==================== mem_port_arbiter
Figure 1. Selected gate families (mem_port_arbiter).
Drawn at 3 px/um.
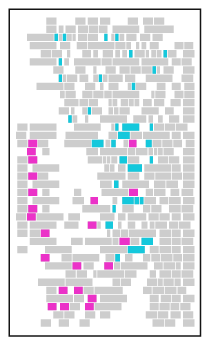

**config.mk**
```make
export PLATFORM = sky130hd
export DESIGN_NAME = mem_port_arbiter
export DESIGN_NICKNAME = d
export VERILOG_FILES = /design/src/rtl/mem_port_arbiter.sv
export SDC_FILE = /design/constraint.sdc
export NUM_CORES = 1
export LEC_CHECK = 0
export CORE_ASPECT_RATIO = 1.75
export CORE_MARGIN = 1.5
export CORE_UTILIZATION = 32
export DETAILED_ROUTE_END_ITERATION = 8
export GPL_ROUTABILITY_DRIVEN = 0
export GPL_TIMING_DRIVEN = 0
export PLACE_DENSITY = 0.77
export SYNTH_ARGS = -nofsm -noshare
export SYNTH_HDL_FRONTEND = slang
export SYNTH_SLANG_ARGS = --single-unit
```
**constraint.sdc**
```tcl
create_clock -name clk -period 1.5 [get_ports clk]
set_input_delay 0.225 -clock clk [delete_from_list [all_inputs] [get_ports clk]]
set_output_delay 0.225 -clock clk [all_outputs]
set_load 0.005 [all_outputs]
```
**src/rtl/mem_port_arbiter.sv**
```systemverilog
// mem_port_arbiter: shares one fixed-latency memory port between an instruction-fetch port and a data port.
// Ports: clk, reset_n (async active-low)
//        i_readM/i_address -> i_data/i_ready           fetch port
//        d_readM/d_writeM/d_address/d_wdata -> d_rdata/d_ready   data port
//        mem_read/mem_write/mem_address/mem_wdata, mem_rdata     memory side
//        busy (access in progress), grant_d (current/last grant went to the data port)
module mem_port_arbiter #(
    parameter int LATENCY        = 2,
    parameter int DATA_BURST_MAX = 2
) (
    input  logic        clk,
    input  logic        reset_n,
    input  logic        i_readM,
    input  logic [15:0] i_address,
    output logic [15:0] i_data,
    output logic        i_ready,
    input  logic        d_readM,
    input  logic        d_writeM,
    input  logic [15:0] d_address,
    input  logic [15:0] d_wdata,
    output logic [15:0] d_rdata,
    output logic        d_ready,
    output logic        mem_read,
    output logic        mem_write,
    output logic [15:0] mem_address,
    output logic [15:0] mem_wdata,
    input  logic [15:0] mem_rdata,
    output logic        busy,
    output logic        grant_d
);
    localparam logic [3:0] CNT_INIT  = 4'(LATENCY - 1);
    localparam logic [1:0] BURST_MAX = 2'(DATA_BURST_MAX);

    typedef enum logic {IDLE, BUSY} state_t;

    state_t      state_q, state_d;
    logic [3:0]  cnt_q, cnt_d;
    logic [1:0]  scnt_q, scnt_d;
    logic        grant_d_q, grant_d_d;
    logic        mem_read_q, mem_read_d;
    logic        mem_write_q, mem_write_d;
    logic [15:0] mem_address_q, mem_address_d;
    logic [15:0] mem_wdata_q, mem_wdata_d;
    logic        d_req, pick_i, done;

    always_comb begin
        d_req         = d_readM | d_writeM;
        // a waiting fetch overtakes data only once the data port has used up its burst allowance
        pick_i        = i_readM && (!d_req || scnt_q == BURST_MAX);
        done          = state_q == BUSY && cnt_q == 4'd0;
        state_d       = state_q;
        cnt_d         = cnt_q;
        scnt_d        = scnt_q;
        grant_d_d     = grant_d_q;
        mem_read_d    = mem_read_q;
        mem_write_d   = mem_write_q;
        mem_address_d = mem_address_q;
        mem_wdata_d   = mem_wdata_q;
        if (state_q == IDLE) begin
            if (i_readM || d_req) begin
                state_d       = BUSY;
                cnt_d         = CNT_INIT;
                grant_d_d     = !pick_i;
                // read+write together on the data port is a write
                mem_write_d   = !pick_i && d_writeM;
                mem_read_d    = pick_i || !d_writeM;
                mem_address_d = pick_i ? i_address : d_address;
                mem_wdata_d   = pick_i ? 16'h0000 : d_wdata;
                scnt_d        = (pick_i || !i_readM) ? 2'd0 : (scnt_q == 2'd3 ? 2'd3 : scnt_q + 2'd1);
            end
        end else if (done) begin
            state_d     = IDLE;
            mem_read_d  = 1'b0;
            mem_write_d = 1'b0;
        end else begin
            cnt_d = cnt_q - 4'd1;
        end
    end

    always_ff @(posedge clk or negedge reset_n) begin
        if (!reset_n) begin
            state_q       <= IDLE;
            cnt_q         <= 4'd0;
            scnt_q        <= 2'd0;
            grant_d_q     <= 1'b0;
            mem_read_q    <= 1'b0;
            mem_write_q   <= 1'b0;
            mem_address_q <= 16'h0000;
            mem_wdata_q   <= 16'h0000;
        end else begin
            state_q       <= state_d;
            cnt_q         <= cnt_d;
            scnt_q        <= scnt_d;
            grant_d_q     <= grant_d_d;
            mem_read_q    <= mem_read_d;
            mem_write_q   <= mem_write_d;
            mem_address_q <= mem_address_d;
            mem_wdata_q   <= mem_wdata_d;
        end
    end

    assign busy        = state_q == BUSY;
    assign grant_d     = grant_d_q;
    assign mem_read    = mem_read_q;
    assign mem_write   = mem_write_q;
    assign mem_address = mem_address_q;
    assign mem_wdata   = mem_wdata_q;
    assign i_ready     = done && !grant_d_q;
    assign d_ready     = done && grant_d_q;
    assign i_data      = i_ready ? mem_rdata : 16'h0000;
    assign d_rdata     = (d_ready && mem_read_q) ? mem_rdata : 16'h0000;
endmodule

```
==================== pipeline_hazard_ctrl_flat
==> src/rtl/pipeline_hazard_ctrl_if.sv <==
// Pipeline hazard controller bus: ID/EX decode fields in, stage-register controls and perf counters out.
interface pipeline_hazard_ctrl_if #(
  parameter int CNT_W = 16
);
  logic [4:0]       ID_rs;
  logic [4:0]       ID_rt;
  logic             ID_uses_rs;
  logic             ID_uses_rt;
  logic             EX_valid;
  logic             EX_MemRead;
  logic [4:0]       EX_rt;
  logic             EX_is_branch;
  logic             EX_branch_taken;
  logic             EX_BranchPredict;
  logic             EX_md_start;
  logic             md_done;
  logic             PC_stall;
  logic             IF_ID_stall;
  logic             IF_ID_flush;
  logic             ID_EX_stall;
  logic             ID_EX_flush;
  logic             PC_redirect;
  logic             md_error;
  logic [CNT_W-1:0] stall_count;
  logic [CNT_W-1:0] flush_count;

  modport master (
    output ID_rs, ID_rt, ID_uses_rs, ID_uses_rt, EX_valid, EX_MemRead, EX_rt,
           EX_is_branch, EX_branch_taken, EX_BranchPredict, EX_md_start, md_done,
    input  PC_stall, IF_ID_stall, IF_ID_flush, ID_EX_stall, ID_EX_flush,
           PC_redirect, md_error, stall_count, flush_count
  );

  modport slave (
    input  ID_rs, ID_rt, ID_uses_rs, ID_uses_rt, EX_valid, EX_MemRead, EX_rt,
           EX_is_branch, EX_branch_taken, EX_BranchPredict, EX_md_start, md_done,
    output PC_stall, IF_ID_stall, IF_ID_flush, ID_EX_stall, ID_EX_flush,
           PC_redirect, md_error, stall_count, flush_count
  );
endinterface

==> src/rtl/pipeline_hazard_ctrl.sv <==
// Stall/flush generator for the five-stage pipeline (load-use, EX mispredict, multi-cycle MD).
// Controls are combinational from state and inputs; saturating stall/flush cycle counters.
module pipeline_hazard_ctrl #(
  parameter int MD_TIMEOUT = 64,
  parameter int CNT_W      = 16
) (
  input  logic                         clk,
  input  logic                         rst_n,
  pipeline_hazard_ctrl_if.slave        bus
);

  typedef enum logic {RUN, MD_WAIT} state_t;

  localparam logic [7:0] TO_LAST = 8'(MD_TIMEOUT - 1);

  state_t           r_state;
  logic [7:0]       r_md_cnt;
  logic [CNT_W-1:0] r_stall_cnt;
  logic [CNT_W-1:0] r_flush_cnt;

  logic w_mispredict, w_md_start, w_load_use, w_rs_hit, w_rt_hit;
  logic w_pc_stall, w_if_id_stall, w_if_id_flush, w_id_ex_stall, w_id_ex_flush;
  logic w_redirect, w_md_error;

  assign w_mispredict = bus.EX_valid & bus.EX_is_branch &
                        (bus.EX_branch_taken != bus.EX_BranchPredict);
  assign w_md_start   = bus.EX_valid & bus.EX_md_start;
  assign w_rs_hit     = bus.ID_uses_rs & (bus.ID_rs == bus.EX_rt);
  assign w_rt_hit     = bus.ID_uses_rt & (bus.ID_rt == bus.EX_rt);
  assign w_load_use   = bus.EX_valid & bus.EX_MemRead & (bus.EX_rt != 5'd0) &
                        (w_rs_hit | w_rt_hit);

  always_comb begin
    w_pc_stall    = 1'b0;
    w_if_id_stall = 1'b0;
    w_if_id_flush = 1'b0;
    w_id_ex_stall = 1'b0;
    w_id_ex_flush = 1'b0;
    w_redirect    = 1'b0;
    w_md_error    = 1'b0;
    if (rst_n) begin
      case (r_state)
        RUN: begin
          // The ID instruction is wrong-path on a mispredict, so its load-use hazard is moot.
          if (w_mispredict) begin
            w_if_id_flush = 1'b1;
            w_id_ex_flush = 1'b1;
            w_redirect    = 1'b1;
          end else if (w_md_start) begin
            w_pc_stall    = 1'b1;
            w_if_id_stall = 1'b1;
            w_id_ex_stall = 1'b1;
          end else if (w_load_use) begin
            w_pc_stall    = 1'b1;
            w_if_id_stall = 1'b1;
            w_id_ex_flush = 1'b1;
          end
        end
        MD_WAIT: begin
          if (!bus.md_done) begin
            if (r_md_cnt == TO_LAST) begin
              w_md_error = 1'b1;
            end else begin
              w_pc_stall    = 1'b1;
              w_if_id_stall = 1'b1;
              w_id_ex_stall = 1'b1;
            end
          end
        end
        default: ;
      endcase
    end
  end

  always_ff @(posedge clk or negedge rst_n) begin
    if (!rst_n) begin
      r_state     <= RUN;
      r_md_cnt    <= 8'd0;
      r_stall_cnt <= '0;
      r_flush_cnt <= '0;
    end else begin
      case (r_state)
        RUN: begin
          if (!w_mispredict && w_md_start) begin
            r_state  <= MD_WAIT;
            r_md_cnt <= 8'd0;
          end
        end
        MD_WAIT: begin
          if (bus.md_done || w_md_error) begin
            r_state <= RUN;
          end else begin
            r_md_cnt <= r_md_cnt + 8'd1;
          end
        end
        default: r_state <= RUN;
      endcase
      if (w_pc_stall && (r_stall_cnt != '1)) begin
        r_stall_cnt <= r_stall_cnt + 1'b1;
      end
      if (w_if_id_flush && (r_flush_cnt != '1)) begin
        r_flush_cnt <= r_flush_cnt + 1'b1;
      end
    end
  end

  assign bus.PC_stall    = w_pc_stall;
  assign bus.IF_ID_stall = w_if_id_stall;
  assign bus.IF_ID_flush = w_if_id_flush;
  assign bus.ID_EX_stall = w_id_ex_stall;
  assign bus.ID_EX_flush = w_id_ex_flush;
  assign bus.PC_redirect = w_redirect;
  assign bus.md_error    = w_md_error;
  assign bus.stall_count = r_stall_cnt;
  assign bus.flush_count = r_flush_cnt;

endmodule
==> src/flat_wrapper.sv <==
// flat-port wrapper written by rule: the top's interface ports become plain ports
module pipeline_hazard_ctrl_flat 
#(
  parameter int MD_TIMEOUT = 64,
  parameter int CNT_W      = 16
)
  (clk, rst_n, bus_ID_rs, bus_ID_rt, bus_ID_uses_rs, bus_ID_uses_rt, bus_EX_valid, bus_EX_MemRead, bus_EX_rt, bus_EX_is_branch, bus_EX_branch_taken, bus_EX_BranchPredict, bus_EX_md_start, bus_md_done, bus_PC_stall, bus_IF_ID_stall, bus_IF_ID_flush, bus_ID_EX_stall, bus_ID_EX_flush, bus_PC_redirect, bus_md_error, bus_stall_count, bus_flush_count);
  pipeline_hazard_ctrl_if #(.CNT_W(CNT_W)) bus_i ();
  input  logic clk;
  input  logic rst_n;
  input wire logic [$bits(bus_i.ID_rs)-1:0] bus_ID_rs;
  input wire logic [$bits(bus_i.ID_rt)-1:0] bus_ID_rt;
  input wire logic [$bits(bus_i.ID_uses_rs)-1:0] bus_ID_uses_rs;
  input wire logic [$bits(bus_i.ID_uses_rt)-1:0] bus_ID_uses_rt;
  input wire logic [$bits(bus_i.EX_valid)-1:0] bus_EX_valid;
  input wire logic [$bits(bus_i.EX_MemRead)-1:0] bus_EX_MemRead;
  input wire logic [$bits(bus_i.EX_rt)-1:0] bus_EX_rt;
  input wire logic [$bits(bus_i.EX_is_branch)-1:0] bus_EX_is_branch;
  input wire logic [$bits(bus_i.EX_branch_taken)-1:0] bus_EX_branch_taken;
  input wire logic [$bits(bus_i.EX_BranchPredict)-1:0] bus_EX_BranchPredict;
  input wire logic [$bits(bus_i.EX_md_start)-1:0] bus_EX_md_start;
  input wire logic [$bits(bus_i.md_done)-1:0] bus_md_done;
  output wire logic [$bits(bus_i.PC_stall)-1:0] bus_PC_stall;
  output wire logic [$bits(bus_i.IF_ID_stall)-1:0] bus_IF_ID_stall;
  output wire logic [$bits(bus_i.IF_ID_flush)-1:0] bus_IF_ID_flush;
  output wire logic [$bits(bus_i.ID_EX_stall)-1:0] bus_ID_EX_stall;
  output wire logic [$bits(bus_i.ID_EX_flush)-1:0] bus_ID_EX_flush;
  output wire logic [$bits(bus_i.PC_redirect)-1:0] bus_PC_redirect;
  output wire logic [$bits(bus_i.md_error)-1:0] bus_md_error;
  output wire logic [$bits(bus_i.stall_count)-1:0] bus_stall_count;
  output wire logic [$bits(bus_i.flush_count)-1:0] bus_flush_count;
  assign bus_i.ID_rs = bus_ID_rs;
  assign bus_i.ID_rt = bus_ID_rt;
  assign bus_i.ID_uses_rs = bus_ID_uses_rs;
  assign bus_i.ID_uses_rt = bus_ID_uses_rt;
  assign bus_i.EX_valid = bus_EX_valid;
  assign bus_i.EX_MemRead = bus_EX_MemRead;
  assign bus_i.EX_rt = bus_EX_rt;
  assign bus_i.EX_is_branch = bus_EX_is_branch;
  assign bus_i.EX_branch_taken = bus_EX_branch_taken;
  assign bus_i.EX_BranchPredict = bus_EX_BranchPredict;
  assign bus_i.EX_md_start = bus_EX_md_start;
  assign bus_i.md_done = bus_md_done;
  assign bus_PC_stall = bus_i.PC_stall;
  assign bus_IF_ID_stall = bus_i.IF_ID_stall;
  assign bus_IF_ID_flush = bus_i.IF_ID_flush;
  assign bus_ID_EX_stall = bus_i.ID_EX_stall;
  assign bus_ID_EX_flush = bus_i.ID_EX_flush;
  assign bus_PC_redirect = bus_i.PC_redirect;
  assign bus_md_error = bus_i.md_error;
  assign bus_stall_count = bus_i.stall_count;
  assign bus_flush_count = bus_i.flush_count;
  pipeline_hazard_ctrl #(.MD_TIMEOUT(MD_TIMEOUT), .CNT_W(CNT_W)) u_core (.clk(clk), .rst_n(rst_n), .bus(bus_i));
endmodule
==> config.mk <==
export PLATFORM = sky130hd
export DESIGN_NAME = pipeline_hazard_ctrl_flat
export DESIGN_NICKNAME = d
export VERILOG_FILES = /design/src/rtl/pipeline_hazard_ctrl_if.sv /design/src/rtl/pipeline_hazard_ctrl.sv /design/src/flat_wrapper.sv
export SDC_FILE = /design/constraint.sdc
export NUM_CORES = 1
export LEC_CHECK = 0
export CORE_AREA = 2 2 97 99
export DETAILED_ROUTE_END_ITERATION = 12
export DIE_AREA = 0 0 99 101
export GPL_ROUTABILITY_DRIVEN = 0
export PLACE_DENSITY = 0.56
export SETUP_SLACK_MARGIN = 0.02
export SYNTH_ARGS = -nofsm -noshare
export SYNTH_HDL_FRONTEND = slang
export SYNTH_SLANG_ARGS = --single-unit
==> constraint.sdc <==
create_clock -name clk -period 2.8 [get_ports clk]
set_clock_uncertainty 0.15 [all_clocks]
set_input_delay 0.84 -clock clk [delete_from_list [all_inputs] [get_ports clk]]
set_output_delay 0.84 -clock clk [all_outputs]
set_load 0.03 [all_outputs]
Figure 2. A small window of the routed layout (mem_port_arbiter).
Region (35, 69) to (60, 94) um. Cells in gray, sequential cells in the stronger gray; small squares are vias.
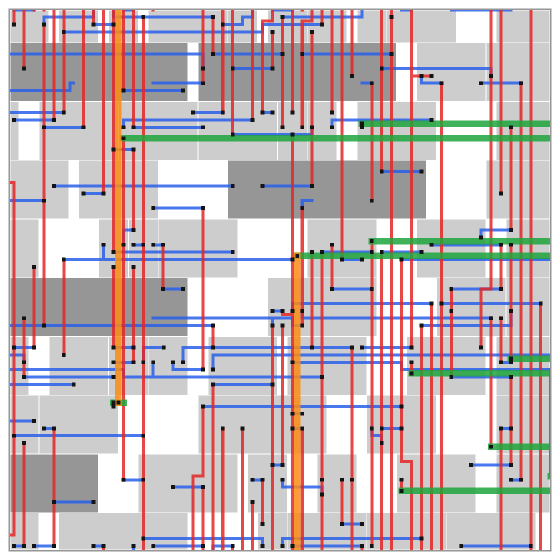
Green marks metal 3. Orange marks metal 4. Red marks metal 2. Blue marks metal 1.
Sequential cells in the window: 4. 59 logic cells have their middle in the window. Most frequent: clkdlybuf4s50_1 (17), a21oi_1 (8), buf_6 (7). Netlist names of flops here include `mem_address` (4).

Notes on Figure 1 above:
Cyan marks nor cells, cells 32. Magenta marks non-inverting ao/oa cells, cells 22.

==> run notes, mem_port_arbiter <==
On the backend side, the flow ran end to end.

The finished layout holds 466 standard cells, fillers aside. The internal power of the cells totals 4618 uW. The worst setup timing slack at the placement stage stands at -728.6 ps. Counting flops with a built-in enable in the synthesized netlist gives 0. The clock latency at the later pin of the worst-skew pair stands at slightly below 300 ps. After synthesis the netlist holds a flip-flop and latch count of between 40 and 50.

The share of power burned in registers stands at 29.7%. The routing usage on met2 stands at between 30% and 40%. The checks that failed: negative setup slack. For this run, the leading register cell type out of synthesis is dfrtp_1.

The top-level I/O count stands at 139. In the Yosys stats the netlist draws on 33 distinct library cells. The synth_stat.txt file lists the number of cells as roughly 210. Yosys shows that the main logic family after synthesis is simple AND/OR/NAND/NOR gates.

The flip-flop and latch area stands at 1055 um2. The final count of negative-setup-slack endpoints stands at 35. Leaving out buffers and inverters, the combinational logic in the layout accounts for 1085 um2.

The flow ran to the end, but the final reports show violations. The capture point of the worst register-to-register path is recorded as cnt_q[3]. OpenSTA lists the critical path startpoint as cnt_q[1]. The first detailed-routing pass took 4 iterations. STA classifies the critical path startpoint as a register. The post-layout net count stands at 455.

The final worst setup slack stands at -600.1 ps.
mem_port_arbiter: cell type report:
| type | count | share of cell area, % |
|---|---|---|
| buffer | 10 | 2.273 |
| clock buffer | 7 | 1.825 |
| clock inverter | 1 | 0.7179 |
| inverter | 3 | 0.2692 |
| multi-input combinational | 153 | 25.93 |
| sequential | 42 | 25.22 |
| tap | 80 | 2.393 |
| timing repair buffer | 170 | 41.37 |
mem_port_arbiter: worst max-delay path: cells and delay by family (launching register included):
kind,cells,cell delay [ps]
flip-flops,1,400
buffers and inverters,4,390
AND/OR/NAND/NOR,4,640
adder cells (fa/ha/maj),1,160
Figure 3. Congestion heat map (pipeline_hazard_ctrl_flat).
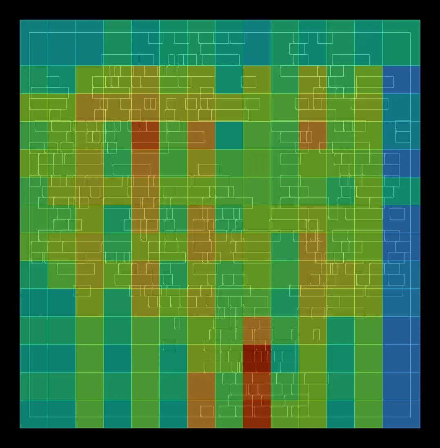
met3 capacity usage during global routing: 2.635%
GRT met1 Usage: 14.66%
Global Route met2 Usage: 18.40%

Figure 4. Sequential cells colored by netlist name (pipeline_hazard_ctrl_flat).
Drawn at 4 px/um. Other sequential cells in the stronger gray, the rest of the logic in the fainter gray.
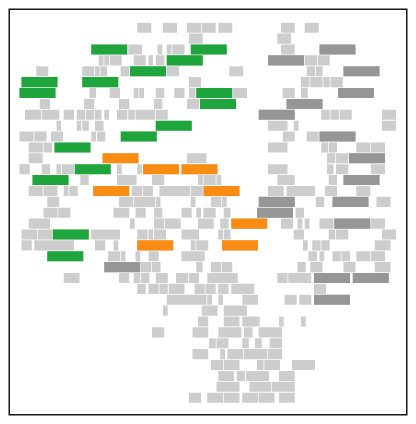
Green marks `u_core.bus.flush_count`, flops 16. Orange marks `u_core.r_md_cnt`, flops 8, where center.
Another 17 sequential cells are not colored.

==> run notes, pipeline_hazard_ctrl_flat <==
On the backend side, the flow ran end to end.

Per the breakdown, switching nets consume 33.59% of all power. Of the cells placed in the final design, the portion with a size suffix greater than 1 is 30.56%. TritonCTS created 5 clock buffers. Per the layout area report, the register area comes to 1026 um2. The final cell count without fillers stands at 412. The total congestion overflow stands at 0. The first global-routing pass estimated 8942 um of wire. The final count of negative-setup-slack endpoints stands at 3.

The detailed-route wire length stands at 5259 um. Counting flops and latches in the post-synthesis netlist gives 41. In this run, the synthesized area fraction spent on AND-OR/OR-AND gates is recorded as 6.221%. The script parses the final routing iteration and logs DRC violations as 0. The report gives the cell count of the worst hold path as 1.

The met2 layer wire length in the routed design stands at 2597 um. For this run, asynchronously set or reset flops after synthesis account for 100.0%. The worst hold path belongs to the class reg2reg.

The run finished, with violations left. The post-layout utilization of the core stands at 37.63%. The number of hold violations in the final report stands at 0.

By area, the class that comes first in the final layout consists of multi-input combinational cells. The combinational power stands at slightly below 600 uW. The number of violations of the max-capacitance limit stands at 0. The non-clock inverters instantiated in the layout total 6. The final timing report gives a worst setup slack of -50.78 ps. Per the run report, area growth between synthesis and finish was 55.53%. The checks that failed: negative setup slack. The summed area of non-filler cells in the final layout stands at 3378 um2.
-- pipeline_hazard_ctrl_flat: state kept, by name, summed over array words and instances (netlist names) --
name,flops
u_core.bus.stall_count,16
u_core.r_state,1
u_core.bus.flush_count,16
u_core.r_md_cnt,8
-- pipeline_hazard_ctrl_flat: critical path: stages --
cell and delay (ps):
buf_8 100, xnor2_2 130, nand4_1 120, o22ai_2 210, nand2_1 100, nor2_2 100
o21a_2 130, buf_6 130
-- pipeline_hazard_ctrl_flat: repair_timing --
action	CTS	global route
setup buffers	3	1
resized	118	5
endpoints found under the setup margin	13	6
pin swaps	23	7

==================== df_tile_sequencer
Figure 5. The metal 1 layer (df_tile_sequencer).
Drawn at 1 px/um.
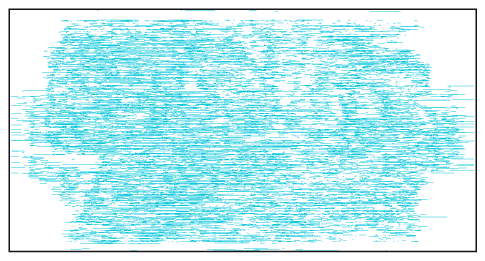

==> src/rtl/df_tile_sequencer_pkg.sv <==
// ----------------------------------------------------------------------------
// df_tile_sequencer_pkg
// Shared types for the dataflow controller tile sequencer.
//   DF_ADDR_W   : default width of emitted tile offsets
//   seq_state_e : sequencer FSM states (IDLE, ISSUE, DONE)
//   tile_desc_t : one tile descriptor (three base offsets + reduction flags)
// ----------------------------------------------------------------------------
package df_tile_sequencer_pkg;

   localparam int DF_ADDR_W = 32;

   typedef enum logic [1:0] {
      IDLE  = 2'd0,
      ISSUE = 2'd1,
      DONE  = 2'd2
   } seq_state_e;

   typedef struct packed {
      logic [DF_ADDR_W-1:0] psums_off;
      logic [DF_ADDR_W-1:0] ifmaps_off;
      logic [DF_ADDR_W-1:0] weights_off;
      logic                 first_c;
      logic                 last_c;
   } tile_desc_t;

endpackage

==> src/rtl/df_loop_counter.sv <==
// ----------------------------------------------------------------------------
// df_loop_counter
// One level of the tile loop nest. Advances when carry_i is high; wraps to 0
// after reaching lim_i and then propagates the carry to the next outer loop.
//   clk_i, rstn_i : clock, synchronous active-low reset
//   clear_i       : force index to 0 (new run)
//   carry_i       : advance request from inner loop (or handshake for c)
//   lim_i         : last index (count-1)
//   idx_o         : current index
//   wrap_o        : index is at its limit
//   carry_o       : this loop wraps on the current advance
// ----------------------------------------------------------------------------
module df_loop_counter #(
   parameter int IDX_W = 12
) (
   input  logic             clk_i,
   input  logic             rstn_i,
   input  logic             clear_i,
   input  logic             carry_i,
   input  logic [IDX_W-1:0] lim_i,
   output logic [IDX_W-1:0] idx_o,
   output logic             wrap_o,
   output logic             carry_o
);

   logic [IDX_W-1:0] idx_q, idx_d;

   assign wrap_o  = (idx_q == lim_i);
   assign carry_o = carry_i & wrap_o;
   assign idx_o   = idx_q;

   // NOTE: every signal written here gets a default first so no latch is inferred.
   always_comb begin
      idx_d = idx_q;
      if (clear_i)      idx_d = '0;
      else if (carry_i) idx_d = wrap_o ? '0 : idx_q + IDX_W'(1);
   end

   // NOTE: state registers use non-blocking assignments only.
   always_ff @(posedge clk_i) begin
      if (!rstn_i) idx_q <= '0;
      else         idx_q <= idx_d;
   end

endmodule

==> src/rtl/df_tile_sequencer.sv <==
// ----------------------------------------------------------------------------
// df_tile_sequencer
// Walks the k/y/x/c tile loop nest (c innermost) of one convolution layer and
// emits a descriptor per tile over a valid/ready handshake.
//   i_clk, i_rstn        : clock, synchronous active-low reset
//   i_start              : start pulse, honoured only in IDLE
//   i_{x,y,k,c}_lim      : last index of each loop
//   i_p_*/i_i_*/i_w_*    : per-loop address steps for psums, ifmaps, weights
//   o_busy               : start acceptance through done pulse
//   o_tile_valid/i_tile_ready : descriptor handshake
//   o_*_off, o_first_c, o_last_c : tile descriptor
//   o_tile_idx           : {k,y,x,c} current indices
//   o_done               : one-cycle pulse after the last handshake
// Offsets are running sums: an advancing loop adds its step, wrapping loops
// subtract the contribution they accumulated (kept in partial registers).
// ----------------------------------------------------------------------------
module df_tile_sequencer
   import df_tile_sequencer_pkg::*;
#(
   parameter int ADDR_W = DF_ADDR_W,
   parameter int IDX_W  = 12,
   parameter int STEP_W = 24
) (
   input  logic               i_clk,
   input  logic               i_rstn,
   input  logic               i_start,
   input  logic [IDX_W-1:0]   i_x_lim,
   input  logic [IDX_W-1:0]   i_y_lim,
   input  logic [IDX_W-1:0]   i_k_lim,
   input  logic [IDX_W-1:0]   i_c_lim,
   input  logic [STEP_W-1:0]  i_p_x_step,
   input  logic [STEP_W-1:0]  i_p_y_step,
   input  logic [STEP_W-1:0]  i_p_k_step,
   input  logic [STEP_W-1:0]  i_i_x_step,
   input  logic [STEP_W-1:0]  i_i_y_step,
   input  logic [STEP_W-1:0]  i_i_c_step,
   input  logic [STEP_W-1:0]  i_w_k_step,
   input  logic [STEP_W-1:0]  i_w_c_step,
   output logic               o_busy,
   output logic               o_tile_valid,
   input  logic               i_tile_ready,
   output logic [ADDR_W-1:0]  o_psums_off,
   output logic [ADDR_W-1:0]  o_ifmaps_off,
   output logic [ADDR_W-1:0]  o_weights_off,
   output logic               o_first_c,
   output logic               o_last_c,
   output logic [4*IDX_W-1:0] o_tile_idx,
   output logic               o_done
);

   seq_state_e state_q, state_d;

   // Latched configuration
   logic [IDX_W-1:0]  x_lim_q, y_lim_q, k_lim_q, c_lim_q;
   logic [STEP_W-1:0] p_x_q, p_y_q, p_k_q, i_x_q, i_y_q, i_c_q, w_k_q, w_c_q;

   // Offset accumulators and per-loop partial contributions
   logic [ADDR_W-1:0] psums_q, psums_d, ifmaps_q, ifmaps_d, weights_q, weights_d;
   logic [ADDR_W-1:0] pp_x_q, pp_x_d, pp_y_q, pp_y_d, pp_k_q, pp_k_d;
   logic [ADDR_W-1:0] ip_x_q, ip_x_d, ip_y_q, ip_y_d, ip_c_q, ip_c_d;
   logic [ADDR_W-1:0] wp_k_q, wp_k_d, wp_c_q, wp_c_d;

   logic [IDX_W-1:0] c_idx, x_idx, y_idx, k_idx;
   logic             c_wrap, x_wrap, y_wrap, k_wrap;
   logic             c_carry, x_carry, y_carry, k_carry;
   logic             start_acc, fire;
   logic             inc_c, inc_x, inc_y, inc_k, wrp_c, wrp_x, wrp_y, wrp_k;

   assign start_acc = (state_q == IDLE) && i_start;
   assign fire      = (state_q == ISSUE) && i_tile_ready;

   // A loop advances when it receives a carry and is not at its limit;
   // it wraps when it receives a carry at its limit.
   assign inc_c = fire    & ~c_wrap;
   assign wrp_c = fire    &  c_wrap;
   assign inc_x = c_carry & ~x_wrap;
   assign wrp_x = c_carry &  x_wrap;
   assign inc_y = x_carry & ~y_wrap;
   assign wrp_y = x_carry &  y_wrap;
   assign inc_k = y_carry & ~k_wrap;
   assign wrp_k = y_carry &  k_wrap;

   df_loop_counter #(.IDX_W(IDX_W)) u_c (.clk_i(i_clk), .rstn_i(i_rstn), .clear_i(start_acc),
      .carry_i(fire),    .lim_i(c_lim_q), .idx_o(c_idx), .wrap_o(c_wrap), .carry_o(c_carry));
   df_loop_counter #(.IDX_W(IDX_W)) u_x (.clk_i(i_clk), .rstn_i(i_rstn), .clear_i(start_acc),
      .carry_i(c_carry), .lim_i(x_lim_q), .idx_o(x_idx), .wrap_o(x_wrap), .carry_o(x_carry));
   df_loop_counter #(.IDX_W(IDX_W)) u_y (.clk_i(i_clk), .rstn_i(i_rstn), .clear_i(start_acc),
      .carry_i(x_carry), .lim_i(y_lim_q), .idx_o(y_idx), .wrap_o(y_wrap), .carry_o(y_carry));
   df_loop_counter #(.IDX_W(IDX_W)) u_k (.clk_i(i_clk), .rstn_i(i_rstn), .clear_i(start_acc),
      .carry_i(y_carry), .lim_i(k_lim_q), .idx_o(k_idx), .wrap_o(k_wrap), .carry_o(k_carry));

   function automatic logic [ADDR_W-1:0] sel(input logic en, input logic [STEP_W-1:0] v);
      return en ? ADDR_W'(v) : '0;
   endfunction

   function automatic logic [ADDR_W-1:0] part_nxt(input logic [ADDR_W-1:0] part,
                                                  input logic [STEP_W-1:0] step,
                                                  input logic inc, input logic wrp);
      return wrp ? '0 : (inc ? part + ADDR_W'(step) : part);
   endfunction

   always_comb begin
      state_d = state_q;
      case (state_q)
         IDLE:    if (i_start) state_d = ISSUE;
         ISSUE:   if (k_carry) state_d = DONE;   // handshake of the last tile
         DONE:    state_d = IDLE;
         default: state_d = IDLE;
      endcase
   end

   always_comb begin
      psums_d   = psums_q + sel(inc_x, p_x_q) + sel(inc_y, p_y_q) + sel(inc_k, p_k_q)
                  - (wrp_x ? pp_x_q : '0) - (wrp_y ? pp_y_q : '0) - (wrp_k ? pp_k_q : '0);
      ifmaps_d  = ifmaps_q + sel(inc_x, i_x_q) + sel(inc_y, i_y_q) + sel(inc_c, i_c_q)
                  - (wrp_x ? ip_x_q : '0) - (wrp_y ? ip_y_q : '0) - (wrp_c ? ip_c_q : '0);
      weights_d = weights_q + sel(inc_k, w_k_q) + sel(inc_c, w_c_q)
                  - (wrp_k ? wp_k_q : '0) - (wrp_c ? wp_c_q : '0);
      pp_x_d = part_nxt(pp_x_q, p_x_q, inc_x, wrp_x);
      pp_y_d = part_nxt(pp_y_q, p_y_q, inc_y, wrp_y);
      pp_k_d = part_nxt(pp_k_q, p_k_q, inc_k, wrp_k);
      ip_x_d = part_nxt(ip_x_q, i_x_q, inc_x, wrp_x);
      ip_y_d = part_nxt(ip_y_q, i_y_q, inc_y, wrp_y);
      ip_c_d = part_nxt(ip_c_q, i_c_q, inc_c, wrp_c);
      wp_k_d = part_nxt(wp_k_q, w_k_q, inc_k, wrp_k);
      wp_c_d = part_nxt(wp_c_q, w_c_q, inc_c, wrp_c);
      if (start_acc) begin
         psums_d = '0; ifmaps_d = '0; weights_d = '0;
         pp_x_d  = '0; pp_y_d   = '0; pp_k_d    = '0;
         ip_x_d  = '0; ip_y_d   = '0; ip_c_d    = '0;
         wp_k_d  = '0; wp_c_d   = '0;
      end
   end

   always_ff @(posedge i_clk) begin
      if (!i_rstn) begin
         state_q <= IDLE;
         psums_q <= '0; ifmaps_q <= '0; weights_q <= '0;
         pp_x_q  <= '0; pp_y_q   <= '0; pp_k_q    <= '0;
         ip_x_q  <= '0; ip_y_q   <= '0; ip_c_q    <= '0;
         wp_k_q  <= '0; wp_c_q   <= '0;
      end else begin
         state_q <= state_d;
         psums_q <= psums_d; ifmaps_q <= ifmaps_d; weights_q <= weights_d;
         pp_x_q  <= pp_x_d;  pp_y_q   <= pp_y_d;   pp_k_q    <= pp_k_d;
         ip_x_q  <= ip_x_d;  ip_y_q   <= ip_y_d;   ip_c_q    <= ip_c_d;
         wp_k_q  <= wp_k_d;  wp_c_q   <= wp_c_d;
      end
   end

   // Configuration is captured only on the accepting edge.
   always_ff @(posedge i_clk) begin
      if (!i_rstn) begin
         x_lim_q <= '0; y_lim_q <= '0; k_lim_q <= '0; c_lim_q <= '0;
         p_x_q <= '0; p_y_q <= '0; p_k_q <= '0;
         i_x_q <= '0; i_y_q <= '0; i_c_q <= '0;
         w_k_q <= '0; w_c_q <= '0;
      end else if (start_acc) begin
         x_lim_q <= i_x_lim; y_lim_q <= i_y_lim; k_lim_q <= i_k_lim; c_lim_q <= i_c_lim;
         p_x_q <= i_p_x_step; p_y_q <= i_p_y_step; p_k_q <= i_p_k_step;
         i_x_q <= i_i_x_step; i_y_q <= i_i_y_step; i_c_q <= i_i_c_step;
         w_k_q <= i_w_k_step; w_c_q <= i_w_c_step;
      end
   end

   assign o_busy        = (state_q != IDLE);
   assign o_tile_valid  = (state_q == ISSUE);
   assign o_done        = (state_q == DONE);
   assign o_psums_off   = psums_q;
   assign o_ifmaps_off  = ifmaps_q;
   assign o_weights_off = weights_q;
   // Flags are qualified by valid so they read 0 outside ISSUE.
   assign o_first_c     = o_tile_valid && (c_idx == '0);
   assign o_last_c      = o_tile_valid && c_wrap;
   assign o_tile_idx    = {k_idx, y_idx, x_idx, c_idx};

endmodule

==> config.mk <==
export PLATFORM = sky130hd
export DESIGN_NAME = df_tile_sequencer
export DESIGN_NICKNAME = d
export VERILOG_FILES = /design/src/rtl/df_tile_sequencer_pkg.sv /design/src/rtl/df_loop_counter.sv /design/src/rtl/df_tile_sequencer.sv
export SDC_FILE = /design/constraint.sdc
export NUM_CORES = 2
export LEC_CHECK = 0
export CORE_ASPECT_RATIO = 0.5
export CORE_MARGIN = 8
export CORE_UTILIZATION = 45
export DETAILED_ROUTE_END_ITERATION = 12
export PLACE_DENSITY = 0.66
export SLEW_MARGIN = 20
export SYNTH_ARGS = -nofsm -noshare
export SYNTH_HDL_FRONTEND = slang
export SYNTH_SLANG_ARGS = --single-unit
==> constraint.sdc <==
create_clock -name i_clk -period 9.5 [get_ports i_clk]
set_clock_uncertainty 0.05 [all_clocks]
set_input_delay 0.95 -clock i_clk [delete_from_list [all_inputs] [get_ports i_clk]]
set_output_delay 0.95 -clock i_clk [all_outputs]
set_load 0.02 [all_outputs]
==================== anim_scheduler_flat
## config.mk

```make
export PLATFORM = sky130hd
export DESIGN_NAME = anim_scheduler_flat
export DESIGN_NICKNAME = d
export VERILOG_FILES = /design/src/rtl/anim_if.sv /design/src/rtl/anim_scheduler.sv /design/src/flat_wrapper.sv
export SDC_FILE = /design/constraint.sdc
export NUM_CORES = 1
export LEC_CHECK = 0
export ABC_AREA = 1
export CELL_PAD_IN_SITES_DETAIL_PLACEMENT = 1
export CELL_PAD_IN_SITES_GLOBAL_PLACEMENT = 1
export CORE_MARGIN = 4
export CORE_UTILIZATION = 44
export DETAILED_ROUTE_END_ITERATION = 6
export PLACE_DENSITY = 0.88
export SYNTH_ARGS = -nofsm -noshare
export SYNTH_HDL_FRONTEND = slang
export SYNTH_SLANG_ARGS = --single-unit
```

## constraint.sdc

```tcl
create_clock -name clk -period 2.2 [get_ports clk]
set_input_delay 0.22 -clock clk [delete_from_list [all_inputs] [get_ports clk]]
set_output_delay 0.22 -clock clk [all_outputs]
set_load 0.005 [all_outputs]
```

## src/rtl/anim_if.sv

```systemverilog
// Board-side control inputs and animation-engine outputs of the scheduler.
// Signalling: btn_next is a one-cycle pulse, auto_en and pause are levels;
// scan_tick and step_tick are one-cycle enables, the rest are registered levels.
interface anim_if;
  logic       btn_next;
  logic       auto_en;
  logic       pause;
  logic       scan_tick;
  logic       step_tick;
  logic [1:0] anim_sel;
  logic       anim_restart;
  logic [7:0] frame_idx;

  // Board / test side: drives the controls, observes the schedule.
  modport master (
    output btn_next, auto_en, pause,
    input  scan_tick, step_tick, anim_sel, anim_restart, frame_idx
  );

  // Scheduler side.
  modport slave (
    input  btn_next, auto_en, pause,
    output scan_tick, step_tick, anim_sel, anim_restart, frame_idx
  );
endinterface

```

## src/rtl/anim_scheduler.sv

```systemverilog
// Tick generator and animation selector for the 7-segment animation engine.
// scan_tick is a free-running multiplex enable; step_tick paces the selected
// animation and is gated by a RESTART/RUN/PAUSE state machine.
module anim_scheduler #(
  parameter int CNT_W   = 27,
  parameter int MUX_DIV = 16384,
  parameter int DIV0    = 33554432,
  parameter int DIV1    = 8388608,
  parameter int DIV2    = 16777216,
  parameter int FRAMES  = 16
) (
  input  logic       clk,
  input  logic       rst,
  anim_if.slave      bus,
  output logic [1:0] fsm_state
);

  typedef enum logic [1:0] {
    ST_RESTART = 2'd0,
    ST_RUN     = 2'd1,
    ST_PAUSE   = 2'd2
  } state_t;

  localparam logic [CNT_W-1:0] SCAN_LAST  = CNT_W'(MUX_DIV - 1);
  localparam logic [CNT_W-1:0] LAST0      = CNT_W'(DIV0 - 1);
  localparam logic [CNT_W-1:0] LAST1      = CNT_W'(DIV1 - 1);
  localparam logic [CNT_W-1:0] LAST2      = CNT_W'(DIV2 - 1);
  localparam logic [7:0]       FRAME_LAST = 8'(FRAMES - 1);

  state_t           state;
  state_t           state_next;
  logic [CNT_W-1:0] scan_cnt;
  logic             scan_tick;
  logic [CNT_W-1:0] step_cnt;
  logic             step_tick;
  logic [7:0]       frame_idx;
  logic [1:0]       anim_sel;
  logic [CNT_W-1:0] step_last;
  logic             step_wrap;
  logic             auto_adv;
  logic             advance;
  logic             count_en;
  logic             anim_restart;

  // Step period of the currently selected animation (index 3 never occurs).
  always_comb begin
    step_last = LAST0;
    case (anim_sel)
      2'd1:    step_last = LAST1;
      2'd2:    step_last = LAST2;
      default: step_last = LAST0;
    endcase
  end

  assign step_wrap = (step_cnt == step_last);
  assign auto_adv  = bus.auto_en && step_wrap && (frame_idx == FRAME_LAST);

  // Advance decision: button wins in RUN and PAUSE; auto-advance only while running.
  always_comb begin
    advance = 1'b0;
    case (state)
      ST_RUN:   advance = bus.btn_next || auto_adv;
      ST_PAUSE: advance = bus.btn_next;
      default:  advance = 1'b0;
    endcase
  end

  // Scan prescaler: free-running, unaffected by pause and by the FSM.
  always_ff @(posedge clk) begin
    if (rst) begin
      scan_cnt  <= '0;
      scan_tick <= 1'b0;
    end else if (scan_cnt == SCAN_LAST) begin
      scan_cnt  <= '0;
      scan_tick <= 1'b1;
    end else begin
      scan_cnt  <= scan_cnt + 1'b1;
      scan_tick <= 1'b0;
    end
  end

  // FSM state register.
  always_ff @(posedge clk) begin
    if (rst) state <= ST_RESTART;
    else     state <= state_next;
  end

  // FSM next-state logic; priority is advance over pause.
  always_comb begin
    state_next = state;
    case (state)
      ST_RESTART: state_next = bus.pause ? ST_PAUSE : ST_RUN;
      ST_RUN: begin
        if (advance)        state_next = ST_RESTART;
        else if (bus.pause) state_next = ST_PAUSE;
        else                state_next = ST_RUN;
      end
      ST_PAUSE: begin
        if (bus.btn_next)    state_next = ST_RESTART;
        else if (!bus.pause) state_next = ST_RUN;
        else                 state_next = ST_PAUSE;
      end
      default: state_next = ST_RESTART;
    endcase
  end

  // FSM outputs: restart flag, debug state, and the step counter enable.
  // A pause in RUN freezes the counter unless that cycle also advances, so a
  // step due on an advance edge is still issued.
  always_comb begin
    anim_restart = (state == ST_RESTART);
    fsm_state    = state;
    count_en     = (state == ST_RUN) && !(bus.pause && !advance);
  end

  // Step prescaler and frame counter.
  always_ff @(posedge clk) begin
    if (rst || state == ST_RESTART) begin
      step_cnt  <= '0;
      step_tick <= 1'b0;
      frame_idx <= '0;
    end else if (count_en) begin
      if (step_wrap) begin
        step_cnt  <= '0;
        step_tick <= 1'b1;
        frame_idx <= (frame_idx == FRAME_LAST) ? 8'd0 : frame_idx + 8'd1;
      end else begin
        step_cnt  <= step_cnt + 1'b1;
        step_tick <= 1'b0;
      end
    end else begin
      step_tick <= 1'b0;
    end
  end

  // Animation selector: 0 -> 1 -> 2 -> 0, one increment per advance edge.
  always_ff @(posedge clk) begin
    if (rst)          anim_sel <= 2'd0;
    else if (advance) anim_sel <= (anim_sel == 2'd2) ? 2'd0 : anim_sel + 2'd1;
  end

  assign bus.scan_tick    = scan_tick;
  assign bus.step_tick    = step_tick;
  assign bus.anim_sel     = anim_sel;
  assign bus.anim_restart = anim_restart;
  assign bus.frame_idx    = frame_idx;

endmodule

```

## src/flat_wrapper.sv

```systemverilog
// flat-port wrapper written by rule: the top's interface ports become plain ports
module anim_scheduler_flat 
#(
  parameter int CNT_W   = 27,
  parameter int MUX_DIV = 16384,
  parameter int DIV0    = 33554432,
  parameter int DIV1    = 8388608,
  parameter int DIV2    = 16777216,
  parameter int FRAMES  = 16
)
  (clk, rst, fsm_state, bus_btn_next, bus_auto_en, bus_pause, bus_scan_tick, bus_step_tick, bus_anim_sel, bus_anim_restart, bus_frame_idx);
  anim_if bus_i ();
  input  logic clk;
  input  logic rst;
  output logic [1:0] fsm_state;
  input wire logic [$bits(bus_i.btn_next)-1:0] bus_btn_next;
  input wire logic [$bits(bus_i.auto_en)-1:0] bus_auto_en;
  input wire logic [$bits(bus_i.pause)-1:0] bus_pause;
  output wire logic [$bits(bus_i.scan_tick)-1:0] bus_scan_tick;
  output wire logic [$bits(bus_i.step_tick)-1:0] bus_step_tick;
  output wire logic [$bits(bus_i.anim_sel)-1:0] bus_anim_sel;
  output wire logic [$bits(bus_i.anim_restart)-1:0] bus_anim_restart;
  output wire logic [$bits(bus_i.frame_idx)-1:0] bus_frame_idx;
  assign bus_i.btn_next = bus_btn_next;
  assign bus_i.auto_en = bus_auto_en;
  assign bus_i.pause = bus_pause;
  assign bus_scan_tick = bus_i.scan_tick;
  assign bus_step_tick = bus_i.step_tick;
  assign bus_anim_sel = bus_i.anim_sel;
  assign bus_anim_restart = bus_i.anim_restart;
  assign bus_frame_idx = bus_i.frame_idx;
  anim_scheduler #(.CNT_W(CNT_W), .MUX_DIV(MUX_DIV), .DIV0(DIV0), .DIV1(DIV1), .DIV2(DIV2), .FRAMES(FRAMES)) u_core (.clk(clk), .rst(rst), .bus(bus_i), .fsm_state(fsm_state));
endmodule
```

==================== register_file_np
File: src/rtl/register_file_np.sv
// register_file_np
// Parametrised register file between the data bus and the ALU/instruction
// datapath: DEPTH entries of W bits, one write port, NR registered read ports.
// Each entry carries a "written" flag that is set by a write and cleared by
// reset or CLR. Reads are write-first: a read of the address being written on
// the same edge returns the new data.
//
// Ports:
//   CLKb  in   1      clock, rising edge
//   RSTb  in   1      asynchronous active-low reset
//   D     in   W      write data
//   ENW   in   1      write enable
//   WRA   in   AW     write address (>= DEPTH is ignored)
//   CLR   in   1      synchronous clear of all entries and flags (beats a write)
//   ENR   in   NR     per-port read enable
//   RDA   in   NR*AW  read addresses, port p at [p*AW +: AW]
//   Q     out  NR*W   registered read data, port p at [p*W +: W]
//   QV    out  NR     registered written flag of the entry read
//
// Optional feature (macro RF_ZERO_REG_EN): entry 0 is a hardwired zero
// register. It has no storage, ignores writes, never bypasses, and reads back
// as Q=0 with QV=1.

module register_file_np #(
    parameter int W     = 10,
    parameter int DEPTH = 4,
    parameter int NR    = 2,
    parameter int AW    = $clog2(DEPTH)
) (
    input  logic            CLKb,
    input  logic            RSTb,
    input  logic [W-1:0]    D,
    input  logic            ENW,
    input  logic [AW-1:0]   WRA,
    input  logic            CLR,
    input  logic [NR-1:0]   ENR,
    input  logic [NR*AW-1:0] RDA,
    output logic [NR*W-1:0] Q,
    output logic [NR-1:0]   QV
);

`ifdef RF_ZERO_REG_EN
    localparam int LO = 1;
`else
    localparam int LO = 0;
`endif

    // Storage only exists for entries LO..DEPTH-1.
    logic [DEPTH-1:LO][W-1:0] mem;
    logic [DEPTH-1:LO]        written;

    logic          wr_hit;
    logic [W-1:0]  rd_data [NR];
    logic [NR-1:0] rd_valid;

    // A write only takes effect when it lands on a stored entry and no clear
    // is pending; out-of-range addresses simply match nothing.
    always_comb begin
        wr_hit = 1'b0;
        for (int i = LO; i < DEPTH; i++) begin
            if (WRA == AW'(i)) begin
                wr_hit = 1'b1;
            end
        end
        wr_hit = wr_hit & ENW & ~CLR;
    end

    // Next read value per port, as seen after this edge's write/clear.
    // Disabled ports, out-of-range addresses and clear all yield zero.
    always_comb begin
        for (int p = 0; p < NR; p++) begin
            rd_data[p]  = '0;
            rd_valid[p] = 1'b0;
            if (ENR[p] && !CLR) begin
`ifdef RF_ZERO_REG_EN
                if (RDA[p*AW +: AW] == '0) begin
                    rd_valid[p] = 1'b1;
                end
`endif
                if (wr_hit && (WRA == RDA[p*AW +: AW])) begin
                    rd_data[p]  = D;
                    rd_valid[p] = 1'b1;
                end else begin
                    for (int i = LO; i < DEPTH; i++) begin
                        if (RDA[p*AW +: AW] == AW'(i)) begin
                            rd_data[p]  = mem[i];
                            rd_valid[p] = written[i];
                        end
                    end
                end
            end
        end
    end

    // Storage, flags and output registers. CLR wins over a simultaneous write.
    always_ff @(posedge CLKb or negedge RSTb) begin
        if (!RSTb) begin
            mem     <= '0;
            written <= '0;
            Q       <= '0;
            QV      <= '0;
        end else begin
            if (CLR) begin
                mem     <= '0;
                written <= '0;
            end else if (wr_hit) begin
                for (int i = LO; i < DEPTH; i++) begin
                    if (WRA == AW'(i)) begin
                        mem[i]     <= D;
                        written[i] <= 1'b1;
                    end
                end
            end
            for (int p = 0; p < NR; p++) begin
                Q[p*W +: W] <= rd_data[p];
            end
            QV <= rd_valid;
        end
    end

endmodule

File: config.mk
export PLATFORM = sky130hd
export DESIGN_NAME = register_file_np
export DESIGN_NICKNAME = d
export VERILOG_FILES = /design/src/rtl/register_file_np.sv
export SDC_FILE = /design/constraint.sdc
export NUM_CORES = 1
export LEC_CHECK = 0
export CAP_MARGIN = 20
export CELL_PAD_IN_SITES_DETAIL_PLACEMENT = 0
export CELL_PAD_IN_SITES_GLOBAL_PLACEMENT = 1
export CORE_MARGIN = 2
export CORE_UTILIZATION = 48
export CTS_CLUSTER_DIAMETER = 50
export DETAILED_ROUTE_END_ITERATION = 8
export GPL_TIMING_DRIVEN = 0
export MAX_ROUTING_LAYER = met4
export PLACE_DENSITY = 0.86
export SYNTH_ARGS = -nofsm -noshare
export SYNTH_HDL_FRONTEND = slang
export SYNTH_SLANG_ARGS = --single-unit
File: constraint.sdc
create_clock -name CLKb -period 2.06 [get_ports CLKb]
set_input_delay 0.309 -clock CLKb [delete_from_list [all_inputs] [get_ports CLKb]]
set_output_delay 0.309 -clock CLKb [all_outputs]
set_load 0.005 [all_outputs]

## Gallery

Congestion heat map.
Plate I
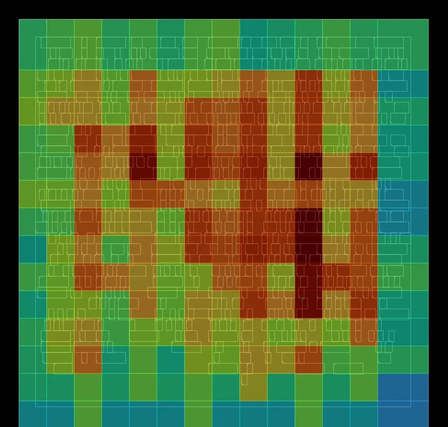
Plate II
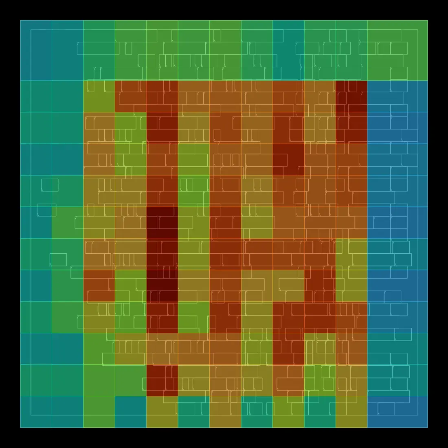
Plate III
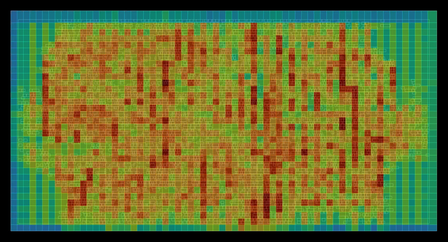
- most wire per cell: Plate III
anim_scheduler_flat is Plate I.
df_tile_sequencer is Plate III.
register_file_np is Plate II.

Figure 6. Clock wires, drivers and flops (df_tile_sequencer).
Drawn at 1 px/um.
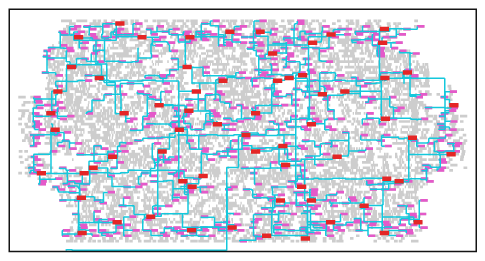
Red marks clock drivers, count 67. Cyan marks clock wires, length 9,970 um. Magenta marks flip-flops, count 642.
There are 68 routed clock nets.

## Picture notes: Figure 5
The layer holds 45% of the routed length. The layer carries 66.8 mm of wire. The wires run mostly horizontal. 6,051 nets have wire on it. The longest straight run is 110 um.

==> run notes, df_tile_sequencer <==
On the backend side, the flow ran end to end.

The run finished with clean final reports. The diode insertion count for antenna repair stands at 5. Among all cell types in the netlist, the one instantiated most often is dfxtp_1. The clock network burns 27.7% of the power. In the power breakdown, the internal column shows 6508 uW.

The kind of cell with the highest combined delay along the critical path is adder cells. The sink count of the clock tree stands at between 600 and 700. Per the detailed placement report, the placed cell area equals 50,730 um2. The sequential area share after synthesis stands at 28.28%. In this run, the number of DRC markers left after iteration 0 of detailed routing was 3,172. Summed over its instances, the top area cell type makes up 28.28% of the synthesized netlist area. For reference, the critical path is captured by o_ifmaps_off[31]. The total congestion overflow stands at 0. The count of port buffers added during placement stands at 392. The final routed DRC violation total stands at 0. In this run, synthesis produced a sequential element count of 642.

The post-synthesis area per instance stands at around 8.8 um2. Power comes to 10,560 uW. The combinational power stands at 4490 uW. The number of cells on the worst hold path stands at 2. Looking at area per cell type in the netlist, the leader is dfxtp_1. The sequential power reported by the tool is roughly 3200 uW. The power attributed to the clock group stands at 2920 uW. The compound-gate portion of the synthesized area stands at 18.00%.

Per the synthesis report, the adder-cell share of the synthesized area is 24.75%. The routability congestion estimate from global placement stands at slightly below 1. According to the cell report, flip-flops and latches in the layout number 642. The number of nets with antenna violations after routing stands at 0. Per the area breakdown, the dominant cell category is multi-input combinational cells. The number of antenna violations at the first check in global routing stands at 7. The area share of and/or/nand/nor cells after synthesis stands at 16.88%. The worst hold path belongs to the class reg2reg. The fraction of area in registers stands at roughly 24%.

The area taken by multi-input combinational cells is reported as 30,370 um2. Global routing consumed, over all layers together, 25.78% of the routing resources. The report puts the cell count of the worst reg-to-reg path at 25. The floorplan report gives the top-level pin count as 393. The die outline area stands at 112,000 um2. STA shows the worst min-delay path finishing at ip_c_q[8]. The headroom to the max-slew limit stands at 25.41%. No sink is reached through more buffers than the 3 on the longest clock path. The endpoint required time on the critical path stands at 9960 ps.
## df_tile_sequencer: layer usage
layer / global-route usage, % / vias up / wire (um) / part of all wire, %
met3: 4.357 / 245 / 9977 / 6.7
met5: 0 / - / 0 / 0
li1: - / 18180 / - / -
met4: 8.198 / 0 / 5025 / 3.4
met2: 41.55 / 1184 / 67080 / 45
met1: 35.52 / 18790 / 66780 / 45
## df_tile_sequencer: per-stage QoR
step	cells	setup WS, ps	util, %
after floorplan	5146	2443	-
after global placement	6729	1197	50.67
after detailed placement	6729	1076	50.67
after CTS	6849	1576	53.01
after global routing	6853	1174	53.02
final	6854	1609	53.02
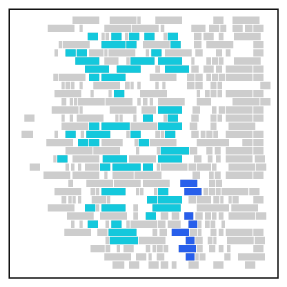
Figure 7: register_file_np, selected gate families.
Drawn at 3 px/um.
Blue marks xor and xnor cells, cells 8. Cyan marks mux cells, cells 52.

Figure 8. Sequential cells colored by netlist name (register_file_np).
Drawn at 6 px/um. Other sequential cells in the stronger gray, the rest of the logic in the fainter gray.
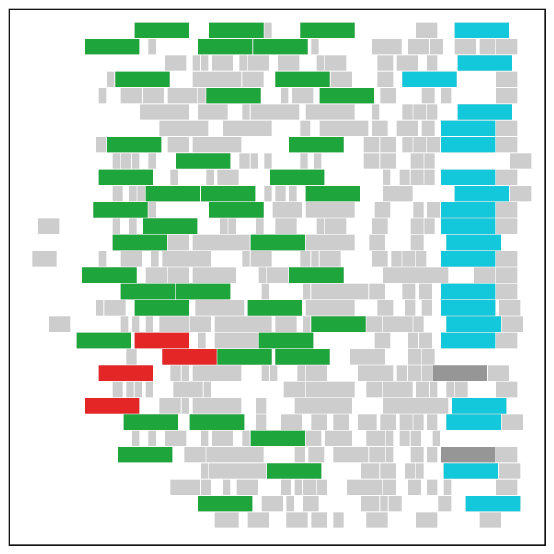
Green marks `mem`, flops 40. Cyan marks `Q`, flops 20. Red marks `written`, flops 4.
Another 2 sequential cells are not colored.

==> run notes, register_file_np <==
On the backend side, the flow ran end to end.

Of the combinational cells, the family taking the most area is multiplexers. The post-layout utilization of the core stands at 58.84%. Of the post-synthesis cell area, the part taken by muxes is 23.55%. The overall die width stands at 89.08 um. Among cell families on the critical path, the largest total delay comes from buffers and inverters. Per the OpenROAD floorplan log, the area of the die is 7935 um2.

STA classifies the critical path startpoint as an input pin. Setup repair after global routing left no endpoint under its margin. The count of port buffers added during placement stands at 39. The report puts the hold buffer count at CTS at 0. The share of power burned in registers stands at 45.6%. The worst path in the final design needs a cycle of ~1700 ps, including I/O delays and setup. The summed area of non-filler cells in the final layout stands at 4199 um2. In this run, post-CTS repair resized a total of 0 instances. The run finished with clean final reports. The final count of negative-setup-slack endpoints stands at 0.

met2 is the most crowded layer. In the Yosys report the total cell count is 294. The net count entering floorplan stands at around 320. The standby leakage power stands at 0.001839 uW. The count of synthesis-stage warnings from yosys stands at 0. After synthesis, the share of flip-flops with an asynchronous set or reset is 100.0%. The report lists the cells along the critical path as clkdlybuf4s50_1, clkbuf_1, nand2b_1, clkbuf_1, nor2_1. The number of hold violations in the final report stands at 0. In the routed layout, each cell is associated on average with a via count of 5.750.
-- register_file_np: metal layers --
metal / up-vias / part of all wire (%) / wire length [um]
li1: 1186 / - / -
met1: 1293 / 43 / 3602
met2: 78 / 49 / 4136
met3: 19 / 5.2 / 437
met4: 0 / 2.2 / 180
met5: - / 0 / 0
-- register_file_np: area by class of cell --
type                    instances  area [um2]
plain buffers                  27       175.2
clock buffers                  14       152.6
clock inverters                 2       60.06
fillers                       652        2938
inverters                       2       7.507
multi-input cells             199        1640
flip-flops and latches         66        1652
well taps                      99       123.9
repair buffers                 39       387.9
Figure 9. A small window of the routed layout (anim_scheduler_flat).
Region (64, 64) to (89, 89) um. Cells in gray, sequential cells in the stronger gray; small squares are vias.
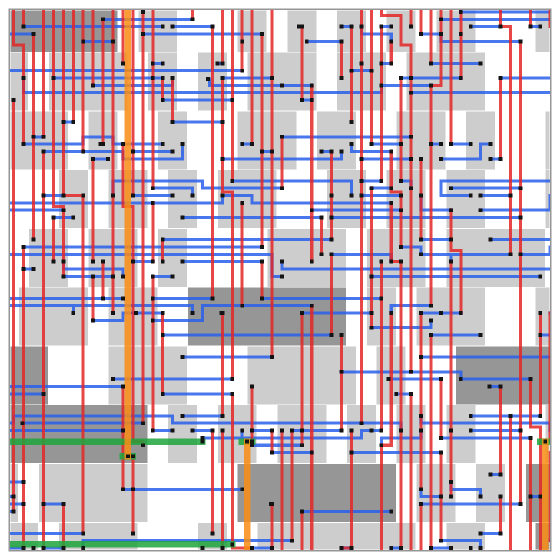
Orange marks metal 4. Red marks metal 2. Green marks metal 3. Blue marks metal 1.
Sequential cells in the window: 5. 54 logic cells have their middle in the window. Most frequent: nand2_1 (11), nand3_1 (7), dfxtp_1 (5). Netlist names of flops here include `u_core.bus.frame_idx` (3), `u_core.step_cnt` (2).

Figure 10. Selected gate families (anim_scheduler_flat).
Drawn at 3 px/um.
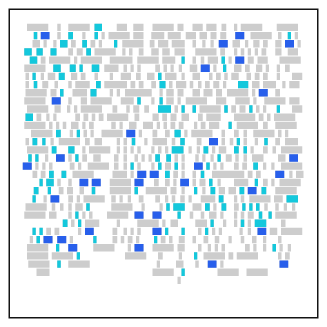
Cyan marks nor cells, cells 115. Blue marks xor and xnor cells, cells 34, where widely spread.

==> run notes, anim_scheduler_flat <==
On the backend side, the flow ran end to end.

After floorplanning, the core was sized to cover about 8700 um2. In the layout the commonest cells are 136 x nand2_1, 74 x inv_1, 69 x nor2_1. The switching part of the total stands at a little over a quarter. The compound-gate portion of the synthesized area stands at 7.759%. The portion of synthesized cell area occupied by the leading cell type stands at 34.74%.

In this run the number of cells on the critical path is 15. The detail-routed net length per standard cell stands at around 17 um. The run finished with clean final reports. The via count of the first global-routing pass was 4,060. The actual slew at the worst max-slew pin stands at 681.4 ps. The clock transition at the register clock pins on the worst setup and hold paths after CTS stands at 70 ps.

In this run the critical path is formed by inv_1, ha_4, inv_1, nand2_1, nand2_2, nand3_1, nor2_2, nand3_2, nand2_2, nand2_4, nand2_8, nand2_8, buf_4, nand2_1, a21oi_1. The cell-mix breakdown from Yosys lists the simple-gate area share as a little under two fifths. The detailed router's first-iteration violation count stands at 173. The number of tap instances stands at approximately 110. The portion of total power attributed to combinational logic stands at 7.2%. By instance count, the leading cell after synthesis is nand2_1. After synthesis, the netlist uses 36 different library cells. The critical path's slowest stage uses the library cell dfxtp_2. 0 antenna diodes ended up in the layout.

After clock tree synthesis, the setup repair step added 0 buffers. The number of clock-tree buffers in the layout stands at 10. Per the synth stats, the flop cell with the highest instance count is dfxtp_1. The script reports the combined buffer and inverter count of the critical path as 3. Sorting the synthesized cells by area gives the leading types as dfxtp_1 35%, nand2_1 13%, inv_1 7.1%. The pre-CTS setup check shows a worst slack of -7.669 ps. During placement, the flow inserted port buffers numbering 19.
-- anim_scheduler_flat: stage by stage --
stage	util, %	TNS (ps)
2_1_floorplan	-	0
3_3_place_gp	49.44	0
3_5_place_dp	49.44	-7.669
4_1_cts	51.57	0
5_1_grt	52.74	-1022
6_report	52.74	0
-- anim_scheduler_flat: per-layer routing --
metal	part of all wire, %	up-vias	global-route usage [%]
met5	0	-	0
met4	3.1	0	8.880
met3	4.0	36	4.096
met2	52	103	40.73
met1	41	1929	26.30
li1	-	1926	-

==================== triloc_seq_ctrl_flat
Figure 11. The metal 1 layer (triloc_seq_ctrl_flat).
Drawn at 2 px/um.
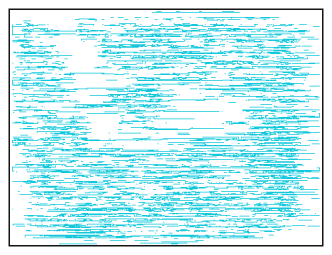

`src/rtl/triloc_seq_ctrl_if.sv`:
```
// Bundle of the anchor-input, shared-vertex, median and result handshake signals.
// master = sequencer side, slave = environment (source, vertex unit, median, sink).
interface triloc_seq_ctrl_if #(
   parameter int N = 8
);
   logic                in_valid;
   logic                in_ready;
   logic signed [N-1:0] xA, yA, xB, yB, xC, yC;
   logic signed [N:0]   rA, rB, rC;

   logic [1:0]          vtx_sel;
   logic signed [N-1:0] v_xU, v_yU, v_xV, v_yV, v_xW, v_yW;
   logic signed [N:0]   v_rU, v_rV, v_rW;
   logic signed [N+1:0] v_xT, v_yT;

   logic signed [N+1:0] m_xD, m_yD, m_xE, m_yE, m_xF, m_yF;
   logic signed [N+3:0] m_xM, m_yM;

   logic                out_valid;
   logic                out_ready;
   logic signed [N+3:0] xM, yM;
   logic                busy;

   modport master (
      input  in_valid, xA, yA, xB, yB, xC, yC, rA, rB, rC,
      output in_ready,
      output vtx_sel, v_xU, v_yU, v_xV, v_yV, v_xW, v_yW, v_rU, v_rV, v_rW,
      input  v_xT, v_yT,
      output m_xD, m_yD, m_xE, m_yE, m_xF, m_yF,
      input  m_xM, m_yM,
      output out_valid, xM, yM, busy,
      input  out_ready
   );

   modport slave (
      output in_valid, xA, yA, xB, yB, xC, yC, rA, rB, rC,
      input  in_ready,
      input  vtx_sel, v_xU, v_yU, v_xV, v_yV, v_xW, v_yW, v_rU, v_rV, v_rW,
      output v_xT, v_yT,
      input  m_xD, m_yD, m_xE, m_yE, m_xF, m_yF,
      output m_xM, m_yM,
      input  out_valid, xM, yM, busy,
      output out_ready
   );
endinterface

```
`src/rtl/triloc_seq_ctrl.sv`:
```
// Trilateration sequencer: time-shares one vertex unit over the D/E/F rotations,
// registers the three vertices for the median stage and holds the result on a valid/ready output.
module triloc_seq_ctrl #(
   parameter int N       = 8,
   parameter int VTX_LAT = 1
) (
   input  logic                     clk,
   input  logic                     rst,
   triloc_seq_ctrl_if.master        bus
);

   if (VTX_LAT < 1 || VTX_LAT > 15) begin : g_bad_lat
      $error("triloc_seq_ctrl: VTX_LAT must be in 1..15");
   end

   localparam logic [2:0] S_IDLE = 3'd0;
   localparam logic [2:0] S_VD   = 3'd1;
   localparam logic [2:0] S_VE   = 3'd2;
   localparam logic [2:0] S_VF   = 3'd3;
   localparam logic [2:0] S_MED  = 3'd4;
   localparam logic [2:0] S_DONE = 3'd5;

   localparam logic [3:0] CNT_LAST = 4'(VTX_LAT - 1);

   logic [2:0]          r_state;
   logic [3:0]          r_cnt;
   logic signed [N-1:0] r_xA, r_yA, r_xB, r_yB, r_xC, r_yC;
   logic signed [N:0]   r_rA, r_rB, r_rC;
   logic signed [N+1:0] r_xD, r_yD, r_xE, r_yE, r_xF, r_yF;
   logic signed [N+3:0] r_xM, r_yM;
   logic                w_last;

   assign w_last = (r_cnt == CNT_LAST);

   always_ff @(posedge clk) begin
      if (rst) begin
         r_state <= S_IDLE;
         r_cnt   <= '0;
         r_xA <= '0; r_yA <= '0; r_xB <= '0; r_yB <= '0; r_xC <= '0; r_yC <= '0;
         r_rA <= '0; r_rB <= '0; r_rC <= '0;
         r_xD <= '0; r_yD <= '0; r_xE <= '0; r_yE <= '0; r_xF <= '0; r_yF <= '0;
         r_xM <= '0; r_yM <= '0;
      end else begin
         case (r_state)
            S_IDLE: begin
               if (bus.in_valid) begin
                  r_xA <= bus.xA; r_yA <= bus.yA;
                  r_xB <= bus.xB; r_yB <= bus.yB;
                  r_xC <= bus.xC; r_yC <= bus.yC;
                  r_rA <= bus.rA; r_rB <= bus.rB; r_rC <= bus.rC;
                  r_cnt   <= '0;
                  r_state <= S_VD;
               end
            end
            S_VD, S_VE, S_VF: begin
               if (w_last) begin
                  r_cnt <= '0;
                  case (r_state)
                     S_VD: begin
                        r_xD <= bus.v_xT; r_yD <= bus.v_yT; r_state <= S_VE;
                     end
                     S_VE: begin
                        r_xE <= bus.v_xT; r_yE <= bus.v_yT; r_state <= S_VF;
                     end
                     default: begin
                        r_xF <= bus.v_xT; r_yF <= bus.v_yT; r_state <= S_MED;
                     end
                  endcase
               end else begin
                  r_cnt <= r_cnt + 4'd1;
               end
            end
            S_MED: begin
               r_xM    <= bus.m_xM;
               r_yM    <= bus.m_yM;
               r_state <= S_DONE;
            end
            S_DONE: begin
               if (bus.out_ready) r_state <= S_IDLE;
            end
            default: r_state <= S_IDLE;
         endcase
      end
   end

   // Operands are a pure function of state and anchor registers, so they hold for the whole slot.
   always_comb begin
      bus.vtx_sel = 2'd3;
      bus.v_xU = '0; bus.v_yU = '0; bus.v_rU = '0;
      bus.v_xV = '0; bus.v_yV = '0; bus.v_rV = '0;
      bus.v_xW = '0; bus.v_yW = '0; bus.v_rW = '0;
      case (r_state)
         S_VD: begin
            bus.vtx_sel = 2'd0;
            bus.v_xU = r_xB; bus.v_yU = r_yB; bus.v_rU = r_rB;
            bus.v_xV = r_xC; bus.v_yV = r_yC; bus.v_rV = r_rC;
            bus.v_xW = r_xA; bus.v_yW = r_yA; bus.v_rW = r_rA;
         end
         S_VE: begin
            bus.vtx_sel = 2'd1;
            bus.v_xU = r_xC; bus.v_yU = r_yC; bus.v_rU = r_rC;
            bus.v_xV = r_xA; bus.v_yV = r_yA; bus.v_rV = r_rA;
            bus.v_xW = r_xB; bus.v_yW = r_yB; bus.v_rW = r_rB;
         end
         S_VF: begin
            bus.vtx_sel = 2'd2;
            bus.v_xU = r_xA; bus.v_yU = r_yA; bus.v_rU = r_rA;
            bus.v_xV = r_xB; bus.v_yV = r_yB; bus.v_rV = r_rB;
            bus.v_xW = r_xC; bus.v_yW = r_yC; bus.v_rW = r_rC;
         end
         default: ;
      endcase
   end

   assign bus.in_ready  = (r_state == S_IDLE);
   assign bus.out_valid = (r_state == S_DONE);
   assign bus.busy      = (r_state != S_IDLE);

   assign bus.m_xD = r_xD;
   assign bus.m_yD = r_yD;
   assign bus.m_xE = r_xE;
   assign bus.m_yE = r_yE;
   assign bus.m_xF = r_xF;
   assign bus.m_yF = r_yF;
   assign bus.xM   = r_xM;
   assign bus.yM   = r_yM;

endmodule
```
`src/flat_wrapper.sv`:
```
// flat-port wrapper written by rule: the top's interface ports become plain ports
module triloc_seq_ctrl_flat 
#(
   parameter int N       = 8,
   parameter int VTX_LAT = 1
)
  (clk, rst, bus_in_valid, bus_xA, bus_yA, bus_xB, bus_yB, bus_xC, bus_yC, bus_rA, bus_rB, bus_rC, bus_in_ready, bus_vtx_sel, bus_v_xU, bus_v_yU, bus_v_xV, bus_v_yV, bus_v_xW, bus_v_yW, bus_v_rU, bus_v_rV, bus_v_rW, bus_v_xT, bus_v_yT, bus_m_xD, bus_m_yD, bus_m_xE, bus_m_yE, bus_m_xF, bus_m_yF, bus_m_xM, bus_m_yM, bus_out_valid, bus_xM, bus_yM, bus_busy, bus_out_ready);
  triloc_seq_ctrl_if #(.N(N)) bus_i ();
  input  logic clk;
  input  logic rst;
  input wire logic [$bits(bus_i.in_valid)-1:0] bus_in_valid;
  input wire logic [$bits(bus_i.xA)-1:0] bus_xA;
  input wire logic [$bits(bus_i.yA)-1:0] bus_yA;
  input wire logic [$bits(bus_i.xB)-1:0] bus_xB;
  input wire logic [$bits(bus_i.yB)-1:0] bus_yB;
  input wire logic [$bits(bus_i.xC)-1:0] bus_xC;
  input wire logic [$bits(bus_i.yC)-1:0] bus_yC;
  input wire logic [$bits(bus_i.rA)-1:0] bus_rA;
  input wire logic [$bits(bus_i.rB)-1:0] bus_rB;
  input wire logic [$bits(bus_i.rC)-1:0] bus_rC;
  output wire logic [$bits(bus_i.in_ready)-1:0] bus_in_ready;
  output wire logic [$bits(bus_i.vtx_sel)-1:0] bus_vtx_sel;
  output wire logic [$bits(bus_i.v_xU)-1:0] bus_v_xU;
  output wire logic [$bits(bus_i.v_yU)-1:0] bus_v_yU;
  output wire logic [$bits(bus_i.v_xV)-1:0] bus_v_xV;
  output wire logic [$bits(bus_i.v_yV)-1:0] bus_v_yV;
  output wire logic [$bits(bus_i.v_xW)-1:0] bus_v_xW;
  output wire logic [$bits(bus_i.v_yW)-1:0] bus_v_yW;
  output wire logic [$bits(bus_i.v_rU)-1:0] bus_v_rU;
  output wire logic [$bits(bus_i.v_rV)-1:0] bus_v_rV;
  output wire logic [$bits(bus_i.v_rW)-1:0] bus_v_rW;
  input wire logic [$bits(bus_i.v_xT)-1:0] bus_v_xT;
  input wire logic [$bits(bus_i.v_yT)-1:0] bus_v_yT;
  output wire logic [$bits(bus_i.m_xD)-1:0] bus_m_xD;
  output wire logic [$bits(bus_i.m_yD)-1:0] bus_m_yD;
  output wire logic [$bits(bus_i.m_xE)-1:0] bus_m_xE;
  output wire logic [$bits(bus_i.m_yE)-1:0] bus_m_yE;
  output wire logic [$bits(bus_i.m_xF)-1:0] bus_m_xF;
  output wire logic [$bits(bus_i.m_yF)-1:0] bus_m_yF;
  input wire logic [$bits(bus_i.m_xM)-1:0] bus_m_xM;
  input wire logic [$bits(bus_i.m_yM)-1:0] bus_m_yM;
  output wire logic [$bits(bus_i.out_valid)-1:0] bus_out_valid;
  output wire logic [$bits(bus_i.xM)-1:0] bus_xM;
  output wire logic [$bits(bus_i.yM)-1:0] bus_yM;
  output wire logic [$bits(bus_i.busy)-1:0] bus_busy;
  input wire logic [$bits(bus_i.out_ready)-1:0] bus_out_ready;
  assign bus_i.in_valid = bus_in_valid;
  assign bus_i.xA = bus_xA;
  assign bus_i.yA = bus_yA;
  assign bus_i.xB = bus_xB;
  assign bus_i.yB = bus_yB;
  assign bus_i.xC = bus_xC;
  assign bus_i.yC = bus_yC;
  assign bus_i.rA = bus_rA;
  assign bus_i.rB = bus_rB;
  assign bus_i.rC = bus_rC;
  assign bus_in_ready = bus_i.in_ready;
  assign bus_vtx_sel = bus_i.vtx_sel;
  assign bus_v_xU = bus_i.v_xU;
  assign bus_v_yU = bus_i.v_yU;
  assign bus_v_xV = bus_i.v_xV;
  assign bus_v_yV = bus_i.v_yV;
  assign bus_v_xW = bus_i.v_xW;
  assign bus_v_yW = bus_i.v_yW;
  assign bus_v_rU = bus_i.v_rU;
  assign bus_v_rV = bus_i.v_rV;
  assign bus_v_rW = bus_i.v_rW;
  assign bus_i.v_xT = bus_v_xT;
  assign bus_i.v_yT = bus_v_yT;
  assign bus_m_xD = bus_i.m_xD;
  assign bus_m_yD = bus_i.m_yD;
  assign bus_m_xE = bus_i.m_xE;
  assign bus_m_yE = bus_i.m_yE;
  assign bus_m_xF = bus_i.m_xF;
  assign bus_m_yF = bus_i.m_yF;
  assign bus_i.m_xM = bus_m_xM;
  assign bus_i.m_yM = bus_m_yM;
  assign bus_out_valid = bus_i.out_valid;
  assign bus_xM = bus_i.xM;
  assign bus_yM = bus_i.yM;
  assign bus_busy = bus_i.busy;
  assign bus_i.out_ready = bus_out_ready;
  triloc_seq_ctrl #(.N(N), .VTX_LAT(VTX_LAT)) u_core (.clk(clk), .rst(rst), .bus(bus_i));
endmodule
```
`config.mk`:
```
export PLATFORM = sky130hd
export DESIGN_NAME = triloc_seq_ctrl_flat
export DESIGN_NICKNAME = d
export VERILOG_FILES = /design/src/rtl/triloc_seq_ctrl_if.sv /design/src/rtl/triloc_seq_ctrl.sv /design/src/flat_wrapper.sv
export SDC_FILE = /design/constraint.sdc
export NUM_CORES = 1
export LEC_CHECK = 0
export CORE_ASPECT_RATIO = 0.75
export CORE_MARGIN = 1
export CORE_UTILIZATION = 45
export CTS_CLUSTER_SIZE = 28
export DETAILED_ROUTE_END_ITERATION = 7
export PLACE_DENSITY = 0.8
export SYNTH_ARGS = -nofsm -noshare
export SYNTH_HDL_FRONTEND = slang
export SYNTH_SLANG_ARGS = --single-unit
```
`constraint.sdc`:
```
create_clock -name clk -period 2.7 [get_ports clk]
set_input_delay 0.54 -clock clk [delete_from_list [all_inputs] [get_ports clk]]
set_output_delay 0.54 -clock clk [all_outputs]
set_load 0.005 [all_outputs]
```
==================== uart_tx
===== src/rtl/uart_tx.sv =====
// uart_tx - 8-N-1 UART transmitter with optional parity and a small TX FIFO.
//
// Bytes written by host logic are queued in a FIFO_DEPTH-entry FIFO and
// serialised LSB first: start bit, D0..D7, optional parity bit, stop bit.
// When the FIFO still holds data at the end of a stop bit, the next frame's
// start bit follows immediately, so a burst leaves the line back-to-back.
//
// Ports:
//   clk_i      system clock (122.61 MHz nominal)
//   rst_i      synchronous active-high reset
//   wr_i       write strobe; data_i is queued when wr_i && !full_o
//   data_i     byte to transmit
//   full_o     FIFO holds FIFO_DEPTH entries
//   busy_o     a frame is in flight or the FIFO is non-empty
//   uart_tx_o  registered serial line, idles high
module uart_tx #(
  parameter int CLK_FREQ   = 122610000,
  parameter int BAUD_RATE  = 115200,
  parameter int PARITY_EN  = 0,
  parameter int PARITY_ODD = 0,
  parameter int FIFO_DEPTH = 4
) (
  input  logic       clk_i,
  input  logic       rst_i,
  input  logic       wr_i,
  input  logic [7:0] data_i,
  output logic       full_o,
  output logic       busy_o,
  output logic       uart_tx_o
);

  localparam int          CLKS_PER_BAUD = CLK_FREQ / BAUD_RATE;
  localparam logic [15:0] BAUD_LAST     = 16'(CLKS_PER_BAUD - 1);
  localparam int          AW            = $clog2(FIFO_DEPTH);
  localparam logic [AW:0] DEPTH_C       = (AW+1)'(FIFO_DEPTH);
  localparam logic        PAR_ODD_C     = (PARITY_ODD != 0);
  localparam logic        PAR_EN_C      = (PARITY_EN != 0);

  typedef enum logic [2:0] {
    S_IDLE,
    S_START,
    S_DATA,
    S_PARITY,
    S_STOP
  } state_t;

  function automatic logic parity_of(input logic [7:0] b);
    return (^b) ^ PAR_ODD_C;
  endfunction

  // FIFO
  logic [7:0]    mem [FIFO_DEPTH];
  logic [AW-1:0] wr_ptr_q;
  logic [AW-1:0] rd_ptr_q;
  logic [AW:0]   cnt_q;
  logic          push;
  logic          pop;
  logic          empty;
  logic [7:0]    head;

  assign full_o = (cnt_q == DEPTH_C);
  assign empty  = (cnt_q == '0);
  assign push   = wr_i && !full_o;
  assign head   = mem[rd_ptr_q];

  always_ff @(posedge clk_i) begin
    if (push) begin
      mem[wr_ptr_q] <= data_i;
    end
  end

  // Pointers wrap naturally since FIFO_DEPTH is a power of two.
  always_ff @(posedge clk_i) begin
    if (rst_i) begin
      wr_ptr_q <= '0;
      rd_ptr_q <= '0;
      cnt_q    <= '0;
    end else begin
      if (push) wr_ptr_q <= wr_ptr_q + 1'b1;
      if (pop)  rd_ptr_q <= rd_ptr_q + 1'b1;
      if (push && !pop)      cnt_q <= cnt_q + 1'b1;
      else if (pop && !push) cnt_q <= cnt_q - 1'b1;
    end
  end

  // Serialiser state
  state_t      state_q, state_d;
  logic [15:0] baud_q, baud_d;
  logic [2:0]  bit_q, bit_d;
  logic [7:0]  shift_q, shift_d;
  logic        par_q, par_d;
  logic        tx_q, tx_d;
  logic        rdy_p0;
  logic        bit_end;

  assign bit_end   = (baud_q == BAUD_LAST);
  assign busy_o    = (state_q != S_IDLE) || !empty;
  assign uart_tx_o = tx_q;

  always_comb begin
    state_d = state_q;
    pop     = 1'b0;
    shift_d = shift_q;
    bit_d   = bit_q;
    par_d   = par_q;
    baud_d  = (state_q == S_IDLE || bit_end) ? 16'd0 : baud_q + 16'd1;

    case (state_q)
      S_IDLE: begin
        // rdy_p0 gives the FIFO write one cycle to settle before the pop,
        // so a fresh write reaches the line two edges after it is taken.
        if (rdy_p0 && !empty) begin
          pop     = 1'b1;
          shift_d = head;
          par_d   = parity_of(head);
          bit_d   = 3'd0;
          state_d = S_START;
        end
      end
      S_START: begin
        if (bit_end) state_d = S_DATA;
      end
      S_DATA: begin
        if (bit_end) begin
          shift_d = {1'b0, shift_q[7:1]};
          bit_d   = bit_q + 3'd1;
          if (bit_q == 3'd7) state_d = PAR_EN_C ? S_PARITY : S_STOP;
        end
      end
      S_PARITY: begin
        if (bit_end) state_d = S_STOP;
      end
      S_STOP: begin
        if (bit_end) begin
          if (!empty) begin
            pop     = 1'b1;
            shift_d = head;
            par_d   = parity_of(head);
            bit_d   = 3'd0;
            state_d = S_START;
          end else begin
            state_d = S_IDLE;
          end
        end
      end
      default: state_d = S_IDLE;
    endcase

    // Line value follows the next state so it moves on the same edge.
    case (state_d)
      S_START:  tx_d = 1'b0;
      S_DATA:   tx_d = shift_d[0];
      S_PARITY: tx_d = par_d;
      default:  tx_d = 1'b1;
    endcase
  end

  always_ff @(posedge clk_i) begin
    if (rst_i) begin
      state_q <= S_IDLE;
      baud_q  <= 16'd0;
      bit_q   <= 3'd0;
      tx_q    <= 1'b1;
      rdy_p0  <= 1'b0;
    end else begin
      state_q <= state_d;
      baud_q  <= baud_d;
      bit_q   <= bit_d;
      tx_q    <= tx_d;
      rdy_p0  <= !empty;
    end
  end

  always_ff @(posedge clk_i) begin
    shift_q <= shift_d;
    par_q   <= par_d;
  end

endmodule


===== config.mk =====
export PLATFORM = sky130hd
export DESIGN_NAME = uart_tx
export DESIGN_NICKNAME = d
export VERILOG_FILES = /design/src/rtl/uart_tx.sv
export SDC_FILE = /design/constraint.sdc
export NUM_CORES = 1
export LEC_CHECK = 0
export ABC_AREA = 0
export ABC_CLOCK_PERIOD_IN_PS = 3450
export CORE_ASPECT_RATIO = 1.1
export CORE_MARGIN = 10
export CORE_UTILIZATION = 40
export CTS_CLUSTER_SIZE = 40
export DETAILED_ROUTE_END_ITERATION = 8
export GPL_TIMING_DRIVEN = 0
export HOLD_SLACK_MARGIN = 0.02
export MAX_ROUTING_LAYER = met4
export PLACE_DENSITY = 0.55
export SLEW_MARGIN = 20
export SYNTH_ARGS = -nofsm -noshare
export SYNTH_HDL_FRONTEND = slang
export SYNTH_SLANG_ARGS = --single-unit

===== constraint.sdc =====
create_clock -name clk_i -period 3.45 [get_ports clk_i]
set_input_delay 0.69 -clock clk_i [delete_from_list [all_inputs] [get_ports clk_i]]
set_output_delay 0.69 -clock clk_i [all_outputs]
set_load 0.02 [all_outputs]

==================== instr_fetch_decode_flat
===== config.mk =====
export PLATFORM = sky130hd
export DESIGN_NAME = instr_fetch_decode_flat
export DESIGN_NICKNAME = d
export VERILOG_FILES = /design/src/rtl/instr_fetch_decode_if.sv /design/src/rtl/instr_fetch_decode.sv /design/src/flat_wrapper.sv
export SDC_FILE = /design/constraint.sdc
export NUM_CORES = 1
export LEC_CHECK = 0
export ABC_AREA = 0
export CAP_MARGIN = 20
export CORE_MARGIN = 2
export CORE_UTILIZATION = 35
export DETAILED_ROUTE_END_ITERATION = 10
export HOLD_SLACK_MARGIN = 0.03
export PLACE_DENSITY = 0.73
export SLEW_MARGIN = 10
export SYNTH_ARGS = -nofsm -noshare
export SYNTH_HDL_FRONTEND = slang
export SYNTH_SLANG_ARGS = --single-unit
export TNS_END_PERCENT = 30

===== constraint.sdc =====
create_clock -name i_CLK -period 1.6 [get_ports i_CLK]
set_input_delay 0.48 -clock i_CLK [delete_from_list [all_inputs] [get_ports i_CLK]]
set_output_delay 0.48 -clock i_CLK [all_outputs]
set_load 0.005 [all_outputs]

===== src/rtl/instr_fetch_decode_if.sv =====
// Fetch/decode bus: step request, instruction memory port and decoded fields.
// The master modport is the environment side; slave is the fetch unit.
interface instr_fetch_decode_if;
    logic        i_Step;
    logic [15:0] i_INSTR;
    logic [7:0]  o_PC;
    logic [15:0] o_IR;
    logic [3:0]  o_Opcode;
    logic [3:0]  o_Rd;
    logic [3:0]  o_Rs;
    logic [3:0]  o_Rt;
    logic [7:0]  o_Imm8;
    logic        o_Valid;
    logic        o_Busy;
    logic        o_Halt;

    modport master (
        output i_Step, i_INSTR,
        input  o_PC, o_IR, o_Opcode, o_Rd, o_Rs, o_Rt, o_Imm8, o_Valid, o_Busy, o_Halt
    );

    modport slave (
        input  i_Step, i_INSTR,
        output o_PC, o_IR, o_Opcode, o_Rd, o_Rs, o_Rt, o_Imm8, o_Valid, o_Busy, o_Halt
    );
endinterface


===== src/rtl/instr_fetch_decode.sv =====
// Single-step instruction fetch and decode: each rising step edge fetches one word
// from a synchronous instruction memory, latches it into the IR and advances the PC.
module instr_fetch_decode #(
    parameter logic [3:0] HALT_OPCODE = 4'hF,
    parameter logic [3:0] JUMP_OPCODE = 4'hE
) (
    input  logic                       i_CLK,
    input  logic                       i_RESET,
    instr_fetch_decode_if.slave        fd_io
);

    typedef enum logic [1:0] {StIdle, StFetch, StWait, StHalt} state_e;

    state_e      state_q, state_d;
    logic [7:0]  pc_q, pc_d;
    logic [15:0] ir_q, ir_d;
    logic        valid_q, valid_d;
    logic        step_q;
    logic        step_edge;
    logic [3:0]  fetched_op;

    assign step_edge  = fd_io.i_Step & ~step_q;
    assign fetched_op = fd_io.i_INSTR[15:12];

    always_ff @(posedge i_CLK or posedge i_RESET) begin
        if (i_RESET) begin
            state_q <= StIdle;
            pc_q    <= 8'h00;
            ir_q    <= 16'h0000;
            valid_q <= 1'b0;
            step_q  <= 1'b0;
        end else begin
            state_q <= state_d;
            pc_q    <= pc_d;
            ir_q    <= ir_d;
            valid_q <= valid_d;
            step_q  <= fd_io.i_Step;
        end
    end

    // Memory samples pc_q at the FETCH edge; its data is captured at the WAIT edge,
    // so the PC must not move until the capture.
    always_comb begin
        state_d = state_q;
        pc_d    = pc_q;
        ir_d    = ir_q;
        valid_d = 1'b0;
        unique case (state_q)
            StIdle: begin
                if (step_edge) begin
                    state_d = StFetch;
                end
            end
            StFetch: begin
                state_d = StWait;
            end
            StWait: begin
                ir_d    = fd_io.i_INSTR;
                valid_d = 1'b1;
                if (fetched_op == HALT_OPCODE) begin
                    state_d = StHalt;
                end else begin
                    state_d = StIdle;
                    if (fetched_op == JUMP_OPCODE) begin
                        pc_d = fd_io.i_INSTR[7:0];
                    end else begin
                        pc_d = pc_q + 8'd1;
                    end
                end
            end
            StHalt: begin
                state_d = StHalt;
            end
            default: begin
                state_d = StIdle;
            end
        endcase
    end

    assign fd_io.o_PC     = pc_q;
    assign fd_io.o_IR     = ir_q;
    assign fd_io.o_Opcode = ir_q[15:12];
    assign fd_io.o_Rd     = ir_q[11:8];
    assign fd_io.o_Rs     = ir_q[7:4];
    assign fd_io.o_Rt     = ir_q[3:0];
    assign fd_io.o_Imm8   = ir_q[7:0];
    assign fd_io.o_Valid  = valid_q;
    assign fd_io.o_Busy   = (state_q == StFetch) || (state_q == StWait);
    assign fd_io.o_Halt   = (state_q == StHalt);

endmodule


===== src/flat_wrapper.sv =====
// flat-port wrapper written by rule: the top's interface ports become plain ports
module instr_fetch_decode_flat 
#(
    parameter logic [3:0] HALT_OPCODE = 4'hF,
    parameter logic [3:0] JUMP_OPCODE = 4'hE
)
  (i_CLK, i_RESET, fd_io_i_Step, fd_io_i_INSTR, fd_io_o_PC, fd_io_o_IR, fd_io_o_Opcode, fd_io_o_Rd, fd_io_o_Rs, fd_io_o_Rt, fd_io_o_Imm8, fd_io_o_Valid, fd_io_o_Busy, fd_io_o_Halt);
  instr_fetch_decode_if fd_io_i ();
  input  logic i_CLK;
  input  logic i_RESET;
  input wire logic [$bits(fd_io_i.i_Step)-1:0] fd_io_i_Step;
  input wire logic [$bits(fd_io_i.i_INSTR)-1:0] fd_io_i_INSTR;
  output wire logic [$bits(fd_io_i.o_PC)-1:0] fd_io_o_PC;
  output wire logic [$bits(fd_io_i.o_IR)-1:0] fd_io_o_IR;
  output wire logic [$bits(fd_io_i.o_Opcode)-1:0] fd_io_o_Opcode;
  output wire logic [$bits(fd_io_i.o_Rd)-1:0] fd_io_o_Rd;
  output wire logic [$bits(fd_io_i.o_Rs)-1:0] fd_io_o_Rs;
  output wire logic [$bits(fd_io_i.o_Rt)-1:0] fd_io_o_Rt;
  output wire logic [$bits(fd_io_i.o_Imm8)-1:0] fd_io_o_Imm8;
  output wire logic [$bits(fd_io_i.o_Valid)-1:0] fd_io_o_Valid;
  output wire logic [$bits(fd_io_i.o_Busy)-1:0] fd_io_o_Busy;
  output wire logic [$bits(fd_io_i.o_Halt)-1:0] fd_io_o_Halt;
  assign fd_io_i.i_Step = fd_io_i_Step;
  assign fd_io_i.i_INSTR = fd_io_i_INSTR;
  assign fd_io_o_PC = fd_io_i.o_PC;
  assign fd_io_o_IR = fd_io_i.o_IR;
  assign fd_io_o_Opcode = fd_io_i.o_Opcode;
  assign fd_io_o_Rd = fd_io_i.o_Rd;
  assign fd_io_o_Rs = fd_io_i.o_Rs;
  assign fd_io_o_Rt = fd_io_i.o_Rt;
  assign fd_io_o_Imm8 = fd_io_i.o_Imm8;
  assign fd_io_o_Valid = fd_io_i.o_Valid;
  assign fd_io_o_Busy = fd_io_i.o_Busy;
  assign fd_io_o_Halt = fd_io_i.o_Halt;
  instr_fetch_decode #(.HALT_OPCODE(HALT_OPCODE), .JUMP_OPCODE(JUMP_OPCODE)) u_core (.i_CLK(i_CLK), .i_RESET(i_RESET), .fd_io(fd_io_i));
endmodule

Figure 12. The metal 1 layer (uart_tx).
Drawn at 2 px/um.
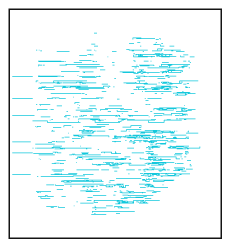
The longest straight run is 21.2 um. 287 nets have wire on it. The wires run mostly horizontal. The layer holds 47% of the routed length. The layer carries 2,600 um of wire.

Figure 13. Sequential cells colored by netlist name (uart_tx).
Drawn at 4 px/um. Other sequential cells in the stronger gray, the rest of the logic in the fainter gray.
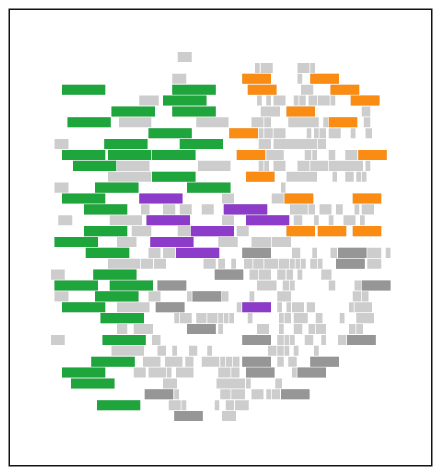
Orange marks `baud_q`, flops 16. Green marks `mem`, flops 32. Purple marks `shift_q`, flops 8, where center.

==> run notes, uart_tx <==
On the backend side, the flow ran end to end.

The class occupying the most area after layout is reported as registers. By area the synthesized netlist is led by edfxtp_1 37%, dfxtp_1 22%, mux4_2 5.6%. The report lists the power per cell area as 671.8 nW/um2. The worst setup path is launched from a register.

The headroom to the max-slew limit stands at 59.73%. By startpoint and endpoint, the worst setup path is classified as reg2reg. Counting flops with a built-in enable in the synthesized netlist gives 39. The worst setup path is captured at a register. The post-synthesis area per instance stands at 12.34 um2. The flow reports that the clock network draws 30.5% of the design power. The root buffer cell chosen for the clock tree is clkbuf_8. Note that the worst hold path type here is reg2reg.

The flow ran to the end, and the final reports show no timing, DRC or antenna violations. The internal power contribution stands at 1751 uW. The global router's overall resource usage stands at a little over a tenth. The layout cell share with drive strength beyond 1 stands at 10.10%.

The actual slew at the worst max-slew pin stands at 601.8 ps. In the finished design, the share of the clock period the worst path needs comes to 84.66%.
## uart_tx: synth_stat cells, types with 3 or more instances
cell	count
nand2b_1	3
o21ai_0	8
nand4_1	4
nand2_1	15
mux4_2	8
nor3b_1	4
and2_1	5
dfxtp_1	35
a21oi_1	7
nor3_1	4
xor2_1	12
nor2b_1	3
or3_1	5
nor2_1	35
nand3_1	9
inv_1	6
ha_1	8
xnor2_1	12
clkbuf_1	7
a22o_1	6
edfxtp_1	39
## uart_tx: per-layer routing
metal	track usage (%)	share of wire, %
met1	12.43	47
met2	15.98	48
met3	3.215	3.4
met4	4.670	1.7
met5	-	0
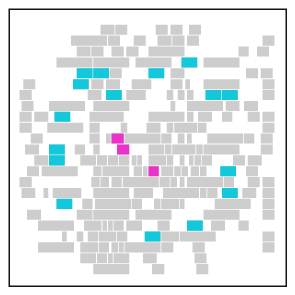
Figure 14: instr_fetch_decode_flat, selected gate families.
Drawn at 4 px/um.
Magenta marks non-inverting ao/oa cells, cells 3. Cyan marks mux cells, cells 16.

Figure 15. Sequential cells colored by netlist name (instr_fetch_decode_flat).
Drawn at 6 px/um. Other sequential cells in the stronger gray, the rest of the logic in the fainter gray.
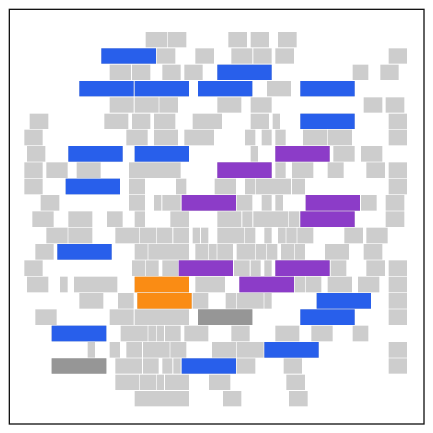
Blue marks `u_core.fd_io.o_IR`, flops 16. Purple marks `u_core.fd_io.o_PC`, flops 8. Orange marks `u_core.state_q`, flops 2.
Another 2 sequential cells are not colored.

==> run notes, instr_fetch_decode_flat <==
On the backend side, the flow ran end to end.

The run finished with clean final reports. The worst-case IR drop observed on VDD is roughly 0.69 mV. The final count of negative-setup-slack endpoints stands at 0. The area fraction in full adders, half adders and majority gates stands at 4.248%.

CTS reports a maximum clock tree buffer depth of 2. By instance count after routing, the leading logic cell types are 48 x dlygate4sd2_1, 28 x dfrtp_1, 23 x buf_4. In this run the number of cells on the critical path is 3. Global routing consumed, on the met2 layer, 28.37% of the routing resources. OpenROAD emitted warnings numbering 31. The critical path maximum fanout is 2.

The pin count of the biggest net entering global routing stands at 29. For reference, the final report shows the max-slew violation count at 0. The portion of total power attributed to combinational logic stands at about three fifths. The routability congestion estimate from global placement stands at 0.9385. The clock share of power stands at 8.7%. The repair_antennas step left the layout with diodes totalling 0. The top cell type by area accounts for 47.58% of the synthesized area. Looking at the clock tree report, the H-tree level count equals 1.

TritonCTS built the clock tree. The actual slew at the worst max-slew pin stands at 215.2 ps. For this run, global-route usage on met1 was measured as 18.53%. In this run the layout overhead on the synthesized area is reported as 55.57%. By area, non-clock buffers come first.
instr_fetch_decode_flat: synthesized netlist by cell type (all sizes together):
library cell and instances:
a21boi 1, a21oi 10, a22o 2, a2bb2oi 1
a31oi 4, and3 1, and4b 1, buf 27
dfrtp 28, ha 5, inv 7, mux2 16
nand2 6, nand3 5, nand4 1, nand4b 1
nor2 4, nor3 1, o21a 1, o21ai 6
o22ai 2, o32ai 2
instr_fetch_decode_flat: logic make-up after synthesis:
kind of cell	Yosys count
AND-OR/OR-AND	29
adder cells (fa/ha/maj)	5
buffers and inverters	34
flip-flops	28
multiplexers	16
AND/OR/NAND/NOR	20
Figure 16. Clock wires, drivers and flops (triloc_seq_ctrl_flat).
Drawn at 2 px/um.
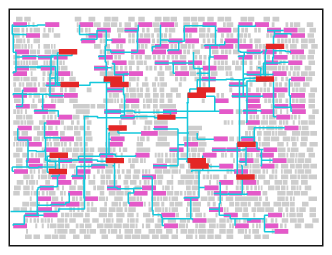
Magenta marks flip-flops, count 166. Red marks clock drivers, count 17. Cyan marks clock wires, length 2,050 um.
Position of the flops: widely spread.

Figure 17. Selected gate families (triloc_seq_ctrl_flat).
Drawn at 2 px/um.
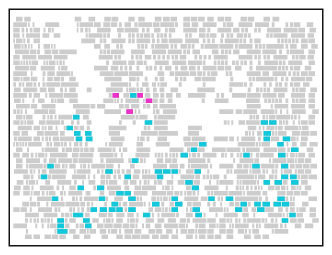
Cyan marks mux cells, cells 77. Magenta marks non-inverting ao/oa cells, cells 4.

About Figure 11:
The wires run mostly horizontal. 1,227 nets have wire on it.

==> run notes, triloc_seq_ctrl_flat <==
On the backend side, the flow ran end to end.

At the pin with the least slew margin, the transition time is 815.0 ps. Net switching is 30.87% of the power. Per the placement log, port buffering inserted around 290 buffers.

Pin placement for this block handled about 290 I/O pins. The clock transition at the register clock pins on the worst setup and hold paths after CTS stands at around 70 ps. Per STA, the worst path is made up of bufbuf_16, mux2i_1, a211oi_1, clkdlybuf4s50_1. In the layout the commonest cells are 268 x clkdlybuf4s50_1, 202 x nand2_1, 201 x a21oi_1. The final routed DRC violation total stands at 0. The worst clock skew stands at 16.24 ps.

The tree is rooted in a clkbuf_16. The number of hold violations in the final report stands at 0. The post-layout net count stands at 1,382.

Leaving out buffers and inverters, the combinational logic in the layout accounts for 4287 um2. The area share of and/or/nand/nor cells after synthesis stands at around 17%. Measured in cells, the most critical reg-to-reg path has a length of 5. The synthesis stats list as the most numerous cell nand2_1. The flow ran to the end, and the final reports show no timing, DRC or antenna violations. The endpoint required time on the critical path stands at 2160 ps. Yosys printed 0 warnings.

Counting flops with a built-in enable in the synthesized netlist gives 0. The worst hold margin stands at ~450 ps. After routing the design area is around 12,000 um2. The detailed router reports a met3 wire length of 2125 um. The number of logic gates stands at 749. The clock share of power stands at 35.4%. The routability congestion estimate from global placement stands at 0.9036.

CTS saw 166 sinks.
-- triloc_seq_ctrl_flat: cell families (layout without fill, tap and decap cells) --
family / after synthesis / count (layout)
AND/OR/NAND/NOR: 321 / 321
flip-flops: 166 / 166
AND-OR/OR-AND: 349 / 349
buffers and inverters: 112 / 355
adder cells (fa/ha/maj): 2 / 2
multiplexers: 77 / 77
-- triloc_seq_ctrl_flat: worst min-delay path, delay by kind of cell, from the launching register on --
kind	cells	cell delay, ps
AOI/OAI and AO/OA	1	50
DFF	1	310
and+or+nand+nor	1	50

==================== physical_iob_clk_ctrl
Figure 18. The metal 1 layer (physical_iob_clk_ctrl).
Drawn at 6 px/um.
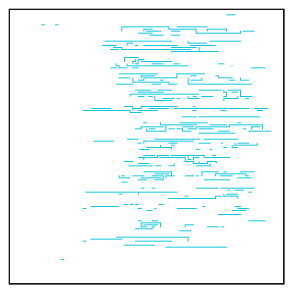

[src/rtl/physical_iob_clk_ctrl.sv]
// Forwarded-clock controller for an ODDR: parks the line low when idle, warms up before ready, cools down after.
// Optional session counter on o_start_cnt is enabled by defining PHYSICAL_IOB_CLK_CTRL_START_CNT_EN.
module physical_iob_clk_ctrl #(
  parameter int WARMUP_CYCLES   = 64,
  parameter int COOLDOWN_CYCLES = 16
) (
  input  logic        i_clk,
  input  logic        i_rst,
  input  logic        i_en,
  output logic        o_oddr_d1,
  output logic        o_oddr_d2,
  output logic        o_oddr_ce,
  output logic        o_busy,
  output logic        o_ready,
  output logic [15:0] o_start_cnt
);

  localparam int MAX_CYCLES = (WARMUP_CYCLES > COOLDOWN_CYCLES) ? WARMUP_CYCLES : COOLDOWN_CYCLES;
  localparam int CW = $clog2(MAX_CYCLES) + 1;
  localparam logic [CW-1:0] WARM_LAST = CW'(WARMUP_CYCLES);
  localparam logic [CW-1:0] COOL_LAST = CW'(COOLDOWN_CYCLES);

  localparam logic [1:0] S_IDLE     = 2'd0;
  localparam logic [1:0] S_WARMUP   = 2'd1;
  localparam logic [1:0] S_RUN      = 2'd2;
  localparam logic [1:0] S_COOLDOWN = 2'd3;

  logic [1:0]    r_state;
  logic [1:0]    w_state_next;
  logic [CW-1:0] r_cnt;
  logic [CW-1:0] w_cnt_next;
  logic          r_d1;
  logic          r_d2;
  logic          r_ce;
  logic          r_busy;
  logic          r_ready;

  always_comb begin
    w_state_next = r_state;
    w_cnt_next   = r_cnt;
    case (r_state)
      S_IDLE: begin
        if (i_en) begin
          w_state_next = S_WARMUP;
          w_cnt_next   = '0;
        end
      end
      S_WARMUP: begin
        if (!i_en) begin
          w_state_next = S_COOLDOWN;
          w_cnt_next   = '0;
        end else if (r_cnt == WARM_LAST) begin
          w_state_next = S_RUN;
          w_cnt_next   = '0;
        end else begin
          w_cnt_next = r_cnt + 1'b1;
        end
      end
      S_RUN: begin
        if (!i_en) begin
          w_state_next = S_COOLDOWN;
          w_cnt_next   = '0;
        end
      end
      S_COOLDOWN: begin
        // The clock never stopped, so a new request skips warm-up, even on the final count.
        if (i_en) begin
          w_state_next = S_RUN;
          w_cnt_next   = '0;
        end else if (r_cnt == COOL_LAST) begin
          w_state_next = S_IDLE;
          w_cnt_next   = '0;
        end else begin
          w_cnt_next = r_cnt + 1'b1;
        end
      end
      default: begin
        w_state_next = S_IDLE;
        w_cnt_next   = '0;
      end
    endcase
  end

  // Outputs are decoded from the next state so they change on the same edge as r_state.
  always_ff @(posedge i_clk) begin
    if (i_rst) begin
      r_state <= S_IDLE;
      r_cnt   <= '0;
      r_d1    <= 1'b0;
      r_d2    <= 1'b0;
      r_ce    <= 1'b1;
      r_busy  <= 1'b0;
      r_ready <= 1'b0;
    end else begin
      r_state <= w_state_next;
      r_cnt   <= w_cnt_next;
      r_d1    <= (w_state_next != S_IDLE);
      r_d2    <= 1'b0;
      r_ce    <= 1'b1;
      r_busy  <= (w_state_next != S_IDLE);
      r_ready <= (w_state_next == S_RUN);
    end
  end

`ifdef PHYSICAL_IOB_CLK_CTRL_START_CNT_EN
  logic [15:0] r_start_cnt;
  logic        w_start;

  assign w_start = (r_state == S_IDLE) && (w_state_next == S_WARMUP);

  always_ff @(posedge i_clk) begin
    if (i_rst) begin
      r_start_cnt <= '0;
    end else if (w_start && (r_start_cnt != 16'hFFFF)) begin
      r_start_cnt <= r_start_cnt + 16'd1;
    end
  end

  assign o_start_cnt = r_start_cnt;
`else
  assign o_start_cnt = '0;
`endif

  assign o_oddr_d1 = r_d1;
  assign o_oddr_d2 = r_d2;
  assign o_oddr_ce = r_ce;
  assign o_busy    = r_busy;
  assign o_ready   = r_ready;

endmodule

[config.mk]
export PLATFORM = sky130hd
export DESIGN_NAME = physical_iob_clk_ctrl
export DESIGN_NICKNAME = d
export VERILOG_FILES = /design/src/rtl/physical_iob_clk_ctrl.sv
export SDC_FILE = /design/constraint.sdc
export NUM_CORES = 1
export LEC_CHECK = 0
export CORE_MARGIN = 1
export CORE_UTILIZATION = 40
export CTS_CLUSTER_SIZE = 16
export DETAILED_ROUTE_END_ITERATION = 7
export PLACE_DENSITY = 0.8
export SYNTH_ARGS = -nofsm -noshare
export SYNTH_HDL_FRONTEND = slang
export SYNTH_SLANG_ARGS = --single-unit
[constraint.sdc]
create_clock -name i_clk -period 1.8 [get_ports i_clk]
set_clock_uncertainty 0.05 [all_clocks]
set_input_delay 0.18 -clock i_clk [delete_from_list [all_inputs] [get_ports i_clk]]
set_output_delay 0.18 -clock i_clk [all_outputs]
set_load 0.02 [all_outputs]
==================== int_ctrl_vec_flat
$ cat config.mk
export PLATFORM = sky130hd
export DESIGN_NAME = int_ctrl_vec_flat
export DESIGN_NICKNAME = d
export VERILOG_FILES = /design/src/rtl/int_ctrl_vec_if.sv /design/src/rtl/int_ctrl_vec.sv /design/src/flat_wrapper.sv
export SDC_FILE = /design/constraint.sdc
export NUM_CORES = 1
export LEC_CHECK = 0
export ABC_AREA = 1
export CAP_MARGIN = 25
export CORE_MARGIN = 5
export CORE_UTILIZATION = 45
export CTS_CLUSTER_SIZE = 30
export DETAILED_ROUTE_END_ITERATION = 8
export GPL_ROUTABILITY_DRIVEN = 1
export PLACE_DENSITY_LB_ADDON = 0.12
export SLEW_MARGIN = 20
export SYNTH_ARGS = -nofsm -noshare
export SYNTH_HDL_FRONTEND = slang
export SYNTH_SLANG_ARGS = --single-unit
$ cat constraint.sdc
create_clock -name clk -period 2 [get_ports clk]
set_clock_uncertainty 0.15 [all_clocks]
set_input_delay 0.4 -clock clk [delete_from_list [all_inputs] [get_ports clk]]
set_output_delay 0.4 -clock clk [all_outputs]
set_load 0.02 [all_outputs]
$ cat src/rtl/int_ctrl_vec_if.sv
// ---------------------------------------------------------------------------
// int_ctrl_vec_if
//   Bundle between the CPU fetch/decode logic and the vectored interrupt
//   controller.
//   master : fetch/decode side. Drives irq, instruction, pc_curr,
//            take_branch and pc_branch.
//   slave  : the controller. Drives pc_int, int_wait, int_run, int_done,
//            pc_resume, active_src and pending.
// ---------------------------------------------------------------------------
interface int_ctrl_vec_if #(
    parameter int NUM_SRC = 4
);
    logic [NUM_SRC-1:0] irq;
    logic [31:0]        instruction;
    logic [31:0]        pc_curr;
    logic               take_branch;
    logic [31:0]        pc_branch;
    logic [31:0]        pc_int;
    logic               int_wait;
    logic               int_run;
    logic               int_done;
    logic [31:0]        pc_resume;
    logic [4:0]         active_src;
    logic [NUM_SRC-1:0] pending;

    modport master (
        output irq, instruction, pc_curr, take_branch, pc_branch,
        input  pc_int, int_wait, int_run, int_done, pc_resume, active_src, pending
    );

    modport slave (
        input  irq, instruction, pc_curr, take_branch, pc_branch,
        output pc_int, int_wait, int_run, int_done, pc_resume, active_src, pending
    );
endinterface

$ cat src/rtl/int_ctrl_vec.sv
// ---------------------------------------------------------------------------
// int_ctrl_vec
//   Vectored multi-source interrupt controller for the CPU fetch unit.
//   Level requests are captured into sticky pending bits, qualified by a
//   software mask (written by the OP_SETMASK instruction), and the lowest
//   eligible index is serviced: the vector-table entry is fetched, the
//   handler address is loaded into fetch with a one-cycle int_run pulse, and
//   the ISR runs until OP_RETI. A RETI drains the pipeline for DRAIN_CYCLES
//   cycles (a branch during the drain squashes it) before int_done pulses.
//
//   Ports
//     clk  : clock
//     rst  : synchronous, active-high reset
//     bus  : int_ctrl_vec_if.slave
//            in  irq[NUM_SRC], instruction[32], pc_curr[32],
//                take_branch, pc_branch[32]
//            out pc_int[32], int_wait, int_run, int_done, pc_resume[32],
//                active_src[5], pending[NUM_SRC]
// ---------------------------------------------------------------------------
module int_ctrl_vec #(
    parameter int          NUM_SRC      = 4,
    parameter logic [31:0] VEC_BASE     = 32'h8,
    parameter logic [31:0] VEC_STRIDE   = 32'h4,
    parameter int          FETCH_WAIT   = 3,
    parameter int          DRAIN_CYCLES = 4,
    parameter logic [5:0]  OP_SETMASK   = 6'b111111,
    parameter logic [5:0]  OP_RETI      = 6'b111110
) (
    input  logic         clk,
    input  logic         rst,
    int_ctrl_vec_if.slave bus
);

    localparam logic [3:0] ST_RST_VEC   = 4'd0;
    localparam logic [3:0] ST_RST_FETCH = 4'd1;
    localparam logic [3:0] ST_RST_RUN   = 4'd2;
    localparam logic [3:0] ST_IDLE      = 4'd3;
    localparam logic [3:0] ST_VEC_LOAD  = 4'd4;
    localparam logic [3:0] ST_VEC_FETCH = 4'd5;
    localparam logic [3:0] ST_WAIT      = 4'd6;
    localparam logic [3:0] ST_RUN       = 4'd7;
    localparam logic [3:0] ST_ISR       = 4'd8;
    localparam logic [3:0] ST_DRAIN     = 4'd9;

    localparam int              CNT_W      = 16;
    localparam logic [CNT_W-1:0] FW_LAST   = CNT_W'(FETCH_WAIT - 1);
    localparam logic [CNT_W-1:0] DRAIN_LAST = CNT_W'(DRAIN_CYCLES - 1);

    logic [3:0]         state_q, state_d;
    logic [NUM_SRC-1:0] mask_q, mask_d;
    logic [NUM_SRC-1:0] pending_q, pending_d;
    logic [31:0]        pc_resume_q, pc_resume_d;
    logic [31:0]        handler_q, handler_d;
    logic [4:0]         active_src_q, active_src_d;
    logic [CNT_W-1:0]   cnt_q, cnt_d;

    logic [5:0]         opcode;
    logic               is_setmask;
    logic               is_reti;
    logic [NUM_SRC-1:0] eligible;
    logic               any_eligible;
    logic [4:0]         winner;
    logic               accept;
    logic [31:0]        vec_addr;

    logic [31:0]        pc_int_c;
    logic               int_wait_c;
    logic               int_run_c;
    logic               int_done_c;

    assign opcode       = bus.instruction[31:26];
    assign is_setmask   = (opcode == OP_SETMASK);
    assign is_reti      = (opcode == OP_RETI);
    assign eligible     = pending_q & mask_q;
    assign any_eligible = |eligible;
    assign accept       = (state_q == ST_IDLE) && any_eligible;
    assign vec_addr     = VEC_BASE + (32'(active_src_q) * VEC_STRIDE);

    // Lowest eligible index wins: scan from the top so the last hit is the lowest.
    always_comb begin
        winner = '0;
        for (int i = NUM_SRC - 1; i >= 0; i--) begin
            if (eligible[i]) begin
                winner = 5'(i);
            end
        end
    end

    // Mask bit i comes from instruction bit i+1. The pending clear on accept
    // takes precedence over a request arriving in the same cycle; a request
    // that is still high afterwards simply re-pends on the next edge.
    for (genvar gi = 0; gi < NUM_SRC; gi++) begin : g_src
        assign mask_d[gi]    = is_setmask ? bus.instruction[gi+1] : mask_q[gi];
        assign pending_d[gi] = (accept && (winner == 5'(gi))) ? 1'b0
                                                             : (pending_q[gi] | bus.irq[gi]);
    end

    always_comb begin
        state_d      = state_q;
        cnt_d        = cnt_q;
        handler_d    = handler_q;
        active_src_d = active_src_q;
        pc_resume_d  = pc_resume_q;
        pc_int_c     = handler_q;
        int_wait_c   = 1'b0;
        int_run_c    = 1'b0;
        int_done_c   = 1'b0;

        case (state_q)
            ST_RST_VEC: begin
                pc_int_c   = 32'h0;
                int_wait_c = 1'b1;
                state_d    = ST_RST_FETCH;
            end
            ST_RST_FETCH: begin
                int_wait_c = 1'b1;
                handler_d  = bus.instruction;
                state_d    = ST_RST_RUN;
            end
            ST_RST_RUN: begin
                int_run_c = 1'b1;
                state_d   = ST_IDLE;
            end
            ST_IDLE: begin
                if (any_eligible) begin
                    int_wait_c   = 1'b1;
                    active_src_d = winner;
                    pc_resume_d  = bus.take_branch ? bus.pc_branch : bus.pc_curr;
                    state_d      = ST_VEC_LOAD;
                end
            end
            ST_VEC_LOAD: begin
                int_wait_c = 1'b1;
                pc_int_c   = vec_addr;
                if (bus.take_branch) pc_resume_d = bus.pc_branch;
                state_d    = ST_VEC_FETCH;
            end
            ST_VEC_FETCH: begin
                int_wait_c = 1'b1;
                pc_int_c   = vec_addr;
                handler_d  = bus.instruction;
                cnt_d      = '0;
                if (bus.take_branch) pc_resume_d = bus.pc_branch;
                state_d    = ST_WAIT;
            end
            ST_WAIT: begin
                int_wait_c = 1'b1;
                pc_int_c   = vec_addr;
                if (bus.take_branch) pc_resume_d = bus.pc_branch;
                if (cnt_q == FW_LAST) begin
                    state_d = ST_RUN;
                end else begin
                    cnt_d = cnt_q + 1'b1;
                end
            end
            ST_RUN: begin
                int_run_c = 1'b1;
                state_d   = ST_ISR;
            end
            ST_ISR: begin
                // Branches inside the handler never affect the saved resume PC.
                if (is_reti) begin
                    int_wait_c = 1'b1;
                    cnt_d      = '0;
                    state_d    = ST_DRAIN;
                end
            end
            ST_DRAIN: begin
                // A branch resolving during the drain means the RETI was on a
                // squashed path: the handler keeps running.
                if (bus.take_branch) begin
                    state_d = ST_ISR;
                end else if (cnt_q == DRAIN_LAST) begin
                    int_done_c = 1'b1;
                    state_d    = ST_IDLE;
                end else begin
                    int_wait_c = 1'b1;
                    cnt_d      = cnt_q + 1'b1;
                end
            end
            default: begin
                state_d = ST_RST_VEC;
            end
        endcase
    end

    always_ff @(posedge clk) begin
        if (rst) begin
            state_q      <= ST_RST_VEC;
            mask_q       <= '0;
            pending_q    <= '0;
            pc_resume_q  <= '0;
            handler_q    <= '0;
            active_src_q <= '0;
            cnt_q        <= '0;
        end else begin
            state_q      <= state_d;
            mask_q       <= mask_d;
            pending_q    <= pending_d;
            pc_resume_q  <= pc_resume_d;
            handler_q    <= handler_d;
            active_src_q <= active_src_d;
            cnt_q        <= cnt_d;
        end
    end

    assign bus.pc_int     = pc_int_c;
    assign bus.int_wait   = int_wait_c;
    assign bus.int_run    = int_run_c;
    assign bus.int_done   = int_done_c;
    assign bus.pc_resume  = pc_resume_q;
    assign bus.active_src = active_src_q;
    assign bus.pending    = pending_q;

endmodule

$ cat src/flat_wrapper.sv
// flat-port wrapper written by rule: the top's interface ports become plain ports
module int_ctrl_vec_flat 
#(
    parameter int          NUM_SRC      = 4,
    parameter logic [31:0] VEC_BASE     = 32'h8,
    parameter logic [31:0] VEC_STRIDE   = 32'h4,
    parameter int          FETCH_WAIT   = 3,
    parameter int          DRAIN_CYCLES = 4,
    parameter logic [5:0]  OP_SETMASK   = 6'b111111,
    parameter logic [5:0]  OP_RETI      = 6'b111110
)
  (clk, rst, bus_irq, bus_instruction, bus_pc_curr, bus_take_branch, bus_pc_branch, bus_pc_int, bus_int_wait, bus_int_run, bus_int_done, bus_pc_resume, bus_active_src, bus_pending);
  int_ctrl_vec_if #(.NUM_SRC(NUM_SRC)) bus_i ();
  input  logic clk;
  input  logic rst;
  input wire logic [$bits(bus_i.irq)-1:0] bus_irq;
  input wire logic [$bits(bus_i.instruction)-1:0] bus_instruction;
  input wire logic [$bits(bus_i.pc_curr)-1:0] bus_pc_curr;
  input wire logic [$bits(bus_i.take_branch)-1:0] bus_take_branch;
  input wire logic [$bits(bus_i.pc_branch)-1:0] bus_pc_branch;
  output wire logic [$bits(bus_i.pc_int)-1:0] bus_pc_int;
  output wire logic [$bits(bus_i.int_wait)-1:0] bus_int_wait;
  output wire logic [$bits(bus_i.int_run)-1:0] bus_int_run;
  output wire logic [$bits(bus_i.int_done)-1:0] bus_int_done;
  output wire logic [$bits(bus_i.pc_resume)-1:0] bus_pc_resume;
  output wire logic [$bits(bus_i.active_src)-1:0] bus_active_src;
  output wire logic [$bits(bus_i.pending)-1:0] bus_pending;
  assign bus_i.irq = bus_irq;
  assign bus_i.instruction = bus_instruction;
  assign bus_i.pc_curr = bus_pc_curr;
  assign bus_i.take_branch = bus_take_branch;
  assign bus_i.pc_branch = bus_pc_branch;
  assign bus_pc_int = bus_i.pc_int;
  assign bus_int_wait = bus_i.int_wait;
  assign bus_int_run = bus_i.int_run;
  assign bus_int_done = bus_i.int_done;
  assign bus_pc_resume = bus_i.pc_resume;
  assign bus_active_src = bus_i.active_src;
  assign bus_pending = bus_i.pending;
  int_ctrl_vec #(.NUM_SRC(NUM_SRC), .VEC_BASE(VEC_BASE), .VEC_STRIDE(VEC_STRIDE), .FETCH_WAIT(FETCH_WAIT), .DRAIN_CYCLES(DRAIN_CYCLES), .OP_SETMASK(OP_SETMASK), .OP_RETI(OP_RETI)) u_core (.clk(clk), .rst(rst), .bus(bus_i));
endmodule
==================== ctrl_wb_stage_flat
**config.mk**
```make
export PLATFORM = sky130hd
export DESIGN_NAME = ctrl_wb_stage_flat
export DESIGN_NICKNAME = d
export VERILOG_FILES = /design/src/rtl/ctrl_wb_stage_if.sv /design/src/rtl/ctrl_wb_stage.sv /design/src/flat_wrapper.sv
export SDC_FILE = /design/constraint.sdc
export NUM_CORES = 1
export LEC_CHECK = 0
export CORE_AREA = 2 2 88 90
export DETAILED_ROUTE_END_ITERATION = 8
export DIE_AREA = 0 0 90 92
export GPL_TIMING_DRIVEN = 0
export HOLD_SLACK_MARGIN = 0.05
export PLACE_DENSITY_LB_ADDON = 0.12
export SLEW_MARGIN = 20
export SYNTH_ARGS = -nofsm -noshare
export SYNTH_HDL_FRONTEND = slang
export SYNTH_SLANG_ARGS = --single-unit
export TNS_END_PERCENT = 20
```
**constraint.sdc**
```tcl
create_clock -name clk -period 1.25 [get_ports clk]
set_input_delay 0.1875 -clock clk [delete_from_list [all_inputs] [get_ports clk]]
set_output_delay 0.1875 -clock clk [all_outputs]
set_load 0.02 [all_outputs]
```
**src/rtl/ctrl_wb_stage_if.sv**
```systemverilog
// MEM->WB control bundle: MEM-side request fields and WB-side registered fields.
interface ctrl_wb_stage_if #(
  parameter int ADDR_W = 5,
  parameter int SEL_W  = 2
);
  logic              valid_MEM;
  logic              reg_write_en_MEM;
  logic [ADDR_W-1:0] rd_MEM;
  logic [SEL_W-1:0]  wb_sel_MEM;
  logic              valid_WB;
  logic              reg_write_en_WB;
  logic [ADDR_W-1:0] rd_WB;
  logic [SEL_W-1:0]  wb_sel_WB;

  modport master (
    output valid_MEM, reg_write_en_MEM,
    output rd_MEM, wb_sel_MEM,
    input  valid_WB, reg_write_en_WB,
    input  rd_WB, wb_sel_WB
  );

  modport slave (
    input  valid_MEM, reg_write_en_MEM,
    input  rd_MEM, wb_sel_MEM,
    output valid_WB, reg_write_en_WB,
    output rd_WB, wb_sel_WB
  );
endinterface

```
**src/rtl/ctrl_wb_stage.sv**
```systemverilog
// MEM->WB control register with x0 suppression and WB forwarding match.
// Define CTRL_WB_PERF_EN to build retire/stall/squash counters.
module ctrl_wb_stage #(
  parameter int ADDR_W = 5,
  parameter int SEL_W  = 2,
  parameter int CNT_W  = 64
) (
  input  logic              clk,
  input  logic              rst,
  ctrl_wb_stage_if.slave    bus,
  input  logic              bubbleW,
  input  logic              flushW,
  input  logic [ADDR_W-1:0] rs1_EX,
  input  logic [ADDR_W-1:0] rs2_EX,
  input  logic              cnt_clr,
  output logic              fwd_hit_rs1,
  output logic              fwd_hit_rs2,
  output logic [CNT_W-1:0]  retire_cnt,
  output logic [CNT_W-1:0]  stall_cnt,
  output logic [CNT_W-1:0]  squash_cnt
);

  logic              valid_q = 1'b0;
  logic              we_q    = 1'b0;
  logic [ADDR_W-1:0] rd_q    = '0;
  logic [SEL_W-1:0]  sel_q   = '0;

  always_ff @(posedge clk) begin
    if (rst) begin
      valid_q <= 1'b0;
      we_q    <= 1'b0;
      rd_q    <= '0;
      sel_q   <= '0;
    end else if (!bubbleW) begin
      if (flushW) begin
        valid_q <= 1'b0;
        we_q    <= 1'b0;
        rd_q    <= '0;
        sel_q   <= '0;
      end else begin
        valid_q <= bus.valid_MEM;
        // x0 writes are dropped here so the regfile never sees them
        we_q    <= bus.reg_write_en_MEM
                 & bus.valid_MEM
                 & (bus.rd_MEM != '0);
        rd_q    <= bus.rd_MEM;
        sel_q   <= bus.wb_sel_MEM;
      end
    end
  end

  assign bus.valid_WB        = valid_q;
  assign bus.reg_write_en_WB = we_q;
  assign bus.rd_WB           = rd_q;
  assign bus.wb_sel_WB       = sel_q;

  assign fwd_hit_rs1 = we_q
                     & (rd_q == rs1_EX)
                     & (rs1_EX != '0);
  assign fwd_hit_rs2 = we_q
                     & (rd_q == rs2_EX)
                     & (rs2_EX != '0);

`ifdef CTRL_WB_PERF_EN
  logic [CNT_W-1:0] ret_q = '0;
  logic [CNT_W-1:0] stl_q = '0;
  logic [CNT_W-1:0] sqh_q = '0;
  logic             ret_ev;
  logic             stl_ev;
  logic             sqh_ev;

  assign ret_ev = !bubbleW & !flushW & bus.valid_MEM;
  assign stl_ev = bubbleW & valid_q;
  assign sqh_ev = !bubbleW & flushW & bus.valid_MEM;

  always_ff @(posedge clk) begin
    if (rst || cnt_clr) begin
      ret_q <= '0;
      stl_q <= '0;
      sqh_q <= '0;
    end else begin
      if (ret_ev) ret_q <= ret_q + 1'b1;
      if (stl_ev) stl_q <= stl_q + 1'b1;
      if (sqh_ev) sqh_q <= sqh_q + 1'b1;
    end
  end

  assign retire_cnt = ret_q;
  assign stall_cnt  = stl_q;
  assign squash_cnt = sqh_q;
`else
  logic unused_cnt_clr;
  assign unused_cnt_clr = cnt_clr;
  assign retire_cnt = '0;
  assign stall_cnt  = '0;
  assign squash_cnt = '0;
`endif

endmodule

```
**src/flat_wrapper.sv**
```systemverilog
// flat-port wrapper written by rule: the top's interface ports become plain ports
module ctrl_wb_stage_flat 
#(
  parameter int ADDR_W = 5,
  parameter int SEL_W  = 2,
  parameter int CNT_W  = 64
)
  (clk, rst, bubbleW, flushW, rs1_EX, rs2_EX, cnt_clr, fwd_hit_rs1, fwd_hit_rs2, retire_cnt, stall_cnt, squash_cnt, bus_valid_MEM, bus_reg_write_en_MEM, bus_rd_MEM, bus_wb_sel_MEM, bus_valid_WB, bus_reg_write_en_WB, bus_rd_WB, bus_wb_sel_WB);
  ctrl_wb_stage_if #(.ADDR_W(ADDR_W), .SEL_W(SEL_W)) bus_i ();
  input  logic clk;
  input  logic rst;
  input  logic bubbleW;
  input  logic flushW;
  input  logic [ADDR_W-1:0] rs1_EX;
  input  logic [ADDR_W-1:0] rs2_EX;
  input  logic cnt_clr;
  output logic fwd_hit_rs1;
  output logic fwd_hit_rs2;
  output logic [CNT_W-1:0] retire_cnt;
  output logic [CNT_W-1:0] stall_cnt;
  output logic [CNT_W-1:0] squash_cnt;
  input wire logic [$bits(bus_i.valid_MEM)-1:0] bus_valid_MEM;
  input wire logic [$bits(bus_i.reg_write_en_MEM)-1:0] bus_reg_write_en_MEM;
  input wire logic [$bits(bus_i.rd_MEM)-1:0] bus_rd_MEM;
  input wire logic [$bits(bus_i.wb_sel_MEM)-1:0] bus_wb_sel_MEM;
  output wire logic [$bits(bus_i.valid_WB)-1:0] bus_valid_WB;
  output wire logic [$bits(bus_i.reg_write_en_WB)-1:0] bus_reg_write_en_WB;
  output wire logic [$bits(bus_i.rd_WB)-1:0] bus_rd_WB;
  output wire logic [$bits(bus_i.wb_sel_WB)-1:0] bus_wb_sel_WB;
  assign bus_i.valid_MEM = bus_valid_MEM;
  assign bus_i.reg_write_en_MEM = bus_reg_write_en_MEM;
  assign bus_i.rd_MEM = bus_rd_MEM;
  assign bus_i.wb_sel_MEM = bus_wb_sel_MEM;
  assign bus_valid_WB = bus_i.valid_WB;
  assign bus_reg_write_en_WB = bus_i.reg_write_en_WB;
  assign bus_rd_WB = bus_i.rd_WB;
  assign bus_wb_sel_WB = bus_i.wb_sel_WB;
  ctrl_wb_stage #(.ADDR_W(ADDR_W), .SEL_W(SEL_W), .CNT_W(CNT_W)) u_core (.clk(clk), .rst(rst), .bus(bus_i), .bubbleW(bubbleW), .flushW(flushW), .rs1_EX(rs1_EX), .rs2_EX(rs2_EX), .cnt_clr(cnt_clr), .fwd_hit_rs1(fwd_hit_rs1), .fwd_hit_rs2(fwd_hit_rs2), .retire_cnt(retire_cnt), .stall_cnt(stall_cnt), .squash_cnt(squash_cnt));
endmodule
```
==================== alu_share_sequencer
`src/rtl/alu_share_sequencer.sv`:
```
// alu_share_sequencer: round-robin front end that shares one combinational ALU
// between two requesters. It registers the granted operation onto the ALU
// inputs, captures the result and flags, and returns them over a valid/ready
// response channel. A multiply pseudo-op is expanded into LO and HI ALU passes.
module alu_share_sequencer #(
  parameter int         DATA_W    = 32,
  parameter logic [5:0] MULT_FUNC = 6'b011000
) (
  input  logic              clk,
  input  logic              reset,
  input  logic [1:0]        req_valid,
  output logic [1:0]        req_ready,
  input  logic [5:0]        req0_func,
  input  logic [5:0]        req1_func,
  input  logic [DATA_W-1:0] req0_a,
  input  logic [DATA_W-1:0] req1_a,
  input  logic [DATA_W-1:0] req0_b,
  input  logic [DATA_W-1:0] req1_b,
  output logic [5:0]        alu_func,
  output logic [DATA_W-1:0] alu_a,
  output logic [DATA_W-1:0] alu_b,
  input  logic [DATA_W-1:0] alu_y,
  input  logic              alu_n,
  input  logic              alu_z,
  input  logic              alu_c,
  input  logic              alu_v,
  output logic              rsp_valid,
  input  logic              rsp_ready,
  output logic              rsp_id,
  output logic [DATA_W-1:0] rsp_y,
  output logic [DATA_W-1:0] rsp_hi,
  output logic [3:0]        rsp_flags,
  output logic              rsp_err,
  output logic              busy
);

  // The two real ALU codes the multiply pseudo-op is split into.
  localparam logic [5:0] FUNC_MULT_LO = 6'b011001;
  localparam logic [5:0] FUNC_MULT_HI = 6'b011010;

  typedef enum logic [2:0] {
    IDLE,
    EXEC,
    EXEC_LO,
    EXEC_HI,
    RESP
  } state_t;

  state_t state;
  state_t state_next;

  logic              rr_ptr;
  logic              grant;
  logic              accept;
  logic [5:0]        grant_func;
  logic [DATA_W-1:0] grant_a;
  logic [DATA_W-1:0] grant_b;
  logic              grant_mult;
  logic              grant_supported;

  // Codes the ALU actually implements; anything else is answered with rsp_err.
  function automatic logic is_supported(input logic [5:0] f);
    case (f)
      6'b100000, 6'b100001, 6'b100011, 6'b001001, 6'b011001, 6'b011010,
      6'b000011, 6'b000010, 6'b000001, 6'b010110, 6'b111000, 6'b111100,
      6'b111110, 6'b111001, 6'b110110, 6'b101110, 6'b100101: return 1'b1;
      default: return 1'b0;
    endcase
  endfunction

  // Arbitration: a lone requester wins, rr_ptr breaks ties; ready only in IDLE.
  always_comb begin
    grant           = (req_valid == 2'b11) ? rr_ptr : req_valid[1];
    accept          = (state == IDLE) && (|req_valid) && !reset;
    req_ready       = 2'b00;
    if (accept) begin
      req_ready[grant] = 1'b1;
    end
    grant_func      = grant ? req1_func : req0_func;
    grant_a         = grant ? req1_a : req0_a;
    grant_b         = grant ? req1_b : req0_b;
    grant_mult      = (grant_func == MULT_FUNC);
    grant_supported = grant_mult || is_supported(grant_func);
  end

  // Next-state logic for the single-op-in-flight sequencer.
  always_comb begin
    state_next = state;
    case (state)
      IDLE: begin
        if (accept) begin
          if (grant_mult) begin
            state_next = EXEC_LO;
          end else if (grant_supported) begin
            state_next = EXEC;
          end else begin
            state_next = RESP;
          end
        end
      end
      EXEC:    state_next = RESP;
      EXEC_LO: state_next = EXEC_HI;
      EXEC_HI: state_next = RESP;
      RESP: begin
        if (rsp_ready) begin
          state_next = IDLE;
        end
      end
      default: state_next = IDLE;
    endcase
  end

  // State register; reset abandons any op in flight.
  always_ff @(posedge clk or posedge reset) begin
    if (reset) begin
      state <= IDLE;
    end else begin
      state <= state_next;
    end
  end

  // Datapath: issue to the ALU, capture results, track round-robin pointer.
  always_ff @(posedge clk or posedge reset) begin
    if (reset) begin
      rr_ptr    <= 1'b0;
      alu_func  <= '0;
      alu_a     <= '0;
      alu_b     <= '0;
      rsp_id    <= 1'b0;
      rsp_y     <= '0;
      rsp_hi    <= '0;
      rsp_flags <= '0;
      rsp_err   <= 1'b0;
    end else begin
      case (state)
        IDLE: begin
          if (accept) begin
            rr_ptr <= ~grant;
            rsp_id <= grant;
            if (grant_mult) begin
              alu_func <= FUNC_MULT_LO;
              alu_a    <= grant_a;
              alu_b    <= grant_b;
            end else if (grant_supported) begin
              alu_func <= grant_func;
              alu_a    <= grant_a;
              alu_b    <= grant_b;
            end else begin
              rsp_y     <= '0;
              rsp_hi    <= '0;
              rsp_flags <= '0;
              rsp_err   <= 1'b1;
            end
          end
        end
        EXEC: begin
          rsp_y     <= alu_y;
          rsp_hi    <= '0;
          rsp_flags <= {alu_n, alu_z, alu_c, alu_v};
          rsp_err   <= 1'b0;
        end
        EXEC_LO: begin
          rsp_y    <= alu_y;
          alu_func <= FUNC_MULT_HI;
        end
        EXEC_HI: begin
          rsp_hi    <= alu_y;
          rsp_flags <= {alu_n, alu_z, alu_c, alu_v};
          rsp_err   <= 1'b0;
        end
        default: begin
        end
      endcase
    end
  end

  assign rsp_valid = (state == RESP);
  assign busy      = (state != IDLE);

endmodule
```
`config.mk`:
```
export PLATFORM = sky130hd
export DESIGN_NAME = alu_share_sequencer
export DESIGN_NICKNAME = d
export VERILOG_FILES = /design/src/rtl/alu_share_sequencer.sv
export SDC_FILE = /design/constraint.sdc
export NUM_CORES = 1
export LEC_CHECK = 0
export CAP_MARGIN = 20
export CORE_UTILIZATION = 42
export DETAILED_ROUTE_END_ITERATION = 16
export GPL_ROUTABILITY_DRIVEN = 0
export GPL_TIMING_DRIVEN = 0
export PLACE_DENSITY = 0.81
export SETUP_SLACK_MARGIN = 0.3
export SLEW_MARGIN = 30
export SYNTH_ARGS = -nofsm -noshare
export SYNTH_HDL_FRONTEND = slang
export SYNTH_SLANG_ARGS = --single-unit
export TNS_END_PERCENT = 50
```
`constraint.sdc`:
```
create_clock -name clk -period 5.8 [get_ports clk]
set_clock_uncertainty 0.15 [all_clocks]
set_input_delay 0.58 -clock clk [delete_from_list [all_inputs] [get_ports clk]]
set_output_delay 0.58 -clock clk [all_outputs]
set_load 0.02 [all_outputs]
```
Figure 19. Congestion heat map (ctrl_wb_stage_flat).
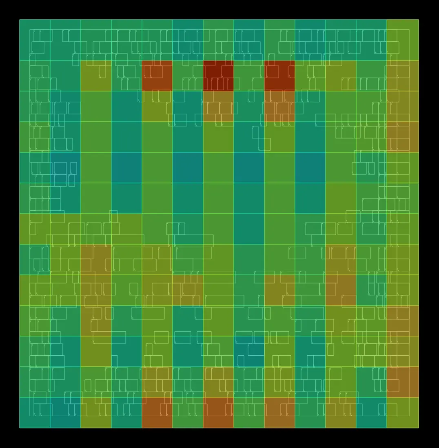
GRT met1 Usage: 8.914%
met3 capacity usage during global routing: 4.108%
post-route core utilization: 42.52%
Avg WL per Cell: 6.957 um
Overall Global Routing Usage: 8.581%

==> run notes, ctrl_wb_stage_flat <==
On the backend side, the flow ran end to end.

The run finished, with violations left. The post-synthesis async set-or-reset flop share stands at 0%. The number of antenna violations at the first check in global routing was 0.

Pins over their slew limit in the final report were tallied at 0. Per the layout area report, the sequential fraction of cell area is 6.203%. In this run the static leakage power is between 0.002 and 0.0025 uW.

Looking at the cell usage after synthesis, the top flip-flop cell is dfxtp_1. The final count of negative-setup-slack endpoints stands at 2. The final reports fail on negative setup slack. The netlist area before placement stands at 1908 um2.

The final timing report gives a worst setup slack of -297.4 ps. The flop-to-flop setup slack stands at 450 ps. Combinational cells account for roughly two thirds of the total power. Setup repair after global routing could not meet its margin everywhere.

STA classifies the critical path endpoint as an output port. The worst reg2reg path depth stands at 3. The switching part of the total stands at 43.62%.
[ctrl_wb_stage_flat: kinds of logic (layout without fill, tap and decap cells)]
group,Yosys count,count (layout),synth area share (%)
other,1,192,0.1965
flip-flops,9,9,9.442
buffers and inverters,194,231,76.00
AND-OR/OR-AND,12,12,4.720
AND/OR/NAND/NOR,23,23,5.967
XOR/XNOR,8,8,3.672
[ctrl_wb_stage_flat: registers in the layout (all words and copies together), names as in the netlist]
register,cells
u_core.bus.rd_WB,5
u_core.bus.wb_sel_WB,2
u_core.bus.valid_WB,1
u_core.bus.reg_write_en_WB,1
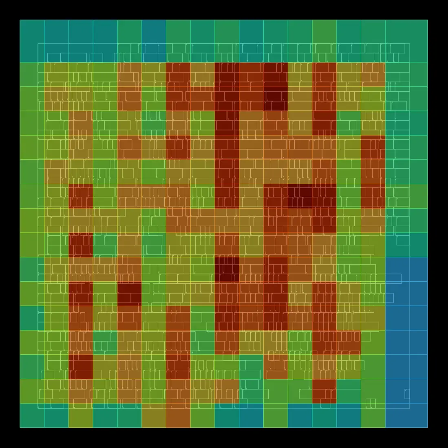
Figure 20: int_ctrl_vec_flat, congestion heat map.
GRT met1 Usage: 29.21%
post-route core utilization: 77.58%

Figure 21. The metal 1 layer (int_ctrl_vec_flat).
Drawn at 2 px/um.
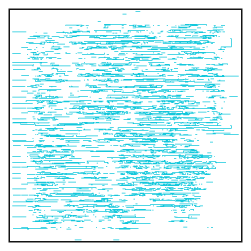
The layer carries 6,870 um of wire. The layer holds 38% of the routed length. The longest straight run is 23.9 um. 1,014 nets have wire on it. The wires run mostly horizontal.

==> run notes, int_ctrl_vec_flat <==
On the backend side, the flow ran end to end.

The total number of placement rows stands at 38. After Yosys synthesis, AND-OR and OR-AND compound gates account for between 10% and 20% of the synthesized area. Once the floorplan was initialized, standard cells occupied 45.98% of the core. The post-layout net count stands at 1,123. The number of antenna violations at the first check in global routing was 0. In this design, the largest share of critical-path delay is due to simple AND/OR/NAND/NOR gates. The worst setup path is captured at an output port.

The fraction of area in registers stands at 22.47%. The maximum vdd drop stands at 0.9649 mV. The arrival time of data at the worst endpoint is listed as about 1700 ps.

The biggest slice of the area belongs to multi-input combinational cells. The end-of-flow timing check tallies setup violations at 34. The final timing report gives a worst setup slack of -278.8 ps. Per the CTS log, the root buffer master is clkbuf_8.

Dividing the final minimum period by the clock period gives 113.9%. For this run the aggregate overflow at the end of global routing stands at 0. The global-route track usage on met3 stands at 8.042%. The multi-input combinational cells in the finished layout cover a total of 3047 um2.

The endpoint required time on the critical path stands at 1450 ps. The number of post-CTS setup repair buffers stands at 10. The count of tool warnings stands at 29. The number of buffers between clock root and the deepest sink stands at 2.

The pre-antenna-repair detailed-routing pass consisted of 5 iterations. TritonCTS built the clock tree. The met2 layer wire length in the routed design stands at 8967 um. The number of multi-input combinational cells in the layout is 560. The number of unique standard cell types used by synthesis stands at 33. The number of hold violations in the final report stands at 0.

The cell that appears most often on the critical path is buf_6. The checks that failed: negative setup slack. The startpoint identified for the worst hold timing path is bus_instruction[28].

The post-synthesis async set-or-reset flop share stands at 0%. The netlist area before placement stands at around 5000 um2. The detailed router's first-iteration violation count stands at 428. The instance count of the mapped netlist stands at 774.

The slowest stage of the critical path belongs to the cell dfxtp_4. The pin count of the biggest net entering global routing stands at approximately 66. The number of clock sinks came to 94. In the finished layout, the clock tree contains a buffer count of 11. The synthesized design contains 0 enable-type register cells. The flow ran to the end, but the final reports show violations. By instance count, the leading cell after synthesis is nor2_1. In the final layout, excluding clock buffers the buffer count is between 200 and 300. The total of fill cells in the finished design stands at about 730.
[int_ctrl_vec_flat: sequential cells by signal, indices dropped and copies added (netlist names)]
name and flops:
u_core.mask_q 4, u_core.bus.active_src 2, u_core.handler_q 32, u_core.cnt_q 16, u_core.state_q 4, u_core.bus.pc_resume 32, u_core.bus.pending 4
[int_ctrl_vec_flat: worst max path at each step]
stage / to / cells after the start / slack, ps
after floorplan: bus_pc_int[3] / 5 / 90
after global placement: bus_int_wait / 6 / -530
after detailed placement: bus_int_wait / 6 / -570
after CTS: bus_pc_int[21] / 9 / -190
after global routing: bus_int_wait / 7 / -350
final: bus_int_wait / 8 / -280
Figure 22. Sequential cells colored by netlist name (physical_iob_clk_ctrl).
Drawn at 10 px/um. Other sequential cells in the stronger gray, the rest of the logic in the fainter gray.
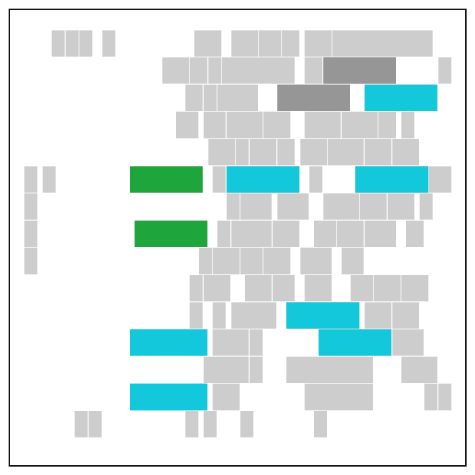
Cyan marks `r_cnt`, flops 7. Green marks `r_state`, flops 2.
Another 2 sequential cells are not colored.

About Figure 18:
The longest straight run is 15.2 um. The wires run mostly horizontal.

==> run notes, physical_iob_clk_ctrl <==
On the backend side, the flow ran end to end.

The run finished, with violations left. The checks that failed: negative setup slack. Net switching is between 30% and 40% of the power. Summing the areas of all xor and xnor instances in the mapped netlist gives 0% of the synthesized area. The final count of negative-setup-slack endpoints stands at 3. The flop-to-flop setup slack stands at -40 ps. Of the total synthesized cell area, the portion taken by AND-OR and OR-AND cells is 17.36%.

For this run, the script counts the antenna cells in the layout as 0. Per the timing report, the achievable frequency comes out to approximately 540 MHz. The post-synthesis async set-or-reset flop share stands at 0%. The area share of and/or/nand/nor cells after synthesis stands at 25.29%.

In this run the critical path is formed by and2b_1, and2_1, a32oi_4, buf_12, or3b_4, a31oi_1. According to the hold report, the worst path is of the reg2reg type. The sequential cell count stands at 11. Data arrives at the worst endpoint at 1990 ps. The setup path with the least slack is of type reg2reg. The area fraction in full adders, half adders and majority gates stands at 3.306%. Per the OpenROAD power report, switching power amounts to 184.9 uW. Entering global routing, the biggest net connects 15 pins. The final worst setup slack stands at -39.59 ps.

The relative area of clock buffers and inverters in the final design stands at 2.917%. The share of power burned in registers stands at 46.0%. Leaving out fill and tap cells, the most frequent cells in the layout are 18 x conb_1, 10 x buf_4, 9 x dfxtp_1.

The internal power contribution stands at 391.5 uW. The detailed-route wire length stands at ~1700 um.
physical_iob_clk_ctrl: registers in the layout, indices dropped and copies added, names as in the netlist:
register,cells
o_busy,1
o_ready,1
r_cnt,7
r_state,2
physical_iob_clk_ctrl: kinds of logic after synthesis:
logic type	count (synthesis)
AOI/OAI and AO/OA	17
and+or+nand+nor	31
buffers and inverters	27
DFF	11
other	2
adders and majority gates	2
physical_iob_clk_ctrl: stage by stage:
step	area [um2]	power, uW
2_1_floorplan	817.0	379.8
3_3_place_gp	810.8	378.5
3_5_place_dp	810.8	384.2
4_1_cts	880.8	574.2
5_1_grt	900.9	610.1
6_report	900.9	576.5
Figure 23. A small window of the routed layout (alu_share_sequencer).
Region (87, 87) to (112, 112) um. Cells in gray, sequential cells in the stronger gray; small squares are vias.
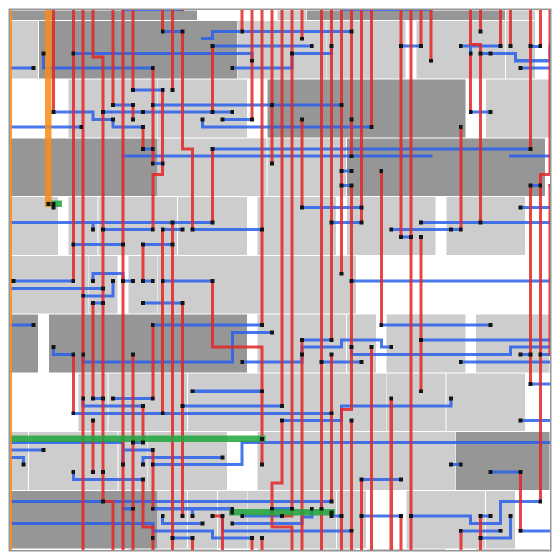
Orange marks metal 4. Green marks metal 3. Red marks metal 2. Blue marks metal 1.
Most frequent: clkdlybuf4s50_1 (13), nand2_1 (11), mux2_2 (9). Netlist names of flops here include `alu_b` (4), `alu_a` (2). 47 logic cells have their middle in the window. Sequential cells in the window: 6.

==> run notes, alu_share_sequencer <==
On the backend side, the flow ran end to end.

The layout cell share with drive strength beyond 1 stands at approximately a tenth. The post-detailed-placement cell area stands at 10,640 um2. The synthesis run shows the most used standard cells to be 203 x nand2_1, 144 x dfrtp_1, 75 x inv_1. The total of fill cells in the finished design stands at 1,346. The longest individual stage delay on the worst path stands at ~500 ps.

The total number of placement rows stands at 47. STA classifies the critical path endpoint as a register. Before placement the cells fill 42.89% of the core. dfrtp_1 takes more of the synthesized area than any other cell. The post-synthesis to final-layout area growth stands at 57.61%.

The count of port buffers added during placement stands at ~320. The cell count in the Yosys report stands at about 770. The chip occupies 17,460 um2.

Walking the worst path, the cells encountered are clkdlybuf4s50_1, nand2b_1, buf_2, nand2_1, clkbuf_1, mux2i_1, ha_1, a211oi_1, o32ai_1, a311o_1, o31ai_4, buf_6, buf_6, mux2_1. The number of cells on the worst hold path stands at 1. The run finished with clean final reports. The detailed router's first-iteration violation count stands at between 300 and 400. The power after layout stands at 5880 uW.

The peak clock frequency supported by timing stands at 223.6 MHz. Pin placement for this block handled around 330 I/O pins. Looking at the setup timing report, the critical path kind is in2reg.

Counting stages on the worst path, the most repeated cell is buf_6. Max-slew check failures listed in the final report amount to 0. Of the post-synthesis cell area, the part taken by muxes is 11.42%.
[alu_share_sequencer: report_power, final]
group,internal [uW],switching [uW]
Clock,614,446
Sequential,1510,335
Combinational,1440,1540
Total,3560,2320
[alu_share_sequencer: layer usage]
metal | track usage, % | wire length (um)
met5 | 0 | 0
met3 | 8.535 | 1911
met1 | 31.27 | 9013
met4 | 12.14 | 611
met2 | 46.59 | 11630
[alu_share_sequencer: registers in the layout, summed over array words and instances (netlist names)]
name and flops:
alu_b 32, rsp_err 1, rsp_hi 32, rsp_y 32, rsp_flags 4, state 3
rr_ptr 1, alu_func 6, alu_a 32, rsp_id 1

==================== led_sequencer
Figure 24. Selected gate families (led_sequencer).
Drawn at 1.5 px/um.
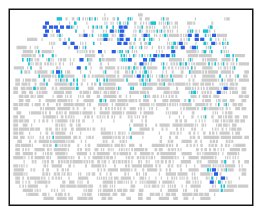

[src/rtl/led_sequencer_pkg.sv]
// Shared definitions for the LED sequencer: register offsets, CTRL layout,
// MODE encodings and the STATUS bit index.
package led_sequencer_pkg;

    localparam logic [2:0] ADDR_CTRL   = 3'd0;
    localparam logic [2:0] ADDR_DATA   = 3'd1;
    localparam logic [2:0] ADDR_PERIOD = 3'd2;
    localparam logic [2:0] ADDR_STATUS = 3'd3;
    localparam logic [2:0] ADDR_DUTY   = 3'd4;

    localparam int unsigned STATUS_WRAP_BIT = 0;

    typedef enum logic [1:0] {
        MODE_MANUAL = 2'b00,
        MODE_BLINK  = 2'b01,
        MODE_SHL    = 2'b10,
        MODE_SHR    = 2'b11
    } mode_e;

    // CTRL register: IE in bit 2, MODE in bits 1:0
    typedef struct packed {
        logic  ie;
        mode_e mode;
    } ctrl_t;

endpackage

[src/rtl/led_seq_pwm.sv]
// Free-running PWM counter and duty compare for the LED output gate.
// Only instantiated when LED_SEQ_PWM_EN is defined.
module led_seq_pwm #(
    parameter int unsigned PWM_W = 8
) (
    input  logic             clk_i,
    input  logic             reset_i,
    input  logic [PWM_W-1:0] duty_i,
    output logic             led_en_o
);

    logic [PWM_W-1:0] p_q;

    // Free-running PWM phase counter
    always_ff @(posedge clk_i) begin
        if (reset_i) begin
            p_q <= '0;
        end else begin
            p_q <= p_q + PWM_W'(1);
        end
    end

    // All-ones duty means fully on; otherwise on while phase is below duty
    assign led_en_o = (duty_i == '1) | (p_q < duty_i);

endmodule

[src/rtl/led_sequencer.sv]
// Bus-mapped LED sequencer: forwards CPU writes to the LED register in MANUAL
// mode and runs a prescaled BLINK/SHL/SHR pattern engine otherwise.
// Optional PWM brightness gate: define LED_SEQ_PWM_EN.
module led_sequencer
    import led_sequencer_pkg::*;
#(
    parameter int unsigned WIDTH    = 32,
    parameter int unsigned PERIOD_W = 32,
    parameter int unsigned PWM_W    = 8
) (
    input  logic        clk,
    input  logic        reset,
    input  logic [2:0]  addr,
    input  logic        we,
    input  logic [31:0] wdata,
    output logic [31:0] rdata,
    output logic [31:0] led_din,
    output logic        led_we,
    output logic        led_en,
    output logic        irq
);

    ctrl_t               ctrl_q,    ctrl_d;
    logic [WIDTH-1:0]    data_q,    data_d;
    logic [PERIOD_W-1:0] period_q,  period_d;
    logic [PERIOD_W-1:0] cnt_q,     cnt_d;
    logic [5:0]          step_q,    step_d;
    logic                wrap_q,    wrap_d;
    logic                led_we_q,  led_we_d;
    logic [31:0]         led_din_q, led_din_d;

    logic wr_ctrl, wr_data, wr_period, wr_status;
    logic engine_on, cnt_at_end, tick;
    logic [5:0] step_lim;

    assign wr_ctrl   = we && (addr == ADDR_CTRL);
    assign wr_data   = we && (addr == ADDR_DATA);
    assign wr_period = we && (addr == ADDR_PERIOD);
    assign wr_status = we && (addr == ADDR_STATUS);

    assign engine_on  = (ctrl_q.mode != MODE_MANUAL) && (period_q != '0);
    assign cnt_at_end = (cnt_q == period_q - PERIOD_W'(1));
    // CPU writes to DATA or CTRL take priority over an engine tick in the same cycle
    assign tick       = engine_on && cnt_at_end && !wr_data && !wr_ctrl;
    assign step_lim   = (ctrl_q.mode == MODE_BLINK) ? 6'd2 : 6'(WIDTH);

    function automatic logic [WIDTH-1:0] next_pattern(mode_e m, logic [WIDTH-1:0] d);
        logic [WIDTH-1:0] r;
        r = d;
        case (m)
            MODE_BLINK: r = ~d;
            MODE_SHL:   for (int unsigned i = 0; i < WIDTH; i++) r[(i + 1) % WIDTH] = d[i];
            MODE_SHR:   for (int unsigned i = 0; i < WIDTH; i++) r[i] = d[(i + 1) % WIDTH];
            default:    r = d;
        endcase
        return r;
    endfunction

`ifdef LED_SEQ_PWM_EN
    logic [PWM_W-1:0] duty_q, duty_d;
    logic             wr_duty;

    assign wr_duty = we && (addr == ADDR_DUTY);

    led_seq_pwm #(.PWM_W(PWM_W)) u_pwm (
        .clk_i    (clk),
        .reset_i  (reset),
        .duty_i   (duty_q),
        .led_en_o (led_en)
    );
`else
    assign led_en = 1'b1;
`endif

    // Next-state: prescaler, step/wrap tracking, CPU-vs-engine arbitration
    always_comb begin
        ctrl_d    = ctrl_q;
        data_d    = data_q;
        period_d  = period_q;
        step_d    = step_q;
        wrap_d    = wrap_q;
        led_we_d  = 1'b0;
        led_din_d = led_din_q;
`ifdef LED_SEQ_PWM_EN
        duty_d    = duty_q;
        if (wr_duty) duty_d = wdata[PWM_W-1:0];
`endif

        if (!engine_on || cnt_at_end) cnt_d = '0;
        else                          cnt_d = cnt_q + PERIOD_W'(1);

        // Clear first so a wrap in the same cycle wins
        if (wr_status) wrap_d = 1'b0;

        if (tick) begin
            data_d   = next_pattern(ctrl_q.mode, data_q);
            led_we_d = 1'b1;
            if (step_q + 6'd1 == step_lim) begin
                step_d = '0;
                wrap_d = 1'b1;
            end else begin
                step_d = step_q + 6'd1;
            end
        end

        if (wr_data) begin
            data_d   = wdata[WIDTH-1:0];
            led_we_d = 1'b1;
            cnt_d    = '0;
        end

        if (wr_ctrl) begin
            ctrl_d = ctrl_t'(wdata[2:0]);
            cnt_d  = '0;
            step_d = '0;
        end

        // Compare against the next count so a shorter period never strands cnt past it
        if (wr_period) begin
            period_d = wdata[PERIOD_W-1:0];
            if (period_d <= cnt_d) cnt_d = '0;
        end

        if (led_we_d) begin
            led_din_d              = '0;
            led_din_d[WIDTH-1:0]   = data_d;
        end
    end

    // State registers with synchronous active-high reset
    always_ff @(posedge clk) begin
        if (reset) begin
            ctrl_q    <= ctrl_t'('0);
            data_q    <= '0;
            period_q  <= '0;
            cnt_q     <= '0;
            step_q    <= '0;
            wrap_q    <= 1'b0;
            led_we_q  <= 1'b0;
            led_din_q <= '0;
`ifdef LED_SEQ_PWM_EN
            duty_q    <= '1;
`endif
        end else begin
            ctrl_q    <= ctrl_d;
            data_q    <= data_d;
            period_q  <= period_d;
            cnt_q     <= cnt_d;
            step_q    <= step_d;
            wrap_q    <= wrap_d;
            led_we_q  <= led_we_d;
            led_din_q <= led_din_d;
`ifdef LED_SEQ_PWM_EN
            duty_q    <= duty_d;
`endif
        end
    end

    // Combinational register readback, zero-extended
    always_comb begin
        rdata = '0;
        case (addr)
            ADDR_CTRL:   rdata[2:0]             = ctrl_q;
            ADDR_DATA:   rdata[WIDTH-1:0]       = data_q;
            ADDR_PERIOD: rdata[PERIOD_W-1:0]    = period_q;
            ADDR_STATUS: rdata[STATUS_WRAP_BIT] = wrap_q;
`ifdef LED_SEQ_PWM_EN
            ADDR_DUTY:   rdata[PWM_W-1:0]       = duty_q;
`endif
            default:     rdata = '0;
        endcase
    end

    assign led_we  = led_we_q;
    assign led_din = led_din_q;
    assign irq     = wrap_q & ctrl_q.ie;

endmodule

[config.mk]
export PLATFORM = sky130hd
export DESIGN_NAME = led_sequencer
export DESIGN_NICKNAME = d
export VERILOG_FILES = /design/src/rtl/led_sequencer_pkg.sv /design/src/rtl/led_seq_pwm.sv /design/src/rtl/led_sequencer.sv
export SDC_FILE = /design/constraint.sdc
export NUM_CORES = 1
export LEC_CHECK = 0
export ABC_AREA = 1
export CORE_ASPECT_RATIO = 0.8
export CORE_MARGIN = 1.5
export CORE_UTILIZATION = 47
export CTS_BUF_LIST = sky130_fd_sc_hd__clkbuf_4 sky130_fd_sc_hd__clkbuf_8 sky130_fd_sc_hd__clkbuf_16
export DETAILED_ROUTE_END_ITERATION = 12
export GPL_TIMING_DRIVEN = 0
export PLACE_DENSITY_LB_ADDON = 0.25
export SYNTH_ARGS = -nofsm -noshare
export SYNTH_HDL_FRONTEND = slang
export SYNTH_SLANG_ARGS = --single-unit
export TNS_END_PERCENT = 10
[constraint.sdc]
create_clock -name clk -period 9.5 [get_ports clk]
set_input_delay 0.95 -clock clk [delete_from_list [all_inputs] [get_ports clk]]
set_output_delay 0.95 -clock clk [all_outputs]
set_load 0.01 [all_outputs]
==================== mem_req_arbiter_flat
===== config.mk =====
export PLATFORM = sky130hd
export DESIGN_NAME = mem_req_arbiter_flat
export DESIGN_NICKNAME = d
export VERILOG_FILES = /design/src/rtl/mem_req_arbiter_pkg.sv /design/src/rtl/mem_req_arbiter_if.sv /design/src/rtl/mem_req_arbiter_rr_pick.sv /design/src/rtl/mem_req_arbiter.sv /design/src/flat_wrapper.sv
export SDC_FILE = /design/constraint.sdc
export NUM_CORES = 1
export LEC_CHECK = 0
export CAP_MARGIN = 20
export CORE_AREA = 4 4 517 519
export CTS_CLUSTER_SIZE = 10
export DETAILED_ROUTE_END_ITERATION = 7
export DIE_AREA = 0 0 521 523
export HOLD_SLACK_MARGIN = 0.05
export PLACE_DENSITY_LB_ADDON = 0.25
export SLEW_MARGIN = 10
export SYNTH_ARGS = -nofsm -noshare
export SYNTH_HDL_FRONTEND = slang
export SYNTH_SLANG_ARGS = --single-unit

===== constraint.sdc =====
create_clock -name clk -period 5.9 [get_ports clk]
set_input_delay 1.18 -clock clk [delete_from_list [all_inputs] [get_ports clk]]
set_output_delay 1.18 -clock clk [all_outputs]
set_load 0.05 [all_outputs]

===== src/rtl/mem_req_arbiter_pkg.sv =====
// Shared types and constants for the memory request arbiter.
package mem_req_arbiter_pkg;

    localparam int ARB_ADDR_W          = 64;
    localparam int ARB_DATA_W          = 128;
    localparam int ARB_MASK_W          = ARB_DATA_W / 8;
    localparam int ARB_DEFAULT_TIMEOUT = 1024;

    typedef enum logic [1:0] {
        IDLE      = 2'd0,
        ISSUE     = 2'd1,
        WAIT_RESP = 2'd2,
        RESPOND   = 2'd3
    } arb_state_t;

    // Latched request. Sized for the widest supported configuration;
    // narrower builds zero-extend into it and truncate on the way out.
    typedef struct packed {
        logic                  we;
        logic [ARB_ADDR_W-1:0] addr;
        logic [ARB_DATA_W-1:0] wdata;
        logic [ARB_MASK_W-1:0] wmask;
    } arb_req_t;

    // Round-robin successor with an explicit wrap (valid for any channel count).
    function automatic int rr_next(input int idx, input int n);
        return (idx >= n - 1) ? 0 : idx + 1;
    endfunction

endpackage


===== src/rtl/mem_req_arbiter_if.sv =====
// Bundles the N requester channels and the single downstream master port.
// 'master' is the arbiter's view, 'slave' is the view of the surrounding logic.
interface mem_req_arbiter_if #(
    parameter int NUM_CH     = 4,
    parameter int ADDR_WIDTH = 64,
    parameter int DATA_WIDTH = 128
);
    localparam int MASK_WIDTH = DATA_WIDTH / 8;

    logic [NUM_CH-1:0]                 req_valid;
    logic [NUM_CH-1:0]                 req_ready;
    logic [NUM_CH-1:0]                 req_we;
    logic [NUM_CH-1:0][ADDR_WIDTH-1:0] req_addr;
    logic [NUM_CH-1:0][DATA_WIDTH-1:0] req_wdata;
    logic [NUM_CH-1:0][MASK_WIDTH-1:0] req_wmask;
    logic [NUM_CH-1:0]                 resp_valid;
    logic [DATA_WIDTH-1:0]             resp_rdata;
    logic                              resp_err;

    logic                              m_req_valid;
    logic                              m_req_ready;
    logic                              m_req_we;
    logic [ADDR_WIDTH-1:0]             m_req_addr;
    logic [DATA_WIDTH-1:0]             m_req_wdata;
    logic [MASK_WIDTH-1:0]             m_req_wmask;
    logic                              m_resp_valid;
    logic [DATA_WIDTH-1:0]             m_resp_rdata;
    logic                              m_resp_err;

    modport master (
        input  req_valid, req_we, req_addr, req_wdata, req_wmask,
        input  m_req_ready, m_resp_valid, m_resp_rdata, m_resp_err,
        output req_ready, resp_valid, resp_rdata, resp_err,
        output m_req_valid, m_req_we, m_req_addr, m_req_wdata, m_req_wmask
    );

    modport slave (
        output req_valid, req_we, req_addr, req_wdata, req_wmask,
        output m_req_ready, m_resp_valid, m_resp_rdata, m_resp_err,
        input  req_ready, resp_valid, resp_rdata, resp_err,
        input  m_req_valid, m_req_we, m_req_addr, m_req_wdata, m_req_wmask
    );
endinterface


===== src/rtl/mem_req_arbiter_rr_pick.sv =====
// Combinational rotate-priority picker: first valid channel at or above
// rr_ptr, wrapping to channel 0.
module rr_pick #(
    parameter int NUM_CH = 4,
    parameter int PW     = (NUM_CH > 1) ? $clog2(NUM_CH) : 1
) (
    input  logic [NUM_CH-1:0] req_valid,
    input  logic [PW-1:0]     rr_ptr,
    output logic              found,
    output logic [PW-1:0]     grant_idx
);

    // Scan NUM_CH slots starting at rr_ptr; wrap by compare so odd counts work.
    always_comb begin
        int                idx;
        logic [NUM_CH-1:0] sh;
        found     = 1'b0;
        grant_idx = '0;
        idx       = 0;
        sh        = '0;
        for (int off = 0; off < NUM_CH; off++) begin
            idx = int'(rr_ptr) + off;
            if (idx >= NUM_CH) idx = idx - NUM_CH;
            sh = req_valid >> idx;
            if (!found && sh[0]) begin
                found     = 1'b1;
                grant_idx = PW'(idx);
            end
        end
    end

endmodule


===== src/rtl/mem_req_arbiter.sv =====
// N-channel round-robin memory request arbiter, one outstanding transaction.
// Optional response watchdog enabled by defining ARB_TIMEOUT_EN.
module mem_req_arbiter
    import mem_req_arbiter_pkg::*;
#(
    parameter int NUM_CH         = 4,
    parameter int ADDR_WIDTH     = ARB_ADDR_W,
    parameter int DATA_WIDTH     = ARB_DATA_W,
    parameter int TIMEOUT_CYCLES = ARB_DEFAULT_TIMEOUT
) (
    input logic               clk,
    input logic               rstn,
    mem_req_arbiter_if.master bus
);

    localparam int PW = (NUM_CH > 1) ? $clog2(NUM_CH) : 1;
    localparam int MW = DATA_WIDTH / 8;

    arb_state_t            state_q, state_d;
    logic [PW-1:0]         rr_ptr_q, rr_ptr_d;
    logic [PW-1:0]         gnt_q, gnt_d;
    arb_req_t              req_q, req_d;
    logic                  m_req_valid_q, m_req_valid_d;
    logic [NUM_CH-1:0]     resp_valid_q, resp_valid_d;
    logic [DATA_WIDTH-1:0] resp_rdata_q, resp_rdata_d;
    logic                  resp_err_q, resp_err_d;
    logic [NUM_CH-1:0]     req_ready_c;
    logic [NUM_CH-1:0]     gnt_oh;
    logic                  pick_found;
    logic [PW-1:0]         pick_idx;

`ifdef ARB_TIMEOUT_EN
    localparam int CW = $clog2(TIMEOUT_CYCLES) + 1;
    logic [CW-1:0] tmo_cnt_q, tmo_cnt_d;
    logic          tmo_hit;
    assign tmo_hit = (tmo_cnt_q >= CW'(TIMEOUT_CYCLES - 1));
`endif

    rr_pick #(.NUM_CH(NUM_CH), .PW(PW)) u_pick (
        .req_valid (bus.req_valid),
        .rr_ptr    (rr_ptr_q),
        .found     (pick_found),
        .grant_idx (pick_idx)
    );

    assign gnt_oh = NUM_CH'(1) << gnt_q;

    // Next-state and datapath latch selection; req_ready is the only
    // combinational output since the accept happens in the picking cycle.
    always_comb begin
        state_d       = state_q;
        rr_ptr_d      = rr_ptr_q;
        gnt_d         = gnt_q;
        req_d         = req_q;
        m_req_valid_d = m_req_valid_q;
        resp_valid_d  = '0;
        resp_rdata_d  = resp_rdata_q;
        resp_err_d    = resp_err_q;
        req_ready_c   = '0;
`ifdef ARB_TIMEOUT_EN
        tmo_cnt_d     = tmo_cnt_q;
`endif
        case (state_q)
            IDLE: begin
                // rstn gate keeps req_ready quiet while the accept would be discarded
                if (pick_found && rstn) begin
                    req_ready_c   = NUM_CH'(1) << pick_idx;
                    gnt_d         = pick_idx;
                    req_d.we      = bus.req_we[pick_idx];
                    req_d.addr    = ARB_ADDR_W'(bus.req_addr[pick_idx]);
                    req_d.wdata   = ARB_DATA_W'(bus.req_wdata[pick_idx]);
                    req_d.wmask   = ARB_MASK_W'(bus.req_wmask[pick_idx]);
                    m_req_valid_d = 1'b1;
                    state_d       = ISSUE;
`ifdef ARB_TIMEOUT_EN
                    tmo_cnt_d     = '0;
`endif
                end
            end
            ISSUE: begin
`ifdef ARB_TIMEOUT_EN
                tmo_cnt_d = tmo_cnt_q + CW'(1);
`endif
                if (bus.m_req_ready) begin
                    m_req_valid_d = 1'b0;
                    state_d       = WAIT_RESP;
                end
`ifdef ARB_TIMEOUT_EN
                else if (tmo_hit) begin
                    m_req_valid_d = 1'b0;
                    resp_rdata_d  = '0;
                    resp_err_d    = 1'b1;
                    resp_valid_d  = gnt_oh;
                    state_d       = RESPOND;
                end
`endif
            end
            WAIT_RESP: begin
`ifdef ARB_TIMEOUT_EN
                tmo_cnt_d = tmo_cnt_q + CW'(1);
`endif
                if (bus.m_resp_valid) begin
                    resp_rdata_d = bus.m_resp_rdata;
                    resp_err_d   = bus.m_resp_err;
                    resp_valid_d = gnt_oh;
                    state_d      = RESPOND;
                end
`ifdef ARB_TIMEOUT_EN
                else if (tmo_hit) begin
                    resp_rdata_d = '0;
                    resp_err_d   = 1'b1;
                    resp_valid_d = gnt_oh;
                    state_d      = RESPOND;
                end
`endif
            end
            RESPOND: begin
                rr_ptr_d = PW'(rr_next(int'(gnt_q), NUM_CH));
                state_d  = IDLE;
            end
            default: state_d = IDLE;
        endcase
    end

    // All state and registered outputs; synchronous active-low reset.
    always_ff @(posedge clk) begin
        if (!rstn) begin
            state_q       <= IDLE;
            rr_ptr_q      <= '0;
            gnt_q         <= '0;
            req_q         <= '0;
            m_req_valid_q <= 1'b0;
            resp_valid_q  <= '0;
            resp_rdata_q  <= '0;
            resp_err_q    <= 1'b0;
`ifdef ARB_TIMEOUT_EN
            tmo_cnt_q     <= '0;
`endif
        end else begin
            state_q       <= state_d;
            rr_ptr_q      <= rr_ptr_d;
            gnt_q         <= gnt_d;
            req_q         <= req_d;
            m_req_valid_q <= m_req_valid_d;
            resp_valid_q  <= resp_valid_d;
            resp_rdata_q  <= resp_rdata_d;
            resp_err_q    <= resp_err_d;
`ifdef ARB_TIMEOUT_EN
            tmo_cnt_q     <= tmo_cnt_d;
`endif
        end
    end

    assign bus.req_ready   = req_ready_c;
    assign bus.resp_valid  = resp_valid_q;
    assign bus.resp_rdata  = resp_rdata_q;
    assign bus.resp_err    = resp_err_q;
    assign bus.m_req_valid = m_req_valid_q;
    assign bus.m_req_we    = req_q.we;
    assign bus.m_req_addr  = ADDR_WIDTH'(req_q.addr);
    assign bus.m_req_wdata = DATA_WIDTH'(req_q.wdata);
    assign bus.m_req_wmask = MW'(req_q.wmask);

endmodule


===== src/flat_wrapper.sv =====
// flat-port wrapper written by rule: the top's interface ports become plain ports
module mem_req_arbiter_flat import mem_req_arbiter_pkg::*;
#(
    parameter int NUM_CH         = 4,
    parameter int ADDR_WIDTH     = ARB_ADDR_W,
    parameter int DATA_WIDTH     = ARB_DATA_W,
    parameter int TIMEOUT_CYCLES = ARB_DEFAULT_TIMEOUT
)
  (clk, rstn, bus_req_valid, bus_req_we, bus_req_addr, bus_req_wdata, bus_req_wmask, bus_m_req_ready, bus_m_resp_valid, bus_m_resp_rdata, bus_m_resp_err, bus_req_ready, bus_resp_valid, bus_resp_rdata, bus_resp_err, bus_m_req_valid, bus_m_req_we, bus_m_req_addr, bus_m_req_wdata, bus_m_req_wmask);
  mem_req_arbiter_if #(.NUM_CH(NUM_CH), .ADDR_WIDTH(ADDR_WIDTH), .DATA_WIDTH(DATA_WIDTH)) bus_i ();
  input logic clk;
  input logic rstn;
  input wire logic [$bits(bus_i.req_valid)-1:0] bus_req_valid;
  input wire logic [$bits(bus_i.req_we)-1:0] bus_req_we;
  input wire logic [$bits(bus_i.req_addr)-1:0] bus_req_addr;
  input wire logic [$bits(bus_i.req_wdata)-1:0] bus_req_wdata;
  input wire logic [$bits(bus_i.req_wmask)-1:0] bus_req_wmask;
  input wire logic [$bits(bus_i.m_req_ready)-1:0] bus_m_req_ready;
  input wire logic [$bits(bus_i.m_resp_valid)-1:0] bus_m_resp_valid;
  input wire logic [$bits(bus_i.m_resp_rdata)-1:0] bus_m_resp_rdata;
  input wire logic [$bits(bus_i.m_resp_err)-1:0] bus_m_resp_err;
  output wire logic [$bits(bus_i.req_ready)-1:0] bus_req_ready;
  output wire logic [$bits(bus_i.resp_valid)-1:0] bus_resp_valid;
  output wire logic [$bits(bus_i.resp_rdata)-1:0] bus_resp_rdata;
  output wire logic [$bits(bus_i.resp_err)-1:0] bus_resp_err;
  output wire logic [$bits(bus_i.m_req_valid)-1:0] bus_m_req_valid;
  output wire logic [$bits(bus_i.m_req_we)-1:0] bus_m_req_we;
  output wire logic [$bits(bus_i.m_req_addr)-1:0] bus_m_req_addr;
  output wire logic [$bits(bus_i.m_req_wdata)-1:0] bus_m_req_wdata;
  output wire logic [$bits(bus_i.m_req_wmask)-1:0] bus_m_req_wmask;
  assign bus_i.req_valid = bus_req_valid;
  assign bus_i.req_we = bus_req_we;
  assign bus_i.req_addr = bus_req_addr;
  assign bus_i.req_wdata = bus_req_wdata;
  assign bus_i.req_wmask = bus_req_wmask;
  assign bus_i.m_req_ready = bus_m_req_ready;
  assign bus_i.m_resp_valid = bus_m_resp_valid;
  assign bus_i.m_resp_rdata = bus_m_resp_rdata;
  assign bus_i.m_resp_err = bus_m_resp_err;
  assign bus_req_ready = bus_i.req_ready;
  assign bus_resp_valid = bus_i.resp_valid;
  assign bus_resp_rdata = bus_i.resp_rdata;
  assign bus_resp_err = bus_i.resp_err;
  assign bus_m_req_valid = bus_i.m_req_valid;
  assign bus_m_req_we = bus_i.m_req_we;
  assign bus_m_req_addr = bus_i.m_req_addr;
  assign bus_m_req_wdata = bus_i.m_req_wdata;
  assign bus_m_req_wmask = bus_i.m_req_wmask;
  mem_req_arbiter #(.NUM_CH(NUM_CH), .ADDR_WIDTH(ADDR_WIDTH), .DATA_WIDTH(DATA_WIDTH), .TIMEOUT_CYCLES(TIMEOUT_CYCLES)) u_core (.clk(clk), .rstn(rstn), .bus(bus_i));
endmodule

==================== input_reg_readout
==> src/rtl/input_reg_readout.sv <==
// Consumer end of the trigger hit latch. It synchronises the latched hits and merges coincident
// bits into one event, hands the event off over valid/ready, then clears and verifies those channels.
module input_reg_readout #(
   parameter int WIDTH      = 48,
   parameter int WIN        = 4,
   parameter int CLR_LEN    = 2,
   parameter int SETTLE_MAX = 8
) (
   input  logic             clk,
   input  logic             rst,
   input  logic [WIDTH-1:0] hit_in,
   output logic [WIDTH-1:0] clr_out,
   output logic [WIDTH-1:0] evt_data,
   output logic             evt_valid,
   input  logic             evt_ready,
   output logic [15:0]      evt_count,
   output logic             stuck
);

   // One shared down/up counter serves the window, clear-hold and settle phases.
   localparam int MAXC = (WIN > CLR_LEN) ? ((WIN > SETTLE_MAX) ? WIN : SETTLE_MAX)
                                         : ((CLR_LEN > SETTLE_MAX) ? CLR_LEN : SETTLE_MAX);
   localparam int CW   = $clog2(MAXC + 1);

   typedef enum logic [2:0] {
      IDLE,
      WINDOW,
      PRESENT,
      CLEAR,
      SETTLE
   } state_t;

   state_t           state_q;
   logic [WIDTH-1:0] sync1_q;
   logic [WIDTH-1:0] hit_s;
   logic [WIDTH-1:0] snap_q;
   logic [CW-1:0]    cnt_q;
   logic [WIDTH-1:0] clr_out_q;
   logic [WIDTH-1:0] evt_data_q;
   logic             evt_valid_q;
   logic [15:0]      evt_count_q;
   logic [15:0]      evt_count_d;
   logic             stuck_q;

   genvar gi;
   generate
      for (gi = 0; gi < WIDTH; gi++) begin : g_sync
         always_ff @(posedge clk) begin
            if (rst) begin
               sync1_q[gi] <= 1'b0;
               hit_s[gi]   <= 1'b0;
            end else begin
               sync1_q[gi] <= hit_in[gi];
               hit_s[gi]   <= sync1_q[gi];
            end
         end
      end
   endgenerate

   assign evt_count_d = (evt_count_q == 16'hFFFF) ? evt_count_q : evt_count_q + 16'd1;

   always_ff @(posedge clk) begin
      if (rst) begin
         state_q     <= IDLE;
         snap_q      <= '0;
         cnt_q       <= '0;
         clr_out_q   <= '0;
         evt_data_q  <= '0;
         evt_valid_q <= 1'b0;
         evt_count_q <= '0;
         stuck_q     <= 1'b0;
      end else begin
         case (state_q)
            IDLE: begin
               clr_out_q   <= '0;
               evt_valid_q <= 1'b0;
               if (|hit_s) begin
                  snap_q  <= hit_s;
                  cnt_q   <= CW'(WIN - 1);
                  state_q <= WINDOW;
               end
            end
            WINDOW: begin
               snap_q <= snap_q | hit_s;
               if (cnt_q == '0) state_q <= PRESENT;
               else             cnt_q   <= cnt_q - 1'b1;
            end
            PRESENT: begin
               // First PRESENT cycle only raises valid, so the snapshot is frozen before it is shown.
               if (!evt_valid_q) begin
                  evt_valid_q <= 1'b1;
                  evt_data_q  <= snap_q;
               end else if (evt_ready) begin
                  evt_valid_q <= 1'b0;
                  evt_count_q <= evt_count_d;
                  clr_out_q   <= snap_q;
                  cnt_q       <= CW'(CLR_LEN - 1);
                  state_q     <= CLEAR;
               end
            end
            CLEAR: begin
               if (cnt_q == '0) begin
                  clr_out_q <= '0;
                  cnt_q     <= '0;
                  state_q   <= SETTLE;
               end else begin
                  cnt_q <= cnt_q - 1'b1;
               end
            end
            SETTLE: begin
               // Two blank cycles cover the synchroniser before cleared bits are trusted to read low.
               if (cnt_q >= CW'(2) && (hit_s & snap_q) == '0) begin
                  snap_q  <= '0;
                  state_q <= IDLE;
               end else if (cnt_q == CW'(SETTLE_MAX - 1)) begin
                  stuck_q <= 1'b1;
                  snap_q  <= '0;
                  state_q <= IDLE;
               end else begin
                  cnt_q <= cnt_q + 1'b1;
               end
            end
            default: state_q <= IDLE;
         endcase
      end
   end

   assign clr_out   = clr_out_q;
   assign evt_data  = evt_data_q;
   assign evt_valid = evt_valid_q;
   assign evt_count = evt_count_q;
   assign stuck     = stuck_q;

endmodule

==> config.mk <==
export PLATFORM = sky130hd
export DESIGN_NAME = input_reg_readout
export DESIGN_NICKNAME = d
export VERILOG_FILES = /design/src/rtl/input_reg_readout.sv
export SDC_FILE = /design/constraint.sdc
export NUM_CORES = 1
export LEC_CHECK = 0
export CAP_MARGIN = 40
export CORE_ASPECT_RATIO = 0.7
export CORE_MARGIN = 1.5
export CORE_UTILIZATION = 52
export CTS_CLUSTER_SIZE = 25
export DETAILED_ROUTE_END_ITERATION = 8
export PLACE_DENSITY_LB_ADDON = 0.2
export SLEW_MARGIN = 20
export SYNTH_ARGS = -nofsm -noshare
export SYNTH_HDL_FRONTEND = slang
export SYNTH_SLANG_ARGS = --single-unit
export TNS_END_PERCENT = 1
==> constraint.sdc <==
create_clock -name clk -period 2.89 [get_ports clk]
set_clock_uncertainty 0.2 [all_clocks]
set_input_delay 0.578 -clock clk [delete_from_list [all_inputs] [get_ports clk]]
set_output_delay 0.578 -clock clk [all_outputs]
set_load 0.005 [all_outputs]
==================== uart_rx_ctrl_fsm
==> config.mk <==
export PLATFORM = sky130hd
export DESIGN_NAME = uart_rx_ctrl_fsm
export DESIGN_NICKNAME = d
export VERILOG_FILES = /design/src/rtl/uart_rx_ctrl_fsm.sv
export SDC_FILE = /design/constraint.sdc
export NUM_CORES = 1
export LEC_CHECK = 0
export ABC_CLOCK_PERIOD_IN_PS = 1800
export CAP_MARGIN = 20
export CORE_UTILIZATION = 30
export CTS_CLUSTER_SIZE = 12
export DETAILED_ROUTE_END_ITERATION = 7
export SLEW_MARGIN = 0
export SYNTH_ARGS = -nofsm -noshare
export SYNTH_HDL_FRONTEND = slang
export SYNTH_SLANG_ARGS = --single-unit
==> constraint.sdc <==
create_clock -name CLK -period 1.8 [get_ports CLK]
set_clock_uncertainty 0.05 [all_clocks]
set_input_delay 0.36 -clock CLK [delete_from_list [all_inputs] [get_ports CLK]]
set_output_delay 0.36 -clock CLK [all_outputs]
set_load 0.01 [all_outputs]
==> src/rtl/uart_rx_ctrl_fsm.sv <==
// ============================================================================
// Module   : uart_rx_ctrl_fsm
// Brief    : UART RX frame controller. Detects the start bit, runs the
//            oversampling edge counter and data bit counter, pulses the
//            sampler/deserializer/checker enables and qualifies data_valid.
// Options  : UART_RX_FRM_ERR_CNT_EN - build the saturating stop-error
//            frame counter on frm_err_cnt (tied to 0 otherwise).
// Revision : 1.0 - initial release
// ============================================================================
`timescale 1ns/1ps
`default_nettype none

module uart_rx_ctrl_fsm #(
  parameter int DATA_WIDTH = 8,
  parameter int PRESCALE_W = 6
) (
  input  logic                  CLK,
  input  logic                  RST,
  input  logic                  rx_in,
  input  logic [PRESCALE_W-1:0] prescale,
  input  logic                  par_en,
  input  logic                  strt_glitch,
  input  logic                  par_err,
  input  logic                  stp_err,
  output logic [PRESCALE_W-1:0] edge_cnt,
  output logic [3:0]            bit_cnt,
  output logic                  dat_samp_en,
  output logic                  deser_en,
  output logic                  strt_chk_en,
  output logic                  par_chk_en,
  output logic                  stp_chk_en,
  output logic                  data_valid,
  output logic [7:0]            frm_err_cnt
);

  localparam logic [2:0] c_ST_IDLE   = 3'd0;
  localparam logic [2:0] c_ST_START  = 3'd1;
  localparam logic [2:0] c_ST_DATA   = 3'd2;
  localparam logic [2:0] c_ST_PARITY = 3'd3;
  localparam logic [2:0] c_ST_STOP   = 3'd4;

  localparam logic [PRESCALE_W-1:0] c_P8  = PRESCALE_W'(8);
  localparam logic [PRESCALE_W-1:0] c_P16 = PRESCALE_W'(16);
  localparam logic [PRESCALE_W-1:0] c_P32 = PRESCALE_W'(32);
  localparam logic [3:0]            c_LAST_BIT = 4'(DATA_WIDTH - 1);

  logic [2:0]            state_q, state_d;
  logic [PRESCALE_W-1:0] edge_q, edge_d;
  logic [3:0]            bit_q, bit_d;
  logic [PRESCALE_W-1:0] p_q, p_d;
  logic                  par_en_q, par_en_d;
  logic                  dv_q, dv_d;

  logic [PRESCALE_W-1:0] w_p_sel;
  logic                  w_bit_end;
  logic                  w_chk_pt;

  // Unsupported ratios fall back to 8x oversampling.
  assign w_p_sel   = (prescale == c_P16 || prescale == c_P32) ? prescale : c_P8;
  // Last oversample of the current bit, using the ratio latched for this frame.
  assign w_bit_end = (edge_q == (p_q - PRESCALE_W'(1)));
  // Edge P/2+2: the sampler's triple sample around mid-bit is complete here.
  assign w_chk_pt  = (edge_q == ((p_q >> 1) + PRESCALE_W'(2)));

  // State and frame-context registers.
  always_ff @(posedge CLK or negedge RST) begin
    if (!RST) begin
      state_q  <= c_ST_IDLE;
      edge_q   <= '0;
      bit_q    <= '0;
      p_q      <= '0;
      par_en_q <= 1'b0;
      dv_q     <= 1'b0;
    end else begin
      state_q  <= state_d;
      edge_q   <= edge_d;
      bit_q    <= bit_d;
      p_q      <= p_d;
      par_en_q <= par_en_d;
      dv_q     <= dv_d;
    end
  end

  // Next-state, counter and frame-qualification logic.
  always_comb begin
    state_d  = state_q;
    edge_d   = '0;
    bit_d    = bit_q;
    p_d      = p_q;
    par_en_d = par_en_q;
    dv_d     = 1'b0;

    if (state_q != c_ST_IDLE) begin
      edge_d = w_bit_end ? '0 : edge_q + PRESCALE_W'(1);
    end

    unique case (state_q)
      c_ST_IDLE: begin
        if (!rx_in) begin
          state_d  = c_ST_START;
          bit_d    = '0;
          p_d      = w_p_sel;
          par_en_d = par_en;
        end
      end
      c_ST_START: begin
        if (w_bit_end) begin
          state_d = strt_glitch ? c_ST_IDLE : c_ST_DATA;
        end
      end
      c_ST_DATA: begin
        if (w_bit_end) begin
          if (bit_q == c_LAST_BIT) begin
            bit_d   = '0;
            state_d = par_en_q ? c_ST_PARITY : c_ST_STOP;
          end else begin
            bit_d = bit_q + 4'd1;
          end
        end
      end
      c_ST_PARITY: begin
        if (w_bit_end) begin
          state_d = c_ST_STOP;
        end
      end
      c_ST_STOP: begin
        if (w_bit_end) begin
          state_d = c_ST_IDLE;
          // Checker results have been stable since edge K+1.
          dv_d    = !strt_glitch && !(par_en_q && par_err) && !stp_err;
        end
      end
      default: begin
        state_d = c_ST_IDLE;
        bit_d   = '0;
      end
    endcase
  end

  // Per-state enables; check pulses fire once per bit at the check point.
  always_comb begin
    dat_samp_en = (state_q != c_ST_IDLE);
    deser_en    = 1'b0;
    strt_chk_en = 1'b0;
    par_chk_en  = 1'b0;
    stp_chk_en  = 1'b0;
    if (w_chk_pt) begin
      unique case (state_q)
        c_ST_START:  strt_chk_en = 1'b1;
        c_ST_DATA:   deser_en    = 1'b1;
        c_ST_PARITY: par_chk_en  = 1'b1;
        c_ST_STOP:   stp_chk_en  = 1'b1;
        default:     deser_en    = 1'b0;
      endcase
    end
  end

  assign edge_cnt   = edge_q;
  assign bit_cnt    = bit_q;
  assign data_valid = dv_q;

`ifdef UART_RX_FRM_ERR_CNT_EN
  logic [7:0] frm_cnt_q;

  // Count frames whose stop bit failed, saturating at 255.
  always_ff @(posedge CLK or negedge RST) begin
    if (!RST) begin
      frm_cnt_q <= '0;
    end else if (state_q == c_ST_STOP && w_bit_end && stp_err && frm_cnt_q != 8'hFF) begin
      frm_cnt_q <= frm_cnt_q + 8'd1;
    end
  end

  assign frm_err_cnt = frm_cnt_q;
`else
  assign frm_err_cnt = 8'd0;
`endif

endmodule

`default_nettype wire

Figure 25. A small window of the routed layout (led_sequencer).
Region (109, 85) to (134, 110) um. Cells in gray, sequential cells in the stronger gray; small squares are vias.
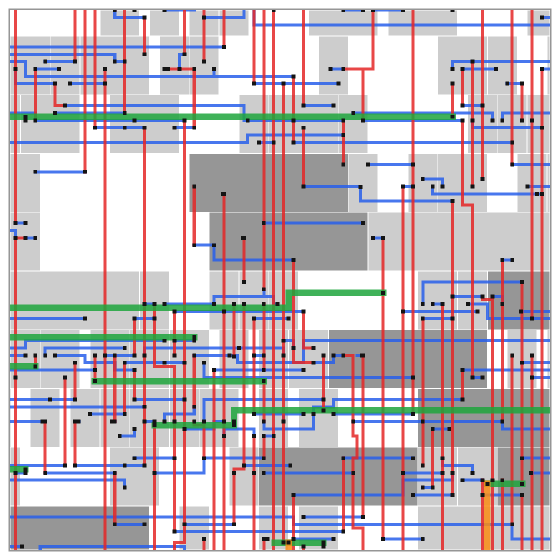
Orange marks metal 4. Red marks metal 2. Blue marks metal 1. Green marks metal 3.
Netlist names of flops here include `cnt_q` (3), `period_q` (3). 60 logic cells have their middle in the window. Sequential cells in the window: 6. Most frequent: inv_1 (14), nand2_1 (8), nor2_1 (7).

Notes on Figure 24 above:
Blue marks xor and xnor cells, cells 53. Cyan marks nor cells, cells 167.

==> run notes, led_sequencer <==
On the backend side, the flow ran end to end.

TritonCTS built the clock tree. The detailed-route wire length stands at about 35,000 um. Nets still carrying antenna violations after routing amount to 0. The first global-routing pass estimated 52,120 um of wire. In this run the most used layer during global routing was met2. Of the total power, the share spent switching nets is 30.03%.

The sink count of the clock tree stands at ~140. The worst reg2reg path depth stands at 27. The run finished with clean final reports. In the post-synthesis netlist, the biggest area contributors are dfxtp_1 29%, nand2_1 11%, inv_1 7.3%. The maximum vdd drop stands at 0.1047 mV. Yosys reported a register bit count of 139. The startpoint identified for the worst register-to-register timing path is period_q[0].

The post-synthesis async set-or-reset flop share stands at 0%. The clock latency at the later pin of the worst-skew pair stands at 430 ps. The detailed router's first-iteration violation count stands at 1,220. The global-route met1 utilization stands at 46.51%.

The post-synth count of flops with an enable pin is 0. The actual slew at the worst max-slew pin stands at roughly 800 ps. The initial standard-cell utilization of the core stands at a little under half. The die is 161.4 um wide. The largest total area in the synthesized netlist belongs to dfxtp_1.

Per the synthesis report, the single largest cell type by area occupies 29.49% of cell area. Entering global routing, the biggest net connects 17 pins. The count of buffers added on input and output ports is 102. The number of buffers between clock root and the deepest sink stands at 2.

Summed over all routing layers, the global router reports a total usage of 32.68%. The peak clock frequency supported by timing stands at around 160 MHz. The cell count in the Yosys report stands at 1,476. The power attributed to the clock group stands at 771 uW. The clock share of power stands at 44.9%. The number of cells on the worst hold path stands at 2. Per STA, the endpoint of the critical path is cnt_q[30]. The library cells used most frequently in the layout, excluding fill and tap cells, are 289 x nand2_1, 183 x inv_1, 139 x dfxtp_1. The finished design was reported to have a net count of 1,670. For this design, the CTS-stage hold fixing added 0 buffers.
[led_sequencer: final cells by class]
class	instances	area (um2)
Buffer	68	325.3
Clock buffer	17	425.4
Clock inverter	14	241.5
Fill cell	1942	8288
Inverter	220	825.8
Multi-Input combinational cell	1049	5502
Sequential cell	139	2783
Tap cell	264	330.3
Timing Repair Buffer	102	1021
[led_sequencer: worst max-delay path: cells and delay by family, from the launching register on]
kind	cells	cell delay, ps
fa+ha+maj	2	430
flops	1	340
simple gates	18	3480
compound gates	2	710
buf+inv	5	1130
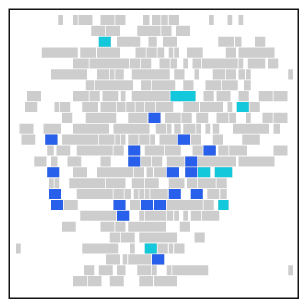
Figure 26: uart_rx_ctrl_fsm, selected gate families.
Drawn at 4 px/um.
Blue marks xor and xnor cells, cells 19. Cyan marks non-inverting ao/oa cells, cells 7.

==> run notes, uart_rx_ctrl_fsm <==
On the backend side, the flow ran end to end.

The post-route utilization of the core is recorded as 51.84%. The total number of placement rows stands at 25. The standby leakage power stands at approximately 0.0011 uW. The worst setup path is launched from a register.

The run finished, with violations left. The number of buffers and inverters on the critical path stands at 3. Per the STA report, the cell with the highest stage delay on the worst path is dfrtp_2. The design received a total of 67 well taps at floorplan. The maximum vdd drop stands at roughly 0.63 mV.

For reference, the critical path is captured by par_chk_en. Entering global routing, the biggest net connects 22 pins. The final timing report counts setup violations totalling 18. The via count of the first global-routing pass came to 1,401. The checks that failed: negative setup slack. Post-CTS repair ended up resizing 49 cells. Summing the areas of all xor and xnor instances in the mapped netlist gives 11.37% of the synthesized area.

The portion of synthesized cell area occupied by the leading cell type stands at 35.90%. The script logs the mean routed wire length per placed instance as 12.69 um. The area of combinational cells with multiple inputs stands at 1050 um2. For the finished layout, the period the worst path requires is around 2400 ps. Among the non-sequential cells, simple AND/OR/NAND/NOR gates take the most area.

The routed via count divided by cell count stands at between 4 and 5. The number of synthesized flops with an enable pin stands at 0. The level count of the clock H-tree stands at 1. The routability congestion estimate from global placement stands at 0.7720.

The final cell count without fillers stands at between 300 and 400. The power per standard cell area stands at 1100 nW/um2. The count of nets left with antenna violations once routing finished came out at 0. The critical path endpoint has a required time of 1390 ps.

The path length in cells of the critical path stands at 8. The summed area of non-filler cells in the final layout stands at 2449 um2. The final worst setup slack stands at -592.3 ps.

The post-synthesis async set-or-reset flop share stands at 100.0%. In the layout the commonest cells are 45 x buf_4, 21 x clkdlybuf4s50_1, 16 x dfrtp_1. According to the CTS report, the clock sink count is 21.
## uart_rx_ctrl_fsm: worst reg2reg max path: stages, from the launching register on
cell	delay [ps]
dfrtp_2	430
buf_6	130
or3_4	400
nor4_2	260
buf_4	160
o2111ai_4	190
buf_6	190
o41ai_4	290
o41ai_2	120
## uart_rx_ctrl_fsm: report_power, final
group	switching, uW	internal [uW]
combinational	817	878
clock	175	155
sequential	95.9	573
## uart_rx_ctrl_fsm: per-layer routing
layer | global-route usage (%) | vias to the layer above
met5 | 0 | -
met4 | 4.575 | 0
met3 | 2.250 | 4
met2 | 26.00 | 27
met1 | 23.49 | 696
li1 | - | 707
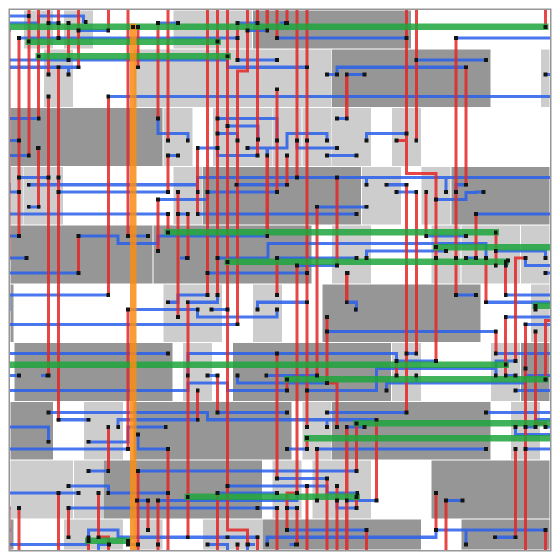
Figure 27: input_reg_readout, a small window of the routed layout.
Region (107, 72) to (132, 97) um. Cells in gray, sequential cells in the stronger gray; small squares are vias.
Green marks metal 3. Red marks metal 2. Blue marks metal 1. Orange marks metal 4.
Netlist names of flops here include `clr_out` (10), `evt_data` (6). Sequential cells in the window: 16. 49 logic cells have their middle in the window. Most frequent: dfxtp_1 (16), nand2_1 (12), nor2_1 (7).

Figure 28. The metal 1 layer (input_reg_readout).
Drawn at 1.5 px/um.
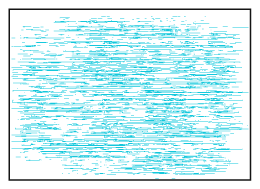
994 nets have wire on it. The layer carries 11,200 um of wire. The layer holds 50% of the routed length. The wires run mostly horizontal.

==> run notes, input_reg_readout <==
On the backend side, the flow ran end to end.

The run finished with clean final reports. The register bit count reported by yosys stands at 265. According to the timing report, the data required time at the worst endpoint equals approximately 3100 ps.

Summed over all routing layers, the global router reports a total usage of 24.48%. The netlist area before placement stands at a little under 9000 um2. The report lists the power per cell area as 719.1 nW/um2. At the pin with the least slew margin, the transition time is between 600 and 700 ps. The headroom to the max-slew limit stands at 56.27%. Internal power comes to just over 6000 uW. The longest individual stage delay on the worst path stands at 550 ps. The total of fill cells in the finished design stands at 1,311.

The min-delay analysis places its worst path in the category in2reg. The timing report gives the worst reg2reg path a setup slack of 260 ps. The sequential cell count stands at between 200 and 300.

Traced cell by cell, the critical path runs through nor4_1, nand4_1, nor4_2, nor3_1, a21oi_4, buf_12, a22o_1. On met3, the global router reports a usage of 4.692%. The compound-gate portion of the synthesized area stands at 16.16%. The layout report gives the register share of total cell area as 45.87%.

The synthesis report gives the async set-or-reset register share as 0%. Summing the areas of all xor and xnor instances in the mapped netlist gives 1.370% of the synthesized area. Yosys printed 0 warnings. By instance count after routing, the leading logic cell type is dfxtp_1. For the worst min-delay path, the startpoint reported by OpenROAD is rst.

The diode insertion count for antenna repair stands at 0. The number of synthesized flops with an enable pin stands at 0. The highest layer touched by signal routing is met4. Counting along the longest clock path gives a buffer depth of 3. The count of nets left with antenna violations once routing finished came out at 0. For this block, the routed nets add up to 22,490 um of wire. The die outline area stands at 18,020 um2.

The first-pass GRT wire length stands at between 30,000 and 40,000 um. For this block, wires on met1 add up to 11,180 um. The largest total area in the synthesized netlist belongs to dfxtp_1. The power attributed to the clock group stands at 3070 uW. The post-detailed-placement cell area stands at 10,790 um2. According to the timing report, the critical path is captured at snap_q[39]. The largest part of the power goes to sequential cells. The summed area of non-filler cells in the final layout stands at between 10,000 and 15,000 um2.
==> input_reg_readout: flip-flops by register name (all words and copies together) (netlist names) <==
name and count:
cnt_q 4, state_q 3, snap_q 48, evt_count 16, clr_out 48, sync1_q 48
evt_valid 1, hit_s 48, stuck 1, evt_data 48
==> input_reg_readout: metrics by stage <==
stage                     instances  worst slack [ps]  hold slack (ps)
after floorplan                 898             759.1            213.8
after global placement         1238             350.5            217.2
after detailed placement       1239             347.8            220.4
after CTS                      1283             324.7            175.3
after global routing           1283             154.5            180.7
final                          1283             261.8            178.7
Figure 29. Clock wires, drivers and flops (mem_req_arbiter_flat).
Drawn at 1 px/um.
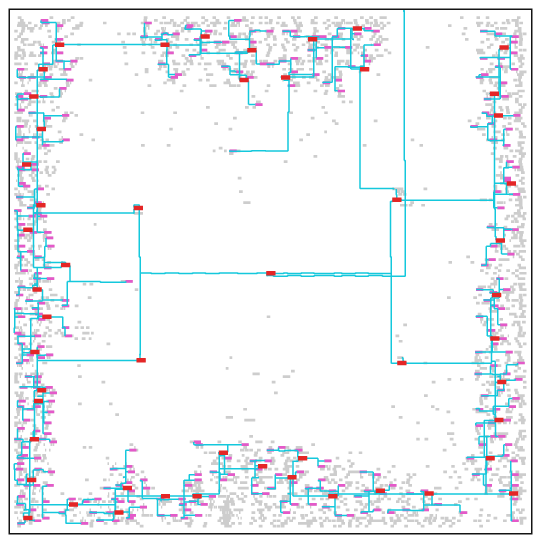
Cyan marks clock wires, length 8,600 um. Magenta marks flip-flops, count 349. Red marks clock drivers, count 52.
There are 53 routed clock nets. Position of the flops: widely spread.

==> run notes, mem_req_arbiter_flat <==
On the backend side, the flow ran end to end.

According to the cell report, flip-flops and latches in the layout number 349. The power after layout stands at 15,430 uW. The number of post-CTS setup repair buffers stands at 0. The launch point of the critical path was reported as u_core.rr_ptr_q[0]. The run finished with clean final reports. The sink count of the clock tree stands at 349. The number of tap instances stands at 3,515. The power report attributes to the clock group a share of 21.3%. Clock tree synthesis inserted a total of 52 buffers. The detailed router's first-iteration violation count stands at 934. The most frequently used library cell after synthesis is nand2_1. The detailed-route wire length stands at 177,900 um.

The count of port buffers added during placement stands at 1,319. In the synthesized netlist, the dominant kind of combinational cell is multiplexers. Per the post-CTS timing run, clock transition at the registers of the reported paths is 60 ps.

On the critical path the largest part of the delay comes from buffers and inverters. In the routed design, unresolved DRC markers number 0. The vias after detailed routing stands at 20.47k. The power per standard cell area stands at 431.1 nW/um2. The met2 layer wire length in the routed design stands at 81,200 um. The maximum vdd drop stands at 0.2195 mV. Leaving out fill and tap cells, the most frequent cells in the layout are 1,316 x clkdlybuf4s50_1, 476 x nand2_1, 423 x mux2i_1. The portion of total power attributed to combinational logic stands at 55.0%.
## mem_req_arbiter_flat: worst register-to-register path, stage by stage (launching register included)
cell	delay [ps]
dfxtp_1	700
inv_1	170
ha_1	480
mux2_2	370
a31oi_1	290
a2bb2oi_4	240
buf_12	370
buf_12	620
mux2i_1	1010
o221ai_1	190
## mem_req_arbiter_flat: stage by stage
stage / worst slack [ps] / util [%]
5_1_grt: 366.6 / 13.64
6_report: 595.5 / 13.66
4_1_cts: 507.3 / 13.63
3_3_place_gp: 738.9 / 12.97
3_5_place_dp: 737.2 / 12.97
2_1_floorplan: 1627 / -

==> gallery <==
Congestion heat map.
picture 1
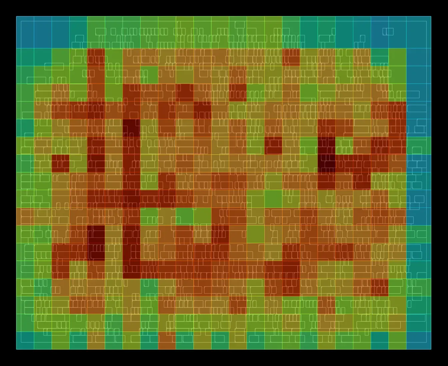
picture 2
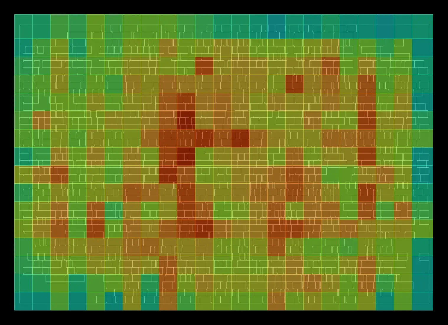
picture 3
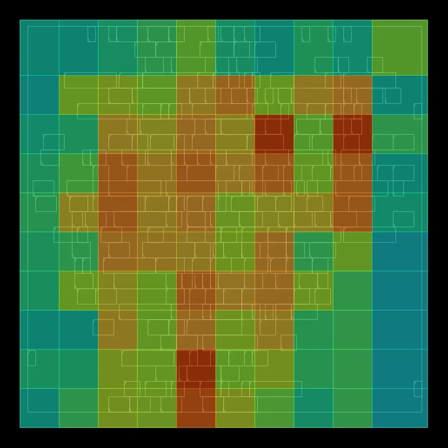
picture 4
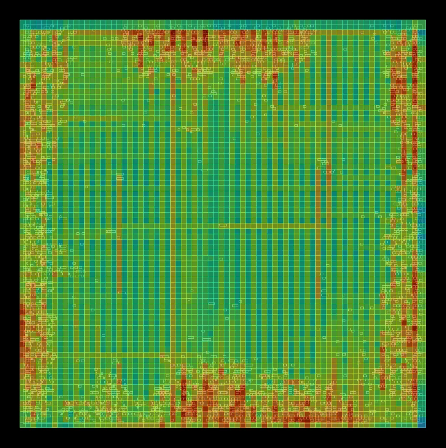
- lowest utilization: picture 4
- highest utilization: picture 2
input_reg_readout is picture 2.
uart_rx_ctrl_fsm is picture 3.
mem_req_arbiter_flat is picture 4.
led_sequencer is picture 1.



==> screenshots <==
A small window of the routed layout.
(a)
Region (20, 20) to (45, 45) um. Cells in gray, sequential cells in the stronger gray; small squares are vias.
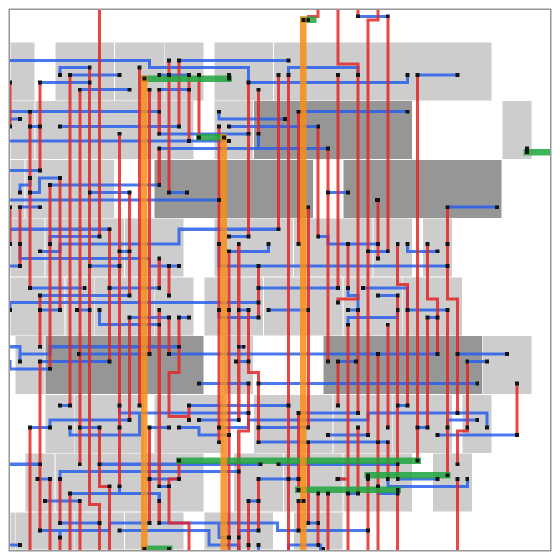
(b)
Region (55, 56) to (80, 81) um. Cells in gray, sequential cells in the stronger gray; small squares are vias.
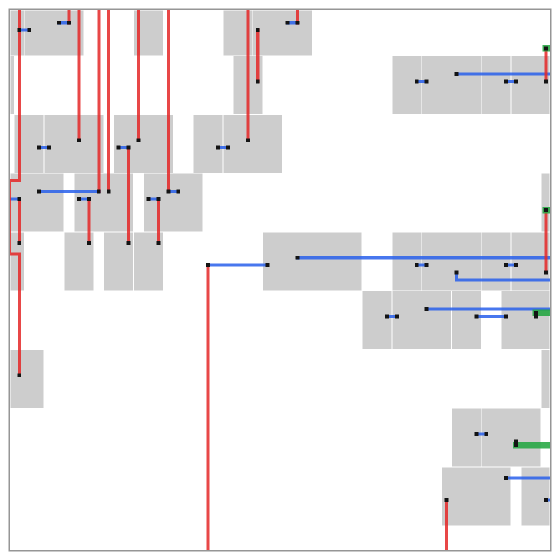
(c)
Region (104, 76) to (129, 101) um. Cells in gray, sequential cells in the stronger gray; small squares are vias.
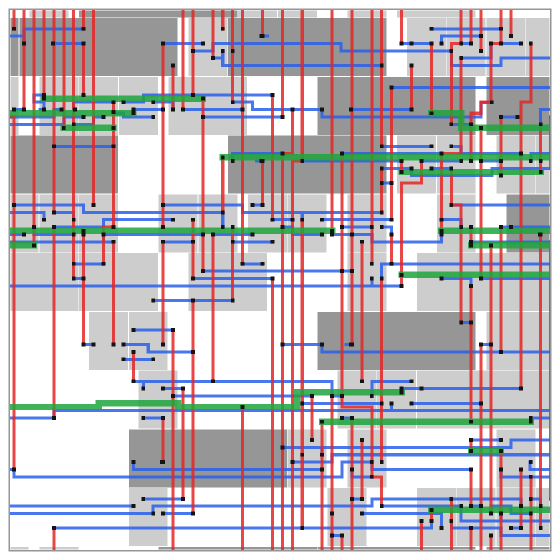
(d)
Region (62, 63) to (87, 88) um. Cells in gray, sequential cells in the stronger gray; small squares are vias.
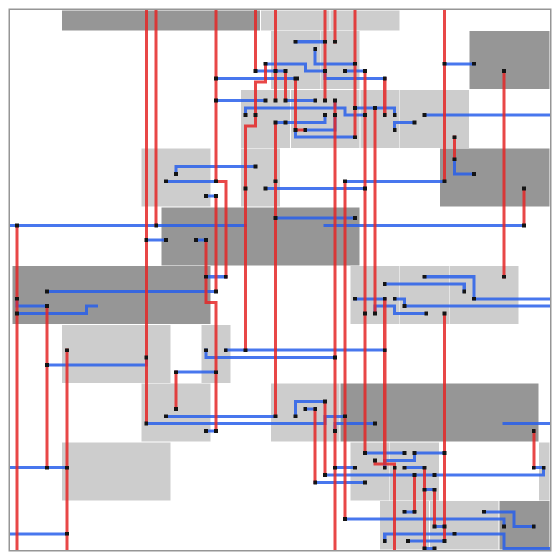
(e)
Region (74, 74) to (99, 99) um. Cells in gray, sequential cells in the stronger gray; small squares are vias.
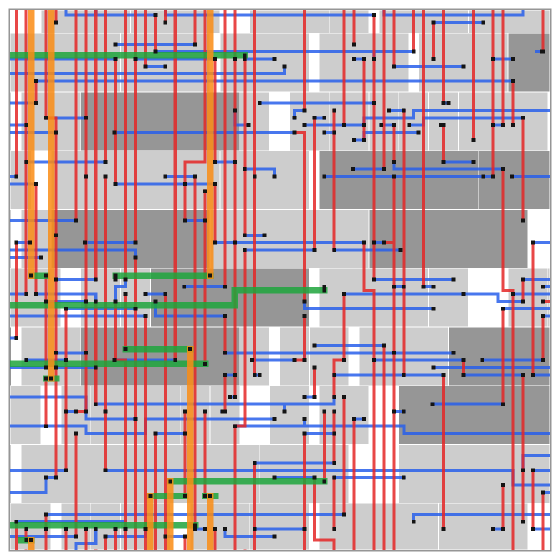
(f)
Region (337, 168) to (362, 193) um. Cells in gray, sequential cells in the stronger gray; small squares are vias.
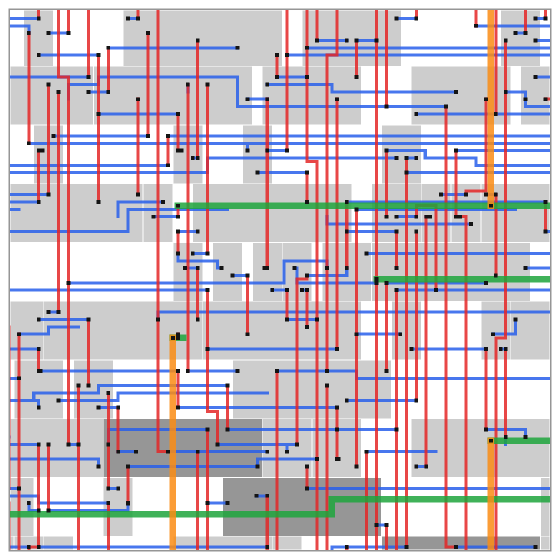
physical_iob_clk_ctrl -> (a)
ctrl_wb_stage_flat -> (b)
int_ctrl_vec_flat -> (e)
triloc_seq_ctrl_flat -> (c)
pipeline_hazard_ctrl_flat -> (d)
df_tile_sequencer -> (f)

Key to (e):
Green marks metal 3. Red marks metal 2. Blue marks metal 1. Orange marks metal 4.
Netlist names of flops here include `u_core.handler_q` (8). 53 logic cells have their middle in the window. Most frequent: dfxtp_1 (8), inv_1 (7). Sequential cells in the window: 8.


## Gallery

A small window of the routed layout.
image #1
Region (39, 39) to (64, 64) um. Cells in gray, sequential cells in the stronger gray; small squares are vias.
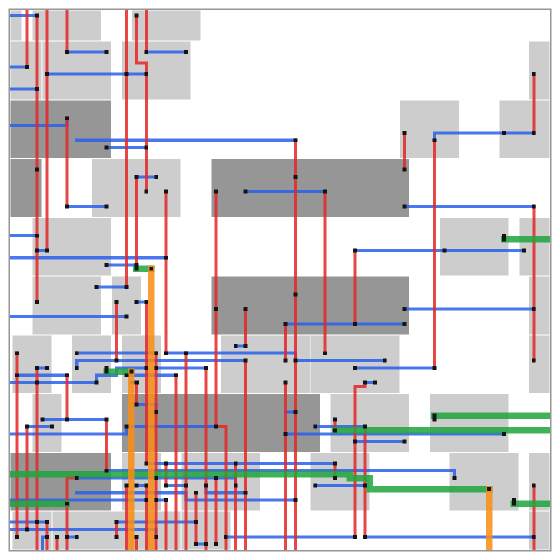
image #2
Region (54, 54) to (79, 79) um. Cells in gray, sequential cells in the stronger gray; small squares are vias.
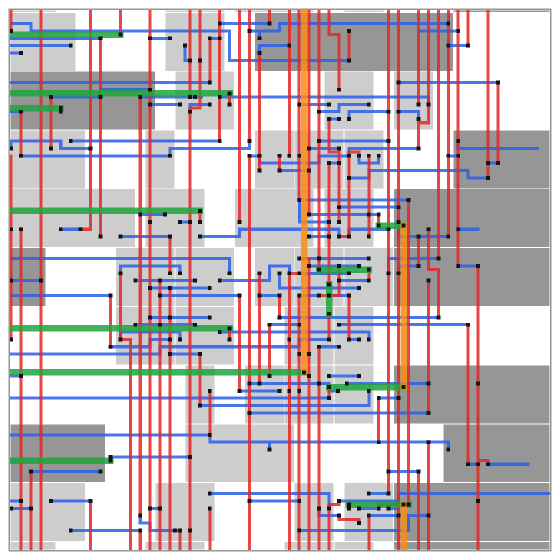
image #3
Region (41, 41) to (66, 66) um. Cells in gray, sequential cells in the stronger gray; small squares are vias.
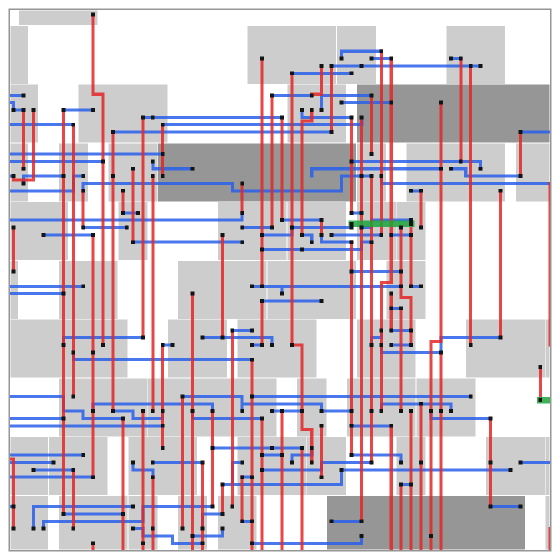
image #4
Region (66, 73) to (91, 98) um. Cells in gray, sequential cells in the stronger gray; small squares are vias.
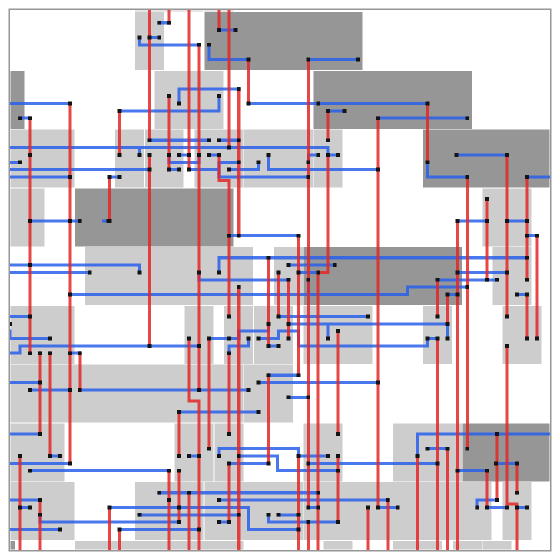
Image #1 is instr_fetch_decode_flat.
Image #3 is uart_rx_ctrl_fsm.
Image #4 is uart_tx.
Image #2 is register_file_np.

Key to image #4:
Blue marks metal 1. Red marks metal 2.
37 logic cells have their middle in the window. Netlist names of flops here include `baud_q` (6). Most frequent: nor2_1 (6), dfxtp_1 (6), xor2_1 (4). Sequential cells in the window: 6.

Power and IR drop assume default switching activity.
